######## block 1 ########
File: config.mk
export PLATFORM = sky130hd
export DESIGN_NAME = dmem_arbiter_flat
export DESIGN_NICKNAME = d
export VERILOG_FILES = /design/src/rtl/dmem_arbiter_pkg.sv /design/src/rtl/dmem_arbiter_if.sv /design/src/rtl/dmem_arbiter.sv /design/src/flat_wrapper.sv
export SDC_FILE = /design/constraint.sdc
export NUM_CORES = 1
export LEC_CHECK = 0
export ABC_AREA = 0
export CORE_ASPECT_RATIO = 0.6
export CORE_MARGIN = 5
export CORE_UTILIZATION = 38
export DETAILED_ROUTE_END_ITERATION = 10
export GPL_ROUTABILITY_DRIVEN = 0
export GPL_TIMING_DRIVEN = 0
export PLACE_DENSITY = 0.87
export SYNTH_ARGS = -nofsm -noshare
export SYNTH_HDL_FRONTEND = slang
export SYNTH_SLANG_ARGS = --single-unit
File: constraint.sdc
create_clock -name clk -period 4.1 [get_ports clk]
set_clock_uncertainty 0.2 [all_clocks]
set_input_delay 0.82 -clock clk [delete_from_list [all_inputs] [get_ports clk]]
set_output_delay 0.82 -clock clk [all_outputs]
set_load 0.005 [all_outputs]
File: src/rtl/dmem_arbiter_pkg.sv
// dmem_arb_pkg
// Shared types for the data-memory arbiter: grant FSM states and the
// owner tag carried alongside an outstanding read.
package dmem_arb_pkg;

    typedef enum logic {
        ARB = 1'b0,
        DMA = 1'b1
    } arb_state_t;

    typedef enum logic {
        OWN_CORE = 1'b0,
        OWN_DMA  = 1'b1
    } owner_t;

endpackage

File: src/rtl/dmem_arbiter_if.sv
// dmem_arbiter_if
// Bundles the three sides of the data-memory arbiter.
//   core side : c_req, c_we, c_addr, c_wdata  -> c_gnt, c_rvalid, c_rdata, core_stall
//   DMA side  : d_req, d_we, d_last, d_addr, d_wdata -> d_gnt, d_rvalid, d_rdata
//   memory    : m_en, m_we, m_addr, m_wdata  <- m_rdata (valid the cycle after m_en)
// slave  : used by the arbiter itself
// master : used by whatever drives the requests and models the memory
interface dmem_arbiter_if #(
    parameter int ADDR_W = 32,
    parameter int DATA_W = 32
);
    logic              c_req;
    logic              c_we;
    logic [ADDR_W-1:0] c_addr;
    logic [DATA_W-1:0] c_wdata;
    logic              c_gnt;
    logic              c_rvalid;
    logic [DATA_W-1:0] c_rdata;

    logic              d_req;
    logic              d_we;
    logic              d_last;
    logic [ADDR_W-1:0] d_addr;
    logic [DATA_W-1:0] d_wdata;
    logic              d_gnt;
    logic              d_rvalid;
    logic [DATA_W-1:0] d_rdata;

    logic              m_en;
    logic              m_we;
    logic [ADDR_W-1:0] m_addr;
    logic [DATA_W-1:0] m_wdata;
    logic [DATA_W-1:0] m_rdata;

    logic              core_stall;

    modport slave (
        input  c_req, c_we, c_addr, c_wdata,
        input  d_req, d_we, d_last, d_addr, d_wdata,
        input  m_rdata,
        output c_gnt, c_rvalid, c_rdata,
        output d_gnt, d_rvalid, d_rdata,
        output m_en, m_we, m_addr, m_wdata,
        output core_stall
    );

    modport master (
        output c_req, c_we, c_addr, c_wdata,
        output d_req, d_we, d_last, d_addr, d_wdata,
        output m_rdata,
        input  c_gnt, c_rvalid, c_rdata,
        input  d_gnt, d_rvalid, d_rdata,
        input  m_en, m_we, m_addr, m_wdata,
        input  core_stall
    );
endinterface

File: src/rtl/dmem_arbiter.sv
// dmem_arbiter
// Shares the single data-memory port between the pipeline M stage (core)
// and a loader/DMA port. Grants are combinational from the grant FSM, the
// burst-beat counter, the starvation counter and the current requests; the
// memory strobe follows the grant in the same cycle. Read data returns one
// cycle after the accepted beat and is routed to the port that issued it.
// Ports:
//   clk  : rising-edge clock
//   rst  : asynchronous active-high reset
//   bus  : dmem_arbiter_if.slave (core, DMA and memory sides, core_stall)
module dmem_arbiter
    import dmem_arb_pkg::*;
#(
    parameter int ADDR_W     = 32,
    parameter int DATA_W     = 32,
    parameter int MAX_BURST  = 4,
    parameter int STARVE_LIM = 8
) (
    input  logic              clk,
    input  logic              rst,
    dmem_arbiter_if.slave     bus
);

    localparam int BW = $clog2(MAX_BURST + 1);
    localparam int SW = $clog2(STARVE_LIM + 1);

    arb_state_t          r_state;
    logic [BW-1:0]       r_beat_cnt;
    logic [SW-1:0]       r_starve_cnt;
    logic                r_rd_pend;
    owner_t              r_owner;
    logic [DATA_W-1:0]   r_c_rdata;
    logic [DATA_W-1:0]   r_d_rdata;

    arb_state_t          w_state_nxt;
    logic [BW-1:0]       w_beat_nxt;
    logic [BW-1:0]       w_beat_inc;
    logic [SW-1:0]       w_starve_nxt;
    logic                w_starved;
    logic                w_c_gnt;
    logic                w_d_gnt;
    logic                w_c_resp;
    logic                w_d_resp;

    assign w_starved  = (r_starve_cnt == SW'(STARVE_LIM));
    assign w_beat_inc = r_beat_cnt + BW'(1);

    // Grant decision from ownership state and current requests
    always_comb begin
        w_c_gnt = 1'b0;
        w_d_gnt = 1'b0;
        case (r_state)
            ARB: begin
                // Core wins ties unless the DMA has waited STARVE_LIM cycles
                if (bus.d_req && (!bus.c_req || w_starved)) begin
                    w_d_gnt = 1'b1;
                end else if (bus.c_req) begin
                    w_c_gnt = 1'b1;
                end else begin
                    w_d_gnt = 1'b0;
                end
            end
            DMA: begin
                // Dropping d_req releases ownership immediately, so the core
                // can use the port in the very same cycle
                w_d_gnt = bus.d_req;
                w_c_gnt = bus.c_req && !bus.d_req;
            end
            default: begin
                w_c_gnt = 1'b0;
                w_d_gnt = 1'b0;
            end
        endcase
    end

    // Next ownership state and burst-beat count
    always_comb begin
        w_state_nxt = ARB;
        w_beat_nxt  = {BW{1'b0}};
        case (r_state)
            ARB: begin
                // A single-beat ownership (d_last on the first beat, or a
                // burst cap of one) never enters DMA
                if (w_d_gnt && !bus.d_last && (MAX_BURST != 1)) begin
                    w_state_nxt = DMA;
                    w_beat_nxt  = BW'(1);
                end else begin
                    w_state_nxt = ARB;
                    w_beat_nxt  = {BW{1'b0}};
                end
            end
            DMA: begin
                if (w_d_gnt && !bus.d_last && (w_beat_inc != BW'(MAX_BURST))) begin
                    w_state_nxt = DMA;
                    w_beat_nxt  = w_beat_inc;
                end else begin
                    w_state_nxt = ARB;
                    w_beat_nxt  = {BW{1'b0}};
                end
            end
            default: begin
                w_state_nxt = ARB;
                w_beat_nxt  = {BW{1'b0}};
            end
        endcase
    end

    // Starvation counter: counts waiting DMA cycles, saturating
    always_comb begin
        if (w_d_gnt) begin
            w_starve_nxt = {SW{1'b0}};
        end else if (bus.d_req && !w_starved) begin
            w_starve_nxt = r_starve_cnt + SW'(1);
        end else begin
            w_starve_nxt = r_starve_cnt;
        end
    end

    // Ownership, counters and read-response bookkeeping
    always_ff @(posedge clk or posedge rst) begin
        if (rst) begin
            r_state      <= ARB;
            r_beat_cnt   <= {BW{1'b0}};
            r_starve_cnt <= {SW{1'b0}};
            r_rd_pend    <= 1'b0;
            r_owner      <= OWN_CORE;
            r_c_rdata    <= {DATA_W{1'b0}};
            r_d_rdata    <= {DATA_W{1'b0}};
        end else begin
            r_state      <= w_state_nxt;
            r_beat_cnt   <= w_beat_nxt;
            r_starve_cnt <= w_starve_nxt;
            r_rd_pend    <= (w_c_gnt && !bus.c_we) || (w_d_gnt && !bus.d_we);
            r_owner      <= w_d_gnt ? OWN_DMA : OWN_CORE;
            // Capture the returning word so each port keeps its last read
            if (w_c_resp) begin
                r_c_rdata <= bus.m_rdata;
            end else begin
                r_c_rdata <= r_c_rdata;
            end
            if (w_d_resp) begin
                r_d_rdata <= bus.m_rdata;
            end else begin
                r_d_rdata <= r_d_rdata;
            end
        end
    end

    assign w_c_resp = r_rd_pend && (r_owner == OWN_CORE);
    assign w_d_resp = r_rd_pend && (r_owner == OWN_DMA);

    assign bus.c_gnt      = w_c_gnt;
    assign bus.d_gnt      = w_d_gnt;
    assign bus.core_stall = bus.c_req && !w_c_gnt;

    // The memory only sees data this cycle, so its word is forwarded directly
    assign bus.c_rvalid = w_c_resp;
    assign bus.d_rvalid = w_d_resp;
    assign bus.c_rdata  = w_c_resp ? bus.m_rdata : r_c_rdata;
    assign bus.d_rdata  = w_d_resp ? bus.m_rdata : r_d_rdata;

    // Memory port follows the granted requester; quiet when idle
    assign bus.m_en    = w_c_gnt || w_d_gnt;
    assign bus.m_we    = w_d_gnt ? bus.d_we    : (w_c_gnt ? bus.c_we    : 1'b0);
    assign bus.m_addr  = w_d_gnt ? bus.d_addr  : (w_c_gnt ? bus.c_addr  : {ADDR_W{1'b0}});
    assign bus.m_wdata = w_d_gnt ? bus.d_wdata : (w_c_gnt ? bus.c_wdata : {DATA_W{1'b0}});

endmodule

File: src/flat_wrapper.sv
// flat-port wrapper written by rule: the top's interface ports become plain ports
module dmem_arbiter_flat import dmem_arb_pkg::*;
#(
    parameter int ADDR_W     = 32,
    parameter int DATA_W     = 32,
    parameter int MAX_BURST  = 4,
    parameter int STARVE_LIM = 8
)
  (clk, rst, bus_c_req, bus_c_we, bus_c_addr, bus_c_wdata, bus_d_req, bus_d_we, bus_d_last, bus_d_addr, bus_d_wdata, bus_m_rdata, bus_c_gnt, bus_c_rvalid, bus_c_rdata, bus_d_gnt, bus_d_rvalid, bus_d_rdata, bus_m_en, bus_m_we, bus_m_addr, bus_m_wdata, bus_core_stall);
  dmem_arbiter_if #(.ADDR_W(ADDR_W), .DATA_W(DATA_W)) bus_i ();
  input  logic clk;
  input  logic rst;
  input wire logic [$bits(bus_i.c_req)-1:0] bus_c_req;
  input wire logic [$bits(bus_i.c_we)-1:0] bus_c_we;
  input wire logic [$bits(bus_i.c_addr)-1:0] bus_c_addr;
  input wire logic [$bits(bus_i.c_wdata)-1:0] bus_c_wdata;
  input wire logic [$bits(bus_i.d_req)-1:0] bus_d_req;
  input wire logic [$bits(bus_i.d_we)-1:0] bus_d_we;
  input wire logic [$bits(bus_i.d_last)-1:0] bus_d_last;
  input wire logic [$bits(bus_i.d_addr)-1:0] bus_d_addr;
  input wire logic [$bits(bus_i.d_wdata)-1:0] bus_d_wdata;
  input wire logic [$bits(bus_i.m_rdata)-1:0] bus_m_rdata;
  output wire logic [$bits(bus_i.c_gnt)-1:0] bus_c_gnt;
  output wire logic [$bits(bus_i.c_rvalid)-1:0] bus_c_rvalid;
  output wire logic [$bits(bus_i.c_rdata)-1:0] bus_c_rdata;
  output wire logic [$bits(bus_i.d_gnt)-1:0] bus_d_gnt;
  output wire logic [$bits(bus_i.d_rvalid)-1:0] bus_d_rvalid;
  output wire logic [$bits(bus_i.d_rdata)-1:0] bus_d_rdata;
  output wire logic [$bits(bus_i.m_en)-1:0] bus_m_en;
  output wire logic [$bits(bus_i.m_we)-1:0] bus_m_we;
  output wire logic [$bits(bus_i.m_addr)-1:0] bus_m_addr;
  output wire logic [$bits(bus_i.m_wdata)-1:0] bus_m_wdata;
  output wire logic [$bits(bus_i.core_stall)-1:0] bus_core_stall;
  assign bus_i.c_req = bus_c_req;
  assign bus_i.c_we = bus_c_we;
  assign bus_i.c_addr = bus_c_addr;
  assign bus_i.c_wdata = bus_c_wdata;
  assign bus_i.d_req = bus_d_req;
  assign bus_i.d_we = bus_d_we;
  assign bus_i.d_last = bus_d_last;
  assign bus_i.d_addr = bus_d_addr;
  assign bus_i.d_wdata = bus_d_wdata;
  assign bus_i.m_rdata = bus_m_rdata;
  assign bus_c_gnt = bus_i.c_gnt;
  assign bus_c_rvalid = bus_i.c_rvalid;
  assign bus_c_rdata = bus_i.c_rdata;
  assign bus_d_gnt = bus_i.d_gnt;
  assign bus_d_rvalid = bus_i.d_rvalid;
  assign bus_d_rdata = bus_i.d_rdata;
  assign bus_m_en = bus_i.m_en;
  assign bus_m_we = bus_i.m_we;
  assign bus_m_addr = bus_i.m_addr;
  assign bus_m_wdata = bus_i.m_wdata;
  assign bus_core_stall = bus_i.core_stall;
  dmem_arbiter #(.ADDR_W(ADDR_W), .DATA_W(DATA_W), .MAX_BURST(MAX_BURST), .STARVE_LIM(STARVE_LIM)) u_core (.clk(clk), .rst(rst), .bus(bus_i));
endmodule
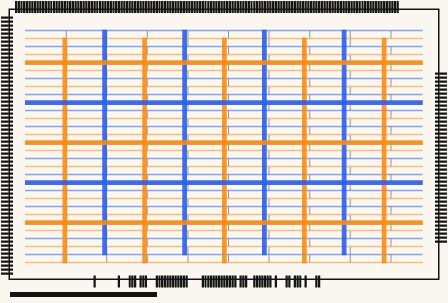
(block_1/floorplan.png)
Bar = 50 um. Pins as bars on the die edge. Tap cells in grey.
| colour | net |
|---|---|
| blue | VDD |
| orange | VSS |
met1 rails: 30
rows: 29
signal pins: 302
Core Region: 0.0107 mm2
die height: 91.3 um
Max VDD drop: 0.000269 V
die width: 146 um

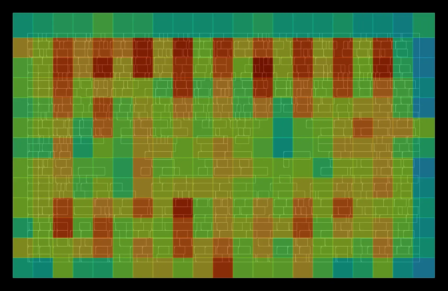
(block_1/congestion_map.png)
M1 GR Usage: 25.8%
final core occ: 71.9%

==> results.py <==
# Synthesis and PnR figures
metrics = {
    "finish": {
        "seq_share_pct": 24.1,
        "ff_count": 74,
        "largest_class": "buffers",
        "clock_buffer_count": 10,
        "final_nets": 880,
        "stdcell_count": 853,
        "syn_to_final_growth_pct": 83.2,
    },
    "clock_tree": {
        "post_cts_buffers": 0,
        "clock_tree.root_cell": "clkbuf_16",
        "cts_resized": 0,
        "cts_buffer_depth": 2,
    },
    "pwr": {
        "p_seq_share_pct": 33.1,
        "pg_clk_uw": 781,
        "powerDensity_mw_per_mm2": 378,
        "total_power_mw": 2.90,
        "p_leak_nw": 3.70,
    },
    "route": {
        "dr_wl_met3_mm": 1.06,
        "wire_per_inst_um": 17.9,
        "drt-initial-drc-count": 120,
    },
    "yosys": {
        "numSynthFlops": 74,
        "adder_share_pct": 1.20,
        "postSynthSeqShare_pct": 44.2,
        "mux_share_pct": 33.5,
        "syn_inst": 398,
    },
    "global_routing": {
        "grt-ovfl-total": 0,
    },
    "critical_path": {
        "crit_end": "bus_m_wdata[28]",
        "cp-end-kind": "output pin",
        "r2r_end": "u_core.r_beat_cnt[2]$_DFF_PP0_",
        "reg2reg_from": "u_core.r_starve_cnt[0]$_DFFE_PP0P_",
        "start_kind": "input pin",
    },
    "min_path": {
        "hold_class": "reg2reg",
    },
    "sta": {
        "fin_crit_sh_pct": 90.5,
        "rsz0062_at_grt": "no",
        "setup_ws_ns": 0.391,
    },
    "status": {
        "status": "finished, final reports clean",
    },
}
[cell usage after synthesis (all sizes together)]
library cell | instances | area (um2)
nand3 | 2 | 10.0
xor2 | 1 | 8.76
dfrtp | 74 | 1850
nand3b | 1 | 7.51
mux2i | 68 | 681
and2 | 1 | 6.26
nor4 | 1 | 21.3
a21o | 1 | 7.51
o21ai | 1 | 5.00
o22ai | 2 | 12.5
ha | 4 | 50.1
a311oi | 1 | 8.76
nor2b | 3 | 26.3
nand2b | 3 | 18.8
mux2 | 64 | 721
o2bb2ai | 1 | 8.76
inv | 71 | 267
or2 | 1 | 6.26
a211oi | 1 | 12.5
buf | 17 | 141
nand4b | 1 | 8.76
clkbuf | 7 | 26.3
nand2 | 69 | 259
a21oi | 1 | 5.00
a21bo | 1 | 10.0
and3 | 1 | 6.26
[flip-flops by register name, indices dropped and copies added, names as in the netlist]
register             cells
u_core.r_rd_pend         1
u_core.r_starve_cnt      4
u_core.r_state           1
u_core.r_owner           1
u_core.r_beat_cnt        3
u_core.r_c_rdata        32
u_core.r_d_rdata        32

######## block 2 ########
==> config.mk <==
export PLATFORM = sky130hd
export DESIGN_NAME = dd_scan_driver
export DESIGN_NICKNAME = d
export VERILOG_FILES = /design/src/rtl/dd_scan_driver.sv
export SDC_FILE = /design/constraint.sdc
export NUM_CORES = 1
export LEC_CHECK = 0
export CORE_ASPECT_RATIO = 1.5
export CORE_MARGIN = 2
export CORE_UTILIZATION = 57
export CTS_CLUSTER_DIAMETER = 40
export DETAILED_ROUTE_END_ITERATION = 7
export GPL_TIMING_DRIVEN = 0
export PLACE_DENSITY_LB_ADDON = 0.08
export SKIP_CTS_REPAIR_TIMING = 1
export SLEW_MARGIN = 30
export SYNTH_ARGS = -nofsm -noshare
export SYNTH_HDL_FRONTEND = slang
export SYNTH_SLANG_ARGS = --single-unit
export TNS_END_PERCENT = 100
==> constraint.sdc <==
create_clock -name clk -period 17.1 [get_ports clk]
set_input_delay 3.42 -clock clk [delete_from_list [all_inputs] [get_ports clk]]
set_output_delay 3.42 -clock clk [all_outputs]
set_load 0.02 [all_outputs]
==> src/rtl/dd_scan_driver.sv <==
// Multiplexed seven-segment scanner with double-buffered frame-synchronous updates,
// blank/blink masks, leading-zero suppression, anti-ghost guard and selectable pin polarity.
module dd_scan_driver #(
  parameter int                     NUM_DIGITS   = 8,
  parameter int                     COUNT_WIDTH  = 28,
  parameter logic [COUNT_WIDTH-1:0] SCAN_COUNT   = 28'h3000,
  parameter int                     GUARD        = 2,
  parameter int                     BLINK_FRAMES = 64,
  parameter bit                     ACTIVE_LOW   = 1'b1
) (
  input  logic                      clk,
  input  logic                      rst,
  input  logic                      load,
  input  logic [4*NUM_DIGITS-1:0]   value,
  input  logic [NUM_DIGITS-1:0]     dpMask,
  input  logic [NUM_DIGITS-1:0]     blankMask,
  input  logic [NUM_DIGITS-1:0]     blinkMask,
  input  logic                      lzsEn,
  output logic [7:0]                segOut,
  output logic [NUM_DIGITS-1:0]     gateOut,
  output logic                      frameDone,
  output logic                      pending
);

  localparam int IDX_W = (NUM_DIGITS > 1) ? $clog2(NUM_DIGITS) : 1;
  localparam int BLK_W = (BLINK_FRAMES > 1) ? $clog2(BLINK_FRAMES) : 1;

  localparam logic [COUNT_WIDTH-1:0] CNT_LAST = SCAN_COUNT - COUNT_WIDTH'(1);
  localparam logic [COUNT_WIDTH-1:0] GUARD_C  = COUNT_WIDTH'(GUARD);
  localparam logic [IDX_W-1:0]       IDX_LAST = IDX_W'(NUM_DIGITS - 1);
  localparam logic [BLK_W-1:0]       BLK_LAST = BLK_W'(BLINK_FRAMES - 1);

  function automatic logic [6:0] font(input logic [3:0] n);
    logic [6:0] f;
    case (n)
      4'h0: f = 7'h3F;
      4'h1: f = 7'h06;
      4'h2: f = 7'h5B;
      4'h3: f = 7'h4F;
      4'h4: f = 7'h66;
      4'h5: f = 7'h6D;
      4'h6: f = 7'h7D;
      4'h7: f = 7'h07;
      4'h8: f = 7'h7F;
      4'h9: f = 7'h6F;
      4'hA: f = 7'h77;
      4'hB: f = 7'h7C;
      4'hC: f = 7'h39;
      4'hD: f = 7'h5E;
      4'hE: f = 7'h79;
      default: f = 7'h71;
    endcase
    return f;
  endfunction

  logic [COUNT_WIDTH-1:0]  cnt_q, cnt_d;
  logic [IDX_W-1:0]        idx_q, idx_d;
  logic [BLK_W-1:0]        blk_cnt_q, blk_cnt_d;
  logic                    blk_phase_q, blk_phase_d;
  logic                    pending_q, pending_d;

  logic [4*NUM_DIGITS-1:0] stg_val_q, stg_val_d;
  logic [NUM_DIGITS-1:0]   stg_dp_q, stg_dp_d;
  logic [NUM_DIGITS-1:0]   stg_blank_q, stg_blank_d;
  logic [NUM_DIGITS-1:0]   stg_blink_q, stg_blink_d;

  logic [4*NUM_DIGITS-1:0] act_val_q, act_val_d;
  logic [NUM_DIGITS-1:0]   act_dp_q, act_dp_d;
  logic [NUM_DIGITS-1:0]   act_blank_q, act_blank_d;
  logic [NUM_DIGITS-1:0]   act_blink_q, act_blink_d;

  logic [7:0]              seg_q, seg_d;
  logic [NUM_DIGITS-1:0]   gate_q, gate_d;
  logic                    frame_done_q, frame_done_d;

  logic                    cnt_wrap;
  logic                    frame_end;
  logic [3:0]              nib;
  logic                    dp_bit;
  logic                    blank_bit;
  logic                    blink_bit;
  logic                    lz_hit;
  logic                    upper_zero;
  logic                    dark;
  logic                    in_guard;

  always_comb begin
    cnt_wrap  = (cnt_q == CNT_LAST);
    frame_end = cnt_wrap && (idx_q == IDX_LAST);

    cnt_d = cnt_wrap ? '0 : cnt_q + 1'b1;
    idx_d = idx_q;
    if (cnt_wrap) begin
      idx_d = (idx_q == IDX_LAST) ? '0 : idx_q + 1'b1;
    end

    blk_cnt_d   = blk_cnt_q;
    blk_phase_d = blk_phase_q;
    if (frame_end) begin
      if (blk_cnt_q == BLK_LAST) begin
        blk_cnt_d   = '0;
        blk_phase_d = ~blk_phase_q;
      end else begin
        blk_cnt_d = blk_cnt_q + 1'b1;
      end
    end

    stg_val_d   = stg_val_q;
    stg_dp_d    = stg_dp_q;
    stg_blank_d = stg_blank_q;
    stg_blink_d = stg_blink_q;
    pending_d   = pending_q;
    if (load) begin
      stg_val_d   = value;
      stg_dp_d    = dpMask;
      stg_blank_d = blankMask;
      stg_blink_d = blinkMask;
      pending_d   = 1'b1;
    end

    // A load coinciding with the boundary bypasses staging so the newest data wins.
    act_val_d   = act_val_q;
    act_dp_d    = act_dp_q;
    act_blank_d = act_blank_q;
    act_blink_d = act_blink_q;
    if (frame_end) begin
      if (load) begin
        act_val_d   = value;
        act_dp_d    = dpMask;
        act_blank_d = blankMask;
        act_blink_d = blinkMask;
      end else if (pending_q) begin
        act_val_d   = stg_val_q;
        act_dp_d    = stg_dp_q;
        act_blank_d = stg_blank_q;
        act_blink_d = stg_blink_q;
      end
      pending_d = 1'b0;
    end

    // Walk from the most significant digit down so upper_zero covers d..NUM_DIGITS-1.
    nib        = 4'h0;
    dp_bit     = 1'b0;
    blank_bit  = 1'b0;
    blink_bit  = 1'b0;
    lz_hit     = 1'b0;
    upper_zero = 1'b1;
    for (int i = NUM_DIGITS - 1; i >= 0; i--) begin
      upper_zero = upper_zero && (act_val_q[4*i +: 4] == 4'h0);
      if (IDX_W'(i) == idx_q) begin
        nib       = act_val_q[4*i +: 4];
        dp_bit    = act_dp_q[i];
        blank_bit = act_blank_q[i];
        blink_bit = act_blink_q[i];
        lz_hit    = upper_zero && (i != 0);
      end
    end

    dark     = blank_bit || (blink_bit && blk_phase_q) || (lzsEn && lz_hit);
    in_guard = (GUARD > 0) && (cnt_q < GUARD_C);

    if (in_guard) begin
      gate_d = '0;
      seg_d  = 8'h00;
    end else begin
      gate_d = NUM_DIGITS'(1) << idx_q;
      seg_d  = dark ? 8'h00 : {dp_bit, font(nib)};
    end

    frame_done_d = frame_end;
  end

  always_ff @(posedge clk or posedge rst) begin
    if (rst) begin
      cnt_q        <= '0;
      idx_q        <= '0;
      blk_cnt_q    <= '0;
      blk_phase_q  <= 1'b0;
      pending_q    <= 1'b0;
      stg_val_q    <= '0;
      stg_dp_q     <= '0;
      stg_blank_q  <= '0;
      stg_blink_q  <= '0;
      act_val_q    <= '0;
      act_dp_q     <= '0;
      act_blank_q  <= '0;
      act_blink_q  <= '0;
      seg_q        <= 8'h00;
      gate_q       <= '0;
      frame_done_q <= 1'b0;
    end else begin
      cnt_q        <= cnt_d;
      idx_q        <= idx_d;
      blk_cnt_q    <= blk_cnt_d;
      blk_phase_q  <= blk_phase_d;
      pending_q    <= pending_d;
      stg_val_q    <= stg_val_d;
      stg_dp_q     <= stg_dp_d;
      stg_blank_q  <= stg_blank_d;
      stg_blink_q  <= stg_blink_d;
      act_val_q    <= act_val_d;
      act_dp_q     <= act_dp_d;
      act_blank_q  <= act_blank_d;
      act_blink_q  <= act_blink_d;
      seg_q        <= seg_d;
      gate_q       <= gate_d;
      frame_done_q <= frame_done_d;
    end
  end

  assign segOut    = seg_q ^ {8{ACTIVE_LOW}};
  assign gateOut   = gate_q ^ {NUM_DIGITS{ACTIVE_LOW}};
  assign frameDone = frame_done_q;
  assign pending   = pending_q;

endmodule

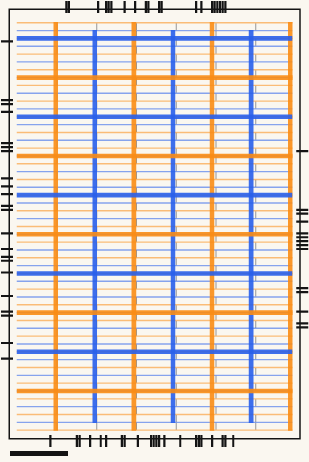
(block_2/floorplan.png)
Bar = 20 um. Pins as bars on the die edge. Tap cells in grey.
| colour | net |
|---|---|
| orange | VSS |
| blue | VDD |
rows: 52
met5 straps: 10
die width: 100 um
die height: 149 um
Core Region: 0.0135 mm2
Max VDD drop: 0.0000614 V

==> results.py <==
# Synthesis and PnR figures
metrics = {
    "status": {
        "status": "finished, final reports clean",
    },
    "route": {
        "drt-initial-drc-count": 309,
        "drc": 0,
    },
    "yosys": {
        "yosysUniqueCellTypes": 67,
        "numSynthFlops": 168,
        "topCellsByArea": "dfrtp_1, mux2_2, mux2_4",
        "ys_sh_simple_pct": 12.2,
        "async_flop_share_pct": 100,
        "synth_warnings": 0,
        "synthMostInstantiatedCell": "dfrtp_1",
        "syn_area_mm2": 0.00794,
    },
    "finish": {
        "bufAreaShareNonClock_pct": 10.2,
        "nNonClkInverters": 35,
        "final_nets": 813,
        "comb-cell-share_pct": 36.0,
        "final_area_mm2": 0.00954,
        "drive_above_1_share_pct": 23.0,
        "ff_count": 168,
        "seq_share_pct": 44.1,
    },
    "clock_tree": {
        "clk_pin_slew_ns": 0.06,
        "cts-htree-levels": 4,
        "clk_latency_ns": 0.43,
        "cts.sinks": 168,
    },
    "sta": {
        "timing.setup.tns_ns": 0,
        "rsz0062_at_grt": "no",
        "fmax_mhz": 183,
        "tightestPinTransition_ns": 0.781,
        "fin_crit_sh_pct": 32.0,
    },
    "min_path": {
        "hold_class": "reg2reg",
    },
    "critical_path": {
        "cp_max_fo": 10,
        "ff2ff_path_depth": 11,
        "crit_type": "in2reg",
        "cp.arrival_ns": 5.78,
        "reg2reg_from": "idx_q[2]$_DFFE_PP0N_",
    },
    "run": {
        "maxCapViolCount": 0,
    },
    "floorplanning": {
        "floorplan.core_util_pct": 58.7,
        "rows": 52,
        "design.portCount": 78,
    },
    "global_routing": {
        "track_usage_pct": 24.6,
        "grt_pass1_vias": 5766,
        "grt_max_degree": 90,
        "grt-ovfl-total": 0,
    },
}
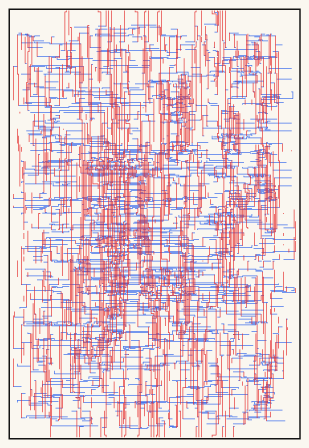
(block_2/layers.png)
Only two layers are drawn.
| colour | layer | wire length |
|---|---|---|
| red | M2 | 9280 um |
| blue | M1 | 6930 um |
drt total wl: 17.2 mm
Vias: 5357

## routing by layer
metal,vias up,routed length [um],track usage (%)
li1,2463,-,-
met1,2690,6930,29.4
met2,160,9280,44.0
met3,44,569,3.67
met4,0,456,9.73
met5,-,0,0
## cell usage in the layout, fill, tap and decap left out, drive strengths merged, types with 14 or more instances in the layout
cell           count
o21ai             19
buf               18
dfrtp            168
clkbuf            31
inv               42
clkdlybuf4s50     77
nand3             18
mux2             114
nand2             34
ha                14
a21oi             23
nor2              36
xnor2             17
nor4              14
## critical path, delay by kind of cell
| kind | cells | cell delay, ns |
|---|---|---|
| mux | 2 | 0.69 |
| buf+inv | 3 | 1.65 |
## stage by stage
stage | setup slack (ns) | instances | util, %
4_1_cts | 11.61 | 914 | 70.5
3_3_place_gp | 7.34 | 881 | 65.9
2_1_floorplan | 9.13 | 642 | -
3_5_place_dp | 11.18 | 882 | 66.2
6_report | 11.63 | 914 | 70.5
5_1_grt | 11.50 | 914 | 70.5
## report_power, final
group	total, mW	internal, mW	switching [mW]
sequential	0.414	0.410	0.00334
clock	0.382	0.219	0.163
combinational	0.0453	0.0252	0.0201

######## block 3 ########
### src/rtl/sim_axis_throttled_sink.sv
// Verification-only AXI-Stream sink. It applies LFSR-paced back-pressure and checks that the
// received data follows an incrementing pattern, reporting beat/error counts and the first error.
module sim_axis_throttled_sink #(
    parameter int unsigned           DATA_WIDTH       = 32,
    parameter int unsigned           MAX_STALL_CYCLES = 6,
    parameter logic [15:0]           LFSR_SEED        = 16'hACE1,
    parameter logic [DATA_WIDTH-1:0] START_VALUE      = '0,
    parameter int unsigned           EXPECTED_BEATS   = 0
) (
    input  logic                  clock_i,
    input  logic                  reset_i,
    input  logic [DATA_WIDTH-1:0] axis_s_tdata,
    input  logic                  axis_s_tvalid,
    output logic                  axis_s_tready,
    input  logic                  enable_i,
    output logic [31:0]           beat_count_o,
    output logic [15:0]           error_count_o,
    output logic                  error_o,
    output logic [DATA_WIDTH-1:0] first_err_data_o,
    output logic [31:0]           first_err_index_o,
    output logic                  done_o
);

    localparam int unsigned SW        = (MAX_STALL_CYCLES > 0) ? $clog2(MAX_STALL_CYCLES + 1) : 1;
    localparam logic [31:0] LAST_BEAT = 32'(EXPECTED_BEATS) - 32'd1;

    typedef enum logic [1:0] {IDLE, RUN, STALL, DONE} state_t;

    state_t                state;
    logic [15:0]           lfsr;
    logic [15:0]           lfsr_next;
    logic [SW-1:0]         stall_len;
    logic [SW-1:0]         stall_cnt;
    logic [DATA_WIDTH-1:0] expected;
    logic                  hs;
    logic                  done_hit;

    // Fibonacci LFSR, taps 16,14,13,11, shifting toward bit 0
    assign lfsr_next = {lfsr[0] ^ lfsr[2] ^ lfsr[3] ^ lfsr[5], lfsr[15:1]};
    assign stall_len = SW'(32'(lfsr) % (MAX_STALL_CYCLES + 1));
    assign hs        = axis_s_tvalid && axis_s_tready;
    assign done_hit  = (EXPECTED_BEATS != 0) && (beat_count_o == LAST_BEAT);

    always_ff @(posedge clock_i) begin
        if (reset_i) begin
            state             <= IDLE;
            axis_s_tready     <= 1'b0;
            lfsr              <= LFSR_SEED;
            stall_cnt         <= '0;
            expected          <= START_VALUE;
            beat_count_o      <= '0;
            error_count_o     <= '0;
            error_o           <= 1'b0;
            first_err_data_o  <= '0;
            first_err_index_o <= '0;
            done_o            <= 1'b0;
        end else begin
            // Expected advances on every beat so one corrupted beat costs exactly one error
            if (hs) begin
                lfsr     <= lfsr_next;
                expected <= expected + DATA_WIDTH'(1);
                if (beat_count_o != '1)
                    beat_count_o <= beat_count_o + 32'd1;
                if (axis_s_tdata != expected) begin
                    if (error_count_o != '1)
                        error_count_o <= error_count_o + 16'd1;
                    if (!error_o) begin
                        error_o           <= 1'b1;
                        first_err_data_o  <= axis_s_tdata;
                        first_err_index_o <= beat_count_o;
                    end
                end
            end

            case (state)
                IDLE: begin
                    if (enable_i) begin
                        state         <= RUN;
                        axis_s_tready <= 1'b1;
                    end
                end
                RUN: begin
                    if (hs) begin
                        if (done_hit) begin
                            state         <= DONE;
                            axis_s_tready <= 1'b0;
                            done_o        <= 1'b1;
                        end else if (stall_len != '0) begin
                            state         <= STALL;
                            stall_cnt     <= stall_len;
                            axis_s_tready <= 1'b0;
                        end
                    end else if (!enable_i) begin
                        state         <= IDLE;
                        axis_s_tready <= 1'b0;
                    end
                end
                STALL: begin
                    // Leaving on a count of 1 keeps tready low for exactly stall_len cycles
                    if (stall_cnt == SW'(1)) begin
                        state         <= enable_i ? RUN : IDLE;
                        axis_s_tready <= enable_i;
                    end else begin
                        stall_cnt <= stall_cnt - SW'(1);
                    end
                end
                DONE: begin
                    axis_s_tready <= 1'b0;
                end
                default: begin
                    state         <= IDLE;
                    axis_s_tready <= 1'b0;
                end
            endcase
        end
    end

`ifndef SYNTHESIS
    logic                  pend;
    logic [DATA_WIDTH-1:0] pend_data;

    // A master that has offered a beat must hold it, unchanged, until it is taken
    always_ff @(posedge clock_i) begin
        if (reset_i) begin
            pend      <= 1'b0;
            pend_data <= '0;
        end else begin
            if (pend && (!axis_s_tvalid || axis_s_tdata != pend_data))
                $error("AXIS master dropped/changed data before handshake");
            pend      <= axis_s_tvalid && !axis_s_tready;
            pend_data <= axis_s_tdata;
        end
    end
`endif

endmodule

### config.mk
export PLATFORM = sky130hd
export DESIGN_NAME = sim_axis_throttled_sink
export DESIGN_NICKNAME = d
export VERILOG_FILES = /design/src/rtl/sim_axis_throttled_sink.sv
export SDC_FILE = /design/constraint.sdc
export NUM_CORES = 1
export LEC_CHECK = 0
export CORE_ASPECT_RATIO = 1.25
export CORE_MARGIN = 3
export CORE_UTILIZATION = 28
export CTS_CLUSTER_DIAMETER = 120
export DETAILED_ROUTE_END_ITERATION = 6
export HOLD_SLACK_MARGIN = 0.05
export PLACE_DENSITY = 0.55
export SETUP_SLACK_MARGIN = 0.02
export SYNTH_ARGS = -nofsm -noshare
export SYNTH_HDL_FRONTEND = slang
export SYNTH_SLANG_ARGS = --single-unit
### constraint.sdc
create_clock -name clock_i -period 8.1 [get_ports clock_i]
set_input_delay 0.81 -clock clock_i [delete_from_list [all_inputs] [get_ports clock_i]]
set_output_delay 0.81 -clock clock_i [all_outputs]
set_load 0.05 [all_outputs]
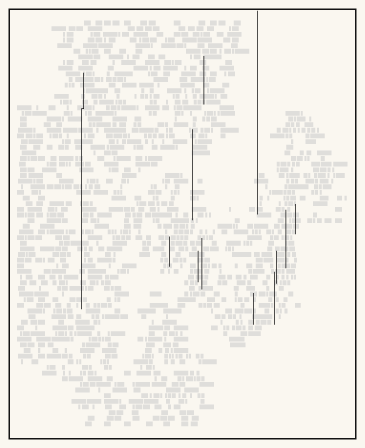
(block_3/m4.png)
longest straight run: 97.9 um
share of all routed wire: 1.7%
main direction: vertical
nets with wire on the layer: 10
wire length on this layer: 431 um
Vias: 8010
drt total wl: 24.9 mm

==> results.py <==
# Synthesis and PnR figures
metrics = {
    "finish": {
        "largest_class": "logic gates",
        "fill_cells": 3142,
        "comb-cell-share_pct": 46.9,
        "drive_above_1_share_pct": 10.4,
        "seq_share_pct": 28.3,
    },
    "clock_tree": {
        "ctsHoldBuffers": 0,
        "cts_buffer_depth": 2,
        "cts_tree": "yes",
        "clk_pin_slew_ns": 0.08,
        "cts-htree-levels": 4,
        "clk_latency_ns": 0.45,
    },
    "critical_path": {
        "slowest_stage": "or4_4",
        "crit_type": "reg2reg",
        "cp_max_fo": 5,
    },
    "route": {
        "drt.antenna.violating_nets": 0,
        "wire_per_inst_um": 15.3,
        "dr_wl_met3_mm": 1.03,
    },
    "floorplanning": {
        "design.portCount": 151,
    },
    "yosys": {
        "postSynthSeqShare_pct": 37.2,
        "syn_area_mm2": 0.00898,
        "synthTopLogicFamily": "simple AND/OR/NAND/NOR gates",
        "top_area_share_pct": 37.2,
        "async_flop_share_pct": 0,
        "synth-edff-count": 0,
    },
    "global_routing": {
        "grt_antenna_before_repair": 0,
    },
    "pwr": {
        "p_seq_share_pct": 22.3,
    },
    "sta": {
        "period_needed_ns": 7.77,
        "fin_crit_sh_pct": 96.0,
        "fmax_mhz": 129,
    },
    "run": {
        "maxCapViolCount": 0,
    },
    "status": {
        "status": "finished, final reports clean",
    },
}
-- worst max-delay path: cells and delay by family (launching register included) --
family                     cells  cell delay (ns)
AOI/OAI and AO/OA             14             2.64
DFF                            1             0.34
buffers and inverters          2             0.21
xor gates and xnor gates       1             0.23
muxes                          1             0.28
adders and majority gates      3             0.72
and+or+nand+nor               12             3.24
-- final timing paths --
check | from | to | slack (ns) | cells past startpoint
worst min-delay path | lfsr[14]$_SDFFE_PP0P_ | lfsr[14]$_SDFFE_PP0P_ | 0.49 | 2
worst max register to register | lfsr[14]$_SDFFE_PP0P_ | state[0]$_SDFFE_PP0P_ | 0.33 | 33
worst max-delay path | lfsr[14]$_SDFFE_PP0P_ | state[0]$_SDFFE_PP0P_ | 0.33 | 33
worst min register to register | lfsr[14]$_SDFFE_PP0P_ | lfsr[14]$_SDFFE_PP0P_ | 0.49 | 2
-- metrics by stage --
step	area, um2	hold slack, ns	worst slack, ns
after global placement	10900	0.472	0.182
after floorplan	8980	0.467	0.237
after detailed placement	10900	0.478	-0.0786
final	11800	0.489	0.326
after global routing	11800	0.512	-0.0922
after CTS	11500	0.498	0.0258

######## block 4 ########
==> block_4/m4.png <==
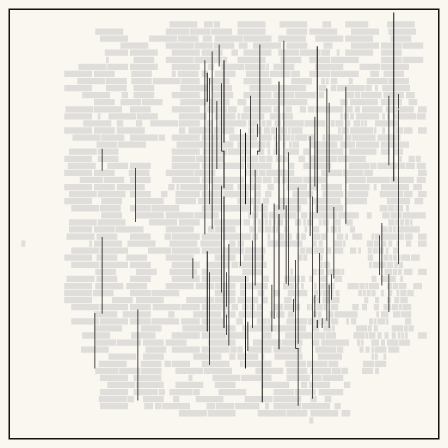
==> block_4/layers.png <==
Only two layers are drawn.
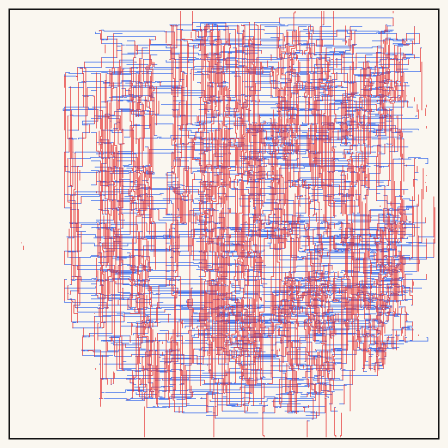
==> block_4/closeup.png <==
Window x 111 to 136, y 29 to 54 um. Cells in grey, sequential cells in the stronger grey; small squares are vias.
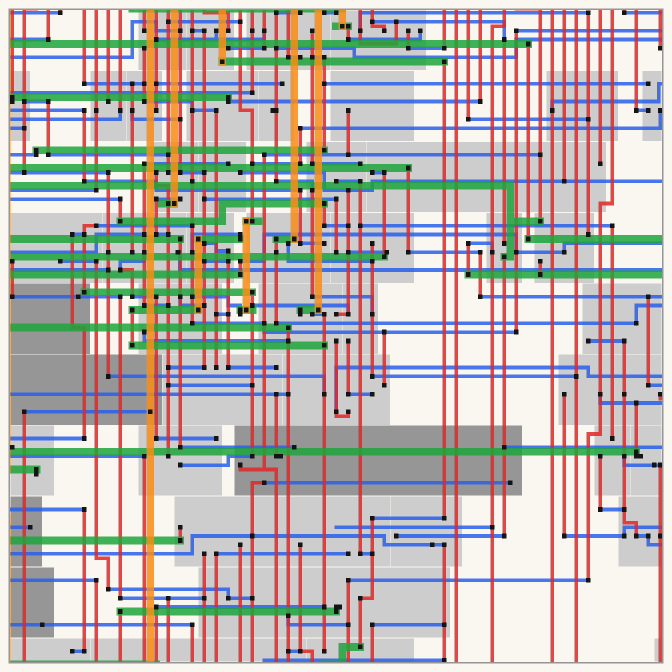
**config.mk**
```make
export PLATFORM = sky130hd
export DESIGN_NAME = lru_set_replacer
export DESIGN_NICKNAME = d
export VERILOG_FILES = /design/src/rtl/lru_set_replacer.sv
export SDC_FILE = /design/constraint.sdc
export NUM_CORES = 1
export LEC_CHECK = 0
export CAP_MARGIN = 30
export CORE_MARGIN = 4
export CORE_UTILIZATION = 50
export DETAILED_ROUTE_END_ITERATION = 8
export PLACE_DENSITY = 0.7
export SETUP_SLACK_MARGIN = 0.3
export SYNTH_ARGS = -nofsm -noshare
export SYNTH_HDL_FRONTEND = slang
export SYNTH_SLANG_ARGS = --single-unit
```
**constraint.sdc**
```tcl
create_clock -name clk -period 5.3 [get_ports clk]
set_input_delay 1.06 -clock clk [delete_from_list [all_inputs] [get_ports clk]]
set_output_delay 1.06 -clock clk [all_outputs]
set_load 0.03 [all_outputs]
```
**src/rtl/lru_set_replacer.sv**
```systemverilog
// lru_set_replacer: multi-set true-LRU replacement engine with per-way valid bits.
//
// Each of NUM_SETS sets keeps an age per way (a permutation of 0..NUM_WAYS-1, 0 = MRU)
// and a valid bit per way. After reset or flush, a sweep initialises one set per cycle
// (ages = way index, all invalid) before the block accepts traffic.
//
// Ports:
//   clk, reset_n          clock, asynchronous active-low reset
//   flush                 in RUN, restart the init sweep (wins over same-cycle requests)
//   acc_valid/set/way     hit or allocate: way becomes MRU and valid; acc_ready in RUN
//   inv_valid/set/way     invalidate: way becomes LRU and invalid; inv_ready when no access
//   query_valid/set       victim query, lock_mask excludes ways from the choice
//   victim_valid/way/none registered query result, one cycle after the query
//   init_done             high in RUN
//   err                   one-cycle pulse: an accepted way select was not one-hot
module lru_set_replacer #(
  parameter int unsigned NUM_WAYS = 4,
  parameter int unsigned NUM_SETS = 16,
  localparam int unsigned AGE_W = $clog2(NUM_WAYS),
  localparam int unsigned SET_W = $clog2(NUM_SETS)
) (
  input  logic                clk,
  input  logic                reset_n,
  input  logic                flush,
  input  logic                acc_valid,
  input  logic [SET_W-1:0]    acc_set,
  input  logic [NUM_WAYS-1:0] acc_way,
  output logic                acc_ready,
  input  logic                inv_valid,
  input  logic [SET_W-1:0]    inv_set,
  input  logic [NUM_WAYS-1:0] inv_way,
  output logic                inv_ready,
  input  logic                query_valid,
  input  logic [SET_W-1:0]    query_set,
  input  logic [NUM_WAYS-1:0] lock_mask,
  output logic                victim_valid,
  output logic [NUM_WAYS-1:0] victim_way,
  output logic                victim_none,
  output logic                init_done,
  output logic                err
);

  typedef enum logic {StInit, StRun} state_e;

  state_e                         state_q;
  logic [SET_W-1:0]               ptr_q;
  logic                           err_q;
  logic                           victim_valid_q;
  logic [NUM_WAYS-1:0]            victim_way_q;
  logic                           victim_none_q;

  logic [NUM_WAYS-1:0][AGE_W-1:0] age_q   [NUM_SETS];
  logic [NUM_WAYS-1:0]            valid_q [NUM_SETS];

  function automatic logic is_onehot(input logic [NUM_WAYS-1:0] v);
    return (v != '0) && ((v & (v - NUM_WAYS'(1))) == '0);
  endfunction

  logic run;
  logic acc_fire, inv_fire, query_fire;
  logic acc_ok, inv_ok;

  assign run        = (state_q == StRun);
  assign acc_fire   = run && !flush && acc_valid;
  assign inv_fire   = run && !flush && inv_valid && !acc_valid;
  assign query_fire = run && !flush && query_valid;
  assign acc_ok     = is_onehot(acc_way);
  assign inv_ok     = is_onehot(inv_way);

  // Single update port: sweep write, access, or invalidate of one set per cycle.
  logic                           upd_en;
  logic [SET_W-1:0]               upd_set;
  logic [NUM_WAYS-1:0][AGE_W-1:0] upd_age;
  logic [NUM_WAYS-1:0]            upd_valid;
  logic [NUM_WAYS-1:0][AGE_W-1:0] cur_age;
  logic [AGE_W-1:0]               hit_age;

  always_comb begin
    upd_en    = 1'b0;
    upd_set   = acc_set;
    cur_age   = age_q[acc_set];
    upd_age   = cur_age;
    upd_valid = valid_q[acc_set];
    hit_age   = '0;
    if (state_q == StInit) begin
      upd_en    = 1'b1;
      upd_set   = ptr_q;
      upd_valid = '0;
      for (int unsigned w = 0; w < NUM_WAYS; w++) begin
        upd_age[w] = AGE_W'(w);
      end
    end else if (acc_fire && acc_ok) begin
      upd_en = 1'b1;
      for (int unsigned w = 0; w < NUM_WAYS; w++) begin
        if (acc_way[w]) hit_age = cur_age[w];
      end
      // Ways younger than the hit age one step; the hit way becomes MRU.
      for (int unsigned w = 0; w < NUM_WAYS; w++) begin
        if (acc_way[w]) begin
          upd_age[w]   = '0;
          upd_valid[w] = 1'b1;
        end else if (cur_age[w] < hit_age) begin
          upd_age[w] = cur_age[w] + AGE_W'(1);
        end
      end
    end else if (inv_fire && inv_ok) begin
      upd_en    = 1'b1;
      upd_set   = inv_set;
      cur_age   = age_q[inv_set];
      upd_age   = cur_age;
      upd_valid = valid_q[inv_set];
      for (int unsigned w = 0; w < NUM_WAYS; w++) begin
        if (inv_way[w]) hit_age = cur_age[w];
      end
      // Ways older than the invalidated one move up; it drops to LRU.
      for (int unsigned w = 0; w < NUM_WAYS; w++) begin
        if (inv_way[w]) begin
          upd_age[w]   = AGE_W'(NUM_WAYS - 1);
          upd_valid[w] = 1'b0;
        end else if (cur_age[w] > hit_age) begin
          upd_age[w] = cur_age[w] - AGE_W'(1);
        end
      end
    end
  end

  always_ff @(posedge clk) begin
    if (upd_en) begin
      age_q[upd_set]   <= upd_age;
      valid_q[upd_set] <= upd_valid;
    end
  end

  // Victim choice: lowest-index unlocked invalid way, else the oldest unlocked way.
  logic [NUM_WAYS-1:0][AGE_W-1:0] q_age;
  logic [NUM_WAYS-1:0]            q_free;
  logic [NUM_WAYS-1:0]            q_cand;
  logic [NUM_WAYS-1:0]            sel_way;
  logic                           sel_none;
  logic                           found;
  logic [AGE_W-1:0]               best_age;

  always_comb begin
    q_age    = age_q[query_set];
    q_cand   = ~lock_mask;
    q_free   = ~valid_q[query_set] & q_cand;
    sel_way  = '0;
    sel_none = 1'b0;
    found    = 1'b0;
    best_age = '0;
    if (q_free != '0) begin
      for (int unsigned w = 0; w < NUM_WAYS; w++) begin
        if (q_free[w] && !found) begin
          sel_way[w] = 1'b1;
          found      = 1'b1;
        end
      end
    end else if (q_cand == '0) begin
      sel_none = 1'b1;
    end else begin
      for (int unsigned w = 0; w < NUM_WAYS; w++) begin
        if (q_cand[w] && (!found || q_age[w] > best_age)) begin
          sel_way    = '0;
          sel_way[w] = 1'b1;
          best_age   = q_age[w];
          found      = 1'b1;
        end
      end
    end
  end

  always_ff @(posedge clk or negedge reset_n) begin
    if (!reset_n) begin
      state_q        <= StInit;
      ptr_q          <= '0;
      err_q          <= 1'b0;
      victim_valid_q <= 1'b0;
      victim_way_q   <= '0;
      victim_none_q  <= 1'b0;
    end else begin
      err_q          <= (acc_fire && !acc_ok) || (inv_fire && !inv_ok);
      victim_valid_q <= query_fire;
      if (query_fire) begin
        victim_way_q  <= sel_way;
        victim_none_q <= sel_none;
      end
      unique case (state_q)
        StInit: begin
          ptr_q <= ptr_q + SET_W'(1);
          if (ptr_q == SET_W'(NUM_SETS - 1)) state_q <= StRun;
        end
        StRun: begin
          if (flush) begin
            state_q <= StInit;
            ptr_q   <= '0;
          end
        end
        default: state_q <= StInit;
      endcase
    end
  end

  assign acc_ready    = run;
  assign inv_ready    = run && !acc_valid;
  assign init_done    = run;
  assign victim_valid = victim_valid_q;
  assign victim_way   = victim_way_q;
  assign victim_none  = victim_none_q;
  assign err          = err_q;

endmodule

```
==> results.py <==
# Synthesis and PnR figures
metrics = {
    "critical_path": {
        "ff2ff_path_depth": 21,
        "slowest_stage": "clkdlybuf4s50_1",
        "crit_family": "AND-OR/OR-AND gates",
        "worstPathCellList": "clkdlybuf4s50_1 -> buf_4 -> buf_4 -> mux4_2 -> mux2i_1 -> mux2i_1 -> o221a_2 -> nor2_2 -> a21oi_1 -> ha_1 -> nand2_1 -> o21ai_1 -> a21oi_2 -> buf_4 -> o41ai_2 -> ha_1 -> nand2_1 -> o21ai_2 -> a31o_4 -> o41ai_2",
        "cp-end-kind": "register",
    },
    "yosys": {
        "compound_area_share_pct": 6.10,
        "syn_nets": 781,
        "adder_share_pct": 1.83,
        "syn_area_mm2": 0.0123,
        "ys_sh_simple_pct": 5.27,
    },
    "status": {
        "status": "finished, final reports clean",
    },
    "route": {
        "drt.antenna.violating_nets": 0,
        "wl_met1_mm": 12.9,
        "drc": 0,
        "dr_wl_met2_mm": 17.6,
    },
    "sta": {
        "timing.setup.tns_ns": 0,
    },
    "finish": {
        "layout_top_cell": "edfxtp_1",
        "final_cell_mix": "edfxtp_1, mux4_2, buf_4",
        "drive_above_1_share_pct": 37.8,
        "final_nets": 886,
        "largest_register_ffs": 128,
    },
    "clock_tree": {
        "post_cts_buffers": 4,
        "cts-htree-levels": 1,
        "cts_tree": "yes",
    },
    "floorplanning": {
        "dieWidth_um": 165,
    },
    "placed_design": {
        "dp.cells": 1130,
        "place.gp.congestion": 1.08,
    },
    "min_path": {
        "holdPathStages": 2,
    },
    "pwr": {
        "powerDensity_mw_per_mm2": 438,
    },
    "global_routing": {
        "grt_max_degree": 29,
    },
}
Notes on block_4/m4.png above:
wire length on this layer: 2120 um
share of all routed wire: 5.7%
drt total wl: 37.3 mm
Vias: 8453

Notes on block_4/layers.png above:
| colour | layer | wire length |
|---|---|---|
| red | M2 | 17600 um |
| blue | M1 | 12900 um |
drt wl/cell: 31.7 um
GRT Util Overall: 27.9%

Notes on block_4/closeup.png above:
| colour | layer |
|---|---|
| red | M2 |
| green | M3 |
| orange | M4 |
| blue | M1 |
netlist names of flops here include: age_q (2)
sequential cells in the window: 2
cells with their middle in the window: 36
most frequent: a21oi_1 (3), nand2_1 (3), buf_4 (3)

synthesized netlist by cell type (all sizes together), types with 4 or more instances:
cell type and count:
a21oi 27, inv 21, a31o 4, xnor2 4
nor2b 9, mux4 172, a211oi 4, a22oi 7
o21ai 18, dfrtp 12, nor3b 4, and2 5
nand3 5, xor2 6, a31oi 6, or3 6
edfxtp 192, nor2 45, nand2 25, nor3 14
clkbuf 17, nand2b 4, buf 38, ha 18
a221oi 4, mux2i 13
where the power goes:
group,total (mW),switching [mW],internal [mW]
combinational,2.15,1.21,0.939
sequential,2.50,0.250,2.26
clock,1.65,0.651,0.996
metrics by stage:
stage	util (%)	hold slack, ns	setup WS, ns	cell area, um2
floorplan	-	0.502	-0.0199	12400
global placement	55.6	0.480	-0.207	13500
detailed placement	55.6	0.485	-0.315	13500
CTS	59.1	0.502	0.301	14300
global route	59.4	0.513	0.184	14400
finish	59.4	0.502	0.302	14400
area by class of cell:
cell class | count | area (um2) | share of cell area [%]
clock inverter | 13 | 179 | 1.24
multi-input combinational | 453 | 5890 | 40.9
clock buffer | 28 | 594 | 4.13
tap | 324 | 405 | 2.82
timing repair buffer | 135 | 1180 | 8.22
sequential | 204 | 6070 | 42.1
inverter | 21 | 78.8 | 0.547

######## block 5 ########
==> block_5/closeup.png <==
Window x 39 to 64, y 5 to 30 um. Cells in grey, sequential cells in the stronger grey; small squares are vias.
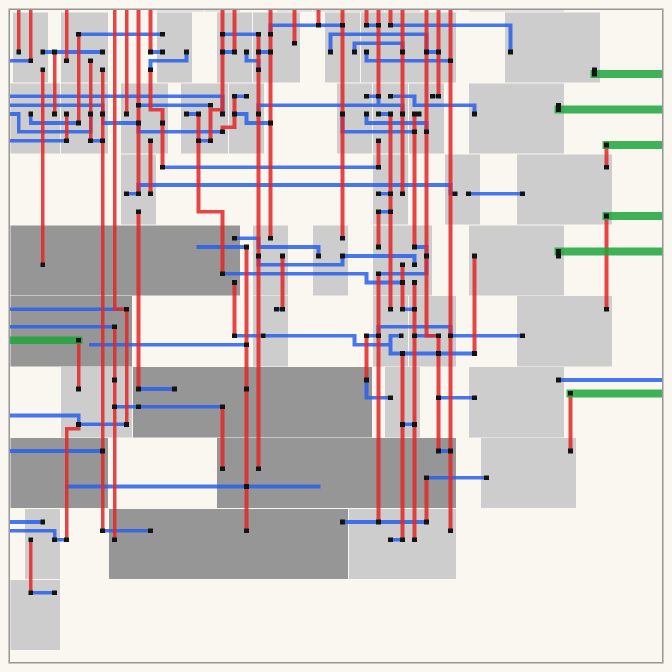
$ cat src/rtl/relay_pkg.sv
`default_nettype none
// +------------------------------------------------------------------+
// | relay_pkg : shared types and opcode constants for the sequencer |
// | Rev 1.0                                                         |
// +------------------------------------------------------------------+
package relay_pkg;

  typedef enum logic [3:0] {
    S_IDLE   = 4'd0,
    S_F0     = 4'd1,
    S_F1     = 4'd2,
    S_DEC    = 4'd3,
    S_E0     = 4'd4,
    S_E1     = 4'd5,
    S_G0     = 4'd6,
    S_G1     = 4'd7,
    S_G2     = 4'd8,
    S_G3     = 4'd9,
    S_G4     = 4'd10,
    S_G5     = 4'd11,
    S_HALTED = 4'd15
  } state_t;

  localparam logic [7:0] MOV8_MASK  = 8'hC0;
  localparam logic [7:0] MOV8_VAL   = 8'h00;
  localparam logic [7:0] SETAB_MASK = 8'hC0;
  localparam logic [7:0] SETAB_VAL  = 8'h40;
  localparam logic [7:0] ALU_MASK   = 8'hF0;
  localparam logic [7:0] ALU_VAL    = 8'h80;
  localparam logic [7:0] LOAD_MASK  = 8'hFC;
  localparam logic [7:0] LOAD_VAL   = 8'h90;
  localparam logic [7:0] STORE_MASK = 8'hFC;
  localparam logic [7:0] STORE_VAL  = 8'h98;
  localparam logic [7:0] INCXY_MASK = 8'hFF;
  localparam logic [7:0] INCXY_VAL  = 8'hB0;
  localparam logic [7:0] HALT_MASK  = 8'hFF;
  localparam logic [7:0] HALT_VAL   = 8'hAE;
  // Reserved GOTO bits [4] and [0] are deliberately outside the mask.
  localparam logic [7:0] GOTO_MASK  = 8'hC0;
  localparam logic [7:0] GOTO_VAL   = 8'hC0;

  localparam logic [2:0] REG_A  = 3'd0;
  localparam logic [2:0] REG_B  = 3'd1;
  localparam logic [2:0] REG_C  = 3'd2;
  localparam logic [2:0] REG_D  = 3'd3;
  localparam logic [2:0] REG_M1 = 3'd4;
  localparam logic [2:0] REG_M2 = 3'd5;
  localparam logic [2:0] REG_X  = 3'd6;
  localparam logic [2:0] REG_Y  = 3'd7;

  localparam logic [2:0] ALU_IDLE = 3'b111;

  function automatic logic op_match(input logic [7:0] op,
                                    input logic [7:0] mask,
                                    input logic [7:0] val);
    return (op & mask) == val;
  endfunction

endpackage : relay_pkg
`default_nettype wire

$ cat src/rtl/relay_reg_decode.sv
`default_nettype none
// +------------------------------------------------------------------+
// | relay_reg_decode : 3-bit register code + enable -> 8-bit one-hot |
// | Rev 1.0                                                          |
// +------------------------------------------------------------------+
module relay_reg_decode (
  input  logic [2:0] i_code,
  input  logic       i_en,
  output logic [7:0] o_onehot
);

  assign o_onehot = i_en ? (8'd1 << i_code) : 8'h00;

endmodule : relay_reg_decode
`default_nettype wire

$ cat src/rtl/relay_sequencer.sv
`default_nettype none
// +------------------------------------------------------------------+
// | relay_sequencer : fetch/decode/execute control-strobe sequencer  |
// | Rev 1.0                                                          |
// +------------------------------------------------------------------+
module relay_sequencer (
  input  logic       clk,
  input  logic       rst_n,
  input  logic       i_run,
  input  logic [7:0] i_inst,
  input  logic       i_zero,
  input  logic       i_carry,
  input  logic       i_sign,
  output logic [7:0] o_ld_reg,
  output logic [7:0] o_sel_reg,
  output logic       o_ld_xy,
  output logic       o_sel_xy,
  output logic       o_sel_m,
  output logic       o_ld_j1,
  output logic       o_ld_j2,
  output logic       o_sel_j,
  output logic       o_ld_inst,
  output logic       o_ld_pc,
  output logic       o_sel_pc,
  output logic       o_ld_inc,
  output logic       o_sel_inc,
  output logic       o_ld_cond,
  output logic [2:0] o_alu_func,
  output logic       o_alu_en,
  output logic       o_imm_en,
  output logic [7:0] o_imm,
  output logic       o_mem_read,
  output logic       o_mem_write,
  output logic       o_halt,
  output logic [3:0] o_fsm_state,
  output logic       o_instr_done
);

  import relay_pkg::*;

  state_t     r_state;
  state_t     w_next;
  logic [7:0] r_ir;

  logic [2:0] w_ld_code;
  logic       w_ld_en;
  logic [2:0] w_sel_code;
  logic       w_sel_en;

  logic w_is_mov, w_is_setab, w_is_alu, w_is_load, w_is_store;
  logic w_is_incxy, w_is_halt, w_is_goto;
  logic w_taken;

  assign w_is_mov   = op_match(r_ir, MOV8_MASK,  MOV8_VAL);
  assign w_is_setab = op_match(r_ir, SETAB_MASK, SETAB_VAL);
  assign w_is_alu   = op_match(r_ir, ALU_MASK,   ALU_VAL);
  assign w_is_load  = op_match(r_ir, LOAD_MASK,  LOAD_VAL);
  assign w_is_store = op_match(r_ir, STORE_MASK, STORE_VAL);
  assign w_is_incxy = op_match(r_ir, INCXY_MASK, INCXY_VAL);
  assign w_is_halt  = op_match(r_ir, HALT_MASK,  HALT_VAL);
  assign w_is_goto  = op_match(r_ir, GOTO_MASK,  GOTO_VAL);

  // GOTO condition bits: n=ir[3], c=ir[2], z=ir[1]; all clear means unconditional.
  assign w_taken = (r_ir[3:1] == 3'b000) | (r_ir[3] & i_sign) |
                   (r_ir[2] & i_carry) | (r_ir[1] & i_zero);

  always_ff @(posedge clk or negedge rst_n) begin
    if (!rst_n) begin
      r_state <= S_IDLE;
      r_ir    <= 8'h00;
    end else begin
      r_state <= w_next;
      if (r_state == S_F0) begin
        r_ir <= i_inst;
      end
    end
  end

  always_comb begin
    w_next       = r_state;
    w_ld_code    = REG_A;
    w_ld_en      = 1'b0;
    w_sel_code   = REG_A;
    w_sel_en     = 1'b0;
    o_ld_xy      = 1'b0;
    o_sel_xy     = 1'b0;
    o_sel_m      = 1'b0;
    o_ld_j1      = 1'b0;
    o_ld_j2      = 1'b0;
    o_sel_j      = 1'b0;
    o_ld_inst    = 1'b0;
    o_ld_pc      = 1'b0;
    o_sel_pc     = 1'b0;
    o_ld_inc     = 1'b0;
    o_sel_inc    = 1'b0;
    o_ld_cond    = 1'b0;
    o_alu_func   = ALU_IDLE;
    o_alu_en     = 1'b0;
    o_imm_en     = 1'b0;
    o_imm        = 8'h00;
    o_mem_read   = 1'b0;
    o_mem_write  = 1'b0;
    o_instr_done = 1'b0;

    case (r_state)
      S_IDLE: begin
        if (i_run) w_next = S_F0;
      end
      S_F0: begin
        o_sel_pc   = 1'b1;
        o_mem_read = 1'b1;
        o_ld_inst  = 1'b1;
        o_ld_inc   = 1'b1;
        w_next     = S_F1;
      end
      S_F1: begin
        o_sel_inc = 1'b1;
        o_ld_pc   = 1'b1;
        w_next    = S_DEC;
      end
      S_DEC: begin
        if (w_is_halt)      w_next = S_HALTED;
        else if (w_is_goto) w_next = S_G0;
        else                w_next = S_E0;
      end
      S_E0: begin
        if (w_is_mov) begin
          if (r_ir[5:3] != r_ir[2:0]) begin
            w_sel_code = r_ir[2:0];
            w_sel_en   = 1'b1;
            w_ld_code  = r_ir[5:3];
            w_ld_en    = 1'b1;
          end
        end else if (w_is_setab) begin
          o_imm_en  = 1'b1;
          o_imm     = {{3{r_ir[4]}}, r_ir[4:0]};
          w_ld_code = r_ir[5] ? REG_B : REG_A;
          w_ld_en   = 1'b1;
        end else if (w_is_alu) begin
          o_alu_en   = 1'b1;
          o_alu_func = r_ir[2:0];
          o_ld_cond  = 1'b1;
          w_ld_code  = r_ir[3] ? REG_D : REG_A;
          w_ld_en    = 1'b1;
        end else if (w_is_load) begin
          o_sel_m    = 1'b1;
          o_mem_read = 1'b1;
          w_ld_code  = {1'b0, r_ir[1:0]};
          w_ld_en    = 1'b1;
        end else if (w_is_store) begin
          o_sel_m     = 1'b1;
          o_mem_write = 1'b1;
          w_sel_code  = {1'b0, r_ir[1:0]};
          w_sel_en    = 1'b1;
        end else if (w_is_incxy) begin
          o_sel_xy = 1'b1;
          o_ld_inc = 1'b1;
        end

        if (w_is_incxy) begin
          w_next = S_E1;
        end else begin
          o_instr_done = 1'b1;
          w_next       = i_run ? S_F0 : S_IDLE;
        end
      end
      S_E1: begin
        o_sel_inc    = 1'b1;
        o_ld_xy      = 1'b1;
        o_instr_done = 1'b1;
        w_next       = i_run ? S_F0 : S_IDLE;
      end
      S_G0: begin
        o_sel_pc   = 1'b1;
        o_mem_read = 1'b1;
        o_ld_j1    = 1'b1;
        o_ld_inc   = 1'b1;
        w_next     = S_G1;
      end
      S_G1: begin
        o_sel_inc = 1'b1;
        o_ld_pc   = 1'b1;
        w_next    = S_G2;
      end
      S_G2: begin
        o_sel_pc   = 1'b1;
        o_mem_read = 1'b1;
        o_ld_j2    = 1'b1;
        o_ld_inc   = 1'b1;
        w_next     = S_G3;
      end
      S_G3: begin
        o_sel_inc = 1'b1;
        o_ld_pc   = 1'b1;
        w_next    = S_G4;
      end
      S_G4: begin
        // Call: PC (already past the operands) becomes the XY link.
        if (r_ir[5]) begin
          o_sel_pc = 1'b1;
          o_ld_xy  = 1'b1;
        end
        w_next = S_G5;
      end
      S_G5: begin
        if (w_taken) begin
          o_sel_j = 1'b1;
          o_ld_pc = 1'b1;
        end
        o_instr_done = 1'b1;
        w_next       = i_run ? S_F0 : S_IDLE;
      end
      S_HALTED: begin
        w_next = S_HALTED;
      end
      default: begin
        w_next = S_IDLE;
      end
    endcase
  end

  relay_reg_decode u_ld_dec (
    .i_code   (w_ld_code),
    .i_en     (w_ld_en),
    .o_onehot (o_ld_reg)
  );

  relay_reg_decode u_sel_dec (
    .i_code   (w_sel_code),
    .i_en     (w_sel_en),
    .o_onehot (o_sel_reg)
  );

  assign o_halt      = (r_state == S_HALTED);
  assign o_fsm_state = r_state;

endmodule : relay_sequencer
`default_nettype wire

$ cat config.mk
export PLATFORM = sky130hd
export DESIGN_NAME = relay_sequencer
export DESIGN_NICKNAME = d
export VERILOG_FILES = /design/src/rtl/relay_pkg.sv /design/src/rtl/relay_reg_decode.sv /design/src/rtl/relay_sequencer.sv
export SDC_FILE = /design/constraint.sdc
export NUM_CORES = 1
export LEC_CHECK = 0
export ABC_AREA = 1
export CAP_MARGIN = 20
export CORE_MARGIN = 5
export CORE_UTILIZATION = 36
export CTS_CLUSTER_SIZE = 12
export DETAILED_ROUTE_END_ITERATION = 8
export HOLD_SLACK_MARGIN = 0.02
export PLACE_DENSITY = 0.73
export SYNTH_ARGS = -nofsm -noshare
export SYNTH_HDL_FRONTEND = slang
export SYNTH_SLANG_ARGS = --single-unit
$ cat constraint.sdc
create_clock -name clk -period 4.5 [get_ports clk]
set_clock_uncertainty 0.05 [all_clocks]
set_input_delay 1.125 -clock clk [delete_from_list [all_inputs] [get_ports clk]]
set_output_delay 1.125 -clock clk [all_outputs]
set_load 0.005 [all_outputs]
==> results.py <==
# Synthesis and PnR figures
metrics = {
    "yosys": {
        "numSynthFlops": 12,
        "adder_share_pct": 0,
        "synth_warnings": 0,
        "top_cells_by_count": "nor2_1, nand2_1, inv_1",
        "synthMostInstantiatedCell": "nor2_1",
        "synth.avg_cell_area_um2": 5.72,
    },
    "global_routing": {
        "grtUsageMet1_pct": 22.5,
        "grt_use_met3_pct": 5.58,
        "grt_max_degree": 20,
        "grt-busiest-layer": "met2",
    },
    "sta": {
        "fin_crit_sh_pct": 82.9,
        "rsz0062_at_grt": "no",
        "setup_ws_ns": 0.770,
        "fmax_mhz": 268,
    },
    "route": {
        "drc": 0,
        "highest_layer": "met4",
        "wl_met1_mm": 1.72,
        "drt.antenna.violating_nets": 0,
        "via_per_inst": 4.87,
    },
    "clock_tree": {
        "post_cts_buffers": 0,
        "cts-htree-levels": 1,
        "cts_tree": "yes",
    },
    "status": {
        "status": "finished, final reports clean",
    },
    "pwr": {
        "peakVddDrop_v": 0.000318,
        "powerComb_uw": 650,
        "pg_clk_uw": 60.1,
        "p_seq_share_pct": 25.9,
    },
    "critical_path": {
        "reg2reg_slack_ns": 2.91,
        "crit_type": "in2out",
    },
    "floorplanning": {
        "design.portCount": 63,
        "core_mm2": 0.00331,
    },
    "run": {
        "maxCapViolCount": 0,
    },
    "finish": {
        "nMultiInputCombCells": 168,
        "ff_count": 12,
        "bufAreaShareNonClock_pct": 33.2,
        "regArea_um2": 300,
        "buffers": 63,
        "drive_above_1_share_pct": 8.76,
    },
}
## Picture notes: block_5/closeup.png
| colour | layer |
|---|---|
| green | M3 |
| blue | M1 |
| red | M2 |
sequential cells in the window: 5
netlist names of flops here include: o_fsm_state (4), r_ir (1)
most frequent: nand2_1 (8), clkdlybuf4s50_1 (8)
cells with their middle in the window: 41

==> worst paths after layout <==
kind                                           from                    endpoint  cells after the start
worst min register to register  r_ir[7]$_DFFE_PN0P_  o_fsm_state[1]$_DFFE_PN0P_                      2
worst min-delay path            r_ir[7]$_DFFE_PN0P_  o_fsm_state[1]$_DFFE_PN0P_                      2
worst max register to register  r_ir[3]$_DFFE_PN0P_  o_fsm_state[0]$_DFFE_PN0P_                      7
worst max-delay path                        i_carry                     o_ld_pc                      6
min in group asynchronous                     rst_n         r_ir[1]$_DFFE_PN0P_                      1
max in group asynchronous                     rst_n  o_fsm_state[0]$_DFFE_PN0P_                      1
==> worst max-delay path: cells and delay by family <==
kind / cells / cell delay (ns)
compound gates: 2 / 0.46
simple gates: 2 / 0.11
buf+inv: 2 / 0.85
==> placed cells by master, fill, tap and decap left out <==
master and count:
and2_1 1, inv_1 21, o21ai_0 10, nor3_1 6
buf_4 1, nor2_4 2, nor2_1 57, nor2_2 3
clkdlybuf4s50_1 62, nand2_1 54, dfrtp_1 12, nand4_1 4
nand3b_1 1, o22ai_1 1, clkbuf_4 3, nand3_1 15
a221oi_1 1, inv_2 7, a21oi_1 4, nand4_2 2
nand3_2 5, nor3b_1 1, nand2_2 1

######## block 6 ########
### src/rtl/spi_keys_pkg.sv
// spi_keys_pkg
//   Shared constants for the SPI key-state reader.
//   ADDR_W      : width of the key address carried in one frame
//   FRAME_BITS  : SCLK rising edges per frame
//   SYNC_STAGES : depth of every input synchronizer
//   CS_IDLE     : chip-select level while no host transaction is active
package spi_keys_pkg;

  localparam int ADDR_W      = 8;
  localparam int FRAME_BITS  = 8;
  localparam int SYNC_STAGES = 2;
  localparam int BIT_CNT_W   = $clog2(FRAME_BITS);
  localparam int ADDR_SPACE  = 1 << ADDR_W;

  localparam logic CS_IDLE = 1'b1;

endpackage

### src/rtl/sync_2ff.sv
// sync_2ff
//   Multi-bit chain of flops that brings asynchronous levels into the clk
//   domain. Each bit is synchronized on its own; there is no
//   cross-bit coherency guarantee.
//   Ports:
//     clk   : destination clock
//     rst_n : asynchronous active-low reset, loads RESET_VAL into every stage
//     d     : asynchronous input levels
//     q     : synchronized levels (SYNC_STAGES clk of latency)
module sync_2ff
  import spi_keys_pkg::*;
#(
  parameter int               WIDTH     = 1,
  parameter logic [WIDTH-1:0] RESET_VAL = '0
) (
  input  logic             clk,
  input  logic             rst_n,
  input  logic [WIDTH-1:0] d,
  output logic [WIDTH-1:0] q
);

  logic [WIDTH-1:0] stage [SYNC_STAGES];

  always_ff @(posedge clk or negedge rst_n) begin
    if (!rst_n) begin
      for (int s = 0; s < SYNC_STAGES; s++) begin
        stage[s] <= RESET_VAL;
      end
    end else begin
      stage[0] <= d;
      for (int s = 1; s < SYNC_STAGES; s++) begin
        stage[s] <= stage[s-1];
      end
    end
  end

  assign q = stage[SYNC_STAGES-1];

endmodule

### src/rtl/spi_keys.sv
// spi_keys
//   SPI mode-0 slave that returns the synchronized state of one key.
//   The host shifts an 8-bit key address in MSB first; on the 8th rising
//   SCLK edge of a frame the addressed key level (0 when the address is
//   beyond NUM_KEYS) is captured onto MISO and held until the next frame
//   completes or chip select rises. All SPI pins are oversampled by clk_g_i.
//   Ports:
//     clk_g_i      : system clock
//     rstn_g_i     : asynchronous active-low reset
//     spi_clk_g_i  : SCLK from host (asynchronous)
//     spi_mosi_g_i : address bits, MSB first
//     spi_miso_g_o : registered state of the addressed key
//     spi_cs_g_i   : chip select, active low
//     keys_i_g     : raw key levels, 1 = pressed (asynchronous)
module spi_keys
  import spi_keys_pkg::*;
#(
  parameter int NUM_KEYS = 89
) (
  input  logic                clk_g_i,
  input  logic                rstn_g_i,
  input  logic                spi_clk_g_i,
  input  logic                spi_mosi_g_i,
  output logic                spi_miso_g_o,
  input  logic                spi_cs_g_i,
  input  logic [NUM_KEYS-1:0] keys_i_g
);

  // The three SPI pins share one synchronizer so they stay cycle-aligned.
  logic [2:0]          spi_sync;
  logic                cs_sync;
  logic                sclk_sync;
  logic                mosi_sync;
  logic [NUM_KEYS-1:0] keys_sync;

  sync_2ff #(
    .WIDTH     (3),
    .RESET_VAL ({CS_IDLE, 1'b0, 1'b0})
  ) u_spi_sync (
    .clk   (clk_g_i),
    .rst_n (rstn_g_i),
    .d     ({spi_cs_g_i, spi_clk_g_i, spi_mosi_g_i}),
    .q     (spi_sync)
  );

  assign {cs_sync, sclk_sync, mosi_sync} = spi_sync;

  sync_2ff #(
    .WIDTH     (NUM_KEYS),
    .RESET_VAL ('0)
  ) u_key_sync (
    .clk   (clk_g_i),
    .rst_n (rstn_g_i),
    .d     (keys_i_g),
    .q     (keys_sync)
  );

  // Zero-extend the key vector to the full address space so that
  // out-of-range addresses read as 0 and the select index is exactly ADDR_W.
  logic [ADDR_SPACE-1:0] keys_pad;

  for (genvar gi = 0; gi < ADDR_SPACE; gi++) begin : g_pad
    if (gi < NUM_KEYS) begin : g_key
      assign keys_pad[gi] = keys_sync[gi];
    end else begin : g_zero
      assign keys_pad[gi] = 1'b0;
    end
  end

  logic                 sclk_prev;
  logic                 sclk_rise;
  logic [BIT_CNT_W-1:0] bit_cnt;
  logic [ADDR_W-1:0]    shift;
  logic [ADDR_W-1:0]    addr;
  logic                 miso;

  assign sclk_rise = sclk_sync & ~sclk_prev;
  // Address as it stands once the current MOSI bit is included; only
  // meaningful on the frame-completing edge.
  assign addr      = {shift[ADDR_W-2:0], mosi_sync};

  always_ff @(posedge clk_g_i or negedge rstn_g_i) begin
    if (!rstn_g_i) begin
      sclk_prev <= 1'b0;
      bit_cnt   <= '0;
      shift     <= '0;
      miso      <= 1'b0;
    end else begin
      sclk_prev <= sclk_sync;
      if (cs_sync == CS_IDLE) begin
        // Deselected: drop any partial frame and release MISO.
        bit_cnt <= '0;
        shift   <= '0;
        miso    <= 1'b0;
      end else if (sclk_rise) begin
        shift   <= addr;
        bit_cnt <= bit_cnt + 1'b1;
        if (bit_cnt == BIT_CNT_W'(FRAME_BITS - 1)) begin
          // Snapshot: later key changes do not reach MISO until next frame.
          miso <= keys_pad[addr];
        end
      end
    end
  end

  assign spi_miso_g_o = miso;

endmodule

### config.mk
export PLATFORM = sky130hd
export DESIGN_NAME = spi_keys
export DESIGN_NICKNAME = d
export VERILOG_FILES = /design/src/rtl/spi_keys_pkg.sv /design/src/rtl/sync_2ff.sv /design/src/rtl/spi_keys.sv
export SDC_FILE = /design/constraint.sdc
export NUM_CORES = 1
export LEC_CHECK = 0
export CORE_MARGIN = 1.5
export CORE_UTILIZATION = 31
export CTS_CLUSTER_SIZE = 30
export DETAILED_ROUTE_END_ITERATION = 12
export GPL_TIMING_DRIVEN = 0
export PLACE_DENSITY_LB_ADDON = 0.2
export SETUP_SLACK_MARGIN = 0.05
export SLEW_MARGIN = 15
export SYNTH_ARGS = -nofsm -noshare
export SYNTH_HDL_FRONTEND = slang
export SYNTH_SLANG_ARGS = --single-unit
### constraint.sdc
create_clock -name clk_g_i -period 5.4 [get_ports clk_g_i]
set_input_delay 0.81 -clock clk_g_i [delete_from_list [all_inputs] [get_ports clk_g_i]]
set_output_delay 0.81 -clock clk_g_i [all_outputs]
set_load 0.03 [all_outputs]
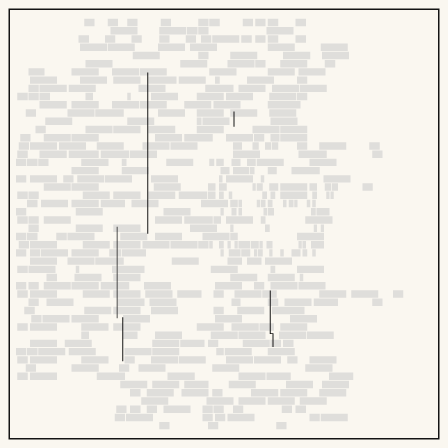
(block_6/m4.png)
nets with wire on the layer: 2
main direction: vertical
share of all routed wire: 1.2%
wire length on this layer: 121 um
drt total wl: 10.1 mm
Vias: 2826

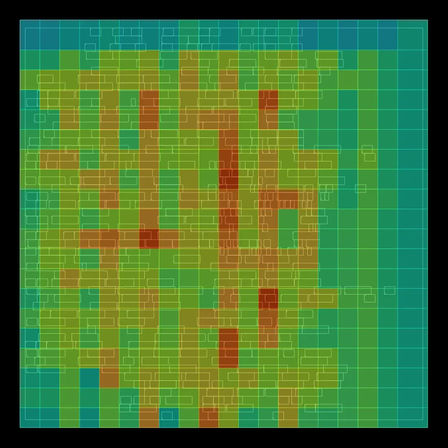
(block_6/congestion_map.png)
GRT Util Overall: 11.3%
M1 GR Usage: 13.9%
M2 GR Usage: 18.4%
drt wl/cell: 15.2 um
final core occ: 41.5%

==> results.py <==
# Synthesis and PnR figures
metrics = {
    "clock_tree": {
        "cts_resized": 0,
        "cts.sinks": 196,
        "cts-htree-levels": 4,
        "cts_buffers": 17,
        "post_cts_buffers": 0,
        "clk_latency_ns": 0.42,
        "cts_tree": "yes",
        "clk_pin_slew_ns": 0.06,
    },
    "floorplanning": {
        "dieHeight_um": 142,
        "floorplan.core_util_pct": 31.7,
    },
    "critical_path": {
        "cp_max_fo": 2,
        "ff2ff_path_depth": 7,
        "cp-startpoint": "spi_miso_g_o$_DFFE_PN0P_",
        "cp.arrival_ns": 1.46,
        "crit_type": "reg2out",
        "path_depth": 1,
        "cp.required_ns": 4.59,
    },
    "pwr": {
        "powerDensity_mw_per_mm2": 377,
    },
    "finish": {
        "comb_area_um2": 943,
        "syn_to_final_growth_pct": 31.1,
        "fill_cells": 1685,
        "bufAreaShareNonClock_pct": 13.6,
        "nMultiInputCombCells": 96,
        "seq_share_pct": 62.9,
        "ff_count": 196,
        "drive_above_1_share_pct": 12.5,
        "comb-cell-share_pct": 12.1,
    },
    "yosys": {
        "syn_area_mm2": 0.00595,
    },
    "global_routing": {
        "grt_pass1_vias": 3091,
        "grt-ovfl-total": 0,
        "grt-busiest-layer": "met2",
        "grt_use_met3_pct": 3.78,
    },
    "route": {
        "highest_layer": "met4",
        "drc": 0,
        "dr_wl_met3_um": 425,
        "dr_wl_met2_mm": 5.18,
    },
    "sta": {
        "fin_hold_ws_ns": 0.346,
        "fin_crit_sh_pct": 42.1,
        "timing.setup.tns_ns": 0,
        "hold_violations": 0,
        "rsz0062_at_grt": "no",
    },
    "status": {
        "status": "finished, final reports clean",
    },
}
==> synthesized netlist by cell type, drive strengths merged <==
cell	number	share of area, %
nand2	21	1.3
nor3	1	0.084
o22ai	5	0.53
nor4b	1	0.15
a2bb2oi	1	0.25
a311o	1	0.19
a311oi	3	0.44
dfstp	2	0.88
nor2b	1	0.11
xnor2	1	0.15
buf	5	0.55
nand2b	1	0.11
a21oi	11	0.99
clkbuf	6	0.95
mux2i	10	1.7
nand3	5	0.42
nand3b	2	0.25
a22oi	5	0.63
nor2	4	0.25
ha	2	0.42
nor4	1	0.11
dfrtp	194	82
mux4	18	7.4
inv	2	0.13
or3b	2	0.34
==> power breakdown <==
part,switching [mW],leakage (nW),internal [mW]
Combinational,0.0660,0.715,0.0933
Clock,0.514,0.280,0.708
Sequential,0.0190,2.31,1.54
Total,0.599,3.30,2.34
==> kinds of logic after synthesis <==
| group | share of synthesized area (%) |
|---|---|
| xor+xnor | 0.147 |
| mux | 9.13 |
| fa+ha+maj | 0.421 |
| flops | 82.5 |
| compound gates | 3.03 |
| simple gates | 3.13 |
| buf+inv | 1.62 |

######## block 7 ########
==> block_7/layers.png <==
Only two layers are drawn.
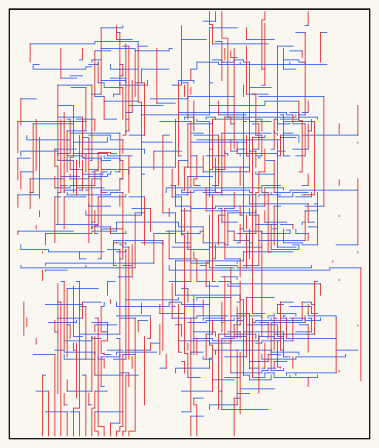
==> block_7/floorplan.png <==
Bar = 20 um. Pins as bars on the die edge. Tap cells in grey.
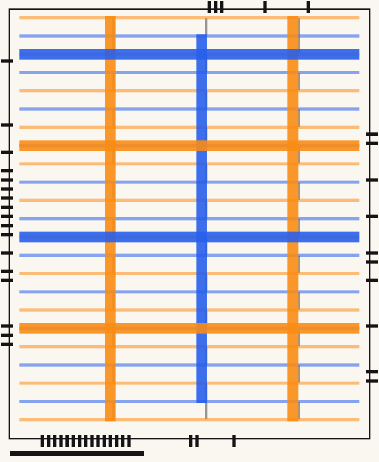
==> block_7/closeup.png <==
Window x 28 to 53, y 3 to 28 um. Cells in grey, sequential cells in the stronger grey; small squares are vias.
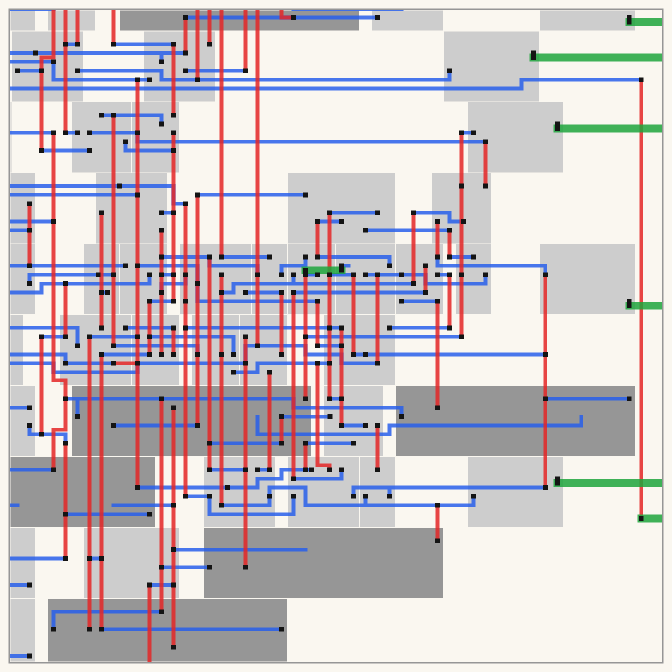
===== config.mk =====
export PLATFORM = sky130hd
export DESIGN_NAME = msrv32_pipe_ctrl
export DESIGN_NICKNAME = d
export VERILOG_FILES = /design/src/rtl/msrv32_pipe_ctrl.sv
export SDC_FILE = /design/constraint.sdc
export NUM_CORES = 1
export LEC_CHECK = 0
export ABC_AREA = 0
export CAP_MARGIN = 20
export CORE_ASPECT_RATIO = 1.2
export CORE_UTILIZATION = 45
export DETAILED_ROUTE_END_ITERATION = 10
export HOLD_SLACK_MARGIN = 0.08
export PLACE_DENSITY_LB_ADDON = 0.12
export SETUP_SLACK_MARGIN = 0.1
export SLEW_MARGIN = 20
export SYNTH_ARGS = -nofsm -noshare
export SYNTH_HDL_FRONTEND = slang
export SYNTH_SLANG_ARGS = --single-unit

===== constraint.sdc =====
create_clock -name clk_in -period 3.1 [get_ports clk_in]
set_input_delay 0.31 -clock clk_in [delete_from_list [all_inputs] [get_ports clk_in]]
set_output_delay 0.31 -clock clk_in [all_outputs]
set_load 0.05 [all_outputs]

===== src/rtl/msrv32_pipe_ctrl.sv =====
// Purpose : pipeline hold/flush controller for the 3-stage msrv32 core (PC, reg_block_1, reg_block_2).
// Latency : Mealy; stall/flush controls respond in the same cycle the cause is presented.
// Backpres: data-bus wait freezes every stage, fetch wait injects bubbles, load-use hazards stall one cycle.
//
// Ports:
//   clk_in, reset_n_in                    clock, async active-low reset
//   instr_hready_in, data_hready_in       instruction / data bus ready
//   branch_taken_in, trap_taken_in        redirect requests
//   ex_load_in, ex_rd_addr_in             load sitting in reg_block_2 and its destination
//   id_rs{1,2}_addr_in, id_rs{1,2}_used_in  stage-2 source operands
//   perf_clr_in                           clears the stall-cycle counter
//   pc_hold_out, reg{1,2}_en_out, reg{1,2}_flush_out   pipeline register controls
//   bus_err_out                           one-cycle pulse on data-wait timeout
//   state_out                             action taken in the previous cycle
//   stall_cycles_out                      saturating count of held cycles
module msrv32_pipe_ctrl #(
    parameter int WAIT_LIMIT = 15,
    parameter int CNT_W      = 16
) (
    input  logic             clk_in,
    input  logic             reset_n_in,
    input  logic             instr_hready_in,
    input  logic             data_hready_in,
    input  logic             branch_taken_in,
    input  logic             trap_taken_in,
    input  logic             ex_load_in,
    input  logic [4:0]       ex_rd_addr_in,
    input  logic [4:0]       id_rs1_addr_in,
    input  logic [4:0]       id_rs2_addr_in,
    input  logic             id_rs1_used_in,
    input  logic             id_rs2_used_in,
    input  logic             perf_clr_in,
    output logic             pc_hold_out,
    output logic             reg1_en_out,
    output logic             reg1_flush_out,
    output logic             reg2_en_out,
    output logic             reg2_flush_out,
    output logic             bus_err_out,
    output logic [2:0]       state_out,
    output logic [CNT_W-1:0] stall_cycles_out
);

    typedef enum logic [2:0] {
        S_IDLE    = 3'b000,
        S_RUN     = 3'b001,
        S_FLUSH   = 3'b010,
        S_MEMWAIT = 3'b011,
        S_LDSTALL = 3'b100,
        S_FWAIT   = 3'b101
    } state_t;

    // Wide enough to reach WAIT_LIMIT; with the timeout disabled the value is never compared.
    localparam int WAIT_W = (WAIT_LIMIT < 2) ? 1 : $clog2(WAIT_LIMIT + 1);

    state_t            state;
    state_t            action;
    logic [WAIT_W-1:0] wait_cnt;
    logic [CNT_W-1:0]  stall_cnt;
    logic              hazard;
    logic              timeout;
    // {pc_hold, reg1_en, reg1_flush, reg2_en, reg2_flush}
    logic [4:0]        ctl;

    always_comb begin
        hazard = ex_load_in && (ex_rd_addr_in != 5'd0) &&
                 ((id_rs1_used_in && (id_rs1_addr_in == ex_rd_addr_in)) ||
                  (id_rs2_used_in && (id_rs2_addr_in == ex_rd_addr_in)));
        timeout = (WAIT_LIMIT != 0) && !data_hready_in &&
                  (wait_cnt == WAIT_W'(WAIT_LIMIT));
    end

    // Action selection. A branch seen while the data bus is stalled is dropped:
    // stage 2 stays frozen and presents it again once the bus is ready.
    always_comb begin
        action = S_RUN;
        ctl    = 5'b01010;
        if ((state == S_IDLE) || trap_taken_in || timeout ||
            (branch_taken_in && data_hready_in)) begin
            action = S_FLUSH;
            ctl    = 5'b01111;
        end else if (!data_hready_in) begin
            action = S_MEMWAIT;
            ctl    = 5'b10000;
        end else if (hazard) begin
            action = S_LDSTALL;
            ctl    = 5'b10011;
        end else if (!instr_hready_in) begin
            // Stage 1 takes a bubble while stage 2 keeps draining.
            action = S_FWAIT;
            ctl    = 5'b11110;
        end
    end

    // Reset forces the safe hold/bubble pattern regardless of the IDLE->FLUSH decode.
    always_comb begin
        pc_hold_out    = !reset_n_in || ctl[4];
        reg1_en_out    =  reset_n_in && ctl[3];
        reg1_flush_out = !reset_n_in || ctl[2];
        reg2_en_out    =  reset_n_in && ctl[1];
        reg2_flush_out = !reset_n_in || ctl[0];
        bus_err_out    =  reset_n_in && timeout;
    end

    always_ff @(posedge clk_in or negedge reset_n_in) begin
        if (!reset_n_in) begin
            state <= S_IDLE;
        end else begin
            state <= action;
        end
    end

    always_ff @(posedge clk_in or negedge reset_n_in) begin
        if (!reset_n_in) begin
            wait_cnt <= '0;
        end else if (action == S_MEMWAIT) begin
            wait_cnt <= wait_cnt + WAIT_W'(1);
        end else begin
            wait_cnt <= '0;
        end
    end

    always_ff @(posedge clk_in or negedge reset_n_in) begin
        if (!reset_n_in) begin
            stall_cnt <= '0;
        end else if (perf_clr_in) begin
            stall_cnt <= '0;
        end else if (pc_hold_out && (state != S_IDLE) && !(&stall_cnt)) begin
            stall_cnt <= stall_cnt + CNT_W'(1);
        end
    end

    assign state_out        = state;
    assign stall_cycles_out = stall_cnt;

endmodule


==> results.py <==
# Synthesis and PnR figures
metrics = {
    "placed_design": {
        "dp.cells": 238,
        "place.gp.congestion": 0.811,
        "detailed_place_hpwl_mm": 2.60,
    },
    "global_routing": {
        "grt-busiest-layer": "met2",
        "grt_antenna_before_repair": 0,
        "grt_use_met3_pct": 2.42,
        "grt_max_degree": 29,
    },
    "sta": {
        "relSlewSlack_pct": 66.2,
        "tightestPinTransition_ns": 0.505,
        "setup_ws_ns": 0.530,
    },
    "status": {
        "status": "finished, final reports clean",
    },
    "clock_tree": {
        "clock_tree.root_cell": "clkbuf_4",
        "cts_resized": 0,
        "clk_pin_slew_ns": 0.13,
        "cts_buffers": 3,
    },
    "finish": {
        "layout_top_cell": "clkdlybuf4s50_1",
        "final_nets": 234,
        "diodes": 0,
        "nNonClkInverters": 4,
        "largest_class": "logic gates",
        "drive_above_1_share_pct": 10.2,
    },
    "yosys": {
        "top_area_share_pct": 40.3,
        "synthTopLogicFamily": "simple AND/OR/NAND/NOR gates",
        "synth_warnings": 0,
        "synth.avg_cell_area_um2": 9.09,
        "numSynthFlops": 23,
        "topCellsByArea": "dfrtp_1, xnor2_1, or4_1",
        "syn_nets": 184,
        "mux_share_pct": 3.16,
        "syn_area_mm2": 0.00143,
    },
    "pwr": {
        "internal_power_uw": 425,
        "powerComb_uw": 157,
        "p_leak_nw": 0.778,
        "p_seq_uw": 311,
    },
    "floorplanning": {
        "dieWidth_um": 53.4,
        "nWellTaps": 36,
        "die-area_mm2": 0.00340,
    },
    "critical_path": {
        "cp-end-kind": "output pin",
        "crit_type": "in2out",
    },
    "route": {
        "drt-initial-drc-count": 48,
        "wl_met1_mm": 1.53,
        "drt.antenna.violating_nets": 0,
        "highest_layer": "met4",
    },
}
About block_7/layers.png:
| colour | layer | wire length |
|---|---|---|
| red | M2 | 1810 um |
| blue | M1 | 1530 um |
drt wl/cell: 14.3 um
Vias: 1388
GRT Util Overall: 21.9%
drt total wl: 3.46 mm

About block_7/floorplan.png:
| colour | net |
|---|---|
| orange | VSS |
| blue | VDD |
rows: 22
met1 rails: 23
tap cells: 36
Core Region: 0.00303 mm2
Max VDD drop: 0.000205 V
die height: 63.7 um

About block_7/closeup.png:
| colour | layer |
|---|---|
| green | M3 |
| blue | M1 |
| red | M2 |
sequential cells in the window: 5
most frequent: clkdlybuf4s50_1 (5), dfrtp_1 (5)
cells with their middle in the window: 36
netlist names of flops here include: stall_cycles_out (5)

-- path summary, 6_finish.rpt --
kind,cells after the start,startpoint,slack [ns],to
min in group clk_in,1,wait_cnt[0]$_DFF_PN0_,0.48,wait_cnt[0]$_DFF_PN0_
max in group asynchronous,2,reset_n_in,2.29,stall_cycles_out[15]$_DFFE_PN0P_
max,8,ex_rd_addr_in[1],0.53,reg2_flush_out
max reg2reg,7,wait_cnt[0]$_DFF_PN0_,0.69,stall_cycles_out[5]$_DFFE_PN0P_
min reg2reg,1,wait_cnt[0]$_DFF_PN0_,0.48,wait_cnt[0]$_DFF_PN0_
min,1,reset_n_in,0.24,state_out[1]$_DFF_PN0_
-- synth_stat cells, drive strengths merged --
cell type	count
a21oi	16
dfrtp	23
xnor2	11
o31ai	10
buf	3
o22ai	1
nand3	13
a41o	1
nor2	11
or3	3
o21ai	5
or4	11
nor2b	5
nor3	3
inv	4
or3b	1
clkbuf	4
nor4	1
and4b	1
and2	4
nand2	8
o211ai	1
and3	5
mux2	4
a211oi	1
nand4	4
xor2	1
ha	2

######## block 8 ########
### src/rtl/syncword_corr.sv
// Access-code correlator: searches the sampled bit stream for the sync word
// within a bounded window, then tracks the trailer and reports lock.
module syncword_corr #(
  parameter int SW_LEN  = 64,
  parameter int TRL_LEN = 4
) (
  input  logic              clk_6M,
  input  logic              rstz,
  input  logic              p_1us,
  input  logic              rxbit_in,
  input  logic              corr_en,
  input  logic [SW_LEN-1:0] regi_syncword,
  input  logic [6:0]        regi_corr_thresh,
  input  logic [9:0]        regi_corr_window,
  output logic              rxbit,
  output logic              sync_found_p,
  output logic              sync_timeout_p,
  output logic              rx_trailer_st_p,
  output logic              rx_locked,
  output logic [6:0]        rx_err_cnt
);

  typedef enum logic [1:0] {IDLE, SEARCH, TRAILER, LOCKED} state_t;

  state_t            state;
  logic [SW_LEN-1:0] shreg;
  logic [SW_LEN-1:0] shreg_nxt;
  logic [6:0]        bitcnt;
  logic [6:0]        bitcnt_nxt;
  logic [6:0]        mism_nxt;
  logic [9:0]        wincnt;
  logic [9:0]        wincnt_nxt;
  logic [1:0]        trlcnt;

  function automatic logic [6:0] popcount(input logic [SW_LEN-1:0] v);
    logic [6:0] c;
    c = '0;
    for (int i = 0; i < SW_LEN; i++) c = c + {6'd0, v[i]};
    return c;
  endfunction

  // The match decision is taken on the post-shift value at the strobe edge,
  // so the registered pulses appear in the cycle right after the strobe.
  always_comb begin
    shreg_nxt  = {rxbit_in, shreg[SW_LEN-1:1]};
    bitcnt_nxt = (bitcnt == 7'(SW_LEN)) ? bitcnt : bitcnt + 7'd1;
    wincnt_nxt = wincnt + 10'd1;
    mism_nxt   = popcount(shreg_nxt ^ regi_syncword);
  end

  assign rxbit = shreg[SW_LEN-1];

  always_ff @(posedge clk_6M or negedge rstz) begin
    if (!rstz) begin
      state           <= IDLE;
      shreg           <= '0;
      bitcnt          <= '0;
      wincnt          <= '0;
      trlcnt          <= '0;
      sync_found_p    <= 1'b0;
      sync_timeout_p  <= 1'b0;
      rx_trailer_st_p <= 1'b0;
      rx_locked       <= 1'b0;
      rx_err_cnt      <= '0;
    end else begin
      sync_found_p    <= 1'b0;
      sync_timeout_p  <= 1'b0;
      rx_trailer_st_p <= 1'b0;
      if (!corr_en) begin
        state     <= IDLE;
        rx_locked <= 1'b0;
      end else begin
        case (state)
          IDLE: begin
            state  <= SEARCH;
            shreg  <= '0;
            bitcnt <= '0;
            wincnt <= '0;
          end
          SEARCH: begin
            if (p_1us) begin
              shreg  <= shreg_nxt;
              bitcnt <= bitcnt_nxt;
              wincnt <= wincnt_nxt;
              if (bitcnt_nxt == 7'(SW_LEN) && mism_nxt <= regi_corr_thresh) begin
                state        <= TRAILER;
                sync_found_p <= 1'b1;
                rx_err_cnt   <= mism_nxt;
                trlcnt       <= '0;
              end else if (regi_corr_window != '0 && wincnt_nxt >= regi_corr_window) begin
                state          <= IDLE;
                sync_timeout_p <= 1'b1;
              end
            end
          end
          TRAILER: begin
            if (p_1us) begin
              shreg  <= shreg_nxt;
              trlcnt <= trlcnt + 2'd1;
              if (trlcnt == 2'd0) rx_trailer_st_p <= 1'b1;
              if (trlcnt == 2'(TRL_LEN - 1)) begin
                state     <= LOCKED;
                rx_locked <= 1'b1;
              end
            end
          end
          LOCKED: begin
            if (p_1us) shreg <= shreg_nxt;
          end
          default: state <= IDLE;
        endcase
      end
    end
  end

endmodule

### config.mk
export PLATFORM = sky130hd
export DESIGN_NAME = syncword_corr
export DESIGN_NICKNAME = d
export VERILOG_FILES = /design/src/rtl/syncword_corr.sv
export SDC_FILE = /design/constraint.sdc
export NUM_CORES = 1
export LEC_CHECK = 0
export ABC_AREA = 1
export CORE_MARGIN = 5
export CORE_UTILIZATION = 30
export CTS_BUF_LIST = sky130_fd_sc_hd__clkbuf_2 sky130_fd_sc_hd__clkbuf_4 sky130_fd_sc_hd__clkbuf_8
export DETAILED_ROUTE_END_ITERATION = 16
export GPL_ROUTABILITY_DRIVEN = 0
export PLACE_DENSITY = 0.54
export SETUP_SLACK_MARGIN = 0.3
export SYNTH_ARGS = -nofsm -noshare
export SYNTH_HDL_FRONTEND = slang
export SYNTH_SLANG_ARGS = --single-unit
### constraint.sdc
create_clock -name clk_6M -period 12.2 [get_ports clk_6M]
set_input_delay 2.44 -clock clk_6M [delete_from_list [all_inputs] [get_ports clk_6M]]
set_output_delay 2.44 -clock clk_6M [all_outputs]
set_load 0.03 [all_outputs]
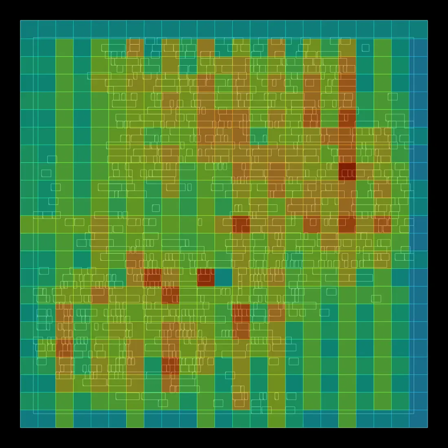
(block_8/congestion_map.png)
met3 usage: 2.07%
gr busiest metal: met2
M2 GR Usage: 19.6%
GRT Util Overall: 12.3%
drt wl/cell: 13.9 um

==> results.py <==
# Synthesis and PnR figures
metrics = {
    "status": {
        "status": "finished, final reports clean",
    },
    "clock_tree": {
        "ctsHoldBuffers": 0,
        "cts_buffers": 9,
        "cts_tree": "yes",
        "clk_latency_ns": 0.38,
        "cts.sinks": 95,
    },
    "critical_path": {
        "cp-end-kind": "register",
        "cp.arrival_ns": 9.98,
        "cp_max_fo": 14,
        "slowest_delay_ns": 0.59,
        "slowest_stage": "fa_1",
    },
    "yosys": {
        "topCellsByArea": "dfrtp_1, fa_1, inv_1",
        "flop_cell": "dfrtp_1",
        "synth.avg_cell_area_um2": 9.39,
    },
    "global_routing": {
        "grt_pass1_vias": 5018,
        "grt_pass1_wl_mm": 25.4,
        "grtUsageMet1_pct": 17.1,
    },
    "route": {
        "drt_pre_antenna_iters": 4,
        "drc": 0,
        "highest_layer": "met4",
    },
    "sta": {
        "tightestPinTransition_ns": 0.791,
        "relSlewSlack_pct": 47.1,
    },
    "finish": {
        "stdcell_count": 1090,
        "final_nets": 985,
        "largest_class": "logic gates",
        "drive_above_1_share_pct": 5.31,
        "fill_cells": 2240,
        "diodes": 0,
        "regArea_mm2": 0.00238,
    },
    "floorplanning": {
        "core_mm2": 0.0218,
    },
    "min_path": {
        "whs_endpoint": "rx_err_cnt[2]$_DFFE_PN0P_",
    },
}
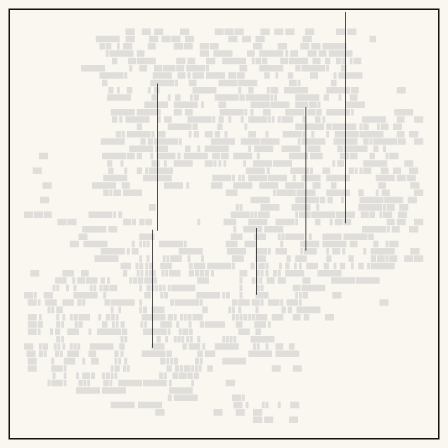
(block_8/m4.png)
share of all routed wire: 1.7%
main direction: vertical
nets with wire on the layer: 2
longest straight run: 78.2 um
wire length on this layer: 254 um
Vias: 4686
drt total wl: 15.1 mm

[how the worst max path moves through the flow]
stage | startpoint | end | slack, ns | depth (start not counted)
floorplan | regi_syncword[17] | rx_err_cnt[3]$_DFFE_PN0P_ | 3.08 | 34
global placement | regi_syncword[17] | rx_err_cnt[6]$_DFFE_PN0P_ | 2.20 | 34
detailed placement | regi_syncword[17] | trlcnt[1]$_DFFE_PN0P_ | 2.05 | 35
CTS | regi_syncword[17] | trlcnt[1]$_DFFE_PN0P_ | 2.45 | 35
global route | regi_syncword[17] | trlcnt[1]$_DFFE_PN0P_ | 1.98 | 35
finish | regi_syncword[17] | trlcnt[1]$_DFFE_PN0P_ | 2.51 | 35
[metrics by stage]
step	setup slack, ns	utilization [%]	hold WS [ns]
5_1_grt	1.98	37.5	0.521
3_5_place_dp	2.05	36.4	0.472
6_report	2.51	37.5	0.491
4_1_cts	2.45	37.5	0.498
2_1_floorplan	3.08	-	0.470
3_3_place_gp	2.20	36.4	0.476

######## block 9 ########
==> block_9/floorplan.png <==
Bar = 20 um. Pins as bars on the die edge. Tap cells in grey.
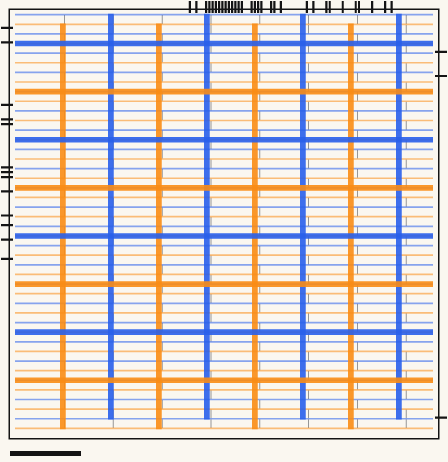
==> block_9/m4.png <==
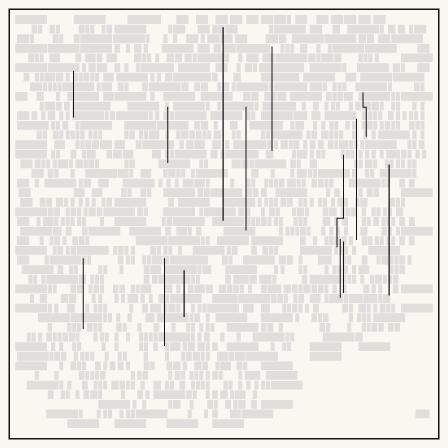
==> block_9/layers.png <==
Only two layers are drawn.
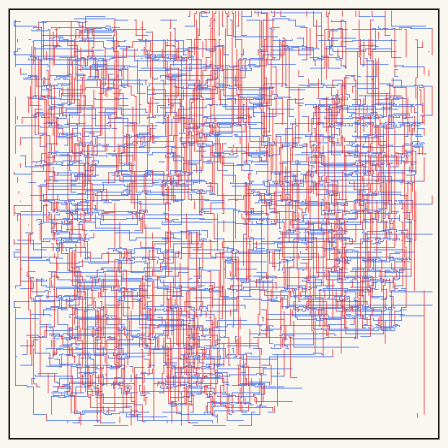
## config.mk

```make
export PLATFORM = sky130hd
export DESIGN_NAME = rc_frame_parser
export DESIGN_NICKNAME = d
export VERILOG_FILES = /design/src/rtl/rc_ctrl_pkg.sv /design/src/rtl/rc_frame_parser_cycle_timer.sv /design/src/rtl/rc_frame_parser.sv
export SDC_FILE = /design/constraint.sdc
export NUM_CORES = 1
export LEC_CHECK = 0
export ABC_AREA = 1
export CORE_MARGIN = 1
export CORE_UTILIZATION = 55
export CTS_CLUSTER_DIAMETER = 150
export DETAILED_ROUTE_END_ITERATION = 6
export PLACE_DENSITY = 0.75
export SETUP_SLACK_MARGIN = 0.1
export SLEW_MARGIN = 20
export SYNTH_ARGS = -nofsm -noshare
export SYNTH_HDL_FRONTEND = slang
export SYNTH_SLANG_ARGS = --single-unit
export TNS_END_PERCENT = 100
```

## constraint.sdc

```tcl
create_clock -name clk -period 4.3 [get_ports clk]
set_input_delay 1.29 -clock clk [delete_from_list [all_inputs] [get_ports clk]]
set_output_delay 1.29 -clock clk [all_outputs]
set_load 0.02 [all_outputs]
```

## src/rtl/rc_ctrl_pkg.sv

```systemverilog
// Shared definitions for the RC control path: frame header bytes, frame
// parser state encoding and the neutral command values also used by the
// downstream PWM stage.
package rc_ctrl_pkg;

    localparam logic [7:0] HDR0 = 8'h61;  // 'a'
    localparam logic [7:0] HDR1 = 8'h62;  // 'b'
    localparam logic [7:0] HDR2 = 8'h63;  // 'c'

    localparam logic [15:0] STEER_NEUTRAL = 16'd500;
    localparam logic [15:0] THR_NEUTRAL   = 16'd512;

    typedef enum logic [2:0] {
        H0 = 3'd0,
        H1 = 3'd1,
        H2 = 3'd2,
        SH = 3'd3,
        SL = 3'd4,
        TH = 3'd5,
        TL = 3'd6,
        CK = 3'd7
    } frame_state_t;

    // Frame checksum: XOR of the four payload bytes.
    function automatic logic [7:0] payload_xor(input logic [15:0] steer_w,
                                               input logic [15:0] thr_w);
        return steer_w[15:8] ^ steer_w[7:0] ^ thr_w[15:8] ^ thr_w[7:0];
    endfunction

endpackage

```

## src/rtl/rc_frame_parser_cycle_timer.sv

```systemverilog
// Generic 32-bit cycle timer: clears on i_clr, counts while i_en, and
// emits a single-cycle o_tc on the cycle whose count step reaches LIMIT.
// The count saturates at LIMIT so the terminal pulse fires only once per
// run; a clear always wins over the terminal pulse.
module cycle_timer #(
    parameter logic [31:0] LIMIT = 32'd100
) (
    input  logic clk,
    input  logic rst_n,
    input  logic i_clr,
    input  logic i_en,
    output logic o_tc
);

    logic [31:0] r_count;
    logic [31:0] w_next;

    assign w_next = r_count + 32'd1;
    assign o_tc   = i_en && !i_clr && (r_count < LIMIT) && (w_next >= LIMIT);

    // Count enabled cycles, holding at LIMIT until the next clear.
    always_ff @(posedge clk or negedge rst_n) begin
        if (!rst_n) begin
            r_count <= '0;
        end else if (i_clr) begin
            r_count <= '0;
        end else if (i_en && (r_count < LIMIT)) begin
            r_count <= w_next;
        end
    end

endmodule

```

## src/rtl/rc_frame_parser.sv

```systemverilog
// RC control frame parser: assembles "abc" + steer(16) + throttle(16) +
// checksum frames from the UART byte stream, publishes validated commands
// with a one-cycle update strobe, aborts stalled frames after an inter-byte
// timeout and forces neutral commands when no good frame arrives in time.
module rc_frame_parser
    import rc_ctrl_pkg::*;
#(
    parameter logic [31:0] BYTE_TIMEOUT_CYC = 32'd260000,
    parameter logic [31:0] FAILSAFE_CYC     = 32'd25000000,
    parameter logic [15:0] STEER_MAX        = 16'd2000,
    parameter logic [15:0] THR_MAX          = 16'd1023
) (
    input  logic        clk,
    input  logic        rst_n,
    input  logic        rx_valid,
    input  logic [7:0]  rx_data,
    output logic [15:0] steer,
    output logic [15:0] throttle,
    output logic        cmd_update,
    output logic        frame_err,
    output logic        timeout_err,
    output logic        failsafe
);

    frame_state_t r_state;
    logic [15:0]  r_steer_buf;
    logic [15:0]  r_thr_buf;
    logic [15:0]  r_steer;
    logic [15:0]  r_throttle;
    logic         r_cmd_update;
    logic         r_frame_err;
    logic         r_timeout_err;
    logic         r_failsafe;

    logic w_in_ck;
    logic w_frame_ok;
    logic w_accept;
    logic w_reject;
    logic w_byte_en;
    logic w_byte_tc;
    logic w_fs_en;
    logic w_fs_tc;

    // The checksum byte is judged against the buffers as they stand when it
    // arrives; the buffers are complete by then.
    assign w_in_ck    = rx_valid && (r_state == CK);
    assign w_frame_ok = (rx_data == payload_xor(r_steer_buf, r_thr_buf)) &&
                        (r_steer_buf <= STEER_MAX) &&
                        (r_thr_buf <= THR_MAX);
    assign w_accept   = w_in_ck && w_frame_ok;
    assign w_reject   = w_in_ck && !w_frame_ok;

    // Byte timer only runs once a frame has started (any state past H0).
    assign w_byte_en  = (r_state != H0);
    // Failsafe timer runs only while the link is considered alive.
    assign w_fs_en    = !r_failsafe;

    cycle_timer #(
        .LIMIT (BYTE_TIMEOUT_CYC)
    ) u_byte_timer (
        .clk   (clk),
        .rst_n (rst_n),
        .i_clr (rx_valid),
        .i_en  (w_byte_en),
        .o_tc  (w_byte_tc)
    );

    cycle_timer #(
        .LIMIT (FAILSAFE_CYC)
    ) u_failsafe_timer (
        .clk   (clk),
        .rst_n (rst_n),
        .i_clr (w_accept),
        .i_en  (w_fs_en),
        .o_tc  (w_fs_tc)
    );

    // Frame state machine: header match, payload capture, checksum verdict
    // and inter-byte timeout abort. Payload bytes are never header-matched.
    always_ff @(posedge clk or negedge rst_n) begin
        if (!rst_n) begin
            r_state       <= H0;
            r_steer_buf   <= '0;
            r_thr_buf     <= '0;
            r_frame_err   <= 1'b0;
            r_timeout_err <= 1'b0;
        end else begin
            r_frame_err   <= 1'b0;
            r_timeout_err <= 1'b0;
            if (rx_valid) begin
                case (r_state)
                    H0: begin
                        if (rx_data == HDR0) r_state <= H1;
                        else                 r_state <= H0;
                    end
                    H1: begin
                        if (rx_data == HDR1)      r_state <= H2;
                        else if (rx_data == HDR0) r_state <= H1;
                        else                      r_state <= H0;
                    end
                    H2: begin
                        if (rx_data == HDR2)      r_state <= SH;
                        else if (rx_data == HDR0) r_state <= H1;
                        else                      r_state <= H0;
                    end
                    SH: begin
                        r_steer_buf[15:8] <= rx_data;
                        r_state           <= SL;
                    end
                    SL: begin
                        r_steer_buf[7:0] <= rx_data;
                        r_state          <= TH;
                    end
                    TH: begin
                        r_thr_buf[15:8] <= rx_data;
                        r_state         <= TL;
                    end
                    TL: begin
                        r_thr_buf[7:0] <= rx_data;
                        r_state        <= CK;
                    end
                    CK: begin
                        r_frame_err <= w_reject;
                        r_state     <= H0;
                    end
                    default: r_state <= H0;
                endcase
            end else if (w_byte_tc) begin
                r_state       <= H0;
                r_timeout_err <= 1'b1;
            end
        end
    end

    // Command outputs: a good frame loads the buffers; otherwise failsafe
    // expiry forces neutral. The timer's clear already gives a simultaneous
    // good frame priority over expiry.
    always_ff @(posedge clk or negedge rst_n) begin
        if (!rst_n) begin
            r_steer      <= STEER_NEUTRAL;
            r_throttle   <= THR_NEUTRAL;
            r_cmd_update <= 1'b0;
            r_failsafe   <= 1'b1;
        end else begin
            r_cmd_update <= 1'b0;
            if (w_accept) begin
                r_steer      <= r_steer_buf;
                r_throttle   <= r_thr_buf;
                r_cmd_update <= 1'b1;
                r_failsafe   <= 1'b0;
            end else if (w_fs_tc) begin
                r_steer      <= STEER_NEUTRAL;
                r_throttle   <= THR_NEUTRAL;
                r_cmd_update <= 1'b1;
                r_failsafe   <= 1'b1;
            end
        end
    end

    assign steer       = r_steer;
    assign throttle    = r_throttle;
    assign cmd_update  = r_cmd_update;
    assign frame_err   = r_frame_err;
    assign timeout_err = r_timeout_err;
    assign failsafe    = r_failsafe;

endmodule

```

==> results.py <==
# Synthesis and PnR figures
metrics = {
    "yosys": {
        "mux_share_pct": 0,
        "syn_inst": 1093,
        "numSynthFlops": 135,
        "compound_area_share_pct": 7.10,
        "synth-edff-count": 0,
        "synthMostInstantiatedCell": "nand2_1",
        "flop_cell": "dfrtp_1",
        "yosysCellCount": 1093,
    },
    "critical_path": {
        "cp_max_fo": 18,
        "cp-end-kind": "register",
        "reg2reg_slack_ns": 1.47,
    },
    "sta": {
        "fin_crit_sh_pct": 77.5,
        "drv_slew": 0,
    },
    "finish": {
        "largest_class": "logic gates",
        "final_cell_mix": "nand2_1, inv_1, dfrtp_1",
        "clockNetworkAreaShare_pct": 6.93,
    },
    "global_routing": {
        "grt_use_met3_pct": 5.31,
    },
    "route": {
        "drc": 0,
        "drt.antenna.violating_nets": 0,
    },
    "placed_design": {
        "portBuffers": 46,
    },
    "min_path": {
        "whs_endpoint": "steer[15]$_DFFE_PN0P_",
    },
    "clock_tree": {
        "ctsHoldBuffers": 0,
        "cts.sinks": 135,
    },
    "status": {
        "status": "finished, final reports clean",
    },
    "run": {
        "maxCapViolCount": 0,
    },
}
Notes on block_9/floorplan.png above:
| colour | net |
|---|---|
| blue | VDD |
| orange | VSS |
met4 straps: 8
tap cells: 180
signal pins: 47
die height: 121 um
Max VDD drop: 0.000336 V
Core Region: 0.0138 mm2
die width: 121 um

Notes on block_9/m4.png above:
longest straight run: 54.4 um
nets with wire on the layer: 9
main direction: vertical
wire length on this layer: 346 um
share of all routed wire: 1.8%
drt total wl: 19.1 mm
Vias: 7143

Notes on block_9/layers.png above:
| colour | layer | wire length |
|---|---|---|
| red | M2 | 9000 um |
| blue | M1 | 8890 um |
drt wl/cell: 14.3 um
GRT Util Overall: 28.2%

[through the flow]
stage	instances	setup slack, ns	utilization [%]
global placement	1298	0.636	60.7
CTS	1330	0.986	65.3
global route	1330	0.707	65.3
detailed placement	1298	0.519	60.7
floorplan	1093	1.60	-
finish	1330	0.968	65.3
[sequential cells by signal, indices dropped and copies added (netlist names)]
| register | flops |
|---|---|
| r_thr_buf | 16 |
| frame_err | 1 |
| cmd_update | 1 |
| timeout_err | 1 |
| u_byte_timer.r_count | 32 |
| steer | 16 |
| r_state | 3 |
| throttle | 16 |
| r_steer_buf | 16 |
| u_failsafe_timer.r_count | 32 |
| failsafe | 1 |
[power by group]
group          internal, mW  switching [mW]
Sequential             1.36           0.113
Clock                 0.972           0.579
Combinational         0.201           0.304
Total                  2.54           0.996
[routing by layer]
layer  vias to the layer above  share of wire [%]  wire length [um]
li1                       3602                  -                 -
met2                       184                 47              9000
met3                        30                4.4               846
met1                      3327                 47              8890
met4                         0                1.8               346
met5                         -                  0                 0
[worst max-delay path, cell delays in order]
cell             delay [ns]
clkdlybuf4s50_1        0.55
xnor2_1                0.15
xor2_1                 0.19
xor2_1                 0.09
nor3_1                 0.26
nand3_2                0.34
nand2_1                0.57
o21ai_0                0.17

######## block 10 ########
==> block_10/m4.png <==
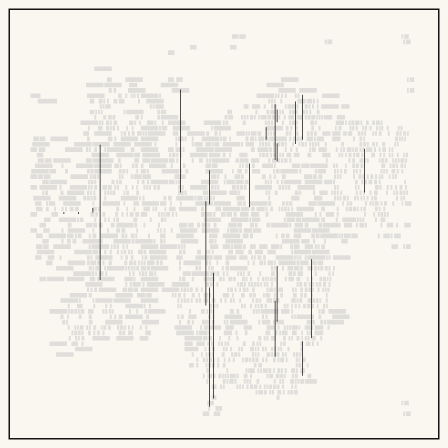
==> block_10/congestion_map.png <==
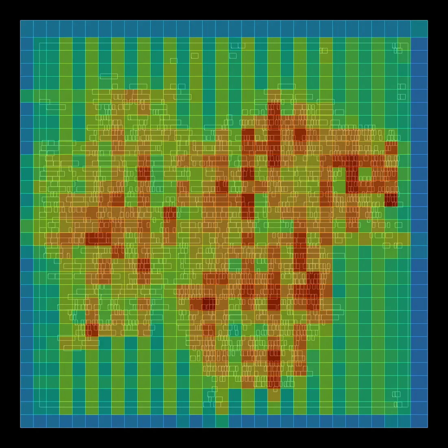
==> block_10/layers.png <==
Only two layers are drawn.
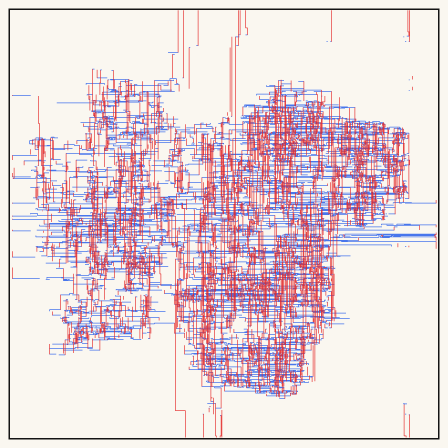
### src/rtl/motor_array_if.sv
// Command/reply bus of the motor array: 4-bit tag plus 24-bit word in each
// direction, each qualified by a one-cycle write strobe.
interface motor_array_if;
    logic [3:0]  in_ctrl;
    logic [23:0] in_data;
    logic        in_wr;
    logic [3:0]  out_ctrl;
    logic [23:0] out_data;
    logic        out_wr;

    modport master (output in_ctrl, in_data, in_wr, input out_ctrl, out_data, out_wr);
    modport slave  (input in_ctrl, in_data, in_wr, output out_ctrl, out_data, out_wr);
endinterface

### src/rtl/motor_array.sv
// N-channel H-bridge driver: slew-limited duty ramp with safe reversal, brake,
// shared PWM counter, debounced encoder counters with queued overflow reports.
module motor_chan #(
    parameter int PWM_BITS  = 11,
    parameter int CNT_BITS  = 12,
    parameter int DEB_DELAY = 50000,
    parameter int RAMP_STEP = 16
) (
    input  logic                clk,
    input  logic                rst_n,
    input  logic                tick,
    input  logic                set,
    input  logic                brk,
    input  logic                stop,
    input  logic                rpt_clr,
    input  logic                dir_in,
    input  logic [PWM_BITS-1:0] tgt_in,
    input  logic                ppr,
    output logic                ina,
    output logic                inb,
    output logic                brake,
    output logic                ramping,
    output logic                pending,
    output logic [PWM_BITS-1:0] duty,
    output logic [CNT_BITS-1:0] cnt
);
    typedef enum logic [1:0] {R_IDLE, R_UP, R_DOWN, R_REV} ramp_e;

    localparam int DW = (DEB_DELAY > 1) ? $clog2(DEB_DELAY) : 1;
    localparam logic [DW-1:0]       DEB_LAST = DW'(DEB_DELAY - 1);
    localparam logic [CNT_BITS-1:0] CNT_MAX  = '1;
    localparam logic [PWM_BITS-1:0] STEP     = PWM_BITS'(RAMP_STEP);

    logic [PWM_BITS-1:0] tgt, duty_nx;
    logic                dir_req, dir_out, dir_nx;
    ramp_e               mode;

    // The ramp state is implied by the duty/direction registers, so the
    // mode is classified combinationally and the registers are the state.
    always_comb begin
        mode    = R_IDLE;
        duty_nx = duty;
        dir_nx  = dir_out;
        if (dir_req != dir_out)  mode = R_REV;
        else if (tgt > duty)     mode = R_UP;
        else if (tgt < duty)     mode = R_DOWN;
        case (mode)
            R_UP:   duty_nx = (int'(tgt - duty) > RAMP_STEP) ? duty + STEP : tgt;
            R_DOWN: duty_nx = (int'(duty - tgt) > RAMP_STEP) ? duty - STEP : tgt;
            R_REV: begin
                duty_nx = (int'(duty) > RAMP_STEP) ? duty - STEP : '0;
                if (duty_nx == '0) dir_nx = dir_req;
            end
            default: ;
        endcase
    end

    always_ff @(posedge clk or negedge rst_n) begin
        if (!rst_n) begin
            duty    <= '0;
            tgt     <= '0;
            dir_req <= 1'b0;
            dir_out <= 1'b0;
            brake   <= 1'b0;
        end else begin
            if (tick) begin
                duty    <= duty_nx;
                dir_out <= dir_nx;
            end
            if (set) begin
                tgt     <= tgt_in;
                dir_req <= dir_in;
                brake   <= 1'b0;
            end
            if (brk) begin
                duty  <= '0;
                tgt   <= '0;
                brake <= 1'b1;
            end
            if (stop) begin
                duty  <= '0;
                tgt   <= '0;
                brake <= 1'b0;
            end
        end
    end

    assign ramping = (mode != R_IDLE);
    assign ina     = brake | (dir_out & (|duty));
    assign inb     = brake | (~dir_out & (|duty));

    // Debouncer: the synchronised input must differ from the accepted level
    // for DEB_DELAY cycles; a one-cycle pulse marks each accepted rising edge.
    logic [1:0]    sync;
    logic          lvl, pulse;
    logic [DW-1:0] dcnt;

    always_ff @(posedge clk or negedge rst_n) begin
        if (!rst_n) begin
            sync  <= '0;
            lvl   <= 1'b0;
            pulse <= 1'b0;
            dcnt  <= '0;
        end else begin
            sync  <= {sync[0], ppr};
            pulse <= 1'b0;
            if (sync[1] == lvl) begin
                dcnt <= '0;
            end else if (dcnt == DEB_LAST) begin
                lvl   <= sync[1];
                pulse <= sync[1];
                dcnt  <= '0;
            end else begin
                dcnt <= dcnt + 1'b1;
            end
        end
    end

    logic clr;
    assign clr = set | stop | rpt_clr;

    always_ff @(posedge clk or negedge rst_n) begin
        if (!rst_n) begin
            cnt     <= '0;
            pending <= 1'b0;
        end else begin
            if (clr)                          cnt <= CNT_BITS'(pulse);
            else if (pulse && cnt != CNT_MAX) cnt <= cnt + 1'b1;
            if (rpt_clr)
                pending <= 1'b0;
            else if (!clr && pulse && cnt == CNT_MAX - 1'b1)
                pending <= 1'b1;
        end
    end
endmodule

module motor_array #(
    parameter int CHANNELS  = 2,
    parameter int PWM_BITS  = 11,
    parameter int CNT_BITS  = 12,
    parameter int DEB_DELAY = 50000,
    parameter int RAMP_DIV  = 1024,
    parameter int RAMP_STEP = 16
) (
    input  logic                clk,
    input  logic                rst_n,
    output logic [CHANNELS-1:0] motor_ina,
    output logic [CHANNELS-1:0] motor_inb,
    output logic [CHANNELS-1:0] motor_pwm,
    input  logic [CHANNELS-1:0] ppr_sence,
    motor_array_if.slave        bus
);
    localparam int PRE_W = (RAMP_DIV > 1) ? $clog2(RAMP_DIV) : 1;
    localparam logic [PRE_W-1:0] PRE_LAST = PRE_W'(RAMP_DIV - 1);
    localparam logic [1:0] OP_SET = 2'b00, OP_BRAKE = 2'b10, OP_STOP = 2'b11;

    logic [PRE_W-1:0]    pre;
    logic [PWM_BITS-1:0] pcnt;
    logic                tick;

    always_ff @(posedge clk or negedge rst_n) begin
        if (!rst_n) begin
            pre  <= '0;
            pcnt <= '0;
        end else begin
            pre  <= tick ? '0 : pre + 1'b1;
            pcnt <= pcnt + 1'b1;
        end
    end
    assign tick = (pre == PRE_LAST);

    logic [1:0]          op, cmd_ch;
    logic                ch_ok, stop_all;
    logic [CHANNELS-1:0] set_v, brk_v, rpt_clr, brake, ramping, pending;
    logic [CHANNELS-1:0][PWM_BITS-1:0] duty;
    logic [CHANNELS-1:0][CNT_BITS-1:0] cnt;
    logic [1:0]          snap_stat, sel;
    logic [19:0]         snap_cnt;
    logic                any_pend, sel_ramp;
    logic                unused_bits;

    assign op          = bus.in_data[23:22];
    assign cmd_ch      = bus.in_data[21:20];
    assign unused_bits = ^bus.in_data[19:PWM_BITS+1];

    // Snapshot of the addressed channel; out-of-range channels read as 11/0.
    always_comb begin
        ch_ok     = 1'b0;
        snap_stat = 2'b11;
        snap_cnt  = '0;
        for (int i = 0; i < CHANNELS; i++) begin
            if (cmd_ch == 2'(i)) begin
                ch_ok     = 1'b1;
                snap_stat = {ramping[i], pending[i]};
                snap_cnt  = 20'(cnt[i]);
            end
        end
    end

    // Lowest pending channel wins; a command reply in the same cycle defers it.
    always_comb begin
        any_pend = |pending;
        sel      = '0;
        sel_ramp = 1'b0;
        for (int i = CHANNELS - 1; i >= 0; i--) begin
            if (pending[i]) begin
                sel      = 2'(i);
                sel_ramp = ramping[i];
            end
        end
    end

    assign stop_all = bus.in_wr & ch_ok & (op == OP_STOP);

    for (genvar i = 0; i < CHANNELS; i++) begin : g_ch
        assign set_v[i]   = bus.in_wr & ch_ok & (op == OP_SET)   & (cmd_ch == 2'(i));
        assign brk_v[i]   = bus.in_wr & ch_ok & (op == OP_BRAKE) & (cmd_ch == 2'(i));
        assign rpt_clr[i] = ~bus.in_wr & any_pend & (sel == 2'(i));
        assign motor_pwm[i] = ~brake[i] & (pcnt < duty[i]);

        motor_chan #(
            .PWM_BITS (PWM_BITS),
            .CNT_BITS (CNT_BITS),
            .DEB_DELAY(DEB_DELAY),
            .RAMP_STEP(RAMP_STEP)
        ) u_ch (
            .clk    (clk),
            .rst_n  (rst_n),
            .tick   (tick),
            .set    (set_v[i]),
            .brk    (brk_v[i]),
            .stop   (stop_all),
            .rpt_clr(rpt_clr[i]),
            .dir_in (bus.in_data[PWM_BITS]),
            .tgt_in (bus.in_data[PWM_BITS-1:0]),
            .ppr    (ppr_sence[i]),
            .ina    (motor_ina[i]),
            .inb    (motor_inb[i]),
            .brake  (brake[i]),
            .ramping(ramping[i]),
            .pending(pending[i]),
            .duty   (duty[i]),
            .cnt    (cnt[i])
        );
    end

    always_ff @(posedge clk or negedge rst_n) begin
        if (!rst_n) begin
            bus.out_wr   <= 1'b0;
            bus.out_ctrl <= '0;
            bus.out_data <= '0;
        end else if (bus.in_wr) begin
            bus.out_wr   <= 1'b1;
            bus.out_ctrl <= bus.in_ctrl;
            bus.out_data <= {cmd_ch, snap_stat, snap_cnt};
        end else if (any_pend) begin
            bus.out_wr   <= 1'b1;
            bus.out_ctrl <= 4'hF;
            bus.out_data <= {sel, sel_ramp, 1'b1, 20'({CNT_BITS{1'b1}})};
        end else begin
            bus.out_wr <= 1'b0;
        end
    end
endmodule
### src/flat_wrapper.sv
// flat-port wrapper written by rule: the top's interface ports become plain ports
module motor_array_flat 
#(
    parameter int CHANNELS  = 2,
    parameter int PWM_BITS  = 11,
    parameter int CNT_BITS  = 12,
    parameter int DEB_DELAY = 50000,
    parameter int RAMP_DIV  = 1024,
    parameter int RAMP_STEP = 16
)
  (clk, rst_n, motor_ina, motor_inb, motor_pwm, ppr_sence, bus_in_ctrl, bus_in_data, bus_in_wr, bus_out_ctrl, bus_out_data, bus_out_wr);
  motor_array_if bus_i ();
  input  logic clk;
  input  logic rst_n;
  output logic [CHANNELS-1:0] motor_ina;
  output logic [CHANNELS-1:0] motor_inb;
  output logic [CHANNELS-1:0] motor_pwm;
  input  logic [CHANNELS-1:0] ppr_sence;
  input wire logic [$bits(bus_i.in_ctrl)-1:0] bus_in_ctrl;
  input wire logic [$bits(bus_i.in_data)-1:0] bus_in_data;
  input wire logic [$bits(bus_i.in_wr)-1:0] bus_in_wr;
  output wire logic [$bits(bus_i.out_ctrl)-1:0] bus_out_ctrl;
  output wire logic [$bits(bus_i.out_data)-1:0] bus_out_data;
  output wire logic [$bits(bus_i.out_wr)-1:0] bus_out_wr;
  assign bus_i.in_ctrl = bus_in_ctrl;
  assign bus_i.in_data = bus_in_data;
  assign bus_i.in_wr = bus_in_wr;
  assign bus_out_ctrl = bus_i.out_ctrl;
  assign bus_out_data = bus_i.out_data;
  assign bus_out_wr = bus_i.out_wr;
  motor_array #(.CHANNELS(CHANNELS), .PWM_BITS(PWM_BITS), .CNT_BITS(CNT_BITS), .DEB_DELAY(DEB_DELAY), .RAMP_DIV(RAMP_DIV), .RAMP_STEP(RAMP_STEP)) u_core (.clk(clk), .rst_n(rst_n), .motor_ina(motor_ina), .motor_inb(motor_inb), .motor_pwm(motor_pwm), .ppr_sence(ppr_sence), .bus(bus_i));
endmodule
### config.mk
export PLATFORM = sky130hd
export DESIGN_NAME = motor_array_flat
export DESIGN_NICKNAME = d
export VERILOG_FILES = /design/src/rtl/motor_array_if.sv /design/src/rtl/motor_array.sv /design/src/flat_wrapper.sv
export SDC_FILE = /design/constraint.sdc
export NUM_CORES = 1
export LEC_CHECK = 0
export ABC_AREA = 1
export CAP_MARGIN = 10
export CORE_MARGIN = 10
export CORE_UTILIZATION = 30
export DETAILED_ROUTE_END_ITERATION = 12
export GPL_ROUTABILITY_DRIVEN = 0
export GPL_TIMING_DRIVEN = 0
export SLEW_MARGIN = 10
export SYNTH_ARGS = -nofsm -noshare
export SYNTH_HDL_FRONTEND = slang
export SYNTH_SLANG_ARGS = --single-unit
export TNS_END_PERCENT = 100
### constraint.sdc
create_clock -name clk -period 4 [get_ports clk]
set_input_delay 0.8 -clock clk [delete_from_list [all_inputs] [get_ports clk]]
set_output_delay 0.8 -clock clk [all_outputs]
set_load 0.005 [all_outputs]
==> results.py <==
# Synthesis and PnR figures
metrics = {
    "yosys": {
        "async_flop_share_pct": 100,
        "topCellsByArea": "dfrtp_1, nand2_1, ha_1",
        "xor_share_pct": 3.34,
        "top_cells_by_count": "nand2_1, inv_1, dfrtp_1",
        "yosysUniqueCellTypes": 53,
        "syn_area_mm2": 0.0115,
        "yosysCellCount": 1618,
    },
    "floorplanning": {
        "die-area_mm2": 0.0467,
        "floorplan.core_util_pct": 30.5,
    },
    "run": {
        "maxCapViolCount": 0,
    },
    "global_routing": {
        "grt_antenna_before_repair": 2,
        "grt-ovfl-total": 0,
    },
    "min_path": {
        "hold_class": "in2async",
    },
    "sta": {
        "setup_viol": 0,
        "rsz0062_at_grt": "no",
        "tightestPinTransition_ns": 0.727,
        "relSlewSlack_pct": 51.2,
        "skew_ns": 0.0130,
    },
    "clock_tree": {
        "clk_pin_slew_ns": 0.08,
        "cts.sinks": 158,
    },
    "critical_path": {
        "crit_family": "buffers and inverters",
        "crit_end": "motor_pwm[1]",
        "cp_max_fo": 6,
    },
    "pwr": {
        "power_frac_clock_pct": 29.2,
    },
    "finish": {
        "final_nets": 1813,
        "drive_above_1_share_pct": 6.03,
    },
    "route": {
        "drt_pre_antenna_iters": 6,
    },
    "status": {
        "status": "finished, final reports clean",
    },
}
About block_10/m4.png:
longest straight run: 68.0 um
share of all routed wire: 1.7%
main direction: vertical
nets with wire on the layer: 18
wire length on this layer: 564 um
Vias: 11000
drt total wl: 33.2 mm

About block_10/congestion_map.png:
final core occ: 35.4%
met3 usage: 2.62%
M2 GR Usage: 22.5%

About block_10/layers.png:
| colour | layer | wire length |
|---|---|---|
| blue | M1 | 15800 um |
| red | M2 | 14800 um |
drt wl/cell: 15.0 um
GRT Util Overall: 14.1%

==> power by group through the flow <==
stage	Sequential [mW]	Combinational, mW	Clock, mW
finish	1.73	2.38	1.69
global route	1.74	2.67	1.80
floorplan	1.75	1.69	0
global placement	1.76	2.30	0
CTS	1.73	2.34	1.73
detailed placement	1.76	2.33	0
==> stage by stage <==
stage	instances	hold slack (ns)	total power, mW	TNS, ns	cell area, um2
4_1_cts	2220	0.277	5.80	0	13400
2_1_floorplan	1625	0.331	3.44	0	11600
5_1_grt	2220	0.288	6.21	0	13400
3_3_place_gp	2187	0.334	4.06	-728.24	12700
6_report	2220	0.270	5.81	0	13400
3_5_place_dp	2188	0.336	4.09	0	12700
==> per-layer routing <==
metal / vias up / track usage [%] / wire (um)
li1: 5418 / - / -
met4: 4 / 3.59 / 563
met2: 346 / 22.5 / 14800
met5: - / 0 / 27
met3: 44 / 2.62 / 2020
met1: 5149 / 19.3 / 15800
==> final cells by class <==
cell class / instances / area [um2]
buffer: 36 / 214
clock buffer: 17 / 425
clock inverter: 15 / 193
fill: 4029 / 24400
inverter: 268 / 1010
multi-input combinational: 1163 / 6380
sequential: 158 / 3950
tap: 511 / 639
timing repair buffer: 52 / 543

######## block 11 ########
==> block_11/closeup.png <==
Window x 132 to 157, y 36 to 61 um. Cells in grey, sequential cells in the stronger grey; small squares are vias.
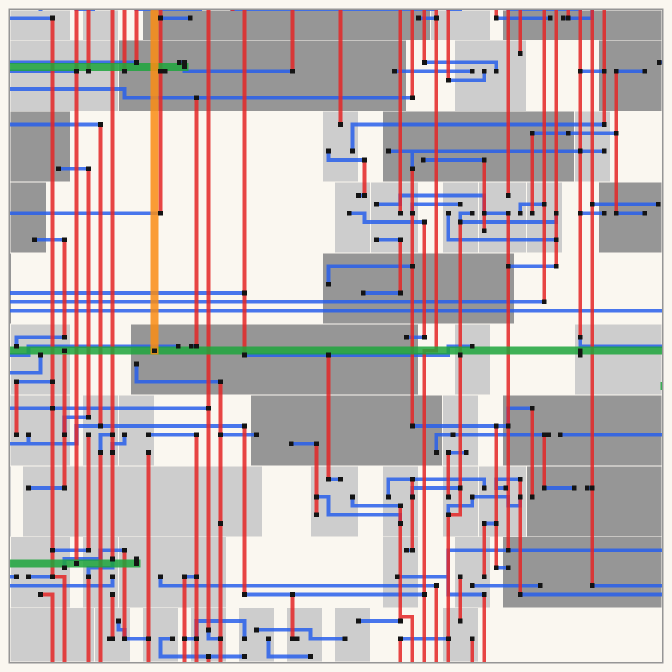
==> block_11/floorplan.png <==
Bar = 50 um. Pins as bars on the die edge. Tap cells in grey.
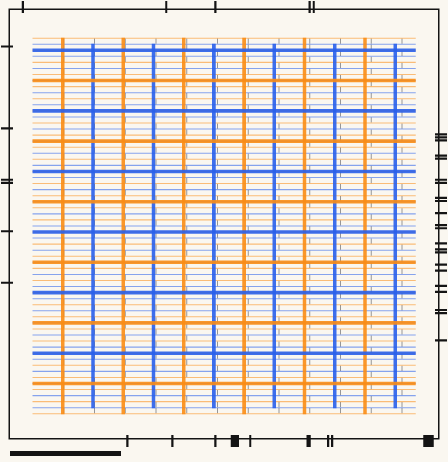
## config.mk

```make
export PLATFORM = sky130hd
export DESIGN_NAME = instr_fetch_unit
export DESIGN_NICKNAME = d
export VERILOG_FILES = /design/src/rtl/fetch_pkg.sv /design/src/rtl/fetch_queue.sv /design/src/rtl/instr_fetch_unit.sv
export SDC_FILE = /design/constraint.sdc
export NUM_CORES = 1
export LEC_CHECK = 0
export ABC_AREA = 1
export CORE_MARGIN = 10
export CORE_UTILIZATION = 47
export DETAILED_ROUTE_END_ITERATION = 8
export GPL_ROUTABILITY_DRIVEN = 0
export REMOVE_ABC_BUFFERS = 1
export SLEW_MARGIN = 20
export SYNTH_ARGS = -nofsm -noshare
export SYNTH_HDL_FRONTEND = slang
export SYNTH_SLANG_ARGS = --single-unit
```

## constraint.sdc

```tcl
create_clock -name clk -period 3.67 [get_ports clk]
set_input_delay 0.9175 -clock clk [delete_from_list [all_inputs] [get_ports clk]]
set_output_delay 0.9175 -clock clk [all_outputs]
set_load 0.01 [all_outputs]
```

## src/rtl/fetch_pkg.sv

```systemverilog
// Shared fetch-stage definitions: default widths, fetch FSM encodings and the
// control-transfer opcodes that the core's decode also uses.
package fetch_pkg;

    localparam int FETCH_INSTR_W = 16;
    localparam int FETCH_ADDR_W  = 4;

    typedef enum logic [1:0] {
        ST_FETCH  = 2'd0,
        ST_LOAD   = 2'd1,
        ST_REFILL = 2'd2
    } fetch_state_e;

    localparam logic [3:0] OP_JMP = 4'b1000;
    localparam logic [3:0] OP_BR  = 4'b1100;

    function automatic logic is_ctrl_xfer(input logic [3:0] opcode);
        return (opcode == OP_JMP) || (opcode == OP_BR);
    endfunction

endpackage

```

## src/rtl/fetch_queue.sv

```systemverilog
// Small synchronous FIFO holding prefetched {address, instruction} pairs.
// Flush empties it in one cycle; a push into a full queue is accepted only alongside a pop.
module fetch_queue #(
    parameter int DEPTH = 2,
    parameter int W     = 20,
    parameter int CW    = $clog2(DEPTH + 1)
) (
    input  logic          clk,
    input  logic          rst,
    input  logic          flush,
    input  logic          push,
    input  logic          pop,
    input  logic [W-1:0]  din,
    output logic [W-1:0]  dout,
    output logic          full,
    output logic          empty,
    output logic [CW-1:0] count
);

    localparam int PW = (DEPTH > 1) ? $clog2(DEPTH) : 1;

    logic [W-1:0]  slot_q [DEPTH];
    logic [PW-1:0] rd_ptr_q;
    logic [PW-1:0] wr_ptr_q;
    logic [CW-1:0] count_q;
    logic          do_push;
    logic          do_pop;

    // Explicit wrap so non-power-of-two depths work.
    function automatic logic [PW-1:0] ptr_inc(input logic [PW-1:0] p);
        return (p == PW'(DEPTH - 1)) ? '0 : p + 1'b1;
    endfunction

    assign empty   = (count_q == '0);
    assign full    = (count_q == CW'(DEPTH));
    assign count   = count_q;
    assign dout    = slot_q[rd_ptr_q];
    assign do_pop  = pop && !empty;
    assign do_push = push && (!full || do_pop);

    always_ff @(posedge clk) begin
        if (rst || flush) begin
            rd_ptr_q <= '0;
            wr_ptr_q <= '0;
            count_q  <= '0;
        end else begin
            if (do_push) begin
                slot_q[wr_ptr_q] <= din;
                wr_ptr_q         <= ptr_inc(wr_ptr_q);
            end
            if (do_pop) begin
                rd_ptr_q <= ptr_inc(rd_ptr_q);
            end
            count_q <= count_q + CW'(do_push) - CW'(do_pop);
        end
    end

endmodule

```

## src/rtl/instr_fetch_unit.sv

```systemverilog
// Fetch stage: loadable program memory, fetch PC, prefetch queue and valid/ready head.
// Define FETCH_STEP_EN to add the step input that gates every memory read.
module instr_fetch_unit
    import fetch_pkg::*;
#(
    parameter int ROM_DEPTH   = 16,
    parameter int INSTR_W     = FETCH_INSTR_W,
    parameter int ADDR_W      = FETCH_ADDR_W,
    parameter int QUEUE_DEPTH = 2
) (
    input  logic               clk,
    input  logic               rst,
    input  logic               load_en,
    input  logic [ADDR_W-1:0]  load_addr,
    input  logic [INSTR_W-1:0] load_data,
    input  logic               redirect,
    input  logic [ADDR_W-1:0]  redirect_addr,
    input  logic               instr_ready,
`ifdef FETCH_STEP_EN
    input  logic               step,
`endif
    output logic               instr_valid,
    output logic [INSTR_W-1:0] instruction,
    output logic [ADDR_W-1:0]  instr_addr
);

    localparam int QCW = $clog2(QUEUE_DEPTH + 1);

    logic [INSTR_W-1:0] mem_q [ROM_DEPTH];
    logic [INSTR_W-1:0] rdata_q;
    logic [ADDR_W-1:0]  raddr_q;
    logic               inflight_q;
    logic               inflight_epoch_q;
    logic               epoch_q, epoch_d;
    fetch_state_e       state_q, state_d;
    logic [ADDR_W-1:0]  pc_q, pc_d;
    logic [ADDR_W-1:0]  rd_addr;
    logic               issue, flush, push, pop, room, step_ok;
    logic [QCW-1:0]     q_count;
    logic               q_full, q_empty;
    logic [INSTR_W+ADDR_W-1:0] q_dout;

`ifdef FETCH_STEP_EN
    assign step_ok = step;
`else
    assign step_ok = 1'b1;
`endif

    assign pop  = !q_empty && instr_ready;
    // Reads issued before a redirect carry the old epoch and are dropped on arrival.
    assign push = inflight_q && (inflight_epoch_q == epoch_q);
    // Room counts the in-flight read and credits a same-cycle pop, giving 1/cycle.
    assign room = !(q_full && !pop) &&
                  ((32'(q_count) + 32'(inflight_q)) < (32'(QUEUE_DEPTH) + 32'(pop)));

    always_comb begin
        state_d = state_q;
        pc_d    = pc_q;
        epoch_d = epoch_q;
        issue   = 1'b0;
        flush   = 1'b0;
        rd_addr = pc_q;
        if (load_en) begin
            state_d = ST_LOAD;
            flush   = 1'b1;
        end else if (redirect) begin
            flush   = 1'b1;
            pc_d    = redirect_addr;
            epoch_d = ~epoch_q;
            state_d = ST_REFILL;
        end else begin
            // Leaving LOAD restarts at address 0 without a wasted cycle.
            rd_addr = (state_q == ST_LOAD) ? '0 : pc_q;
            issue   = step_ok && room;
            pc_d    = issue ? rd_addr + 1'b1 : rd_addr;
            state_d = (state_q == ST_REFILL && !issue) ? ST_REFILL : ST_FETCH;
        end
    end

    always_ff @(posedge clk) begin
        if (rst) begin
            state_q          <= ST_FETCH;
            pc_q             <= '0;
            epoch_q          <= 1'b0;
            inflight_q       <= 1'b0;
            inflight_epoch_q <= 1'b0;
            raddr_q          <= '0;
        end else begin
            state_q          <= state_d;
            pc_q             <= pc_d;
            epoch_q          <= epoch_d;
            inflight_q       <= issue;
            inflight_epoch_q <= epoch_d;
            if (issue) begin
                raddr_q <= rd_addr;
            end
        end
    end

    // Program memory: contents survive reset; registered read returns old data on collision.
    always_ff @(posedge clk) begin
        if (load_en && !rst) begin
            mem_q[load_addr] <= load_data;
        end
        if (issue) begin
            rdata_q <= mem_q[rd_addr];
        end
    end

    fetch_queue #(
        .DEPTH (QUEUE_DEPTH),
        .W     (INSTR_W + ADDR_W),
        .CW    (QCW)
    ) u_queue (
        .clk   (clk),
        .rst   (rst),
        .flush (flush),
        .push  (push),
        .pop   (pop),
        .din   ({raddr_q, rdata_q}),
        .dout  (q_dout),
        .full  (q_full),
        .empty (q_empty),
        .count (q_count)
    );

    assign instr_valid = !q_empty;
    assign instruction = q_empty ? '0 : q_dout[INSTR_W-1:0];
    assign instr_addr  = q_empty ? '0 : q_dout[INSTR_W +: ADDR_W];

endmodule

```

==> results.py <==
# Synthesis and PnR figures
metrics = {
    "run": {
        "tool_warnings": 25,
    },
    "clock_tree": {
        "clk_latency_ns": 0.51,
        "cts_resized": 0,
    },
    "floorplanning": {
        "die-area_mm2": 0.0369,
    },
    "yosys": {
        "ys_sh_simple_pct": 19.0,
        "synth.avg_cell_area_um2": 11.8,
        "synthTopLogicFamily": "simple AND/OR/NAND/NOR gates",
        "yosys-stat-area_mm2": 0.0139,
    },
    "finish": {
        "final_cell_mix": "edfxtp_1, nand3_1, nand2_1",
    },
    "placed_design": {
        "detailed_place_hpwl_mm": 18.5,
        "portBuffers": 49,
    },
    "route": {
        "drt-total-wl_mm": 32.8,
        "drt_pre_antenna_iters": 5,
    },
    "status": {
        "status": "finished, final reports clean",
    },
    "critical_path": {
        "slowest_stage": "clkdlybuf4s50_1",
    },
}
Notes on block_11/closeup.png above:
| colour | layer |
|---|---|
| green | M3 |
| orange | M4 |
| blue | M1 |
| red | M2 |
most frequent: nand2_1 (11), inv_1 (6), dfxtp_1 (4)
netlist names of flops here include: raddr_q (4), mem_q (2)
sequential cells in the window: 7
cells with their middle in the window: 39

Notes on block_11/floorplan.png above:
| colour | net |
|---|---|
| blue | VDD |
| orange | VSS |
tap cells: 384
met1 rails: 63
Core Region: 0.0290 mm2
Max VDD drop: 0.000346 V

==> registers in the layout (all words and copies together) (netlist names), named ones only <==
register          cells
mem_q               256
u_queue.slot_q       40
rdata_q              16
pc_q                  4
raddr_q               4
state_q               2
u_queue.count         2
inflight_q            1
u_queue.rd_ptr_q      1
u_queue.wr_ptr_q      1
==> cell type report <==
type / instances / area [um2]
fill: 2429 / 12900
sequential: 328 / 9690
multi-input combinational: 643 / 3370
clock buffer: 48 / 1010
timing repair buffer: 88 / 833
inverter: 145 / 544
tap: 384 / 480
clock inverter: 16 / 204
==> synth_stat cells, drive strengths merged <==
cell and n:
nand2 187, nor2 69, a32o 1, clkbuf 23
or2 50, a21oi 29, ha 5, o21ai 1
clkinv 1, nand3 216, o21bai 1, dfxtp 16
xnor2 2, edfxtp 312, o2111ai 48, nand4 1
inv 144, nor3 1, nand3b 32, buf 46
==> worst register-to-register path, stage by stage, from the launching register on <==
cell and delay (ns):
dfxtp_1 0.40, nor2_1 0.07, buf_4 0.21, nor2_4 0.13, nand2_1 0.09, a21oi_2 0.23, nand2_1 0.18, inv_2 0.44

######## block 12 ########
==> block_12/m4.png <==
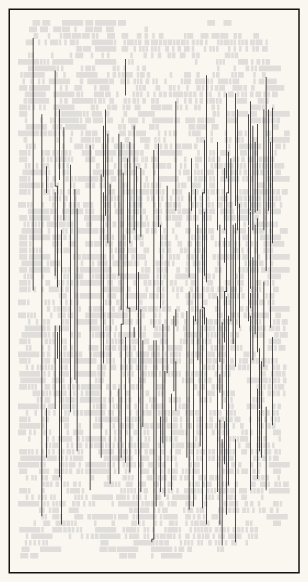
==> block_12/closeup.png <==
Window x 78 to 103, y 46 to 71 um. Cells in grey, sequential cells in the stronger grey; small squares are vias.
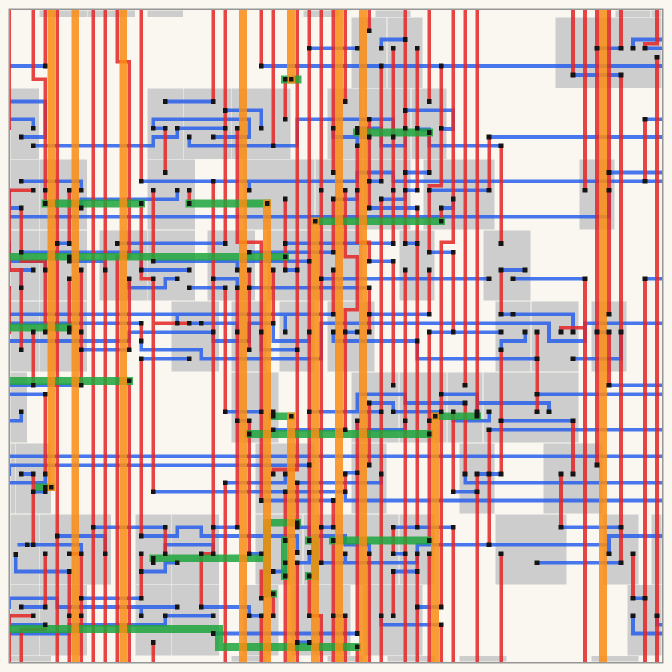
==> block_12/congestion_map.png <==
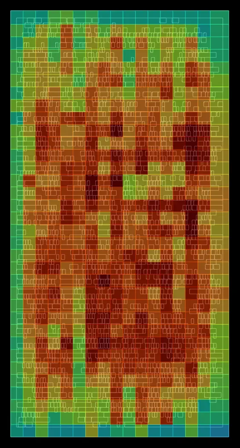
[config.mk]
export PLATFORM = sky130hd
export DESIGN_NAME = fx_envelope_detector_flat
export DESIGN_NICKNAME = d
export VERILOG_FILES = /design/src/rtl/fx_pkg.sv /design/src/rtl/fx_envelope_detector_if.sv /design/src/rtl/fx_abs_peak.sv /design/src/rtl/fx_envelope_detector.sv /design/src/flat_wrapper.sv
export SDC_FILE = /design/constraint.sdc
export NUM_CORES = 1
export LEC_CHECK = 0
export ABC_AREA = 1
export CAP_MARGIN = 20
export CORE_ASPECT_RATIO = 2
export CORE_MARGIN = 3
export CORE_UTILIZATION = 45
export CTS_BUF_LIST = sky130_fd_sc_hd__clkbuf_2
export DETAILED_ROUTE_END_ITERATION = 8
export SLEW_MARGIN = 20
export SYNTH_ARGS = -nofsm -noshare
export SYNTH_HDL_FRONTEND = slang
export SYNTH_HIERARCHICAL = 1
export SYNTH_SLANG_ARGS = --single-unit
[constraint.sdc]
create_clock -name clk -period 6.1 [get_ports clk]
set_input_delay 0.61 -clock clk [delete_from_list [all_inputs] [get_ports clk]]
set_output_delay 0.61 -clock clk [all_outputs]
set_load 0.01 [all_outputs]
[src/rtl/fx_pkg.sv]
// Shared definitions for the FX sidechain detector and compressor gain stage.
package fx_pkg;

  typedef enum logic [1:0] {IDLE, PEAK, SMOOTH} env_state_t;

  localparam int ENV_FRAC_W     = 8;
  localparam int ATK_SHIFT_BASE = 1;
  localparam int REL_SHIFT_BASE = 4;
  localparam int LVL_W          = 32;

  // Control value -> sample-domain level; the compressor uses the same mapping.
  function automatic logic [LVL_W-1:0] level_from_param(input logic [LVL_W-1:0] param,
                                                        input int unsigned      shift);
    return param << shift;
  endfunction

endpackage

[src/rtl/fx_envelope_detector_if.sv]
// Sample/control/result bundle between the sidechain source and the envelope detector.
interface fx_envelope_detector_if #(
  parameter int DATA_W  = 16,
  parameter int PARAM_W = 7
);
  logic                   sample_valid;
  logic [1:0][DATA_W-1:0] audio_in;
  logic [PARAM_W-1:0]     threshold;
  logic [PARAM_W-1:0]     attack;
  // "release" is a reserved word, hence the suffix.
  logic [PARAM_W-1:0]     release_ctl;
  logic [DATA_W-1:0]      env_out;
  logic                   env_valid;
  logic                   over_thresh;
  logic                   busy;
  logic                   overrun;

  modport master (
    output sample_valid, audio_in, threshold, attack, release_ctl,
    input  env_out, env_valid, over_thresh, busy, overrun
  );

  modport slave (
    input  sample_valid, audio_in, threshold, attack, release_ctl,
    output env_out, env_valid, over_thresh, busy, overrun
  );
endinterface

[src/rtl/fx_abs_peak.sv]
// Per-lane magnitude of signed samples, then the largest magnitude across lanes.
module fx_abs_peak #(
  parameter int DATA_W    = 16,
  parameter int NUM_LANES = 2
) (
  input  logic [NUM_LANES-1:0][DATA_W-1:0] audio,
  output logic [DATA_W-1:0]                peak
);

  logic [NUM_LANES-1:0][DATA_W-1:0] mag;

  for (genvar i = 0; i < NUM_LANES; i++) begin : g_lane
    // Negating the most negative value yields 2^(DATA_W-1), which fits unsigned.
    assign mag[i] = audio[i][DATA_W-1] ? (~audio[i] + DATA_W'(1)) : audio[i];
  end

  always_comb begin
    peak = '0;
    for (int i = 0; i < NUM_LANES; i++)
      if (mag[i] > peak) peak = mag[i];
  end

endmodule

[src/rtl/fx_envelope_detector.sv]
// Stereo peak detector with attack/release envelope follower and threshold flag.
module fx_envelope_detector
  import fx_pkg::*;
#(
  parameter int DATA_W  = 16,
  parameter int PARAM_W = 7,
  parameter int FRAC_W  = ENV_FRAC_W
) (
  input  logic                   clk,
  input  logic                   reset,
  fx_envelope_detector_if.slave  bus
);

  localparam int ACC_W = DATA_W + FRAC_W;

  env_state_t             state, state_nxt;
  logic                   accept, ld_peak, ld_env, busy;

  logic [1:0][DATA_W-1:0] audio_q;
  logic [PARAM_W-1:0]     thr_q, atk_q, rel_q;
  logic [DATA_W-1:0]      peak_c, peak_q;

  logic [ACC_W-1:0]       env_acc, acc_nxt, target, diff, step;
  logic [3:0]             ka, kr;
  logic [DATA_W-1:0]      env_nxt, env_q;
  logic                   over_nxt, over_q, env_vld_q, overrun_q;

  fx_abs_peak #(.DATA_W(DATA_W), .NUM_LANES(2)) u_abs_peak (
    .audio (audio_q),
    .peak  (peak_c)
  );

  always_ff @(posedge clk or posedge reset) begin
    if (reset) state <= IDLE;
    else       state <= state_nxt;
  end

  always_comb begin
    state_nxt = state;
    accept    = 1'b0;
    ld_peak   = 1'b0;
    ld_env    = 1'b0;
    unique case (state)
      IDLE:    if (bus.sample_valid) begin accept = 1'b1; state_nxt = PEAK; end
      PEAK:    begin ld_peak = 1'b1; state_nxt = SMOOTH; end
      SMOOTH:  begin ld_env  = 1'b1; state_nxt = IDLE;   end
      default: state_nxt = IDLE;
    endcase
  end

  assign busy = (state != IDLE);

  assign ka = 4'(ATK_SHIFT_BASE) + 4'(atk_q[PARAM_W-1 -: 3]);
  assign kr = 4'(REL_SHIFT_BASE) + 4'(rel_q[PARAM_W-1 -: 3]);

  // Shifted step never overshoots the target; the 1-LSB floor guarantees exact convergence.
  always_comb begin
    target  = {peak_q, {FRAC_W{1'b0}}};
    diff    = '0;
    step    = '0;
    acc_nxt = env_acc;
    if (target > env_acc) begin
      diff = target - env_acc;
      step = diff >> ka;
      if (step == '0) step = ACC_W'(1);
      acc_nxt = env_acc + step;
    end else if (target < env_acc) begin
      diff = env_acc - target;
      step = diff >> kr;
      if (step == '0) step = ACC_W'(1);
      acc_nxt = env_acc - step;
    end
  end

  assign env_nxt  = acc_nxt[ACC_W-1:FRAC_W];
  assign over_nxt = LVL_W'(env_nxt) >= level_from_param(LVL_W'(thr_q), DATA_W - PARAM_W);

  always_ff @(posedge clk or posedge reset) begin
    if (reset) begin
      audio_q   <= '0;
      thr_q     <= '0;
      atk_q     <= '0;
      rel_q     <= '0;
      peak_q    <= '0;
      env_acc   <= '0;
      env_q     <= '0;
      over_q    <= 1'b0;
      env_vld_q <= 1'b0;
      overrun_q <= 1'b0;
    end else begin
      env_vld_q <= ld_env;
      if (bus.sample_valid && busy) overrun_q <= 1'b1;
      if (accept) begin
        audio_q <= bus.audio_in;
        thr_q   <= bus.threshold;
        atk_q   <= bus.attack;
        rel_q   <= bus.release_ctl;
      end
      if (ld_peak) peak_q <= peak_c;
      if (ld_env) begin
        env_acc <= acc_nxt;
        env_q   <= env_nxt;
        over_q  <= over_nxt;
      end
    end
  end

  assign bus.env_out     = env_q;
  assign bus.env_valid   = env_vld_q;
  assign bus.over_thresh = over_q;
  assign bus.busy        = busy;
  assign bus.overrun     = overrun_q;

endmodule

[src/flat_wrapper.sv]
// flat-port wrapper written by rule: the top's interface ports become plain ports
module fx_envelope_detector_flat import fx_pkg::*;
#(
  parameter int DATA_W  = 16,
  parameter int PARAM_W = 7,
  parameter int FRAC_W  = ENV_FRAC_W
)
  (clk, reset, bus_sample_valid, bus_audio_in, bus_threshold, bus_attack, bus_release_ctl, bus_env_out, bus_env_valid, bus_over_thresh, bus_busy, bus_overrun);
  fx_envelope_detector_if #(.DATA_W(DATA_W), .PARAM_W(PARAM_W)) bus_i ();
  input  logic clk;
  input  logic reset;
  input wire logic [$bits(bus_i.sample_valid)-1:0] bus_sample_valid;
  input wire logic [$bits(bus_i.audio_in)-1:0] bus_audio_in;
  input wire logic [$bits(bus_i.threshold)-1:0] bus_threshold;
  input wire logic [$bits(bus_i.attack)-1:0] bus_attack;
  input wire logic [$bits(bus_i.release_ctl)-1:0] bus_release_ctl;
  output wire logic [$bits(bus_i.env_out)-1:0] bus_env_out;
  output wire logic [$bits(bus_i.env_valid)-1:0] bus_env_valid;
  output wire logic [$bits(bus_i.over_thresh)-1:0] bus_over_thresh;
  output wire logic [$bits(bus_i.busy)-1:0] bus_busy;
  output wire logic [$bits(bus_i.overrun)-1:0] bus_overrun;
  assign bus_i.sample_valid = bus_sample_valid;
  assign bus_i.audio_in = bus_audio_in;
  assign bus_i.threshold = bus_threshold;
  assign bus_i.attack = bus_attack;
  assign bus_i.release_ctl = bus_release_ctl;
  assign bus_env_out = bus_i.env_out;
  assign bus_env_valid = bus_i.env_valid;
  assign bus_over_thresh = bus_i.over_thresh;
  assign bus_busy = bus_i.busy;
  assign bus_overrun = bus_i.overrun;
  fx_envelope_detector #(.DATA_W(DATA_W), .PARAM_W(PARAM_W), .FRAC_W(FRAC_W)) u_core (.clk(clk), .reset(reset), .bus(bus_i));
endmodule
==> results.py <==
# Synthesis and PnR figures
metrics = {
    "yosys": {
        "xor_share_pct": 3.26,
        "topCellsByArea": "nand2_1, dfrtp_1, nand3_1",
        "synth.avg_cell_area_um2": 5.79,
        "postSynthSeqShare_pct": 19.0,
        "ys_sh_simple_pct": 43.5,
        "yosys-stat-area_mm2": 0.0118,
        "top_cells_by_count": "nand2_1, nand3_1, inv_1",
    },
    "finish": {
        "syn_to_final_growth_pct": 22.3,
        "fill_cells": 2799,
        "buffers": 226,
    },
    "sta": {
        "fin_crit_sh_pct": 95.1,
        "hold_violations": 0,
        "rsz0062_at_grt": "yes",
        "fin_hold_ws_ns": 0.161,
        "timing.setup.tns_ns": 0,
    },
    "placed_design": {
        "place.gp.congestion": 1.01,
    },
    "critical_path": {
        "cp_common_cell": "nand2_1",
        "crit_end": "u_core/bus.over_thresh$_DFFE_PP0P_",
        "reg2reg_slack_ns": 0.30,
        "r2r_end": "u_core/bus.over_thresh$_DFFE_PP0P_",
    },
    "floorplanning": {
        "die-area_mm2": 0.0284,
        "dieWidth_um": 121,
    },
    "clock_tree": {
        "cts_resized": 5,
    },
    "route": {
        "highest_layer": "met4",
        "dr_wl_met3_mm": 2.15,
        "dr_wl_met2_mm": 24.4,
    },
    "status": {
        "status": "finished, final reports clean",
    },
}
Notes on block_12/m4.png above:
share of all routed wire: 13%
main direction: vertical
drt total wl: 47.6 mm
Vias: 14000

Notes on block_12/closeup.png above:
| colour | layer |
|---|---|
| red | M2 |
| green | M3 |
| orange | M4 |
| blue | M1 |
most frequent: nand2_1 (27), nand3_1 (23), nand2_2 (5)
cells with their middle in the window: 63
sequential cells in the window: 0

Notes on block_12/congestion_map.png above:
drt wl/cell: 18.7 um
gr busiest metal: met2
met3 usage: 4.62%
M2 GR Usage: 60.5%

-- kinds of logic (layout without fill, tap and decap cells) --
logic type,count (synthesis),count (layout)
buffers and inverters,337,499
other,0,2
AND/OR/NAND/NOR,1220,1220
adder cells (fa/ha/maj),103,103
AND-OR/OR-AND,249,249
flip-flops,90,90
XOR/XNOR,44,44
-- registers in the layout, indices dropped and copies added, names as in the netlist --
name and cells:
u_core/atk_q 3, u_core/audio_q 32, u_core/bus.env_out 16, u_core/bus.env_valid 1, u_core/bus.over_thresh 1, u_core/bus.overrun 1
u_core/env_acc 8, u_core/peak_q 16, u_core/rel_q 3, u_core/state 2, u_core/thr_q 7
-- worst max-delay path, delay by kind of cell, from the launching register on --
kind,cells,cell delay (ns)
XOR/XNOR,2,0.37
flip-flops,1,0.59
adder cells (fa/ha/maj),4,1.15
AND-OR/OR-AND,2,0.21
AND/OR/NAND/NOR,31,3.00
buffers and inverters,3,0.41

######## block 13 ########
<file path="config.mk">
export PLATFORM = sky130hd
export DESIGN_NAME = led_bar_fader
export DESIGN_NICKNAME = d
export VERILOG_FILES = /design/src/rtl/led_pkg.sv /design/src/rtl/led_tick_gen.sv /design/src/rtl/led_bar_fader.sv
export SDC_FILE = /design/constraint.sdc
export NUM_CORES = 1
export LEC_CHECK = 0
export CAP_MARGIN = 5
export CORE_MARGIN = 2
export CORE_UTILIZATION = 30
export DETAILED_ROUTE_END_ITERATION = 8
export PLACE_DENSITY = 0.54
export RECOVER_POWER = 25
export SLEW_MARGIN = 40
export SYNTH_ARGS = -nofsm -noshare
export SYNTH_HDL_FRONTEND = slang
export SYNTH_SLANG_ARGS = --single-unit
</file>
<file path="constraint.sdc">
create_clock -name clock -period 3.8 [get_ports clock]
set_clock_uncertainty 0.05 [all_clocks]
set_input_delay 0.38 -clock clock [delete_from_list [all_inputs] [get_ports clock]]
set_output_delay 0.38 -clock clock [all_outputs]
set_load 0.01 [all_outputs]
</file>
<file path="src/rtl/led_pkg.sv">
// Shared types and constants for the LED display blocks.
// Also carries the gamma mapping used when LED_BAR_GAMMA_EN is defined.
package led_pkg;

    typedef enum logic [1:0] {IDLE, UP, DOWN} fade_state_t;

    localparam int LED_COUNT = 8;
    localparam int PWM_BITS  = 5;
    localparam int LEVEL_W   = 8;
    localparam int SEG_BITS  = LEVEL_W - PWM_BITS;

    // Squared-law brightness curve: (x*x)>>8 taken from a 16-bit product.
    function automatic logic [LEVEL_W-1:0] gamma_map(input logic [LEVEL_W-1:0] x);
        logic [2*LEVEL_W-1:0] prod;
        prod = (2*LEVEL_W)'(x) * (2*LEVEL_W)'(x);
        return prod[2*LEVEL_W-1:LEVEL_W];
    endfunction

endpackage

</file>
<file path="src/rtl/led_tick_gen.sv">
// Fade-rate tick generator: counts 0..PRESCALE-1 and flags the last count.
// With PRESCALE=1 the tick is asserted every cycle.
module led_tick_gen #(
    parameter int PRESCALE = 1000
) (
    input  logic clock,
    input  logic reset,
    output logic tick
);

    localparam int CNT_W = (PRESCALE > 1) ? $clog2(PRESCALE) : 1;
    localparam logic [CNT_W-1:0] LAST = CNT_W'(PRESCALE - 1);

    logic [CNT_W-1:0] count_reg;

    always_ff @(posedge clock) begin
        if (reset) begin
            count_reg <= '0;
        end else if (count_reg == LAST) begin
            count_reg <= '0;
        end else begin
            count_reg <= count_reg + 1'b1;
        end
    end

    assign tick = (count_reg == LAST);

endmodule

</file>
<file path="src/rtl/led_bar_fader.sv">
// Fades a displayed level toward an 8-bit brightness target and renders it on an
// 8-LED bar with PWM on the partial LED. Optional gamma curve: LED_BAR_GAMMA_EN.
module led_bar_fader
    import led_pkg::*;
#(
    parameter int PRESCALE = 1000,
    parameter int STEP     = 1
) (
    input  logic               clock,
    input  logic               reset,
    input  logic [LEVEL_W-1:0] data_in,
    output logic [LEVEL_W-1:0] led_out,
    output logic [LEVEL_W-1:0] level_out,
    output logic               busy
);

    localparam logic [LEVEL_W:0] STEP_9 = (LEVEL_W+1)'(STEP);

    logic                  tick;
    logic [LEVEL_W-1:0]    target_reg;
    logic [LEVEL_W-1:0]    target_next;
    logic [LEVEL_W-1:0]    level_reg;
    fade_state_t           state_reg;
    logic                  busy_reg;
    logic [PWM_BITS-1:0]   pwm_reg;
    logic [LED_COUNT-1:0]  led_reg;
    logic [LED_COUNT-1:0]  led_next;

    led_tick_gen #(.PRESCALE(PRESCALE)) u_tick (
        .clock (clock),
        .reset (reset),
        .tick  (tick)
    );

`ifdef LED_BAR_GAMMA_EN
    assign target_next = gamma_map(data_in);
`else
    assign target_next = data_in;
`endif

    // One extra bit of headroom so the step can never wrap past 255 or below 0.
    logic [LEVEL_W:0]        up_sum;
    logic signed [LEVEL_W:0] dn_diff;
    logic [LEVEL_W-1:0]      up_level;
    logic [LEVEL_W-1:0]      dn_level;

    assign up_sum   = {1'b0, level_reg} + STEP_9;
    assign dn_diff  = $signed({1'b0, level_reg}) - $signed(STEP_9);
    assign up_level = (up_sum > {1'b0, target_reg}) ? target_reg : up_sum[LEVEL_W-1:0];
    assign dn_level = (dn_diff < $signed({1'b0, target_reg})) ? target_reg
                                                              : dn_diff[LEVEL_W-1:0];

    logic [SEG_BITS-1:0] seg;
    logic [PWM_BITS-1:0] duty;

    assign seg  = level_reg[LEVEL_W-1:PWM_BITS];
    assign duty = level_reg[PWM_BITS-1:0];

    genvar gi;
    generate
        for (gi = 0; gi < LED_COUNT; gi++) begin : g_bar
            localparam logic [SEG_BITS-1:0] IDX = SEG_BITS'(gi);
            assign led_next[gi] = (IDX < seg) || ((IDX == seg) && (pwm_reg < duty));
        end
    endgenerate

    always_ff @(posedge clock) begin
        if (reset) begin
            target_reg <= '0;
            level_reg  <= '0;
            state_reg  <= IDLE;
            busy_reg   <= 1'b0;
            pwm_reg    <= '0;
            led_reg    <= '0;
        end else begin
            target_reg <= target_next;
            pwm_reg    <= pwm_reg + 1'b1;
            led_reg    <= led_next;
            case (state_reg)
                IDLE: begin
                    if (target_reg > level_reg) begin
                        state_reg <= UP;
                        busy_reg  <= 1'b1;
                    end else if (target_reg < level_reg) begin
                        state_reg <= DOWN;
                        busy_reg  <= 1'b1;
                    end
                end
                UP: begin
                    if (target_reg == level_reg) begin
                        state_reg <= IDLE;
                        busy_reg  <= 1'b0;
                    end else if (target_reg < level_reg) begin
                        state_reg <= DOWN;
                    end else if (tick) begin
                        level_reg <= up_level;
                    end
                end
                DOWN: begin
                    if (target_reg == level_reg) begin
                        state_reg <= IDLE;
                        busy_reg  <= 1'b0;
                    end else if (target_reg > level_reg) begin
                        state_reg <= UP;
                    end else if (tick) begin
                        level_reg <= dn_level;
                    end
                end
                default: begin
                    state_reg <= IDLE;
                    busy_reg  <= 1'b0;
                end
            endcase
        end
    end

    assign led_out   = led_reg;
    assign level_out = level_reg;
    assign busy      = busy_reg;

endmodule
</file>
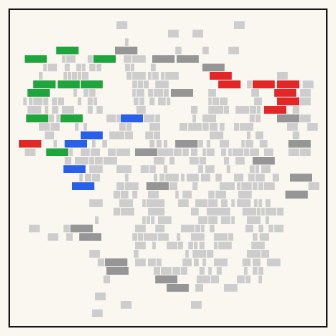
(block_13/ff_map.png)
Other sequential cells in the stronger grey, the rest of the logic in the fainter grey.
| colour | name in the netlist | sequential cells | where |
|---|---|---|---|
| red | led_out | 8 | upper right |
| green | u_tick.count_reg | 10 | upper left |
| blue | pwm_reg | 5 | middle left |
final core occ: 36.0%
Seq group: 474 uW
Seq/total area: 25.3%
Reg area: 841 um2

==> results.py <==
# Synthesis and PnR figures
metrics = {
    "pwr": {
        "switchingPower_uw": 283,
        "p_seq_share_pct": 50.2,
        "share_comb_of_total_power_pct": 17.1,
    },
    "yosys": {
        "async_flop_share_pct": 0,
        "synth_warnings": 0,
        "top_cells_by_count": "dfxtp_1, ha_1, inv_1",
    },
    "critical_path": {
        "worstPathCellList": "ha_1 -> nand3_1 -> or3_1 -> xnor2_1 -> inv_1 -> ha_1 -> a211oi_2 -> o21ai_2 -> o31ai_4 -> nand2_4 -> mux2_4 -> o32ai_2",
        "slowest_stage": "o31ai_4",
        "cp-end-kind": "register",
        "ff2ff_path_depth": 12,
        "crit_type": "reg2reg",
        "crit_family": "AND-OR/OR-AND gates",
        "slowest_delay_ns": 0.46,
        "cp.arrival_ns": 3.59,
    },
    "finish": {
        "final_nets": 405,
        "largest_register_ffs": 10,
        "clock_buffer_count": 5,
        "syn_to_final_growth_pct": 16.8,
    },
    "sta": {
        "drv_slew": 0,
        "fin_crit_sh_pct": 90.1,
        "hold_violations": 0,
        "setup_viol": 0,
    },
    "clock_tree": {
        "clk_pin_slew_ns": 0.09,
        "cts-htree-levels": 2,
        "ctsHoldBuffers": 0,
        "cts.sinks": 42,
    },
    "placed_design": {
        "place.gp.congestion": 0.915,
    },
    "route": {
        "drt_pre_antenna_iters": 4,
    },
    "global_routing": {
        "grt_use_met3_pct": 2.48,
        "grt_pass1_vias": 2321,
        "track_usage_pct": 14.5,
    },
    "run": {
        "maxCapViolCount": 0,
    },
    "status": {
        "status": "finished, final reports clean",
    },
}
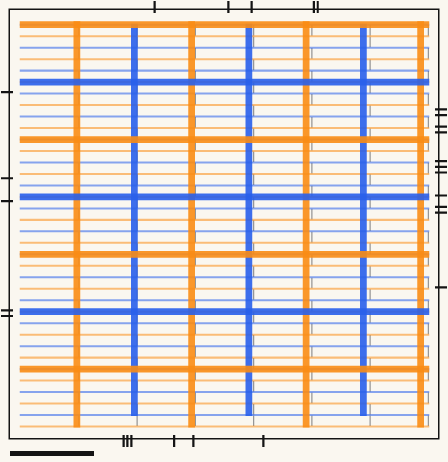
(block_13/floorplan.png)
Bar = 20 um. Pins as bars on the die edge. Tap cells in grey.
| colour | net |
|---|---|
| blue | VDD |
| orange | VSS |
rows: 35
tap cells: 129
met5 straps: 7
met1 rails: 36
met4 straps: 7
Core Region: 0.00924 mm2
Max VDD drop: 0.000151 V
die width: 101 um

power groups by stage:
stage / sequential [mW] / clock, mW / combinational (mW)
floorplan: 0.481 / 0 / 0.115
global placement: 0.484 / 0 / 0.161
detailed placement: 0.484 / 0 / 0.161
CTS: 0.474 / 0.325 / 0.163
global route: 0.476 / 0.342 / 0.185
finish: 0.474 / 0.309 / 0.162
cell usage in the layout, fill, tap and decap left out, types with 12 or more instances in the layout:
cell	netlist	layout
dfxtp_1	42	42
ha_1	35	35
inv_1	26	26
clkdlybuf4s50_1	0	25
nor2_1	23	23
a21oi_1	20	20
nand3_1	19	19
nand2_1	15	15
o21ai_0	13	13
xnor2_1	12	12
cell families after synthesis:
| family | Yosys count | synth area share [%] |
|---|---|---|
| xor+xnor | 20 | 6.15 |
| simple gates | 107 | 20.1 |
| buf+inv | 40 | 5.71 |
| flops | 42 | 29.5 |
| compound gates | 88 | 21.5 |
| fa+ha+maj | 35 | 15.4 |
| mux | 4 | 1.58 |
per-stage QoR:
stage                     hold WS [ns]  std cells
after global placement           0.392        482
after detailed placement         0.398        482
after CTS                        0.420        490
after floorplan                  0.375        336
after global routing             0.434        490
final                            0.413        490

######## block 14 ########
==> block_14/layers.png <==
Only two layers are drawn.
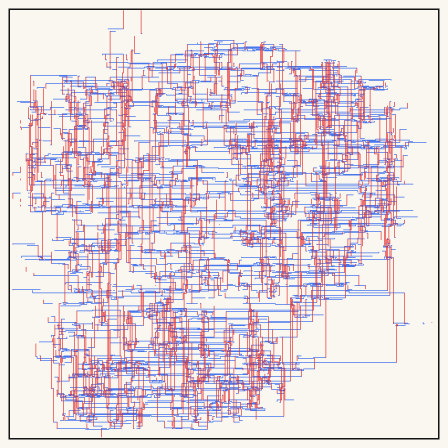
==> block_14/congestion_map.png <==
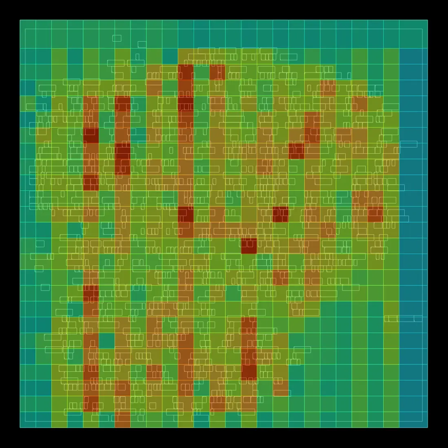
===== src/rtl/ir_beacon_tx.sv =====
// IR beacon transmitter: 50%-duty carrier at a programmable frequency in Hz,
// half-period from a serial restoring divider, with optional on/off burst keying.
module ir_beacon_tx #(
   parameter int unsigned CLK_HZ    = 50_000_000,
   parameter int unsigned BURST_CYC = 2_500_000
) (
   input  logic       clk,
   input  logic       reset,
   input  logic [9:0] freq_hz,
   input  logic       load,
   input  logic       enable,
   input  logic       burst_en,
   output logic       ir_out,
   output logic       busy,
   output logic       ready,
   output logic       err
);

   localparam int unsigned FREQ_W = 10;
   localparam int unsigned CNT_W  = 32;
   localparam int unsigned STEP_W = 6;
   localparam logic [CNT_W-1:0]  DIVIDEND   = CNT_W'(CLK_HZ / 2);
   localparam logic [CNT_W-1:0]  BURST_LEN  = CNT_W'(BURST_CYC);
   localparam logic [CNT_W-1:0]  BURST_LAST = CNT_W'(2 * BURST_CYC - 1);
   localparam logic [STEP_W-1:0] LAST_STEP  = STEP_W'(32);

   typedef enum logic [1:0] {
      ST_IDLE,
      ST_DIVIDE,
      ST_RUN
   } state_t;

   state_t              state_q, state_d;
   logic [FREQ_W-1:0]   div_q, div_d;
   logic [FREQ_W-1:0]   rem_q, rem_d;
   logic [CNT_W-1:0]    quo_q, quo_d;
   logic [STEP_W-1:0]   step_q, step_d;
   logic [CNT_W-1:0]    half_q, half_d;
   logic [CNT_W-1:0]    car_q, car_d;
   logic [CNT_W-1:0]    burst_q, burst_d;
   logic                phase_q, phase_d;
   logic                ir_q, ir_d;
   logic                busy_q, busy_d;
   logic                ready_q, ready_d;
   logic                err_q, err_d;

   logic                start_c;
   logic [FREQ_W:0]     rem_sh_c;
   logic                ge_c;

   // State and output registers
   always_ff @(posedge clk) begin
      if (reset) begin
         state_q <= ST_IDLE;
         div_q   <= '0;
         rem_q   <= '0;
         quo_q   <= '0;
         step_q  <= '0;
         half_q  <= '0;
         car_q   <= '0;
         burst_q <= '0;
         phase_q <= 1'b0;
         ir_q    <= 1'b0;
         busy_q  <= 1'b0;
         ready_q <= 1'b0;
         err_q   <= 1'b0;
      end else begin
         state_q <= state_d;
         div_q   <= div_d;
         rem_q   <= rem_d;
         quo_q   <= quo_d;
         step_q  <= step_d;
         half_q  <= half_d;
         car_q   <= car_d;
         burst_q <= burst_d;
         phase_q <= phase_d;
         ir_q    <= ir_d;
         busy_q  <= busy_d;
         ready_q <= ready_d;
         err_q   <= err_d;
      end
   end

   // Next-state: divider steps, carrier/burst counters, output decode
   always_comb begin
      state_d  = state_q;
      div_d    = div_q;
      rem_d    = rem_q;
      quo_d    = quo_q;
      step_d   = step_q;
      half_d   = half_q;
      car_d    = car_q;
      burst_d  = burst_q;
      phase_d  = phase_q;
      ir_d     = 1'b0;
      busy_d   = busy_q;
      ready_d  = ready_q;
      err_d    = err_q;
      start_c  = 1'b0;
      rem_sh_c = {rem_q, quo_q[CNT_W-1]};
      ge_c     = (rem_sh_c >= {1'b0, div_q});

      unique case (state_q)
         ST_IDLE: begin
            if (load) begin
               if (freq_hz != '0) start_c = 1'b1;
               else               err_d   = 1'b1;
            end
         end
         ST_DIVIDE: begin
            if (step_q == LAST_STEP) begin
               half_d  = quo_q;
               state_d = ST_RUN;
               busy_d  = 1'b0;
               ready_d = 1'b1;
               car_d   = '0;
               phase_d = 1'b0;
               burst_d = '0;
            end else begin
               rem_d  = ge_c ? FREQ_W'(rem_sh_c - {1'b0, div_q}) : FREQ_W'(rem_sh_c);
               quo_d  = {quo_q[CNT_W-2:0], ge_c};
               step_d = step_q + STEP_W'(1);
            end
         end
         ST_RUN: begin
            if (load) begin
               ready_d = 1'b0;
               if (freq_hz != '0) begin
                  start_c = 1'b1;
               end else begin
                  err_d   = 1'b1;
                  state_d = ST_IDLE;
               end
            end else if (enable) begin
               if (car_q == half_q - CNT_W'(1)) begin
                  car_d   = '0;
                  phase_d = ~phase_q;
               end else begin
                  car_d = car_q + CNT_W'(1);
               end
               burst_d = (burst_q == BURST_LAST) ? '0 : burst_q + CNT_W'(1);
               ir_d    = phase_d & (~burst_en | (burst_d < BURST_LEN));
            end else begin
               // Disabled: hold at the RUN-entry point so re-enable restarts cleanly
               car_d   = '0;
               phase_d = 1'b0;
               burst_d = '0;
            end
         end
         default: state_d = ST_IDLE;
      endcase

      if (start_c) begin
         state_d = ST_DIVIDE;
         div_d   = freq_hz;
         rem_d   = '0;
         quo_d   = DIVIDEND;
         step_d  = '0;
         busy_d  = 1'b1;
         ready_d = 1'b0;
         err_d   = 1'b0;
      end
   end

   assign ir_out = ir_q;
   assign busy   = busy_q;
   assign ready  = ready_q;
   assign err    = err_q;

endmodule


===== config.mk =====
export PLATFORM = sky130hd
export DESIGN_NAME = ir_beacon_tx
export DESIGN_NICKNAME = d
export VERILOG_FILES = /design/src/rtl/ir_beacon_tx.sv
export SDC_FILE = /design/constraint.sdc
export NUM_CORES = 1
export LEC_CHECK = 0
export CORE_MARGIN = 2
export CORE_UTILIZATION = 30
export CTS_CLUSTER_SIZE = 14
export DETAILED_ROUTE_END_ITERATION = 6
export PLACE_DENSITY = 0.47
export REMOVE_ABC_BUFFERS = 1
export SYNTH_ARGS = -nofsm -noshare
export SYNTH_HDL_FRONTEND = slang
export SYNTH_SLANG_ARGS = --single-unit
export TNS_END_PERCENT = 10

===== constraint.sdc =====
create_clock -name clk -period 6 [get_ports clk]
set_input_delay 0.9 -clock clk [delete_from_list [all_inputs] [get_ports clk]]
set_output_delay 0.9 -clock clk [all_outputs]
set_load 0.01 [all_outputs]

==> results.py <==
# Synthesis and PnR figures
metrics = {
    "status": {
        "status": "finished, final reports clean",
    },
    "pwr": {
        "switchingPower_uw": 639,
        "powerComb_uw": 209,
        "share_comb_of_total_power_pct": 8.8,
    },
    "route": {
        "drt_pre_antenna_iters": 5,
        "drc": 0,
    },
    "critical_path": {
        "path_buffers": 1,
        "ff2ff_path_depth": 10,
        "r2r_end": "car_q[27]$_SDFFE_PP0P_",
        "cp_common_cell": "mux2i_1",
    },
    "clock_tree": {
        "clk_latency_ns": 0.44,
    },
    "sta": {
        "skew_ns": 0.00916,
    },
    "min_path": {
        "min_from": "div_q[8]$_SDFFE_PP0P_",
        "hold_class": "reg2reg",
        "holdPathStages": 2,
    },
    "floorplanning": {
        "floorplan.core_util_pct": 30.6,
        "nWellTaps": 390,
        "die-area_mm2": 0.0317,
    },
    "yosys": {
        "top_cells_by_count": "nand2_1, dfxtp_1, a21oi_1",
        "yosysUniqueCellTypes": 66,
        "async_flop_share_pct": 0,
        "synth-edff-count": 0,
        "yosys.area.top_type": "dfxtp_1",
        "topCellsByArea": "dfxtp_1, nand2_1, a21oi_1",
        "compound_area_share_pct": 18.0,
    },
    "global_routing": {
        "grt_pass1_wl_mm": 40.3,
    },
    "finish": {
        "comb-cell-share_pct": 53.4,
    },
}
Notes on block_14/layers.png above:
| colour | layer | wire length |
|---|---|---|
| blue | M1 | 12900 um |
| red | M2 | 10300 um |
GRT Util Overall: 15.9%
drt total wl: 24.1 mm
Vias: 8127
drt wl/cell: 15.4 um

Notes on block_14/congestion_map.png above:
gr busiest metal: met2
M1 GR Usage: 23.3%

## metrics by stage
| stage | power (mW) | instances | setup WS [ns] | util (%) | hold slack, ns |
|---|---|---|---|---|---|
| floorplan | 1.26 | 1112 | 2.31 | - | 0.430 |
| global placement | 1.34 | 1535 | 1.75 | 32.0 | 0.445 |
| detailed placement | 1.34 | 1535 | 1.61 | 32.0 | 0.449 |
| CTS | 2.43 | 1566 | 1.59 | 33.9 | 0.458 |
| global route | 2.49 | 1566 | 1.16 | 33.9 | 0.475 |
| finish | 2.38 | 1566 | 1.63 | 33.9 | 0.454 |
## cells by family after synthesis
kind of cell / after synthesis
flops: 161
xor+xnor: 70
simple gates: 527
fa+ha+maj: 16
compound gates: 275
buf+inv: 118
mux: 28
## routing by layer
metal | global-route usage [%] | routed length (um) | vias to the layer above
met3 | 2.88 | 638 | 21
met2 | 23.7 | 10300 | 98
met5 | 0 | 0 | -
met1 | 23.3 | 12900 | 3816
li1 | - | - | 4192
met4 | 4.10 | 269 | 0
## registers in the layout, summed over array words and instances, names as in the netlist
signal	flops
half_q	32
ir_out	1
burst_q	32
rem_q	10
state_q	2
ready	1
step_q	6
phase_q	1
err	1
busy	1
quo_q	32
car_q	32
div_q	10

######## block 15 ########
==> block_15/floorplan.png <==
Bar = 20 um. Pins as bars on the die edge. Tap cells in grey.
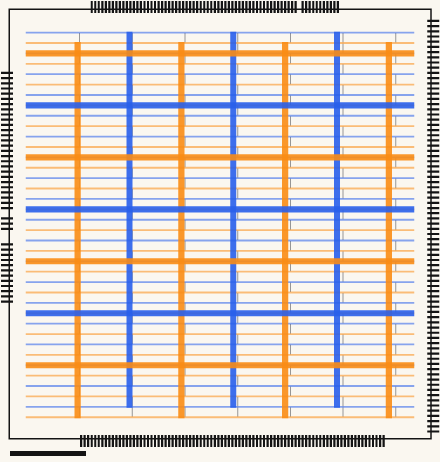
==> block_15/layers.png <==
Only two layers are drawn.
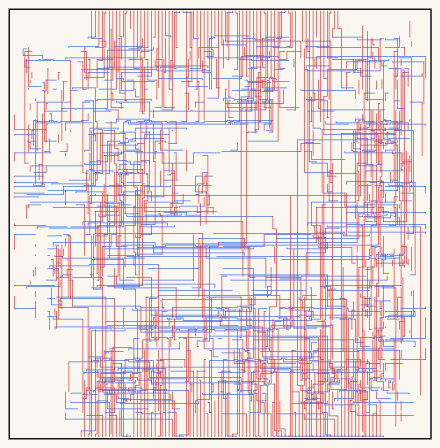
===== config.mk =====
export PLATFORM = sky130hd
export DESIGN_NAME = mem_port_arbiter
export DESIGN_NICKNAME = d
export VERILOG_FILES = /design/src/rtl/mem_arb_pkg.sv /design/src/rtl/mem_arb_select.sv /design/src/rtl/mem_port_arbiter.sv
export SDC_FILE = /design/constraint.sdc
export NUM_CORES = 1
export LEC_CHECK = 0
export CAP_MARGIN = 20
export CORE_AREA = 4 4 106 108
export DETAILED_ROUTE_END_ITERATION = 6
export DIE_AREA = 0 0 110 112
export SYNTH_ARGS = -nofsm -noshare
export SYNTH_HDL_FRONTEND = slang
export SYNTH_SLANG_ARGS = --single-unit

===== constraint.sdc =====
create_clock -name clk_i -period 1.9 [get_ports clk_i]
set_input_delay 0.38 -clock clk_i [delete_from_list [all_inputs] [get_ports clk_i]]
set_output_delay 0.38 -clock clk_i [all_outputs]
set_load 0.005 [all_outputs]

===== src/rtl/mem_arb_pkg.sv =====
// Shared types and defaults for the memory port arbiter: owner/state encodings,
// default widths and the bit positions of the one-hot winner vector.
package mem_arb_pkg;

  localparam int ADDR_W_DEF       = 32;
  localparam int DATA_W_DEF       = 32;
  localparam int STARVE_LIMIT_DEF = 4;

  typedef enum logic {
    OWN_FETCH = 1'b0,
    OWN_DREAD = 1'b1
  } owner_e;

  typedef enum logic {
    ST_IDLE    = 1'b0,
    ST_WAIT_RD = 1'b1
  } state_e;

  // One-hot winner vector layout
  localparam int SEL_W  = 3;
  localparam int SEL_F  = 0;
  localparam int SEL_DR = 1;
  localparam int SEL_DW = 2;

endpackage


===== src/rtl/mem_arb_select.sv =====
// Combinational requester picker: write > data read > fetch, except that a
// starved, un-killed fetch request overrides both data requesters.
module mem_arb_select
  import mem_arb_pkg::*;
(
  input  logic             f_req,
  input  logic             dr_req,
  input  logic             dw_req,
  input  logic             kill,
  input  logic             starved,
  output logic [SEL_W-1:0] winner
);

  logic f_ok;

  assign f_ok = f_req & ~kill;

  always_comb begin
    winner = '0;
    if (f_ok && starved) begin
      winner[SEL_F] = 1'b1;
    end else if (dw_req) begin
      winner[SEL_DW] = 1'b1;
    end else if (dr_req) begin
      winner[SEL_DR] = 1'b1;
    end else if (f_ok) begin
      winner[SEL_F] = 1'b1;
    end
  end

endmodule


===== src/rtl/mem_port_arbiter.sv =====
// Shares one single-port memory between fetch reads, data reads and data writes,
// keeping at most one read outstanding and routing its data back to the owner.
module mem_port_arbiter
  import mem_arb_pkg::*;
#(
  parameter int ADDR_W       = ADDR_W_DEF,
  parameter int DATA_W       = DATA_W_DEF,
  parameter int STARVE_LIMIT = STARVE_LIMIT_DEF
) (
  input  logic                clk_i,
  input  logic                reset_i,
  input  logic                f_req_i,
  input  logic [ADDR_W-1:0]   f_addr_i,
  input  logic                f_kill_i,
  output logic                f_gnt_o,
  output logic                f_rvalid_o,
  input  logic                dr_req_i,
  input  logic [ADDR_W-1:0]   dr_addr_i,
  output logic                dr_gnt_o,
  output logic                dr_rvalid_o,
  input  logic                dw_req_i,
  input  logic [ADDR_W-1:0]   dw_addr_i,
  input  logic [DATA_W-1:0]   dw_wdata_i,
  input  logic [DATA_W/8-1:0] dw_wmask_i,
  output logic                dw_gnt_o,
  output logic [DATA_W-1:0]   rdata_o,
  output logic                mem_req_o,
  output logic                mem_we_o,
  output logic [ADDR_W-1:0]   mem_addr_o,
  output logic [DATA_W-1:0]   mem_wdata_o,
  output logic [DATA_W/8-1:0] mem_wmask_o,
  input  logic                mem_ready_i,
  input  logic                mem_rvalid_i,
  input  logic [DATA_W-1:0]   mem_rdata_i
);

  localparam int CNT_W = $clog2(STARVE_LIMIT + 1);

  state_e           state_reg, state_next;
  owner_e           owner_reg, owner_next;
  logic             drop_reg, drop_next;
  logic [CNT_W-1:0] starve_reg, starve_next;

  logic [SEL_W-1:0] winner;
  logic             starved;
  logic             idle;
  logic             issue;
  logic             accept;
  logic             resp;

  assign idle    = (state_reg == ST_IDLE);
  assign starved = (starve_reg == CNT_W'(STARVE_LIMIT));

  mem_arb_select u_select (
    .f_req   (f_req_i),
    .dr_req  (dr_req_i),
    .dw_req  (dw_req_i),
    .kill    (f_kill_i),
    .starved (starved),
    .winner  (winner)
  );

  always_ff @(posedge clk_i or posedge reset_i) begin
    if (reset_i) begin
      state_reg  <= ST_IDLE;
      owner_reg  <= OWN_FETCH;
      drop_reg   <= 1'b0;
      starve_reg <= '0;
    end else begin
      state_reg  <= state_next;
      owner_reg  <= owner_next;
      drop_reg   <= drop_next;
      starve_reg <= starve_next;
    end
  end

  always_comb begin
    state_next  = state_reg;
    owner_next  = owner_reg;
    drop_next   = drop_reg;
    starve_next = starve_reg;
    mem_req_o   = 1'b0;
    mem_we_o    = 1'b0;
    mem_addr_o  = '0;
    mem_wdata_o = '0;
    mem_wmask_o = '0;
    f_gnt_o     = 1'b0;
    dr_gnt_o    = 1'b0;
    dw_gnt_o    = 1'b0;
    f_rvalid_o  = 1'b0;
    dr_rvalid_o = 1'b0;
    rdata_o     = '0;

    // Outputs are forced low for the whole reset pulse, not just after the edge
    issue  = ~reset_i & idle & (|winner);
    accept = issue & mem_ready_i;
    resp   = ~reset_i & ~idle & mem_rvalid_i;

    if (issue) begin
      mem_req_o = 1'b1;
      if (winner[SEL_DW]) begin
        mem_we_o    = 1'b1;
        mem_addr_o  = dw_addr_i;
        mem_wdata_o = dw_wdata_i;
        mem_wmask_o = dw_wmask_i;
      end else if (winner[SEL_DR]) begin
        mem_addr_o = dr_addr_i;
      end else begin
        mem_addr_o = f_addr_i;
      end
    end

    f_gnt_o  = accept & winner[SEL_F];
    dr_gnt_o = accept & winner[SEL_DR];
    dw_gnt_o = accept & winner[SEL_DW];

    if (resp) begin
      rdata_o     = mem_rdata_i;
      f_rvalid_o  = (owner_reg == OWN_FETCH) & ~drop_reg & ~f_kill_i;
      dr_rvalid_o = (owner_reg == OWN_DREAD);
    end

    case (state_reg)
      ST_IDLE: begin
        if (accept && !winner[SEL_DW]) begin
          state_next = ST_WAIT_RD;
          owner_next = winner[SEL_F] ? OWN_FETCH : OWN_DREAD;
          drop_next  = 1'b0;
        end
      end
      ST_WAIT_RD: begin
        if (f_kill_i && owner_reg == OWN_FETCH) begin
          drop_next = 1'b1;
        end
        if (mem_rvalid_i) begin
          state_next = ST_IDLE;
        end
      end
      default: state_next = ST_IDLE;
    endcase

    // Count data grants that overtook a waiting fetch
    if (!f_req_i || f_gnt_o) begin
      starve_next = '0;
    end else if ((dw_gnt_o || dr_gnt_o) && !starved) begin
      starve_next = starve_reg + CNT_W'(1);
    end
  end

endmodule


==> results.py <==
# Synthesis and PnR figures
metrics = {
    "yosys": {
        "yosysCellCount": 262,
        "postSynthSeqShare_pct": 9.43,
    },
    "sta": {
        "setup_viol": 106,
        "tightestPinTransition_ns": 0.272,
        "setup_ws_ns": -0.515,
        "period_needed_ns": 2.41,
    },
    "status": {
        "status": "finished with violations",
        "violations": "negative setup slack",
    },
    "critical_path": {
        "crit_type": "reg2out",
    },
    "run": {
        "maxCapViolCount": 0,
        "tool_warnings": 29,
    },
    "floorplanning": {
        "design.portCount": 279,
    },
    "global_routing": {
        "grt_antenna_before_repair": 1,
        "grt-ovfl-total": 0,
    },
    "clock_tree": {
        "cts_buffer_depth": 2,
    },
    "route": {
        "drt-initial-drc-count": 116,
    },
}
## Picture notes: block_15/floorplan.png
| colour | net |
|---|---|
| orange | VSS |
| blue | VDD |
rows: 37
met1 rails: 38
met4 straps: 7
signal pins: 279
met5 straps: 7
Core Region: 0.0102 mm2
die width: 110 um
die height: 112 um

## Picture notes: block_15/layers.png
| colour | layer | wire length |
|---|---|---|
| blue | M1 | 5550 um |
| red | M2 | 7730 um |
Vias: 3332
drt wl/cell: 19.7 um
drt total wl: 14.7 mm

[report_power, final]
group	leakage, nW	internal [mW]	switching (mW)	total (mW)
clock network	0.0216	0.136	0.0545	0.191
registers	0.0775	0.136	0.00677	0.143
logic	2.61	0.816	0.418	1.23
total	2.71	1.09	0.479	1.57
[routing by layer]
metal  GRT usage, %  vias to the layer above  share of wire [%]
met4           3.49                        0                1.0
met1           24.5                     1571                 38
met2           39.2                      159                 53
met5              0                        -                  0
li1               -                     1590                  -
met3           4.81                       12                8.8
[layout make-up]
cell class	instances	area [um2]
fillers	954	4370
repair buffers	368	3850
well taps	136	170
flip-flops and latches	6	150
multi-input cells	226	1620
inverters	6	22.5
diodes	1	2.50
clock buffers	3	41.3
[metrics by stage]
stage	cell area, um2	setup TNS (ns)	hold slack (ns)	worst slack, ns
global placement	4690	-63.48	0.485	-0.801
detailed placement	4690	-66.39	0.501	-0.872
floorplan	1590	0	0.176	0.143
global route	5860	-37.91	0.359	-0.609
CTS	5630	-22.71	0.309	-0.431
finish	5860	-31.05	0.335	-0.515

######## block 16 ########
--- src/rtl/tx_frame_fifo_pkg.sv ---
// Shared constants and pointer arithmetic for the TX frame FIFO.
package tx_frame_fifo_pkg;

    localparam int unsigned OVF_CNT_W = 16;

    // Modular pointer difference; pointers wrap at 2**bits.
    function automatic logic [31:0] ptr_diff(logic [31:0] a, logic [31:0] b, int unsigned bits);
        logic [31:0] mask;
        mask = (32'd1 << bits) - 32'd1;
        return (a - b) & mask;
    endfunction

endpackage

--- src/rtl/tx_frame_fifo_if.sv ---
// Producer/consumer bus of the TX frame FIFO; master drives writes and rd_ready.
interface tx_frame_fifo_if #(
    parameter int unsigned WIDTH = 8,
    parameter int unsigned DEPTH = 256
);
    localparam int unsigned ADDR_BITS = $clog2(DEPTH);

    logic                 wr_en;
    logic [WIDTH-1:0]     wr_data;
    logic                 wr_commit;
    logic                 wr_abort;
    logic                 full;
    logic                 almost_full;
    logic [ADDR_BITS:0]   free;
    logic                 wr_overflow;
    logic                 rd_valid;
    logic [WIDTH-1:0]     rd_data;
    logic                 rd_ready;
    logic [ADDR_BITS:0]   rd_level;

    modport master (
        output wr_en, wr_data, wr_commit, wr_abort, rd_ready,
        input  full, almost_full, free, wr_overflow, rd_valid, rd_data, rd_level
    );

    modport slave (
        input  wr_en, wr_data, wr_commit, wr_abort, rd_ready,
        output full, almost_full, free, wr_overflow, rd_valid, rd_data, rd_level
    );

endinterface

--- src/rtl/tx_frame_fifo_dpram.sv ---
// Storage for the TX frame FIFO: one synchronous write port, one asynchronous read port.
module fifo_dpram #(
    parameter int unsigned WIDTH = 8,
    parameter int unsigned DEPTH = 256
) (
    input  logic                       clk,
    input  logic                       i_we,
    input  logic [$clog2(DEPTH)-1:0]   i_waddr,
    input  logic [WIDTH-1:0]           i_wdata,
    input  logic [$clog2(DEPTH)-1:0]   i_raddr,
    output logic [WIDTH-1:0]           o_rdata
);

    logic [WIDTH-1:0] r_mem [DEPTH];

    always_ff @(posedge clk) begin
        if (i_we) begin
            r_mem[i_waddr] <= i_wdata;
        end
    end

    assign o_rdata = r_mem[i_raddr];

endmodule

--- src/rtl/tx_frame_fifo.sv ---
// TX FIFO with speculative writes and frame commit/abort; reader only sees committed words.
// Optional frame/overflow statistics enabled by defining TX_FRAME_FIFO_STATS_EN.
module tx_frame_fifo
    import tx_frame_fifo_pkg::*;
#(
    parameter int unsigned WIDTH     = 8,
    parameter int unsigned DEPTH     = 256,
    parameter int unsigned AF_THRESH = 16
) (
    input  logic                      clk,
    input  logic                      rst_n,
    tx_frame_fifo_if.slave            bus
`ifdef TX_FRAME_FIFO_STATS_EN
    ,
    output logic [$clog2(DEPTH):0]    o_frames_pending,
    output logic [OVF_CNT_W-1:0]      o_ovf_count
`endif
);

    localparam int unsigned ADDR_BITS = $clog2(DEPTH);
    localparam int unsigned PTR_W     = ADDR_BITS + 1;

    typedef logic [ADDR_BITS:0] ptr_t;

    ptr_t             r_wr_ptr, r_cm_ptr, r_rd_ptr;
    logic             r_ovf;
    ptr_t             w_used, w_level, w_free, w_wr_ptr_next;
    logic             w_full, w_wr_go, w_rd_go, w_ovf_evt, w_rd_valid;
    logic [WIDTH-1:0] w_mem_rdata;

    assign w_used        = ptr_t'(ptr_diff(32'(r_wr_ptr), 32'(r_rd_ptr), PTR_W));
    assign w_level       = ptr_t'(ptr_diff(32'(r_cm_ptr), 32'(r_rd_ptr), PTR_W));
    assign w_free        = ptr_t'(DEPTH) - w_used;
    assign w_full        = (w_used == ptr_t'(DEPTH));
    assign w_rd_valid    = (r_rd_ptr != r_cm_ptr);
    // Abort discards this cycle's word too, so it never reaches memory.
    assign w_wr_go       = bus.wr_en & ~w_full & ~bus.wr_abort;
    assign w_ovf_evt     = bus.wr_en & w_full;
    assign w_wr_ptr_next = r_wr_ptr + ptr_t'(w_wr_go);
    assign w_rd_go       = w_rd_valid & bus.rd_ready;

    always_ff @(posedge clk or negedge rst_n) begin
        if (!rst_n) begin
            r_wr_ptr <= '0;
            r_cm_ptr <= '0;
            r_rd_ptr <= '0;
            r_ovf    <= 1'b0;
        end else begin
            r_wr_ptr <= bus.wr_abort ? r_cm_ptr : w_wr_ptr_next;
            if (bus.wr_commit && !bus.wr_abort) begin
                r_cm_ptr <= w_wr_ptr_next;
            end
            if (w_rd_go) begin
                r_rd_ptr <= r_rd_ptr + ptr_t'(1);
            end
            r_ovf <= w_ovf_evt;
        end
    end

    fifo_dpram #(
        .WIDTH (WIDTH),
        .DEPTH (DEPTH)
    ) u_mem (
        .clk     (clk),
        .i_we    (w_wr_go),
        .i_waddr (r_wr_ptr[ADDR_BITS-1:0]),
        .i_wdata (bus.wr_data),
        .i_raddr (r_rd_ptr[ADDR_BITS-1:0]),
        .o_rdata (w_mem_rdata)
    );

    assign bus.full        = w_full;
    assign bus.almost_full = (32'(w_free) <= AF_THRESH);
    assign bus.free        = w_free;
    assign bus.wr_overflow = r_ovf;
    assign bus.rd_valid    = w_rd_valid;
    assign bus.rd_data     = w_rd_valid ? w_mem_rdata : '0;
    assign bus.rd_level    = w_level;

`ifdef TX_FRAME_FIFO_STATS_EN
    // End-of-frame marker per slot; a frame is drained when its marked word is read.
    logic [DEPTH-1:0]       r_eof;
    ptr_t                   r_frames;
    logic [OVF_CNT_W-1:0]   r_ovf_cnt;
    logic                   w_new_frame, w_frame_done;
    logic [ADDR_BITS-1:0]   w_last_idx;

    assign w_new_frame  = bus.wr_commit & ~bus.wr_abort & (w_wr_ptr_next != r_cm_ptr);
    assign w_frame_done = w_rd_go & r_eof[r_rd_ptr[ADDR_BITS-1:0]];
    assign w_last_idx   = r_wr_ptr[ADDR_BITS-1:0] - ADDR_BITS'(1);

    always_ff @(posedge clk) begin
        if (w_wr_go) begin
            r_eof[r_wr_ptr[ADDR_BITS-1:0]] <= bus.wr_commit;
        end else if (w_new_frame) begin
            r_eof[w_last_idx] <= 1'b1;
        end
    end

    always_ff @(posedge clk or negedge rst_n) begin
        if (!rst_n) begin
            r_frames  <= '0;
            r_ovf_cnt <= '0;
        end else begin
            if (w_new_frame && !w_frame_done && r_frames != ptr_t'(DEPTH)) begin
                r_frames <= r_frames + ptr_t'(1);
            end else if (!w_new_frame && w_frame_done) begin
                r_frames <= r_frames - ptr_t'(1);
            end
            if (w_ovf_evt && r_ovf_cnt != '1) begin
                r_ovf_cnt <= r_ovf_cnt + OVF_CNT_W'(1);
            end
        end
    end

    assign o_frames_pending = r_frames;
    assign o_ovf_count      = r_ovf_cnt;
`endif

endmodule
--- src/flat_wrapper.sv ---
// flat-port wrapper written by rule: the top's interface ports become plain ports
module tx_frame_fifo_flat import tx_frame_fifo_pkg::*;
#(
    parameter int unsigned WIDTH     = 8,
    parameter int unsigned DEPTH     = 256,
    parameter int unsigned AF_THRESH = 16
)
  (clk, rst_n, bus_wr_en, bus_wr_data, bus_wr_commit, bus_wr_abort, bus_rd_ready, bus_full, bus_almost_full, bus_free, bus_wr_overflow, bus_rd_valid, bus_rd_data, bus_rd_level);
  tx_frame_fifo_if #(.WIDTH(WIDTH), .DEPTH(DEPTH)) bus_i ();
  input  logic clk;
  input  logic rst_n;
  input wire logic [$bits(bus_i.wr_en)-1:0] bus_wr_en;
  input wire logic [$bits(bus_i.wr_data)-1:0] bus_wr_data;
  input wire logic [$bits(bus_i.wr_commit)-1:0] bus_wr_commit;
  input wire logic [$bits(bus_i.wr_abort)-1:0] bus_wr_abort;
  input wire logic [$bits(bus_i.rd_ready)-1:0] bus_rd_ready;
  output wire logic [$bits(bus_i.full)-1:0] bus_full;
  output wire logic [$bits(bus_i.almost_full)-1:0] bus_almost_full;
  output wire logic [$bits(bus_i.free)-1:0] bus_free;
  output wire logic [$bits(bus_i.wr_overflow)-1:0] bus_wr_overflow;
  output wire logic [$bits(bus_i.rd_valid)-1:0] bus_rd_valid;
  output wire logic [$bits(bus_i.rd_data)-1:0] bus_rd_data;
  output wire logic [$bits(bus_i.rd_level)-1:0] bus_rd_level;
  assign bus_i.wr_en = bus_wr_en;
  assign bus_i.wr_data = bus_wr_data;
  assign bus_i.wr_commit = bus_wr_commit;
  assign bus_i.wr_abort = bus_wr_abort;
  assign bus_i.rd_ready = bus_rd_ready;
  assign bus_full = bus_i.full;
  assign bus_almost_full = bus_i.almost_full;
  assign bus_free = bus_i.free;
  assign bus_wr_overflow = bus_i.wr_overflow;
  assign bus_rd_valid = bus_i.rd_valid;
  assign bus_rd_data = bus_i.rd_data;
  assign bus_rd_level = bus_i.rd_level;
  tx_frame_fifo #(.WIDTH(WIDTH), .DEPTH(DEPTH), .AF_THRESH(AF_THRESH)) u_core (.clk(clk), .rst_n(rst_n), .bus(bus_i));
endmodule
--- config.mk ---
export PLATFORM = sky130hd
export DESIGN_NAME = tx_frame_fifo_flat
export DESIGN_NICKNAME = d
export VERILOG_FILES = /design/src/rtl/tx_frame_fifo_pkg.sv /design/src/rtl/tx_frame_fifo_if.sv /design/src/rtl/tx_frame_fifo_dpram.sv /design/src/rtl/tx_frame_fifo.sv /design/src/flat_wrapper.sv
export SDC_FILE = /design/constraint.sdc
export NUM_CORES = 2
export LEC_CHECK = 0
export CORE_AREA = 3 3 339 475
export CTS_CLUSTER_SIZE = 25
export DETAILED_ROUTE_END_ITERATION = 16
export DIE_AREA = 0 0 342 478
export MAX_ROUTING_LAYER = met4
export PLACE_DENSITY_LB_ADDON = 0.1
export SLEW_MARGIN = 10
export SYNTH_ARGS = -nofsm -noshare
export SYNTH_HDL_FRONTEND = slang
export SYNTH_SLANG_ARGS = --single-unit
--- constraint.sdc ---
create_clock -name clk -period 6.87 [get_ports clk]
set_input_delay 1.0305 -clock clk [delete_from_list [all_inputs] [get_ports clk]]
set_output_delay 1.0305 -clock clk [all_outputs]
set_load 0.03 [all_outputs]
==> results.py <==
# Synthesis and PnR figures
metrics = {
    "floorplanning": {
        "die-area_mm2": 0.163,
        "dieHeight_um": 478,
    },
    "sta": {
        "hold_violations": 0,
        "timing.setup.tns_ns": 0,
    },
    "pwr": {
        "pg_clk_mw": 10.6,
        "internal_power_mw": 24.4,
        "swShare_pct": 32.9,
        "switchingPower_mw": 12.0,
    },
    "yosys": {
        "syn_inst": 3989,
        "synthTopLogicFamily": "multiplexers",
        "synth_warnings": 0,
        "async_flop_share_pct": 1.35,
        "synthMostInstantiatedCell": "edfxtp_1",
    },
    "clock_tree": {
        "cts.sinks": 2076,
        "ctsHoldBuffers": 0,
        "cts_resized": 0,
        "clk_latency_ns": 0.84,
    },
    "critical_path": {
        "path_buffers": 3,
        "cp_common_cell": "mux4_2",
        "cp-end-kind": "output pin",
    },
    "placed_design": {
        "place.gp.congestion": 0.833,
        "place_area_mm2": 0.0846,
    },
    "global_routing": {
        "grt_pass1_vias": 40900,
        "grt_max_degree": 169,
        "grt_pass1_wl_mm": 307,
    },
    "route": {
        "drt.antenna.violating_nets": 0,
    },
    "finish": {
        "layout_top_cell": "edfxtp_1",
    },
    "status": {
        "status": "finished, final reports clean",
    },
}
## area by class of cell
type	count	area, um2
fillers	11500	66100
flip-flops and latches	2076	62200
multi-input cells	1661	18200
clock buffers	238	5050
well taps	2088	2610
repair buffers	153	1520
clock inverters	121	1130
inverters	21	83.8
diodes	3	7.51
## cell families (layout without fill, tap and decap cells)
logic type,count (synthesis),in the layout
buf+inv,252,533
flops,2076,2076
mux,669,669
other cells,0,3
compound gates,364,364
fa+ha+maj,25,25
simple gates,568,568
xor+xnor,35,35
## metrics by stage
stage,power [mW],hold slack [ns],std cells
floorplan,21.7,0.496,3989
global placement,26.1,0.514,5998
detailed placement,26.1,0.527,5998
CTS,36.6,0.539,6357
global route,37.7,0.560,6360
finish,36.4,0.533,6361
## state kept, by name, indices dropped and copies added, names as in the netlist
signal and flops:
u_core.r_wr_ptr 9, u_core.u_mem.r_mem 2048, u_core.r_cm_ptr 9, u_core.bus.wr_overflow 1
u_core.r_rd_ptr 9
## metal layers
layer,vias up,global-route usage (%),wire [um]
li1,16700,-,-
met1,21700,36.9,85100
met2,1669,43.9,108000
met3,311,4.20,15000
met4,0,7.53,5960
met5,-,-,0
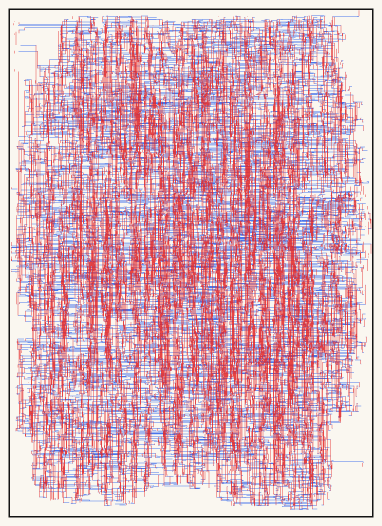
(block_16/layers.png)
Only two layers are drawn.
| colour | layer | wire length |
|---|---|---|
| red | M2 | 108 mm |
| blue | M1 | 85.1 mm |
GRT Util Overall: 27.3%
Vias: 40400
drt wl/cell: 33.6 um
drt total wl: 214 mm


######## block 17 ########
`src/rtl/axil_sir_bridge.sv`:
```
`default_nettype none
// ============================================================================
// Module   : axil_sir_bridge
// Purpose  : AXI4-Lite slave to Sir register-bus master, one access at a time.
//            Optional macro SIR_BRIDGE_TIMEOUT_EN adds an SLVERR ack timeout.
// Revision : 1.0 - initial release
// ============================================================================
module axil_sir_bridge #(
  parameter int ADDRWIDTH = 8,
  parameter int DATAWIDTH = 32,
  parameter int TIMEOUT   = 255
) (
  input  logic                   clk,
  input  logic                   rst,
  input  logic [ADDRWIDTH+1:0]   s_awaddr,
  input  logic                   s_awvalid,
  output logic                   s_awready,
  input  logic [DATAWIDTH-1:0]   s_wdata,
  input  logic [DATAWIDTH/8-1:0] s_wstrb,
  input  logic                   s_wvalid,
  output logic                   s_wready,
  output logic [1:0]             s_bresp,
  output logic                   s_bvalid,
  input  logic                   s_bready,
  input  logic [ADDRWIDTH+1:0]   s_araddr,
  input  logic                   s_arvalid,
  output logic                   s_arready,
  output logic [DATAWIDTH-1:0]   s_rdata,
  output logic [1:0]             s_rresp,
  output logic                   s_rvalid,
  input  logic                   s_rready,
  output logic                   SirSel,
  output logic                   SirRead,
  output logic [ADDRWIDTH-1:0]   SirAddr,
  output logic [DATAWIDTH-1:0]   SirWdat,
  input  logic                   SirDack,
  input  logic [DATAWIDTH-1:0]   SirRdat
);

  localparam logic [1:0] c_IDLE   = 2'd0;
  localparam logic [1:0] c_SEL    = 2'd1;
  localparam logic [1:0] c_BRESP  = 2'd2;
  localparam logic [1:0] c_RRESP  = 2'd3;
  localparam logic [1:0] c_OKAY   = 2'b00;
  localparam logic [1:0] c_SLVERR = 2'b10;

  logic [1:0]           r_state;
  logic [1:0]           w_nextState;
  logic                 r_lastWrite;
  logic                 r_read;
  logic [ADDRWIDTH-1:0] r_addr;
  logic [DATAWIDTH-1:0] r_wdat;
  logic [DATAWIDTH-1:0] r_rdata;
  logic [1:0]           r_resp;
  logic                 w_wrElig;
  logic                 w_rdElig;
  logic                 w_takeWr;
  logic                 w_takeRd;
  logic                 w_timeout;
  logic                 w_done;

  // Byte-lane bits and strobes carry no information on a word-wide bus.
  logic w_unused;
  assign w_unused = &{1'b0, s_wstrb, s_awaddr[1:0], s_araddr[1:0]};

  assign w_wrElig = s_awvalid & s_wvalid;
  assign w_rdElig = s_arvalid;
  // On contention the type not served last wins; after reset that is the write.
  assign w_takeWr = (r_state == c_IDLE) & ~rst & w_wrElig & (~w_rdElig | ~r_lastWrite);
  assign w_takeRd = (r_state == c_IDLE) & ~rst & w_rdElig & ~w_takeWr;

`ifdef SIR_BRIDGE_TIMEOUT_EN
  localparam int                  c_CNT_W   = $clog2(TIMEOUT + 1);
  localparam logic [c_CNT_W-1:0]  c_CNTLAST = c_CNT_W'(TIMEOUT - 1);
  logic [c_CNT_W-1:0] r_cnt;

  // r_cnt holds the number of SEL cycles already elapsed, so the TIMEOUT-th cycle is the last.
  always_ff @(posedge clk) begin
    if (rst || r_state != c_SEL) r_cnt <= '0;
    else                         r_cnt <= r_cnt + 1'b1;
  end

  assign w_timeout = (r_state == c_SEL) & ~SirDack & (r_cnt == c_CNTLAST);
`else
  assign w_timeout = 1'b0;
`endif

  assign w_done = (r_state == c_SEL) & (SirDack | w_timeout);

  always_ff @(posedge clk) begin
    if (rst) r_state <= c_IDLE;
    else     r_state <= w_nextState;
  end

  always_comb begin
    w_nextState = r_state;
    case (r_state)
      c_IDLE:  if (w_takeWr || w_takeRd) w_nextState = c_SEL;
      c_SEL:   if (w_done) w_nextState = r_read ? c_RRESP : c_BRESP;
      c_BRESP: if (s_bready) w_nextState = c_IDLE;
      c_RRESP: if (s_rready) w_nextState = c_IDLE;
      default: w_nextState = c_IDLE;
    endcase
  end

  always_ff @(posedge clk) begin
    if (rst) begin
      r_lastWrite <= 1'b0;
      r_read      <= 1'b0;
      r_addr      <= '0;
      r_wdat      <= '0;
      r_rdata     <= '0;
      r_resp      <= c_OKAY;
    end else begin
      if (w_takeWr) begin
        r_addr      <= s_awaddr[ADDRWIDTH+1:2];
        r_wdat      <= s_wdata;
        r_read      <= 1'b0;
        r_lastWrite <= 1'b1;
      end else if (w_takeRd) begin
        r_addr      <= s_araddr[ADDRWIDTH+1:2];
        r_wdat      <= '0;
        r_read      <= 1'b1;
        r_lastWrite <= 1'b0;
      end
      if (w_done) begin
        r_resp  <= w_timeout ? c_SLVERR : c_OKAY;
        r_rdata <= (r_read && !w_timeout) ? SirRdat : '0;
      end
    end
  end

  always_comb begin
    s_awready = w_takeWr;
    s_wready  = w_takeWr;
    s_arready = w_takeRd;
    SirSel    = (r_state == c_SEL);
    SirRead   = (r_state == c_SEL) & r_read;
    SirAddr   = (r_state == c_SEL) ? r_addr : '0;
    SirWdat   = (r_state == c_SEL) ? r_wdat : '0;
    s_bvalid  = (r_state == c_BRESP);
    s_bresp   = (r_state == c_BRESP) ? r_resp : c_OKAY;
    s_rvalid  = (r_state == c_RRESP);
    s_rresp   = (r_state == c_RRESP) ? r_resp : c_OKAY;
    s_rdata   = (r_state == c_RRESP) ? r_rdata : '0;
  end

endmodule
`default_nettype wire

```
`config.mk`:
```
export PLATFORM = sky130hd
export DESIGN_NAME = axil_sir_bridge
export DESIGN_NICKNAME = d
export VERILOG_FILES = /design/src/rtl/axil_sir_bridge.sv
export SDC_FILE = /design/constraint.sdc
export NUM_CORES = 1
export LEC_CHECK = 0
export CORE_MARGIN = 5
export CORE_UTILIZATION = 30
export DETAILED_ROUTE_END_ITERATION = 7
export PLACE_DENSITY = 0.63
export SLEW_MARGIN = 20
export SYNTH_ARGS = -nofsm -noshare
export SYNTH_HDL_FRONTEND = slang
export SYNTH_SLANG_ARGS = --single-unit
```
`constraint.sdc`:
```
create_clock -name clk -period 1.6 [get_ports clk]
set_input_delay 0.16 -clock clk [delete_from_list [all_inputs] [get_ports clk]]
set_output_delay 0.16 -clock clk [all_outputs]
set_load 0.005 [all_outputs]
```
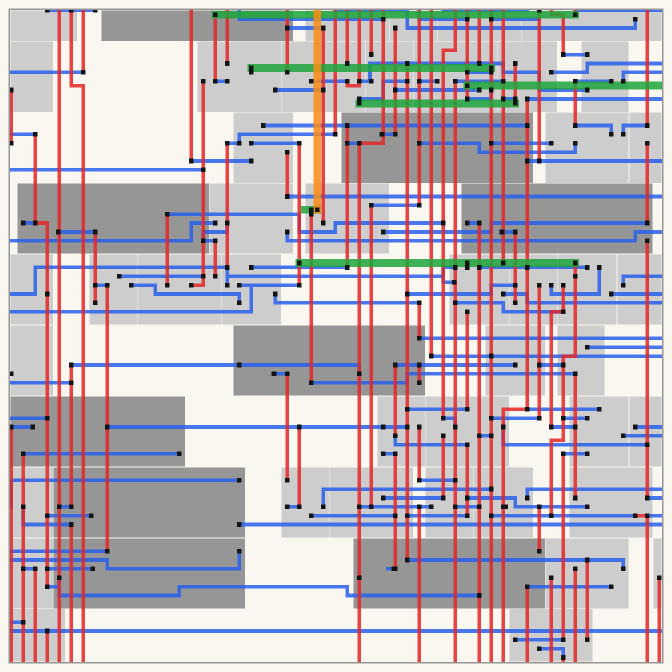
(block_17/closeup.png)
Window x 77 to 102, y 17 to 42 um. Cells in grey, sequential cells in the stronger grey; small squares are vias.
| colour | layer |
|---|---|
| orange | M4 |
| red | M2 |
| blue | M1 |
| green | M3 |
most frequent: dfxtp_1 (8), nand4_1 (7)
sequential cells in the window: 8
cells with their middle in the window: 37
netlist names of flops here include: r_wdat (5), r_addr (3)

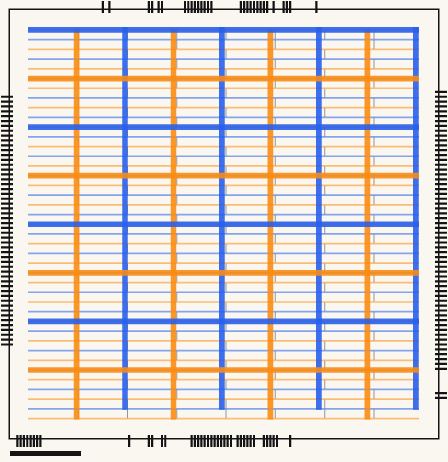
(block_17/floorplan.png)
Bar = 20 um. Pins as bars on the die edge. Tap cells in grey.
| colour | net |
|---|---|
| orange | VSS |
| blue | VDD |
met1 rails: 41
tap cells: 147
signal pins: 179
Core Region: 0.0119 mm2
Max VDD drop: 0.000375 V

==> results.py <==
# Synthesis and PnR figures
metrics = {
    "status": {
        "status": "finished with violations",
        "violations": "negative setup slack",
    },
    "clock_tree": {
        "clock_tree.root_cell": "clkbuf_16",
        "cts_tree": "yes",
    },
    "route": {
        "drt_pre_antenna_iters": 4,
        "wl_met1_mm": 6.11,
        "drc": 0,
        "drt-total-wl_mm": 14.6,
        "highest_layer": "met4",
    },
    "sta": {
        "fin_hold_ws_ns": 0.408,
        "relSlewSlack_pct": 38.0,
        "rsz0062_at_grt": "yes",
        "setup_ws_ns": -0.138,
        "setup_viol": 84,
        "fmax_mhz": 575,
        "period_needed_ns": 1.74,
        "fin_crit_sh_pct": 109,
    },
    "critical_path": {
        "cp.arrival_ns": 1.58,
        "reg2reg_from": "r_state[0]$_SDFFE_PP0P_",
        "r2r_end": "r_addr[4]$_SDFFE_PP0P_",
    },
    "global_routing": {
        "grtUsageMet1_pct": 23.4,
        "grt_antenna_before_repair": 0,
    },
    "min_path": {
        "hold_class": "in2reg",
    },
    "finish": {
        "ff_count": 76,
        "clock_buffer_count": 9,
        "final_nets": 733,
        "nNonClkInverters": 4,
        "largest_class": "buffers",
        "layout_top_cell": "clkdlybuf4s50_1",
        "comb-cell-share_pct": 33.5,
        "fill_cells": 1115,
    },
    "pwr": {
        "powerComb_mw": 1.07,
        "share_comb_of_total_power_pct": 21.8,
        "pg_clk_mw": 1.86,
        "switchingPower_mw": 1.35,
        "p_leak_nw": 2.60,
    },
    "yosys": {
        "adder_share_pct": 0,
        "synth_warnings": 0,
        "yosys.area.top_type": "dfxtp_1",
        "syn_area_mm2": 0.00362,
        "top_cells_by_count": "dfxtp_1, a21oi_1, and2_1",
        "top_area_share_pct": 42.0,
    },
    "placed_design": {
        "place.gp.congestion": 0.813,
    },
    "floorplanning": {
        "die-area_mm2": 0.0144,
        "design.portCount": 179,
    },
}
==> critical path, cell delays in order (launching register included) <==
cell and delay (ns):
dfxtp_4 0.37, nor2b_4 0.20, buf_6 0.12, buf_6 0.12, buf_12 0.12, buf_12 0.10
and2_4 0.13, buf_6 0.09
==> worst min-delay path by stage <==
| stage | slack [ns] | depth (start not counted) | endpoint | start |
|---|---|---|---|---|
| after global routing | 0.41 | 3 | r_rdata[18]$_SDFFE_PP0P_ | SirRdat[18] |
| final | 0.41 | 3 | r_wdat[21]$_SDFFE_PP0P_ | s_wdata[21] |
| after CTS | 0.39 | 3 | r_wdat[21]$_SDFFE_PP0P_ | s_wdata[21] |
| after global placement | 0.43 | 2 | r_rdata[25]$_SDFFE_PP0P_ | r_rdata[25]$_SDFFE_PP0P_ |
| after detailed placement | 0.44 | 2 | r_rdata[5]$_SDFFE_PP0P_ | r_rdata[5]$_SDFFE_PP0P_ |
| after floorplan | 0.31 | 2 | r_wdat[0]$_SDFFE_PP0P_ | s_wdata[0] |
==> registers in the layout, indices dropped and copies added (netlist names) <==
signal,flops
r_read,1
r_wdat,32
r_addr,8
r_rdata,32
r_lastWrite,1
r_state,2

######## block 18 ########
==> block_18/closeup.png <==
Window x 118 to 143, y 23 to 48 um. Cells in grey, sequential cells in the stronger grey; small squares are vias.
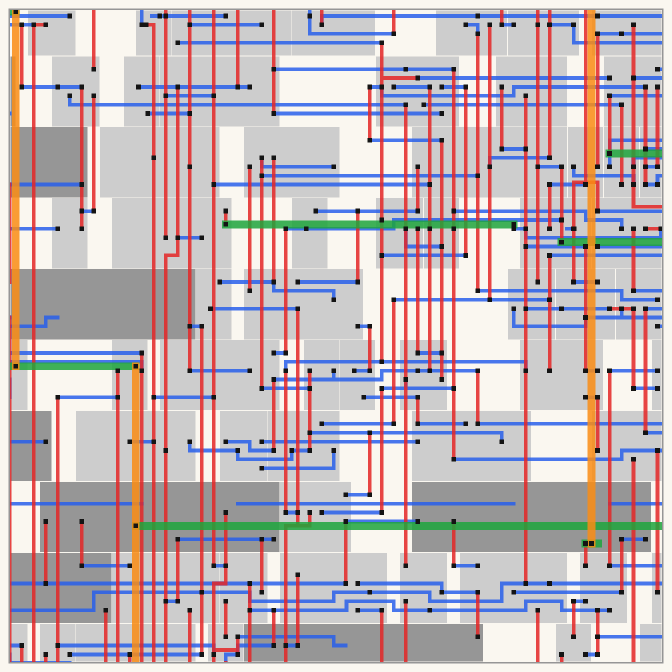
==> block_18/congestion_map.png <==
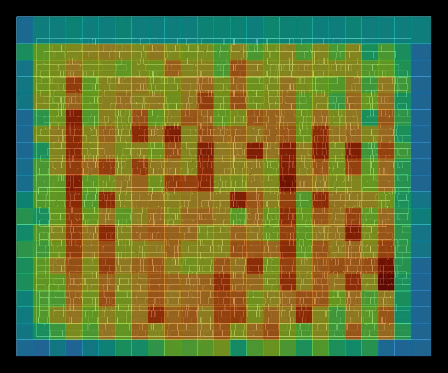
==> src/rtl/audio_pkg.sv <==
// Shared constants and types for the audio mix scheduler.
package audio_pkg;

  localparam int unsigned SampleW = 16;
  localparam int SatMax = 32767;
  localparam int SatMin = -32768;

  typedef enum logic [1:0] {
    Gain0 = 2'd0,
    Gain1 = 2'd1,
    Gain2 = 2'd2,
    Gain3 = 2'd3
  } gain_shift_e;

  typedef enum logic [1:0] {
    StIdle,
    StAcc,
    StSat,
    StHold
  } mix_state_e;

  function automatic int unsigned idx_w(input int unsigned n);
    return (n > 1) ? int'($clog2(n)) : 1;
  endfunction

endpackage

==> src/rtl/rr_arbiter.sv <==
// Round-robin arbiter: one-hot grant per cycle, search starts at the rotating pointer.
module rr_arbiter
  import audio_pkg::*;
#(
  parameter int unsigned NSRC = 3
) (
  input  logic            i_clock,
  input  logic            i_reset_n,
  input  logic [NSRC-1:0] i_req,
  output logic [NSRC-1:0] o_gnt
);
  localparam int unsigned PW = idx_w(NSRC);

  logic [PW-1:0] r_ptr;
  logic [PW-1:0] w_ptr_d;
  logic          w_found;
  int unsigned   w_idx;

  always_comb begin
    o_gnt   = '0;
    w_ptr_d = r_ptr;
    w_found = 1'b0;
    w_idx   = 0;
    for (int unsigned o = 0; o < NSRC; o++) begin
      w_idx = (32'(r_ptr) + o) % NSRC;
      if (!w_found && i_req[w_idx[PW-1:0]]) begin
        w_found                 = 1'b1;
        o_gnt[w_idx[PW-1:0]]    = 1'b1;
        w_ptr_d                 = PW'((w_idx + 1) % NSRC);
      end
    end
  end

  always_ff @(posedge i_clock or negedge i_reset_n) begin
    if (!i_reset_n) begin
      r_ptr <= '0;
    end else begin
      r_ptr <= w_ptr_d;
    end
  end

endmodule

==> src/rtl/audio_mix_sched.sv <==
// Audio mix scheduler: round-robin sample capture, per-frame gain/saturating mix.
// Build option AUDIO_MIX_STALE_MUTE_EN mutes sources with no new sample for 4 frames.
module audio_mix_sched
  import audio_pkg::*;
#(
  parameter int unsigned NSRC  = 3,
  parameter int unsigned FRAME = 512,
  parameter int unsigned AW    = 19
) (
  input  logic                    i_clock,
  input  logic                    i_reset_n,
  input  logic [NSRC-1:0]         i_src_req,
  input  logic [SampleW*NSRC-1:0] i_src_l,
  input  logic [SampleW*NSRC-1:0] i_src_r,
  input  logic [2*NSRC-1:0]       i_src_gain,
  output logic [NSRC-1:0]         o_src_ack,
  output logic [SampleW-1:0]      o_l,
  output logic [SampleW-1:0]      o_r,
  output logic                    o_frame,
  output logic                    o_clip
);
  localparam int unsigned PW = idx_w(NSRC);
  localparam int unsigned FW = idx_w(FRAME);
  localparam logic [FW-1:0] FcLast = FW'(FRAME - 1);
  localparam logic signed [AW-1:0] LimHi = AW'(SatMax);
  localparam logic signed [AW-1:0] LimLo = AW'(SatMin);

  mix_state_e                r_state, w_state_d;
  logic [FW-1:0]             r_fc;
  logic [PW-1:0]             r_k;
  logic [NSRC-1:0]           w_gnt;
  logic                      w_frame;
  logic signed [SampleW-1:0] r_slot_l [NSRC];
  logic signed [SampleW-1:0] r_slot_r [NSRC];
  logic signed [AW-1:0]      r_acc_l, r_acc_r, w_add_l, w_add_r;
  logic signed [SampleW-1:0] w_sel_l, w_sel_r, w_shl_l, w_shl_r;
  logic signed [SampleW-1:0] w_sat_l, w_sat_r;
  logic [SampleW-1:0]        r_pend_l, r_pend_r, r_l, r_r;
  logic                      r_clip, w_clamp, w_mute;
  gain_shift_e               w_gain;

  rr_arbiter #(
    .NSRC(NSRC)
  ) u_arb (
    .i_clock  (i_clock),
    .i_reset_n(i_reset_n),
    .i_req    (i_src_req),
    .o_gnt    (w_gnt)
  );

  always_ff @(posedge i_clock or negedge i_reset_n) begin
    if (!i_reset_n) begin
      for (int unsigned i = 0; i < NSRC; i++) begin
        r_slot_l[i] <= '0;
        r_slot_r[i] <= '0;
      end
    end else begin
      for (int unsigned i = 0; i < NSRC; i++) begin
        if (w_gnt[i]) begin
          r_slot_l[i] <= i_src_l[SampleW*i +: SampleW];
          r_slot_r[i] <= i_src_r[SampleW*i +: SampleW];
        end
      end
    end
  end

`ifdef AUDIO_MIX_STALE_MUTE_EN
  localparam logic [2:0] StaleMax = 3'd4;
  logic [2:0]      r_stale [NSRC];
  logic [NSRC-1:0] r_seen;

  // r_seen marks sources granted since the last frame pulse.
  always_ff @(posedge i_clock or negedge i_reset_n) begin
    if (!i_reset_n) begin
      for (int unsigned i = 0; i < NSRC; i++) r_stale[i] <= '0;
      r_seen <= '0;
    end else begin
      for (int unsigned i = 0; i < NSRC; i++) begin
        if (w_gnt[i]) begin
          r_stale[i] <= '0;
        end else if (w_frame && !r_seen[i] && r_stale[i] != StaleMax) begin
          r_stale[i] <= r_stale[i] + 3'd1;
        end
      end
      r_seen <= w_frame ? '0 : (r_seen | w_gnt);
    end
  end
`endif

  always_comb begin
    w_sel_l = '0;
    w_sel_r = '0;
    w_gain  = Gain0;
    w_mute  = 1'b0;
    for (int unsigned i = 0; i < NSRC; i++) begin
      if (r_k == PW'(i)) begin
        w_sel_l = r_slot_l[i];
        w_sel_r = r_slot_r[i];
        w_gain  = gain_shift_e'(i_src_gain[2*i +: 2]);
`ifdef AUDIO_MIX_STALE_MUTE_EN
        w_mute  = (r_stale[i] == StaleMax);
`endif
      end
    end
    w_shl_l = w_sel_l >>> w_gain;
    w_shl_r = w_sel_r >>> w_gain;
    w_add_l = w_mute ? '0 : {{(AW-SampleW){w_shl_l[SampleW-1]}}, w_shl_l};
    w_add_r = w_mute ? '0 : {{(AW-SampleW){w_shl_r[SampleW-1]}}, w_shl_r};
  end

  always_comb begin
    w_clamp = 1'b0;
    w_sat_l = r_acc_l[SampleW-1:0];
    w_sat_r = r_acc_r[SampleW-1:0];
    if (r_acc_l > LimHi) begin
      w_sat_l = LimHi[SampleW-1:0];
      w_clamp = 1'b1;
    end else if (r_acc_l < LimLo) begin
      w_sat_l = LimLo[SampleW-1:0];
      w_clamp = 1'b1;
    end
    if (r_acc_r > LimHi) begin
      w_sat_r = LimHi[SampleW-1:0];
      w_clamp = 1'b1;
    end else if (r_acc_r < LimLo) begin
      w_sat_r = LimLo[SampleW-1:0];
      w_clamp = 1'b1;
    end
  end

  always_comb begin
    w_state_d = r_state;
    w_frame   = 1'b0;
    unique case (r_state)
      StIdle: if (r_fc == '0) w_state_d = StAcc;
      StAcc:  if (r_k == PW'(NSRC - 1)) w_state_d = StSat;
      StSat:  w_state_d = StHold;
      StHold: begin
        if (r_fc == FcLast) begin
          w_frame   = 1'b1;
          w_state_d = StIdle;
        end
      end
      default: w_state_d = StIdle;
    endcase
  end

  always_ff @(posedge i_clock or negedge i_reset_n) begin
    if (!i_reset_n) begin
      r_state  <= StIdle;
      r_fc     <= '0;
      r_k      <= '0;
      r_acc_l  <= '0;
      r_acc_r  <= '0;
      r_pend_l <= '0;
      r_pend_r <= '0;
      r_l      <= '0;
      r_r      <= '0;
      r_clip   <= 1'b0;
    end else begin
      r_state <= w_state_d;
      r_fc    <= (r_fc == FcLast) ? '0 : r_fc + 1'b1;
      unique case (r_state)
        StIdle: begin
          if (r_fc == '0) begin
            r_acc_l <= '0;
            r_acc_r <= '0;
            r_k     <= '0;
          end
        end
        StAcc: begin
          r_acc_l <= r_acc_l + w_add_l;
          r_acc_r <= r_acc_r + w_add_r;
          r_k     <= r_k + 1'b1;
        end
        StSat: begin
          r_pend_l <= w_sat_l;
          r_pend_r <= w_sat_r;
          if (w_clamp) r_clip <= 1'b1;
        end
        StHold: begin
          if (w_frame) begin
            r_l <= r_pend_l;
            r_r <= r_pend_r;
          end
        end
        default: ;
      endcase
    end
  end

  assign o_src_ack = w_gnt;
  assign o_l       = r_l;
  assign o_r       = r_r;
  assign o_frame   = w_frame;
  assign o_clip    = r_clip;

endmodule

==> config.mk <==
export PLATFORM = sky130hd
export DESIGN_NAME = audio_mix_sched
export DESIGN_NICKNAME = d
export VERILOG_FILES = /design/src/rtl/audio_pkg.sv /design/src/rtl/rr_arbiter.sv /design/src/rtl/audio_mix_sched.sv
export SDC_FILE = /design/constraint.sdc
export NUM_CORES = 1
export LEC_CHECK = 0
export CAP_MARGIN = 10
export CORE_ASPECT_RATIO = 0.8
export CORE_MARGIN = 8
export CORE_UTILIZATION = 61
export DETAILED_ROUTE_END_ITERATION = 8
export PLACE_DENSITY_LB_ADDON = 0.1
export SETUP_SLACK_MARGIN = 0.4
export SLEW_MARGIN = 20
export SYNTH_ARGS = -nofsm -noshare
export SYNTH_HDL_FRONTEND = slang
export SYNTH_HIERARCHICAL = 1
export SYNTH_SLANG_ARGS = --single-unit
==> constraint.sdc <==
create_clock -name i_clock -period 12.7 [get_ports i_clock]
set_input_delay 1.905 -clock i_clock [delete_from_list [all_inputs] [get_ports i_clock]]
set_output_delay 1.905 -clock i_clock [all_outputs]
set_load 0.005 [all_outputs]
==> results.py <==
# Synthesis and PnR figures
metrics = {
    "yosys": {
        "synth-edff-count": 0,
        "syn_nets": 1428,
        "ys_sh_simple_pct": 12.2,
        "adder_share_pct": 6.98,
        "compound_area_share_pct": 15.4,
        "yosysCellCount": 1255,
        "numSynthFlops": 214,
    },
    "finish": {
        "comb_area_mm2": 0.00637,
        "layout_top_cell": "dfrtp_1",
        "final_cell_mix": "dfrtp_1, nand2_1, clkdlybuf4s50_1",
        "final_nets": 1538,
        "final_area_mm2": 0.0146,
    },
    "sta": {
        "fin_hold_ws_ns": 0.471,
        "setup_ws_ns": 6.22,
        "drv_slew": 0,
        "setup_viol": 0,
        "period_needed_ns": 6.48,
        "hold_violations": 0,
        "fin_crit_sh_pct": 51.1,
    },
    "clock_tree": {
        "cts-htree-levels": 1,
        "cts_resized": 0,
        "clk_pin_slew_ns": 0.06,
        "cts_buffers": 23,
        "clock_tree.root_cell": "clkbuf_16",
        "cts.sinks": 214,
        "post_cts_buffers": 0,
    },
    "route": {
        "via_per_inst": 5.77,
        "highest_layer": "met4",
        "wire_per_inst_um": 17.4,
        "drt_pre_antenna_iters": 5,
    },
    "run": {
        "maxCapViolCount": 0,
    },
    "critical_path": {
        "crit_end": "o_src_ack[1]",
        "cp.required_ns": 10.80,
        "reg2reg_from": "u_arb/r_ptr[0]$_DFFE_PN0P_",
    },
    "global_routing": {
        "grtUsageMet1_pct": 29.8,
        "grt-ovfl-total": 0,
    },
    "pwr": {
        "swShare_pct": 33.6,
        "internal_power_mw": 1.95,
    },
    "placed_design": {
        "detailed_place_hpwl_mm": 20.3,
    },
    "status": {
        "status": "finished, final reports clean",
    },
}
Notes on block_18/closeup.png above:
| colour | layer |
|---|---|
| orange | M4 |
| green | M3 |
| red | M2 |
| blue | M1 |
netlist names of flops here include: r_slot_r (4)
sequential cells in the window: 4
cells with their middle in the window: 56
most frequent: ha_1 (9), o21ai_0 (6)

Notes on block_18/congestion_map.png above:
GRT Util Overall: 23.1%
gr busiest metal: met2
final core occ: 74.2%

power groups by stage:
stage	combinational [mW]	sequential (mW)	clock (mW)
after detailed placement	1.05	1.16	0
after global routing	1.18	1.19	0.765
after floorplan	0.844	1.10	0
after CTS	1.06	1.15	0.736
after global placement	1.01	1.14	0
final	1.07	1.15	0.727
flip-flops by register name, summed over array words and instances, names as in the netlist, 9 cells and up:
name / count
o_l: 16
o_r: 16
r_acc_l: 19
r_acc_r: 19
r_fc: 9
r_pend_l: 16
r_pend_r: 16
r_slot_l: 48
r_slot_r: 48
Yosys cell counts (all sizes together), types with 17 or more instances:
master	count
dfrtp	214
nand2	142
mux2	120
nor2	115
o21ai	110
a21oi	101
ha	64
inv	51
mux2i	47
clkbuf	40
buf	30
a21o	24
nand3	19
o22ai	19
xnor2	17
critical path, cell delays in order:
cell and delay, ns:
clkdlybuf4s50_1 0.61, or4b_4 0.57, a21oi_1 0.20, nor2_1 0.16, o21ai_4 0.14, buf_4 0.40
clkdlybuf4s50_1 0.59
final cells by class:
class	count	area share (%)
multi-input combinational	919	43.6
sequential	214	36.7
timing repair buffer	156	10.5
clock buffer	31	4.49
tap	264	2.26
inverter	51	1.31
clock inverter	11	1.16

######## block 19 ########
### config.mk
export PLATFORM = sky130hd
export DESIGN_NAME = reg_file_flat
export DESIGN_NICKNAME = d
export VERILOG_FILES = /design/src/rtl/cpu_pkg.sv /design/src/rtl/reg_file_if.sv /design/src/rtl/reg_read_port.sv /design/src/rtl/reg_file.sv /design/src/flat_wrapper.sv
export SDC_FILE = /design/constraint.sdc
export NUM_CORES = 2
export LEC_CHECK = 0
export ABC_CLOCK_PERIOD_IN_PS = 4350
export CAP_MARGIN = 10
export CORE_ASPECT_RATIO = 1.75
export CORE_MARGIN = 4
export CORE_UTILIZATION = 38
export CTS_CLUSTER_SIZE = 28
export DETAILED_ROUTE_END_ITERATION = 12
export MAX_ROUTING_LAYER = met4
export PLACE_DENSITY_LB_ADDON = 0.25
export SKIP_CTS_REPAIR_TIMING = 1
export SKIP_LAST_GASP = 1
export SYNTH_ARGS = -nofsm -noshare
export SYNTH_HDL_FRONTEND = slang
export SYNTH_SLANG_ARGS = --single-unit
### constraint.sdc
create_clock -name clk -period 4.35 [get_ports clk]
set_input_delay 1.0875 -clock clk [delete_from_list [all_inputs] [get_ports clk]]
set_output_delay 1.0875 -clock clk [all_outputs]
set_load 0.02 [all_outputs]
### src/rtl/cpu_pkg.sv
// ============================================================
// Package : cpu_pkg
// Desc    : Shared CPU constants, ABI register indices, ALU selects
// Revision: 1.0
// ============================================================
`default_nettype none

package cpu_pkg;

    localparam int XLEN     = 32;
    localparam int AW       = 5;
    localparam int NUM_REGS = 2 ** AW;

    localparam logic [AW-1:0] ZERO = 5'd0;
    localparam logic [AW-1:0] RA   = 5'd1;
    localparam logic [AW-1:0] SP   = 5'd2;

    // Decode and ALU both key off these encodings
    typedef enum logic [3:0] {
        ALU_ADD = 4'd2,
        ALU_SUB = 4'd3,
        ALU_AND = 4'd4,
        ALU_OR  = 4'd5,
        ALU_XOR = 4'd6,
        ALU_SLT = 4'd8
    } alu_sel_e;

endpackage : cpu_pkg

`default_nettype wire

### src/rtl/reg_file_if.sv
// ============================================================
// Interface : reg_file_if
// Desc      : Read, write and debug signals of the register file
// Revision  : 1.0
// ============================================================
`default_nettype none

interface reg_file_if #(
    parameter int XLEN = cpu_pkg::XLEN,
    parameter int AW   = cpu_pkg::AW
);

    logic [AW-1:0]   rs1_addr;
    logic [XLEN-1:0] rs1_data;
    logic [AW-1:0]   rs2_addr;
    logic [XLEN-1:0] rs2_data;
    logic            we;
    logic [AW-1:0]   rd_addr;
    logic [XLEN-1:0] wr_data;
    logic [AW-1:0]   dbg_addr;
    logic [XLEN-1:0] dbg_data;
    logic [15:0]     wr_count;

    modport master (
        output rs1_addr, rs2_addr, we, rd_addr, wr_data, dbg_addr,
        input  rs1_data, rs2_data, dbg_data, wr_count
    );

    modport slave (
        input  rs1_addr, rs2_addr, we, rd_addr, wr_data, dbg_addr,
        output rs1_data, rs2_data, dbg_data, wr_count
    );

endinterface : reg_file_if

`default_nettype wire

### src/rtl/reg_read_port.sv
// ============================================================
// Module  : reg_read_port
// Desc    : One combinational read port with x0 forcing and optional bypass
// Revision: 1.0
// ============================================================
`default_nettype none

module reg_read_port #(
    parameter int XLEN   = 32,
    parameter int AW     = 5,
    parameter int BYPASS = 1
) (
    input  wire logic [AW-1:0]                  addr,
    input  wire logic [(2**AW)-1:0][XLEN-1:0]   regs,
    input  wire logic                           we,
    input  wire logic [AW-1:0]                  rd_addr,
    input  wire logic [XLEN-1:0]                wr_data,
    output logic      [XLEN-1:0]                data
);

    logic w_hit;

    // addr != 0 already implies rd_addr != 0 on a hit
    assign w_hit = (BYPASS != 0) && we && (rd_addr == addr);

    always_comb begin
        data = '0;
        if (addr != '0) begin
            if (w_hit) begin
                data = wr_data;
            end else begin
                data = regs[addr];
            end
        end
    end

endmodule : reg_read_port

`default_nettype wire

### src/rtl/reg_file.sv
// ============================================================
// Module  : reg_file
// Desc    : 32x32 register file, two ALU read ports, one write port, debug port
// Revision: 1.0
// ============================================================
`default_nettype none

module reg_file #(
    parameter int XLEN   = 32,
    parameter int AW     = 5,
    parameter int BYPASS = 1
) (
    input  wire logic  clk,
    input  wire logic  rst_n,
    reg_file_if.slave  bus
);

    import cpu_pkg::*;

    localparam int C_NUM = 2 ** AW;

    logic [C_NUM-1:0][XLEN-1:0] r_regs;
    logic [15:0]                r_wr_count;
    logic                       w_commit;
    logic                       w_we_live;

    assign w_commit = bus.we && (bus.rd_addr != ZERO);

    // Bypass must not leak wr_data while the array is held in reset
    assign w_we_live = bus.we && rst_n;

    always_ff @(posedge clk or negedge rst_n) begin
        if (!rst_n) begin
            r_regs     <= '0;
            r_wr_count <= '0;
        end else if (w_commit) begin
            r_regs[bus.rd_addr] <= bus.wr_data;
            if (r_wr_count != 16'hFFFF) begin
                r_wr_count <= r_wr_count + 16'd1;
            end
        end
    end

    reg_read_port #(.XLEN(XLEN), .AW(AW), .BYPASS(BYPASS)) u_rs1 (
        .addr    (bus.rs1_addr),
        .regs    (r_regs),
        .we      (w_we_live),
        .rd_addr (bus.rd_addr),
        .wr_data (bus.wr_data),
        .data    (bus.rs1_data)
    );

    reg_read_port #(.XLEN(XLEN), .AW(AW), .BYPASS(BYPASS)) u_rs2 (
        .addr    (bus.rs2_addr),
        .regs    (r_regs),
        .we      (w_we_live),
        .rd_addr (bus.rd_addr),
        .wr_data (bus.wr_data),
        .data    (bus.rs2_data)
    );

    reg_read_port #(.XLEN(XLEN), .AW(AW), .BYPASS(0)) u_dbg (
        .addr    (bus.dbg_addr),
        .regs    (r_regs),
        .we      (1'b0),
        .rd_addr (bus.rd_addr),
        .wr_data (bus.wr_data),
        .data    (bus.dbg_data)
    );

    assign bus.wr_count = r_wr_count;

endmodule : reg_file

`default_nettype wire

### src/flat_wrapper.sv
// flat-port wrapper written by rule: the top's interface ports become plain ports
module reg_file_flat import cpu_pkg::*;
#(
    parameter int XLEN   = 32,
    parameter int AW     = 5,
    parameter int BYPASS = 1
)
  (clk, rst_n, bus_rs1_addr, bus_rs2_addr, bus_we, bus_rd_addr, bus_wr_data, bus_dbg_addr, bus_rs1_data, bus_rs2_data, bus_dbg_data, bus_wr_count);
  reg_file_if #(.XLEN(XLEN), .AW(AW)) bus_i ();
  input  wire logic clk;
  input  wire logic rst_n;
  input wire logic [$bits(bus_i.rs1_addr)-1:0] bus_rs1_addr;
  input wire logic [$bits(bus_i.rs2_addr)-1:0] bus_rs2_addr;
  input wire logic [$bits(bus_i.we)-1:0] bus_we;
  input wire logic [$bits(bus_i.rd_addr)-1:0] bus_rd_addr;
  input wire logic [$bits(bus_i.wr_data)-1:0] bus_wr_data;
  input wire logic [$bits(bus_i.dbg_addr)-1:0] bus_dbg_addr;
  output wire logic [$bits(bus_i.rs1_data)-1:0] bus_rs1_data;
  output wire logic [$bits(bus_i.rs2_data)-1:0] bus_rs2_data;
  output wire logic [$bits(bus_i.dbg_data)-1:0] bus_dbg_data;
  output wire logic [$bits(bus_i.wr_count)-1:0] bus_wr_count;
  assign bus_i.rs1_addr = bus_rs1_addr;
  assign bus_i.rs2_addr = bus_rs2_addr;
  assign bus_i.we = bus_we;
  assign bus_i.rd_addr = bus_rd_addr;
  assign bus_i.wr_data = bus_wr_data;
  assign bus_i.dbg_addr = bus_dbg_addr;
  assign bus_rs1_data = bus_i.rs1_data;
  assign bus_rs2_data = bus_i.rs2_data;
  assign bus_dbg_data = bus_i.dbg_data;
  assign bus_wr_count = bus_i.wr_count;
  reg_file #(.XLEN(XLEN), .AW(AW), .BYPASS(BYPASS)) u_core (.clk(clk), .rst_n(rst_n), .bus(bus_i));
endmodule
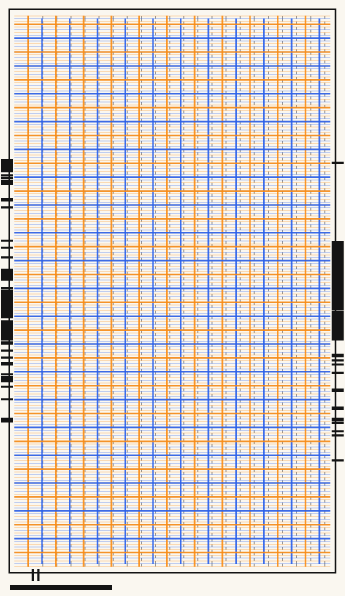
(block_19/floorplan.png)
Bar = 100 um. Pins as bars on the die edge. Tap cells in grey.
| colour | net |
|---|---|
| blue | VDD |
| orange | VSS |
signal pins: 167
rows: 198
Max VDD drop: 0.000355 V
die width: 318 um
die height: 550 um

==> results.py <==
# Synthesis and PnR figures
metrics = {
    "critical_path": {
        "cp-startpoint": "bus_rs2_addr[0]",
        "reg2reg_slack_ns": 2.55,
    },
    "global_routing": {
        "grtUsageMet1_pct": 37.8,
        "track_usage_pct": 32.5,
    },
    "clock_tree": {
        "cts.sinks": 1040,
        "cts_buffer_depth": 3,
        "cts_buffers": 107,
    },
    "min_path": {
        "holdPathStages": 0,
        "min_from": "u_core.r_regs[26]$_DFFE_PN0P_",
    },
    "route": {
        "wire_per_inst_um": 39.3,
        "dr_wl_met3_mm": 24.5,
        "dr_wl_met2_mm": 134,
    },
    "sta": {
        "setup_viol": 13,
        "timing.setup.tns_ns": -0.304,
        "setup_ws_ns": -0.101,
        "drv_slew": 0,
    },
    "yosys": {
        "syn_area_mm2": 0.0637,
        "synth-edff-count": 0,
        "postSynthSeqShare_pct": 40.8,
    },
    "placed_design": {
        "place.gp.congestion": 0.972,
    },
    "status": {
        "violations": "negative setup slack",
        "status": "finished with violations",
    },
    "finish": {
        "nMultiInputCombCells": 2725,
        "drive_above_1_share_pct": 60.9,
        "fill_cells": 14600,
    },
    "pwr": {
        "powerDensity_mw_per_mm2": 417,
    },
}
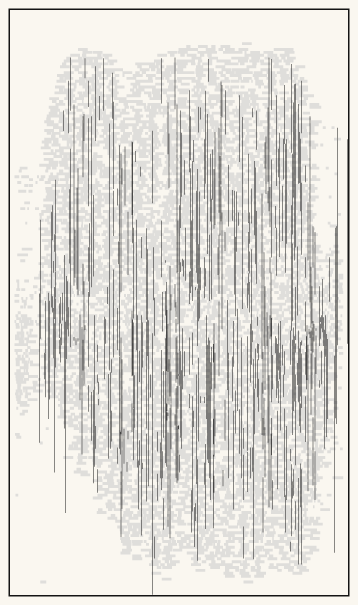
(block_19/m4.png)
share of all routed wire: 8.9%
longest straight run: 246 um
main direction: vertical
Vias: 48800
drt total wl: 285 mm

power groups by stage:
stage	Combinational, mW	Sequential [mW]	Clock (mW)
6_report	9.85	13.4	10.1
5_1_grt	10.3	13.6	10.6
4_1_cts	9.47	13.3	10.2
3_5_place_dp	9.43	13.5	0
3_3_place_gp	9.31	13.3	0
2_1_floorplan	5.91	12.8	0
flip-flops by register name, indices dropped and copies added (netlist names):
| signal | cells |
|---|---|
| u_core.r_regs | 1024 |
| u_core.bus.wr_count | 16 |
worst max-delay path, delay by kind of cell:
family	cells	cell delay (ns)
multiplexers	2	0.78
buffers and inverters	5	0.76
AND-OR/OR-AND	1	0.35
AND/OR/NAND/NOR	2	0.35
cell families (layout without fill, tap and decap cells):
group / count (synthesis) / count (layout) / share of synthesized area [%]
AOI/OAI and AO/OA: 475 / 475 / 5.38
xor gates and xnor gates: 25 / 25 / 0.344
adders and majority gates: 1 / 1 / 0.0196
buffers and inverters: 551 / 1281 / 4.02
DFF: 1040 / 1040 / 40.8
muxes: 1904 / 1904 / 46.9
other: 0 / 9 / 0
and+or+nand+nor: 320 / 320 / 2.46

######## block 20 ########
==> block_20/congestion_map.png <==
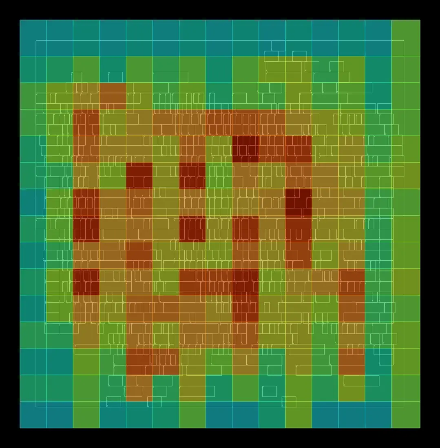
==> block_20/m4.png <==
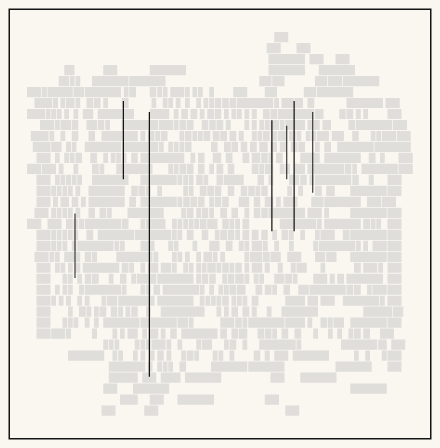
[config.mk]
export PLATFORM = sky130hd
export DESIGN_NAME = remap_pipe
export DESIGN_NICKNAME = d
export VERILOG_FILES = /design/src/rtl/remap_pipe.sv
export SDC_FILE = /design/constraint.sdc
export NUM_CORES = 1
export LEC_CHECK = 0
export ABC_AREA = 1
export CAP_MARGIN = 20
export CORE_AREA = 4 4 100 102
export DETAILED_ROUTE_END_ITERATION = 8
export DIE_AREA = 0 0 104 106
export GPL_ROUTABILITY_DRIVEN = 0
export PLACE_DENSITY = 0.83
export SYNTH_ARGS = -nofsm -noshare
export SYNTH_HDL_FRONTEND = slang
export SYNTH_SLANG_ARGS = --single-unit
[constraint.sdc]
create_clock -name clk_i -period 2.45 [get_ports clk_i]
set_clock_uncertainty 0.15 [all_clocks]
set_input_delay 0.49 -clock clk_i [delete_from_list [all_inputs] [get_ports clk_i]]
set_output_delay 0.49 -clock clk_i [all_outputs]
set_load 0.02 [all_outputs]
[src/rtl/remap_pipe.sv]
// remap_pipe: two-stage leading-one remapper.
// Each accepted word becomes {leading-one index, optional normalised fraction}.
// Stage 1 locates the leading one. Stage 2 normalises the word and packs the result.
//
// Handshake (both ports):
//   - A transfer happens on a rising edge where valid && ready.
//   - Once a result is valid, the producer holds it, and it does not drop, until the transfer occurs.
//   - num_ready_o depends only on the stage valids and rslt_ready_i. It never depends on num_valid_i.
module remap_pipe #(
  parameter int WIDTH = 32
) (
  input  logic             clk_i,
  input  logic             rst_i,
  input  logic             num_valid_i,
  output logic             num_ready_o,
  input  logic [WIDTH-1:0] num_i,
  input  logic             frac_en_i,
  output logic             rslt_valid_o,
  input  logic             rslt_ready_i,
  output logic [WIDTH-1:0] rslt_o,
  output logic             zero_o,
  output logic             busy_o
);

  localparam int IDXW  = $clog2(WIDTH);
  localparam int FRACW = WIDTH - IDXW;

  // Stage 1 state
  logic             v1_q, v1_d;
  logic [WIDTH-1:0] num1_q, num1_d;
  logic             frac_en1_q, frac_en1_d;
  logic [IDXW-1:0]  idx1_q, idx1_d;
  logic             zero1_q, zero1_d;

  // Stage 2 state
  logic             v2_q, v2_d;
  logic [WIDTH-1:0] rslt2_q, rslt2_d;
  logic             zero2_q, zero2_d;

  logic             en1, en2;
  logic [IDXW-1:0]  lead_idx;
  logic [IDXW-1:0]  shamt;
  logic [WIDTH-1:0] shifted;
  logic [FRACW-1:0] frac;
  logic             unused_shift_bits;

  // Stage enables: a stage may load when it is empty or its contents move on.
  always_comb begin
    en2 = !v2_q || rslt_ready_i;
    en1 = !v1_q || en2;
  end

  // Priority encoder: the index of the highest set bit of the incoming word.
  always_comb begin
    lead_idx = '0;
    for (int i = 0; i < WIDTH; i++) begin
      if (num_i[i]) lead_idx = IDXW'(i);
    end
  end

  // Stage 1 next state.
  // Bubbles load as v1 = 0.
  // Data loads only on an accepted input.
  always_comb begin
    v1_d       = v1_q;
    num1_d     = num1_q;
    frac_en1_d = frac_en1_q;
    idx1_d     = idx1_q;
    zero1_d    = zero1_q;
    if (en1) begin
      v1_d = num_valid_i;
      if (num_valid_i) begin
        num1_d     = num_i;
        frac_en1_d = frac_en_i;
        idx1_d     = lead_idx;
        zero1_d    = (num_i == '0);
      end
    end
  end

  // Normalisation.
  // The shift moves the leading one to the MSB.
  // The fraction field is the bits just below the leading one, left-aligned.
  always_comb begin
    shamt   = IDXW'(WIDTH - 1) - idx1_q;
    shifted = num1_q << shamt;
    frac    = shifted[WIDTH-2 -: FRACW];
  end

  // The MSB is always the leading one.
  // The lowest bits fall off the truncated fraction field.
  assign unused_shift_bits = ^{shifted[WIDTH-1], shifted[IDXW-2:0]};

  // Stage 2 next state.
  // Pack {idx, frac}.
  // A zero operand yields an all-zero result with the flag set.
  always_comb begin
    v2_d    = v2_q;
    rslt2_d = rslt2_q;
    zero2_d = zero2_q;
    if (en2) begin
      v2_d = v1_q;
      if (v1_q) begin
        if (zero1_q) begin
          rslt2_d = '0;
          zero2_d = 1'b1;
        end else begin
          rslt2_d = {idx1_q, (frac_en1_q ? frac : {FRACW{1'b0}})};
          zero2_d = 1'b0;
        end
      end
    end
  end

  // Pipeline registers. Reset empties both stages and clears all data.
  always_ff @(posedge clk_i or posedge rst_i) begin
    if (rst_i) begin
      v1_q       <= 1'b0;
      num1_q     <= '0;
      frac_en1_q <= 1'b0;
      idx1_q     <= '0;
      zero1_q    <= 1'b0;
      v2_q       <= 1'b0;
      rslt2_q    <= '0;
      zero2_q    <= 1'b0;
    end else begin
      v1_q       <= v1_d;
      num1_q     <= num1_d;
      frac_en1_q <= frac_en1_d;
      idx1_q     <= idx1_d;
      zero1_q    <= zero1_d;
      v2_q       <= v2_d;
      rslt2_q    <= rslt2_d;
      zero2_q    <= zero2_d;
    end
  end

  assign num_ready_o  = en1;
  assign rslt_valid_o = v2_q;
  assign rslt_o       = rslt2_q;
  assign zero_o       = zero2_q;
  assign busy_o       = v1_q | v2_q;

endmodule

==> results.py <==
# Synthesis and PnR figures
metrics = {
    "global_routing": {
        "track_usage_pct": 20.3,
        "grt-ovfl-total": 0,
    },
    "critical_path": {
        "start_kind": "input pin",
    },
    "pwr": {
        "p_seq_share_pct": 38.1,
        "pg_clk_mw": 1.02,
        "switchingPower_mw": 1.54,
    },
    "yosys": {
        "async_flop_share_pct": 100,
        "yosysUniqueCellTypes": 28,
        "syn_area_mm2": 0.00430,
        "numSynthFlops": 73,
    },
    "finish": {
        "syn_to_final_growth_pct": 26.2,
    },
    "floorplanning": {
        "floorplan.core_util_pct": 47.2,
    },
    "route": {
        "drc": 0,
        "drt-initial-drc-count": 322,
        "drt_pre_antenna_iters": 5,
    },
    "run": {
        "maxCapViolCount": 0,
        "tool_warnings": 26,
    },
    "status": {
        "status": "finished, final reports clean",
    },
    "clock_tree": {
        "cts_buffer_depth": 2,
    },
}
## Picture notes: block_20/congestion_map.png
M2 GR Usage: 32.0%
gr busiest metal: met2
drt wl/cell: 13.9 um

## Picture notes: block_20/m4.png
longest straight run: 65.3 um
main direction: vertical
share of all routed wire: 1.7%
nets with wire on the layer: 6
wire length on this layer: 192 um
Vias: 4426
drt total wl: 11.2 mm

==> worst paths after layout <==
path	endpoint
setup / recovery	idx1_q[0]$_DFFE_PP0P_
max in group asynchronous	num1_q[0]$_DFFE_PP0P_
hold reg to reg	rslt_o[5]$_DFFE_PP0P_
setup reg to reg	rslt_o[24]$_DFFE_PP0P_
min in group asynchronous	rslt_o[20]$_DFFE_PP0P_
hold / removal	rslt_o[5]$_DFFE_PP0P_
==> layer usage <==
metal / global-route usage (%) / part of all wire, %
met1: 28.2 / 46
met2: 32.0 / 45
met3: 4.31 / 7.3
met4: 6.36 / 1.7
met5: 0 / 0
==> sequential cells by signal (all words and copies together), names as in the netlist <==
signal	count
frac_en1_q	1
idx1_q	5
num1_q	31
rslt_o	32
rslt_valid_o	1
v1_q	1
zero1_q	1
zero_o	1
==> critical path: cells and delay by family <==
family | cells | cell delay (ns)
buf+inv | 2 | 0.62
simple gates | 26 | 1.22
==> final cells by class <==
class / instances / area [um2]
fillers: 869 / 3680
flip-flops and latches: 73 / 1830
multi-input cells: 467 / 2140
inverters: 44 / 183
repair buffers: 94 / 923
clock buffers: 10 / 128
well taps: 111 / 139
clock inverters: 6 / 82.6

######## block 21 ########
==> block_21/layers.png <==
Only two layers are drawn.
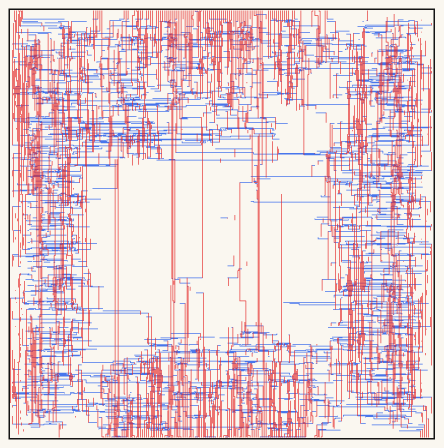
$ cat config.mk
export PLATFORM = sky130hd
export DESIGN_NAME = mem_port_arbiter
export DESIGN_NICKNAME = d
export VERILOG_FILES = /design/src/rtl/mem_arb_pkg.sv /design/src/rtl/mem_lat_counter.sv /design/src/rtl/mem_port_arbiter.sv
export SDC_FILE = /design/constraint.sdc
export NUM_CORES = 1
export LEC_CHECK = 0
export CORE_AREA = 2 2 190 192
export DETAILED_ROUTE_END_ITERATION = 8
export DIE_AREA = 0 0 192 194
export GPL_TIMING_DRIVEN = 0
export PLACE_DENSITY = 0.6
export SLEW_MARGIN = 20
export SYNTH_ARGS = -nofsm -noshare
export SYNTH_HDL_FRONTEND = slang
export SYNTH_SLANG_ARGS = --single-unit
$ cat constraint.sdc
create_clock -name clk -period 2.3 [get_ports clk]
set_clock_uncertainty 0.2 [all_clocks]
set_input_delay 0.69 -clock clk [delete_from_list [all_inputs] [get_ports clk]]
set_output_delay 0.69 -clock clk [all_outputs]
set_load 0.03 [all_outputs]
$ cat src/rtl/mem_arb_pkg.sv
// Shared types and defaults for the IF/MEM unified-memory port arbiter.
package mem_arb_pkg;

  localparam int unsigned MEM_LAT_DEF = 1;

  typedef enum logic [1:0] {
    IDLE  = 2'd0,
    ISSUE = 2'd1,
    WAIT  = 2'd2,
    DONE  = 2'd3
  } arb_state_t;

  typedef enum logic {
    GNT_IF = 1'b0,
    GNT_DM = 1'b1
  } grant_t;

endpackage

$ cat src/rtl/mem_lat_counter.sv
// Loadable down-counter with a zero flag, used to time the memory read
// latency. It saturates at zero when decremented there.
module mem_lat_counter
  import mem_arb_pkg::*;
#(
  parameter int unsigned MEM_LAT = MEM_LAT_DEF,
  parameter int unsigned CW      = $clog2(MEM_LAT + 1)
) (
  input  logic          clk,
  input  logic          rst,
  input  logic          load,
  input  logic          dec,
  input  logic [CW-1:0] load_val,
  output logic          zero
);

  logic [CW-1:0] cnt_q;
  logic [CW-1:0] cnt_d;

  // Next count: load has priority over decrement.
  always_comb begin
    cnt_d = cnt_q;
    if (load) begin
      cnt_d = load_val;
    end else if (dec && (cnt_q != '0)) begin
      cnt_d = cnt_q - 1'b1;
    end
  end

  // Counter register, cleared by the asynchronous active-low reset.
  always_ff @(posedge clk or negedge rst) begin
    if (!rst) begin
      cnt_q <= '0;
    end else begin
      cnt_q <= cnt_d;
    end
  end

  assign zero = (cnt_q == '0);

endmodule

$ cat src/rtl/mem_port_arbiter.sv
// Arbiter and sequencer for a single-ported memory shared by the IF and MEM
// pipeline stages. One access at a time: IDLE -> ISSUE -> WAIT -> DONE.
// Optional macro ARB_RR_EN selects round-robin arbitration; otherwise DM has
// fixed priority over IF.
module mem_port_arbiter
  import mem_arb_pkg::*;
#(
  parameter int unsigned ADDR_W  = 64,
  parameter int unsigned DATA_W  = 64,
  parameter int unsigned INST_W  = 32,
  parameter int unsigned MEM_LAT = MEM_LAT_DEF
) (
  input  logic              clk,
  input  logic              rst,
  input  logic              if_req,
  input  logic [ADDR_W-1:0] if_addr,
  output logic              if_ack,
  output logic [INST_W-1:0] if_rdata,
  input  logic              dm_req,
  input  logic              dm_we,
  input  logic [ADDR_W-1:0] dm_addr,
  input  logic [DATA_W-1:0] dm_wdata,
  output logic              dm_ack,
  output logic [DATA_W-1:0] dm_rdata,
  output logic              mem_en,
  output logic              mem_we,
  output logic [ADDR_W-1:0] mem_addr,
  output logic [DATA_W-1:0] mem_wdata,
  input  logic [DATA_W-1:0] mem_rdata,
  output logic              stall_if,
  output logic              stall_mem,
  output logic              busy
);

  localparam int unsigned CNT_W = $clog2(MEM_LAT + 1);

  arb_state_t        state_q,    state_d;
  grant_t            grant_q,    grant_d;
  logic              we_q,       we_d;
  logic              sel_hi_q,   sel_hi_d;
  logic [ADDR_W-1:0] addr_q,     addr_d;
  logic [DATA_W-1:0] wdata_q,    wdata_d;
  logic [INST_W-1:0] if_rdata_q, if_rdata_d;
  logic [DATA_W-1:0] dm_rdata_q, dm_rdata_d;

  logic pick_dm;
  logic cnt_zero;
  logic unused_addr_bits;

  assign unused_addr_bits = ^{if_addr[1:0], dm_addr[2:0]};

  mem_lat_counter #(
    .MEM_LAT (MEM_LAT),
    .CW      (CNT_W)
  ) u_lat_cnt (
    .clk      (clk),
    .rst      (rst),
    .load     (state_q == ISSUE),
    .dec      (state_q == WAIT),
    .load_val (CNT_W'(MEM_LAT - 1)),
    .zero     (cnt_zero)
  );

  // Arbitration decision, only consumed in IDLE.
  always_comb begin
`ifdef ARB_RR_EN
    // grant_q holds the last granted requester and serves as the RR flag.
    pick_dm = dm_req && (!if_req || (grant_q == GNT_IF));
`else
    pick_dm = dm_req;
`endif
  end

  // FSM next state, request latching and read data capture.
  always_comb begin
    state_d    = state_q;
    grant_d    = grant_q;
    we_d       = we_q;
    sel_hi_d   = sel_hi_q;
    addr_d     = addr_q;
    wdata_d    = wdata_q;
    if_rdata_d = if_rdata_q;
    dm_rdata_d = dm_rdata_q;
    case (state_q)
      IDLE: begin
        if (if_req || dm_req) begin
          state_d = ISSUE;
          if (pick_dm) begin
            grant_d  = GNT_DM;
            we_d     = dm_we;
            sel_hi_d = 1'b0;
            addr_d   = {dm_addr[ADDR_W-1:3], 3'b000};
            wdata_d  = dm_wdata;
          end else begin
            grant_d  = GNT_IF;
            we_d     = 1'b0;
            sel_hi_d = if_addr[2];
            addr_d   = {if_addr[ADDR_W-1:3], 3'b000};
            wdata_d  = '0;
          end
        end
      end
      ISSUE: begin
        state_d = WAIT;
      end
      WAIT: begin
        if (cnt_zero) begin
          state_d = DONE;
          if (grant_q == GNT_IF) begin
            if_rdata_d = sel_hi_q ? mem_rdata[DATA_W-1:INST_W] : mem_rdata[INST_W-1:0];
          end else if (!we_q) begin
            dm_rdata_d = mem_rdata;
          end
        end
      end
      DONE: begin
        state_d = IDLE;
      end
      default: begin
        state_d = IDLE;
      end
    endcase
  end

  // State and datapath registers with asynchronous active-low reset.
  always_ff @(posedge clk or negedge rst) begin
    if (!rst) begin
      state_q    <= IDLE;
      grant_q    <= GNT_IF;
      we_q       <= 1'b0;
      sel_hi_q   <= 1'b0;
      addr_q     <= '0;
      wdata_q    <= '0;
      if_rdata_q <= '0;
      dm_rdata_q <= '0;
    end else begin
      state_q    <= state_d;
      grant_q    <= grant_d;
      we_q       <= we_d;
      sel_hi_q   <= sel_hi_d;
      addr_q     <= addr_d;
      wdata_q    <= wdata_d;
      if_rdata_q <= if_rdata_d;
      dm_rdata_q <= dm_rdata_d;
    end
  end

  assign mem_en    = (state_q == ISSUE);
  assign mem_we    = (state_q == ISSUE) && we_q;
  assign mem_addr  = addr_q;
  assign mem_wdata = wdata_q;
  assign if_ack    = (state_q == DONE) && (grant_q == GNT_IF);
  assign dm_ack    = (state_q == DONE) && (grant_q == GNT_DM);
  assign if_rdata  = if_rdata_q;
  assign dm_rdata  = dm_rdata_q;
  assign busy      = (state_q != IDLE);
  assign stall_if  = if_req && !if_ack;
  assign stall_mem = dm_req && !dm_ack;

endmodule

==> results.py <==
# Synthesis and PnR figures
metrics = {
    "status": {
        "status": "finished with violations",
        "violations": "negative setup slack",
    },
    "critical_path": {
        "cp.required_ns": 1.41,
        "ff2ff_path_depth": 7,
        "cp.arrival_ns": 1.58,
        "start_kind": "register",
        "cp_max_fo": 4,
    },
    "global_routing": {
        "grt_pass1_wl_mm": 52.1,
        "grt_max_degree": 91,
        "grtUsageMet1_pct": 20.2,
        "grt_use_met3_pct": 5.76,
        "grt-ovfl-total": 0,
    },
    "pwr": {
        "power_frac_clock_pct": 17.8,
        "powerDensity_mw_per_mm2": 1420,
        "power-top-group": "combinational cells",
    },
    "yosys": {
        "synth-edff-count": 0,
        "synthTopLogicFamily": "multiplexers",
        "flop_cell": "dfrtp_1",
        "syn_inst": 862,
        "mux_share_pct": 17.5,
        "yosys-stat-area_mm2": 0.00954,
        "topCellsByArea": "dfrtp_1, mux2i_1, nand2_1",
        "yosysCellCount": 862,
        "numSynthFlops": 227,
    },
    "route": {
        "vias": 8281,
        "drt_pre_antenna_iters": 6,
        "via_per_inst": 4.44,
    },
    "sta": {
        "drv_slew": 0,
        "timing.setup.tns_ns": -0.830,
        "setup_ws_ns": -0.174,
        "fmax_mhz": 404,
        "setup_viol": 7,
    },
    "finish": {
        "clock_buffer_count": 42,
        "nNonClkInverters": 3,
        "nMultiInputCombCells": 571,
    },
    "clock_tree": {
        "cts_buffer_depth": 3,
    },
    "placed_design": {
        "portBuffers": 482,
        "place.gp.congestion": 0.812,
    },
    "min_path": {
        "whs_endpoint": "mem_wdata[43]$_DFFE_PN0P_",
    },
}
About block_21/layers.png:
| colour | layer | wire length |
|---|---|---|
| red | M2 | 17800 um |
| blue | M1 | 13100 um |
drt total wl: 35.2 mm
drt wl/cell: 18.9 um

-- critical path, stage by stage (launching register included) --
cell	delay (ns)
dfrtp_1	0.43
ha_2	0.20
and2_4	0.14
nor2b_4	0.13
buf_6	0.15
-- metrics by stage --
step / hold WS [ns] / worst slack, ns / total power, mW / cell area, um2
after floorplan: 0.194 / 0.0921 / 13.8 / 9550
after global placement: 0.250 / -9.79 / 19.5 / 15000
after detailed placement: 0.254 / -0.775 / 19.6 / 15000
after CTS: 0.263 / -0.229 / 22.6 / 15700
after global routing: 0.276 / -0.226 / 23.7 / 15800
final: 0.257 / -0.174 / 22.3 / 15800
-- worst max path at each step --
stage / start / endpoint / cells after the start
4_1_cts: state_q[0]$_DFFE_PN0P_ / stall_mem / 4
2_1_floorplan: state_q[1]$_DFFE_PN0P_ / stall_if / 3
6_report: state_q[1]$_DFFE_PN0P_ / stall_mem / 4
5_1_grt: state_q[1]$_DFFE_PN0P_ / stall_if / 4
3_3_place_gp: rst / if_rdata[17]$_DFFE_PN0P_ / 1
3_5_place_dp: if_req / stall_if / 3


==> gallery <==
Supply network.
panel A
Bar = 50 um. Pins as bars on the die edge. Tap cells in grey.
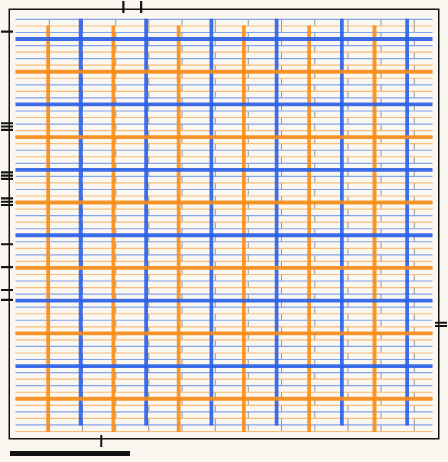
panel B
Bar = 50 um. Pins as bars on the die edge. Tap cells in grey.
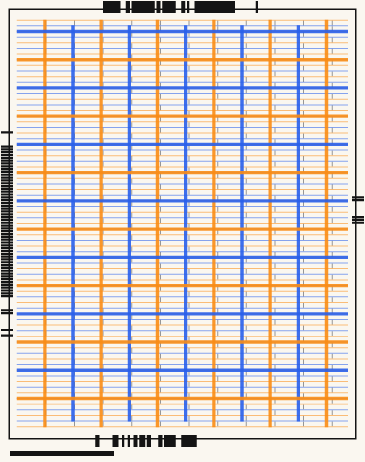
panel C
Bar = 50 um. Pins as bars on the die edge. Tap cells in grey.
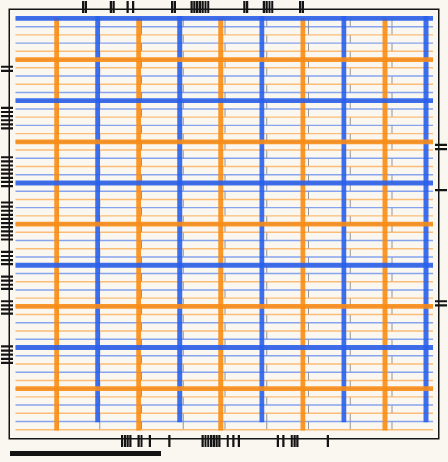
panel D
Bar = 50 um. Pins as bars on the die edge. Tap cells in grey.
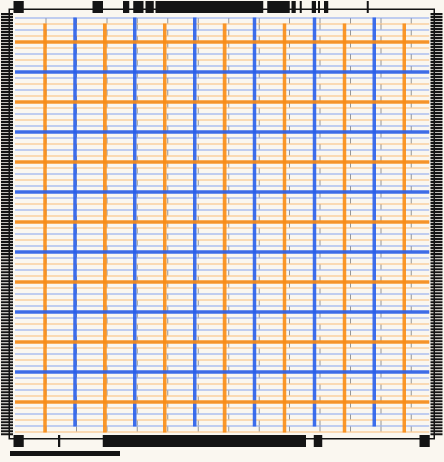
panel E
Bar = 20 um. Pins as bars on the die edge. Tap cells in grey.
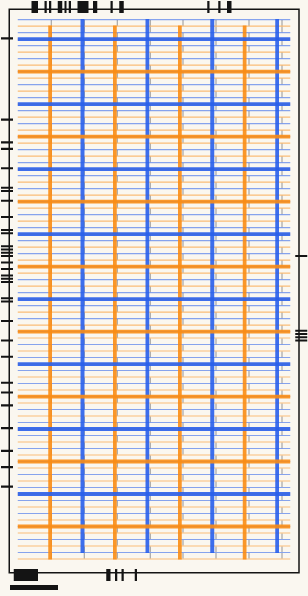
panel F
Bar = 50 um. Pins as bars on the die edge. Tap cells in grey.
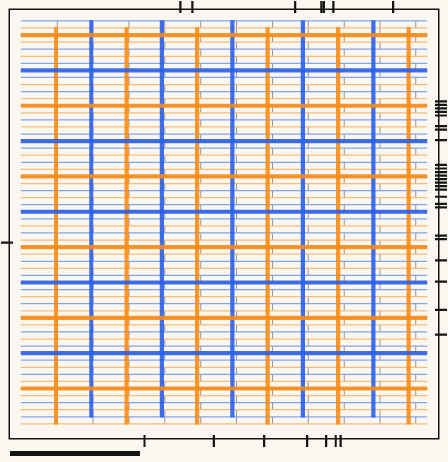
| picture | from |
|---|---|
| panel A | block 14 |
| panel D | block 21 |
| panel F | block 4 |
| panel B | block 3 |
| panel C | block 6 |
| panel E | block 12 |
The one with the most pins is panel D.
The one with the smallest die is panel C.

Key to panel C:
| colour | net |
|---|---|
| blue | VDD |
| orange | VSS |
met1 rails: 51
tap cells: 234
rows: 50
met4 straps: 10


==> gallery <==
Routing congestion map.
picture 1
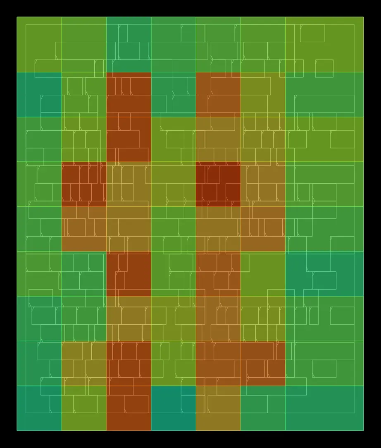
picture 2
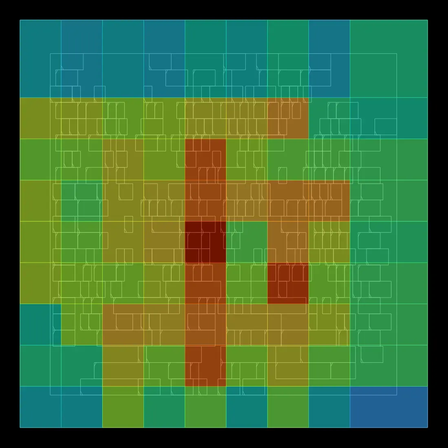
picture 3
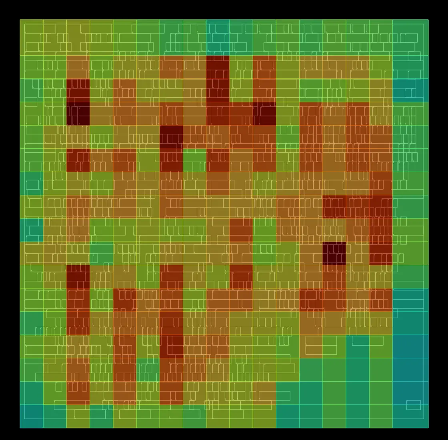
picture 4
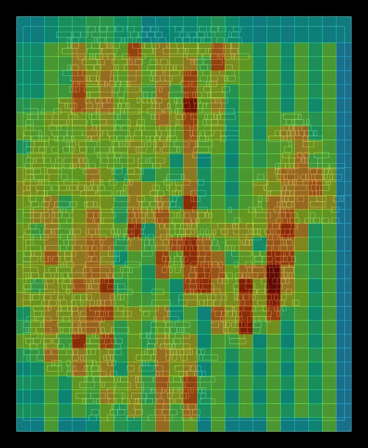
picture 5
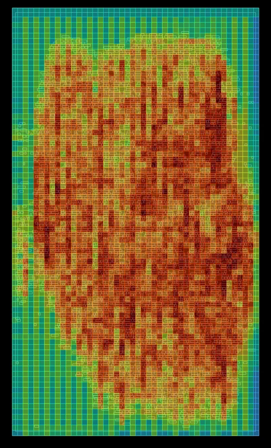
picture 6
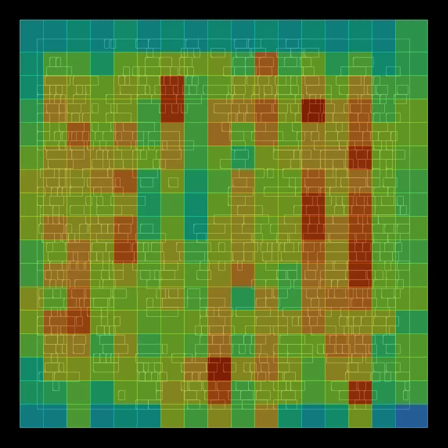
| from | picture |
|---|---|
| block 9 | picture 3 |
| block 17 | picture 6 |
| block 3 | picture 4 |
| block 19 | picture 5 |
| block 7 | picture 1 |
| block 5 | picture 2 |

Power is estimated from default activity; no workload was simulated.
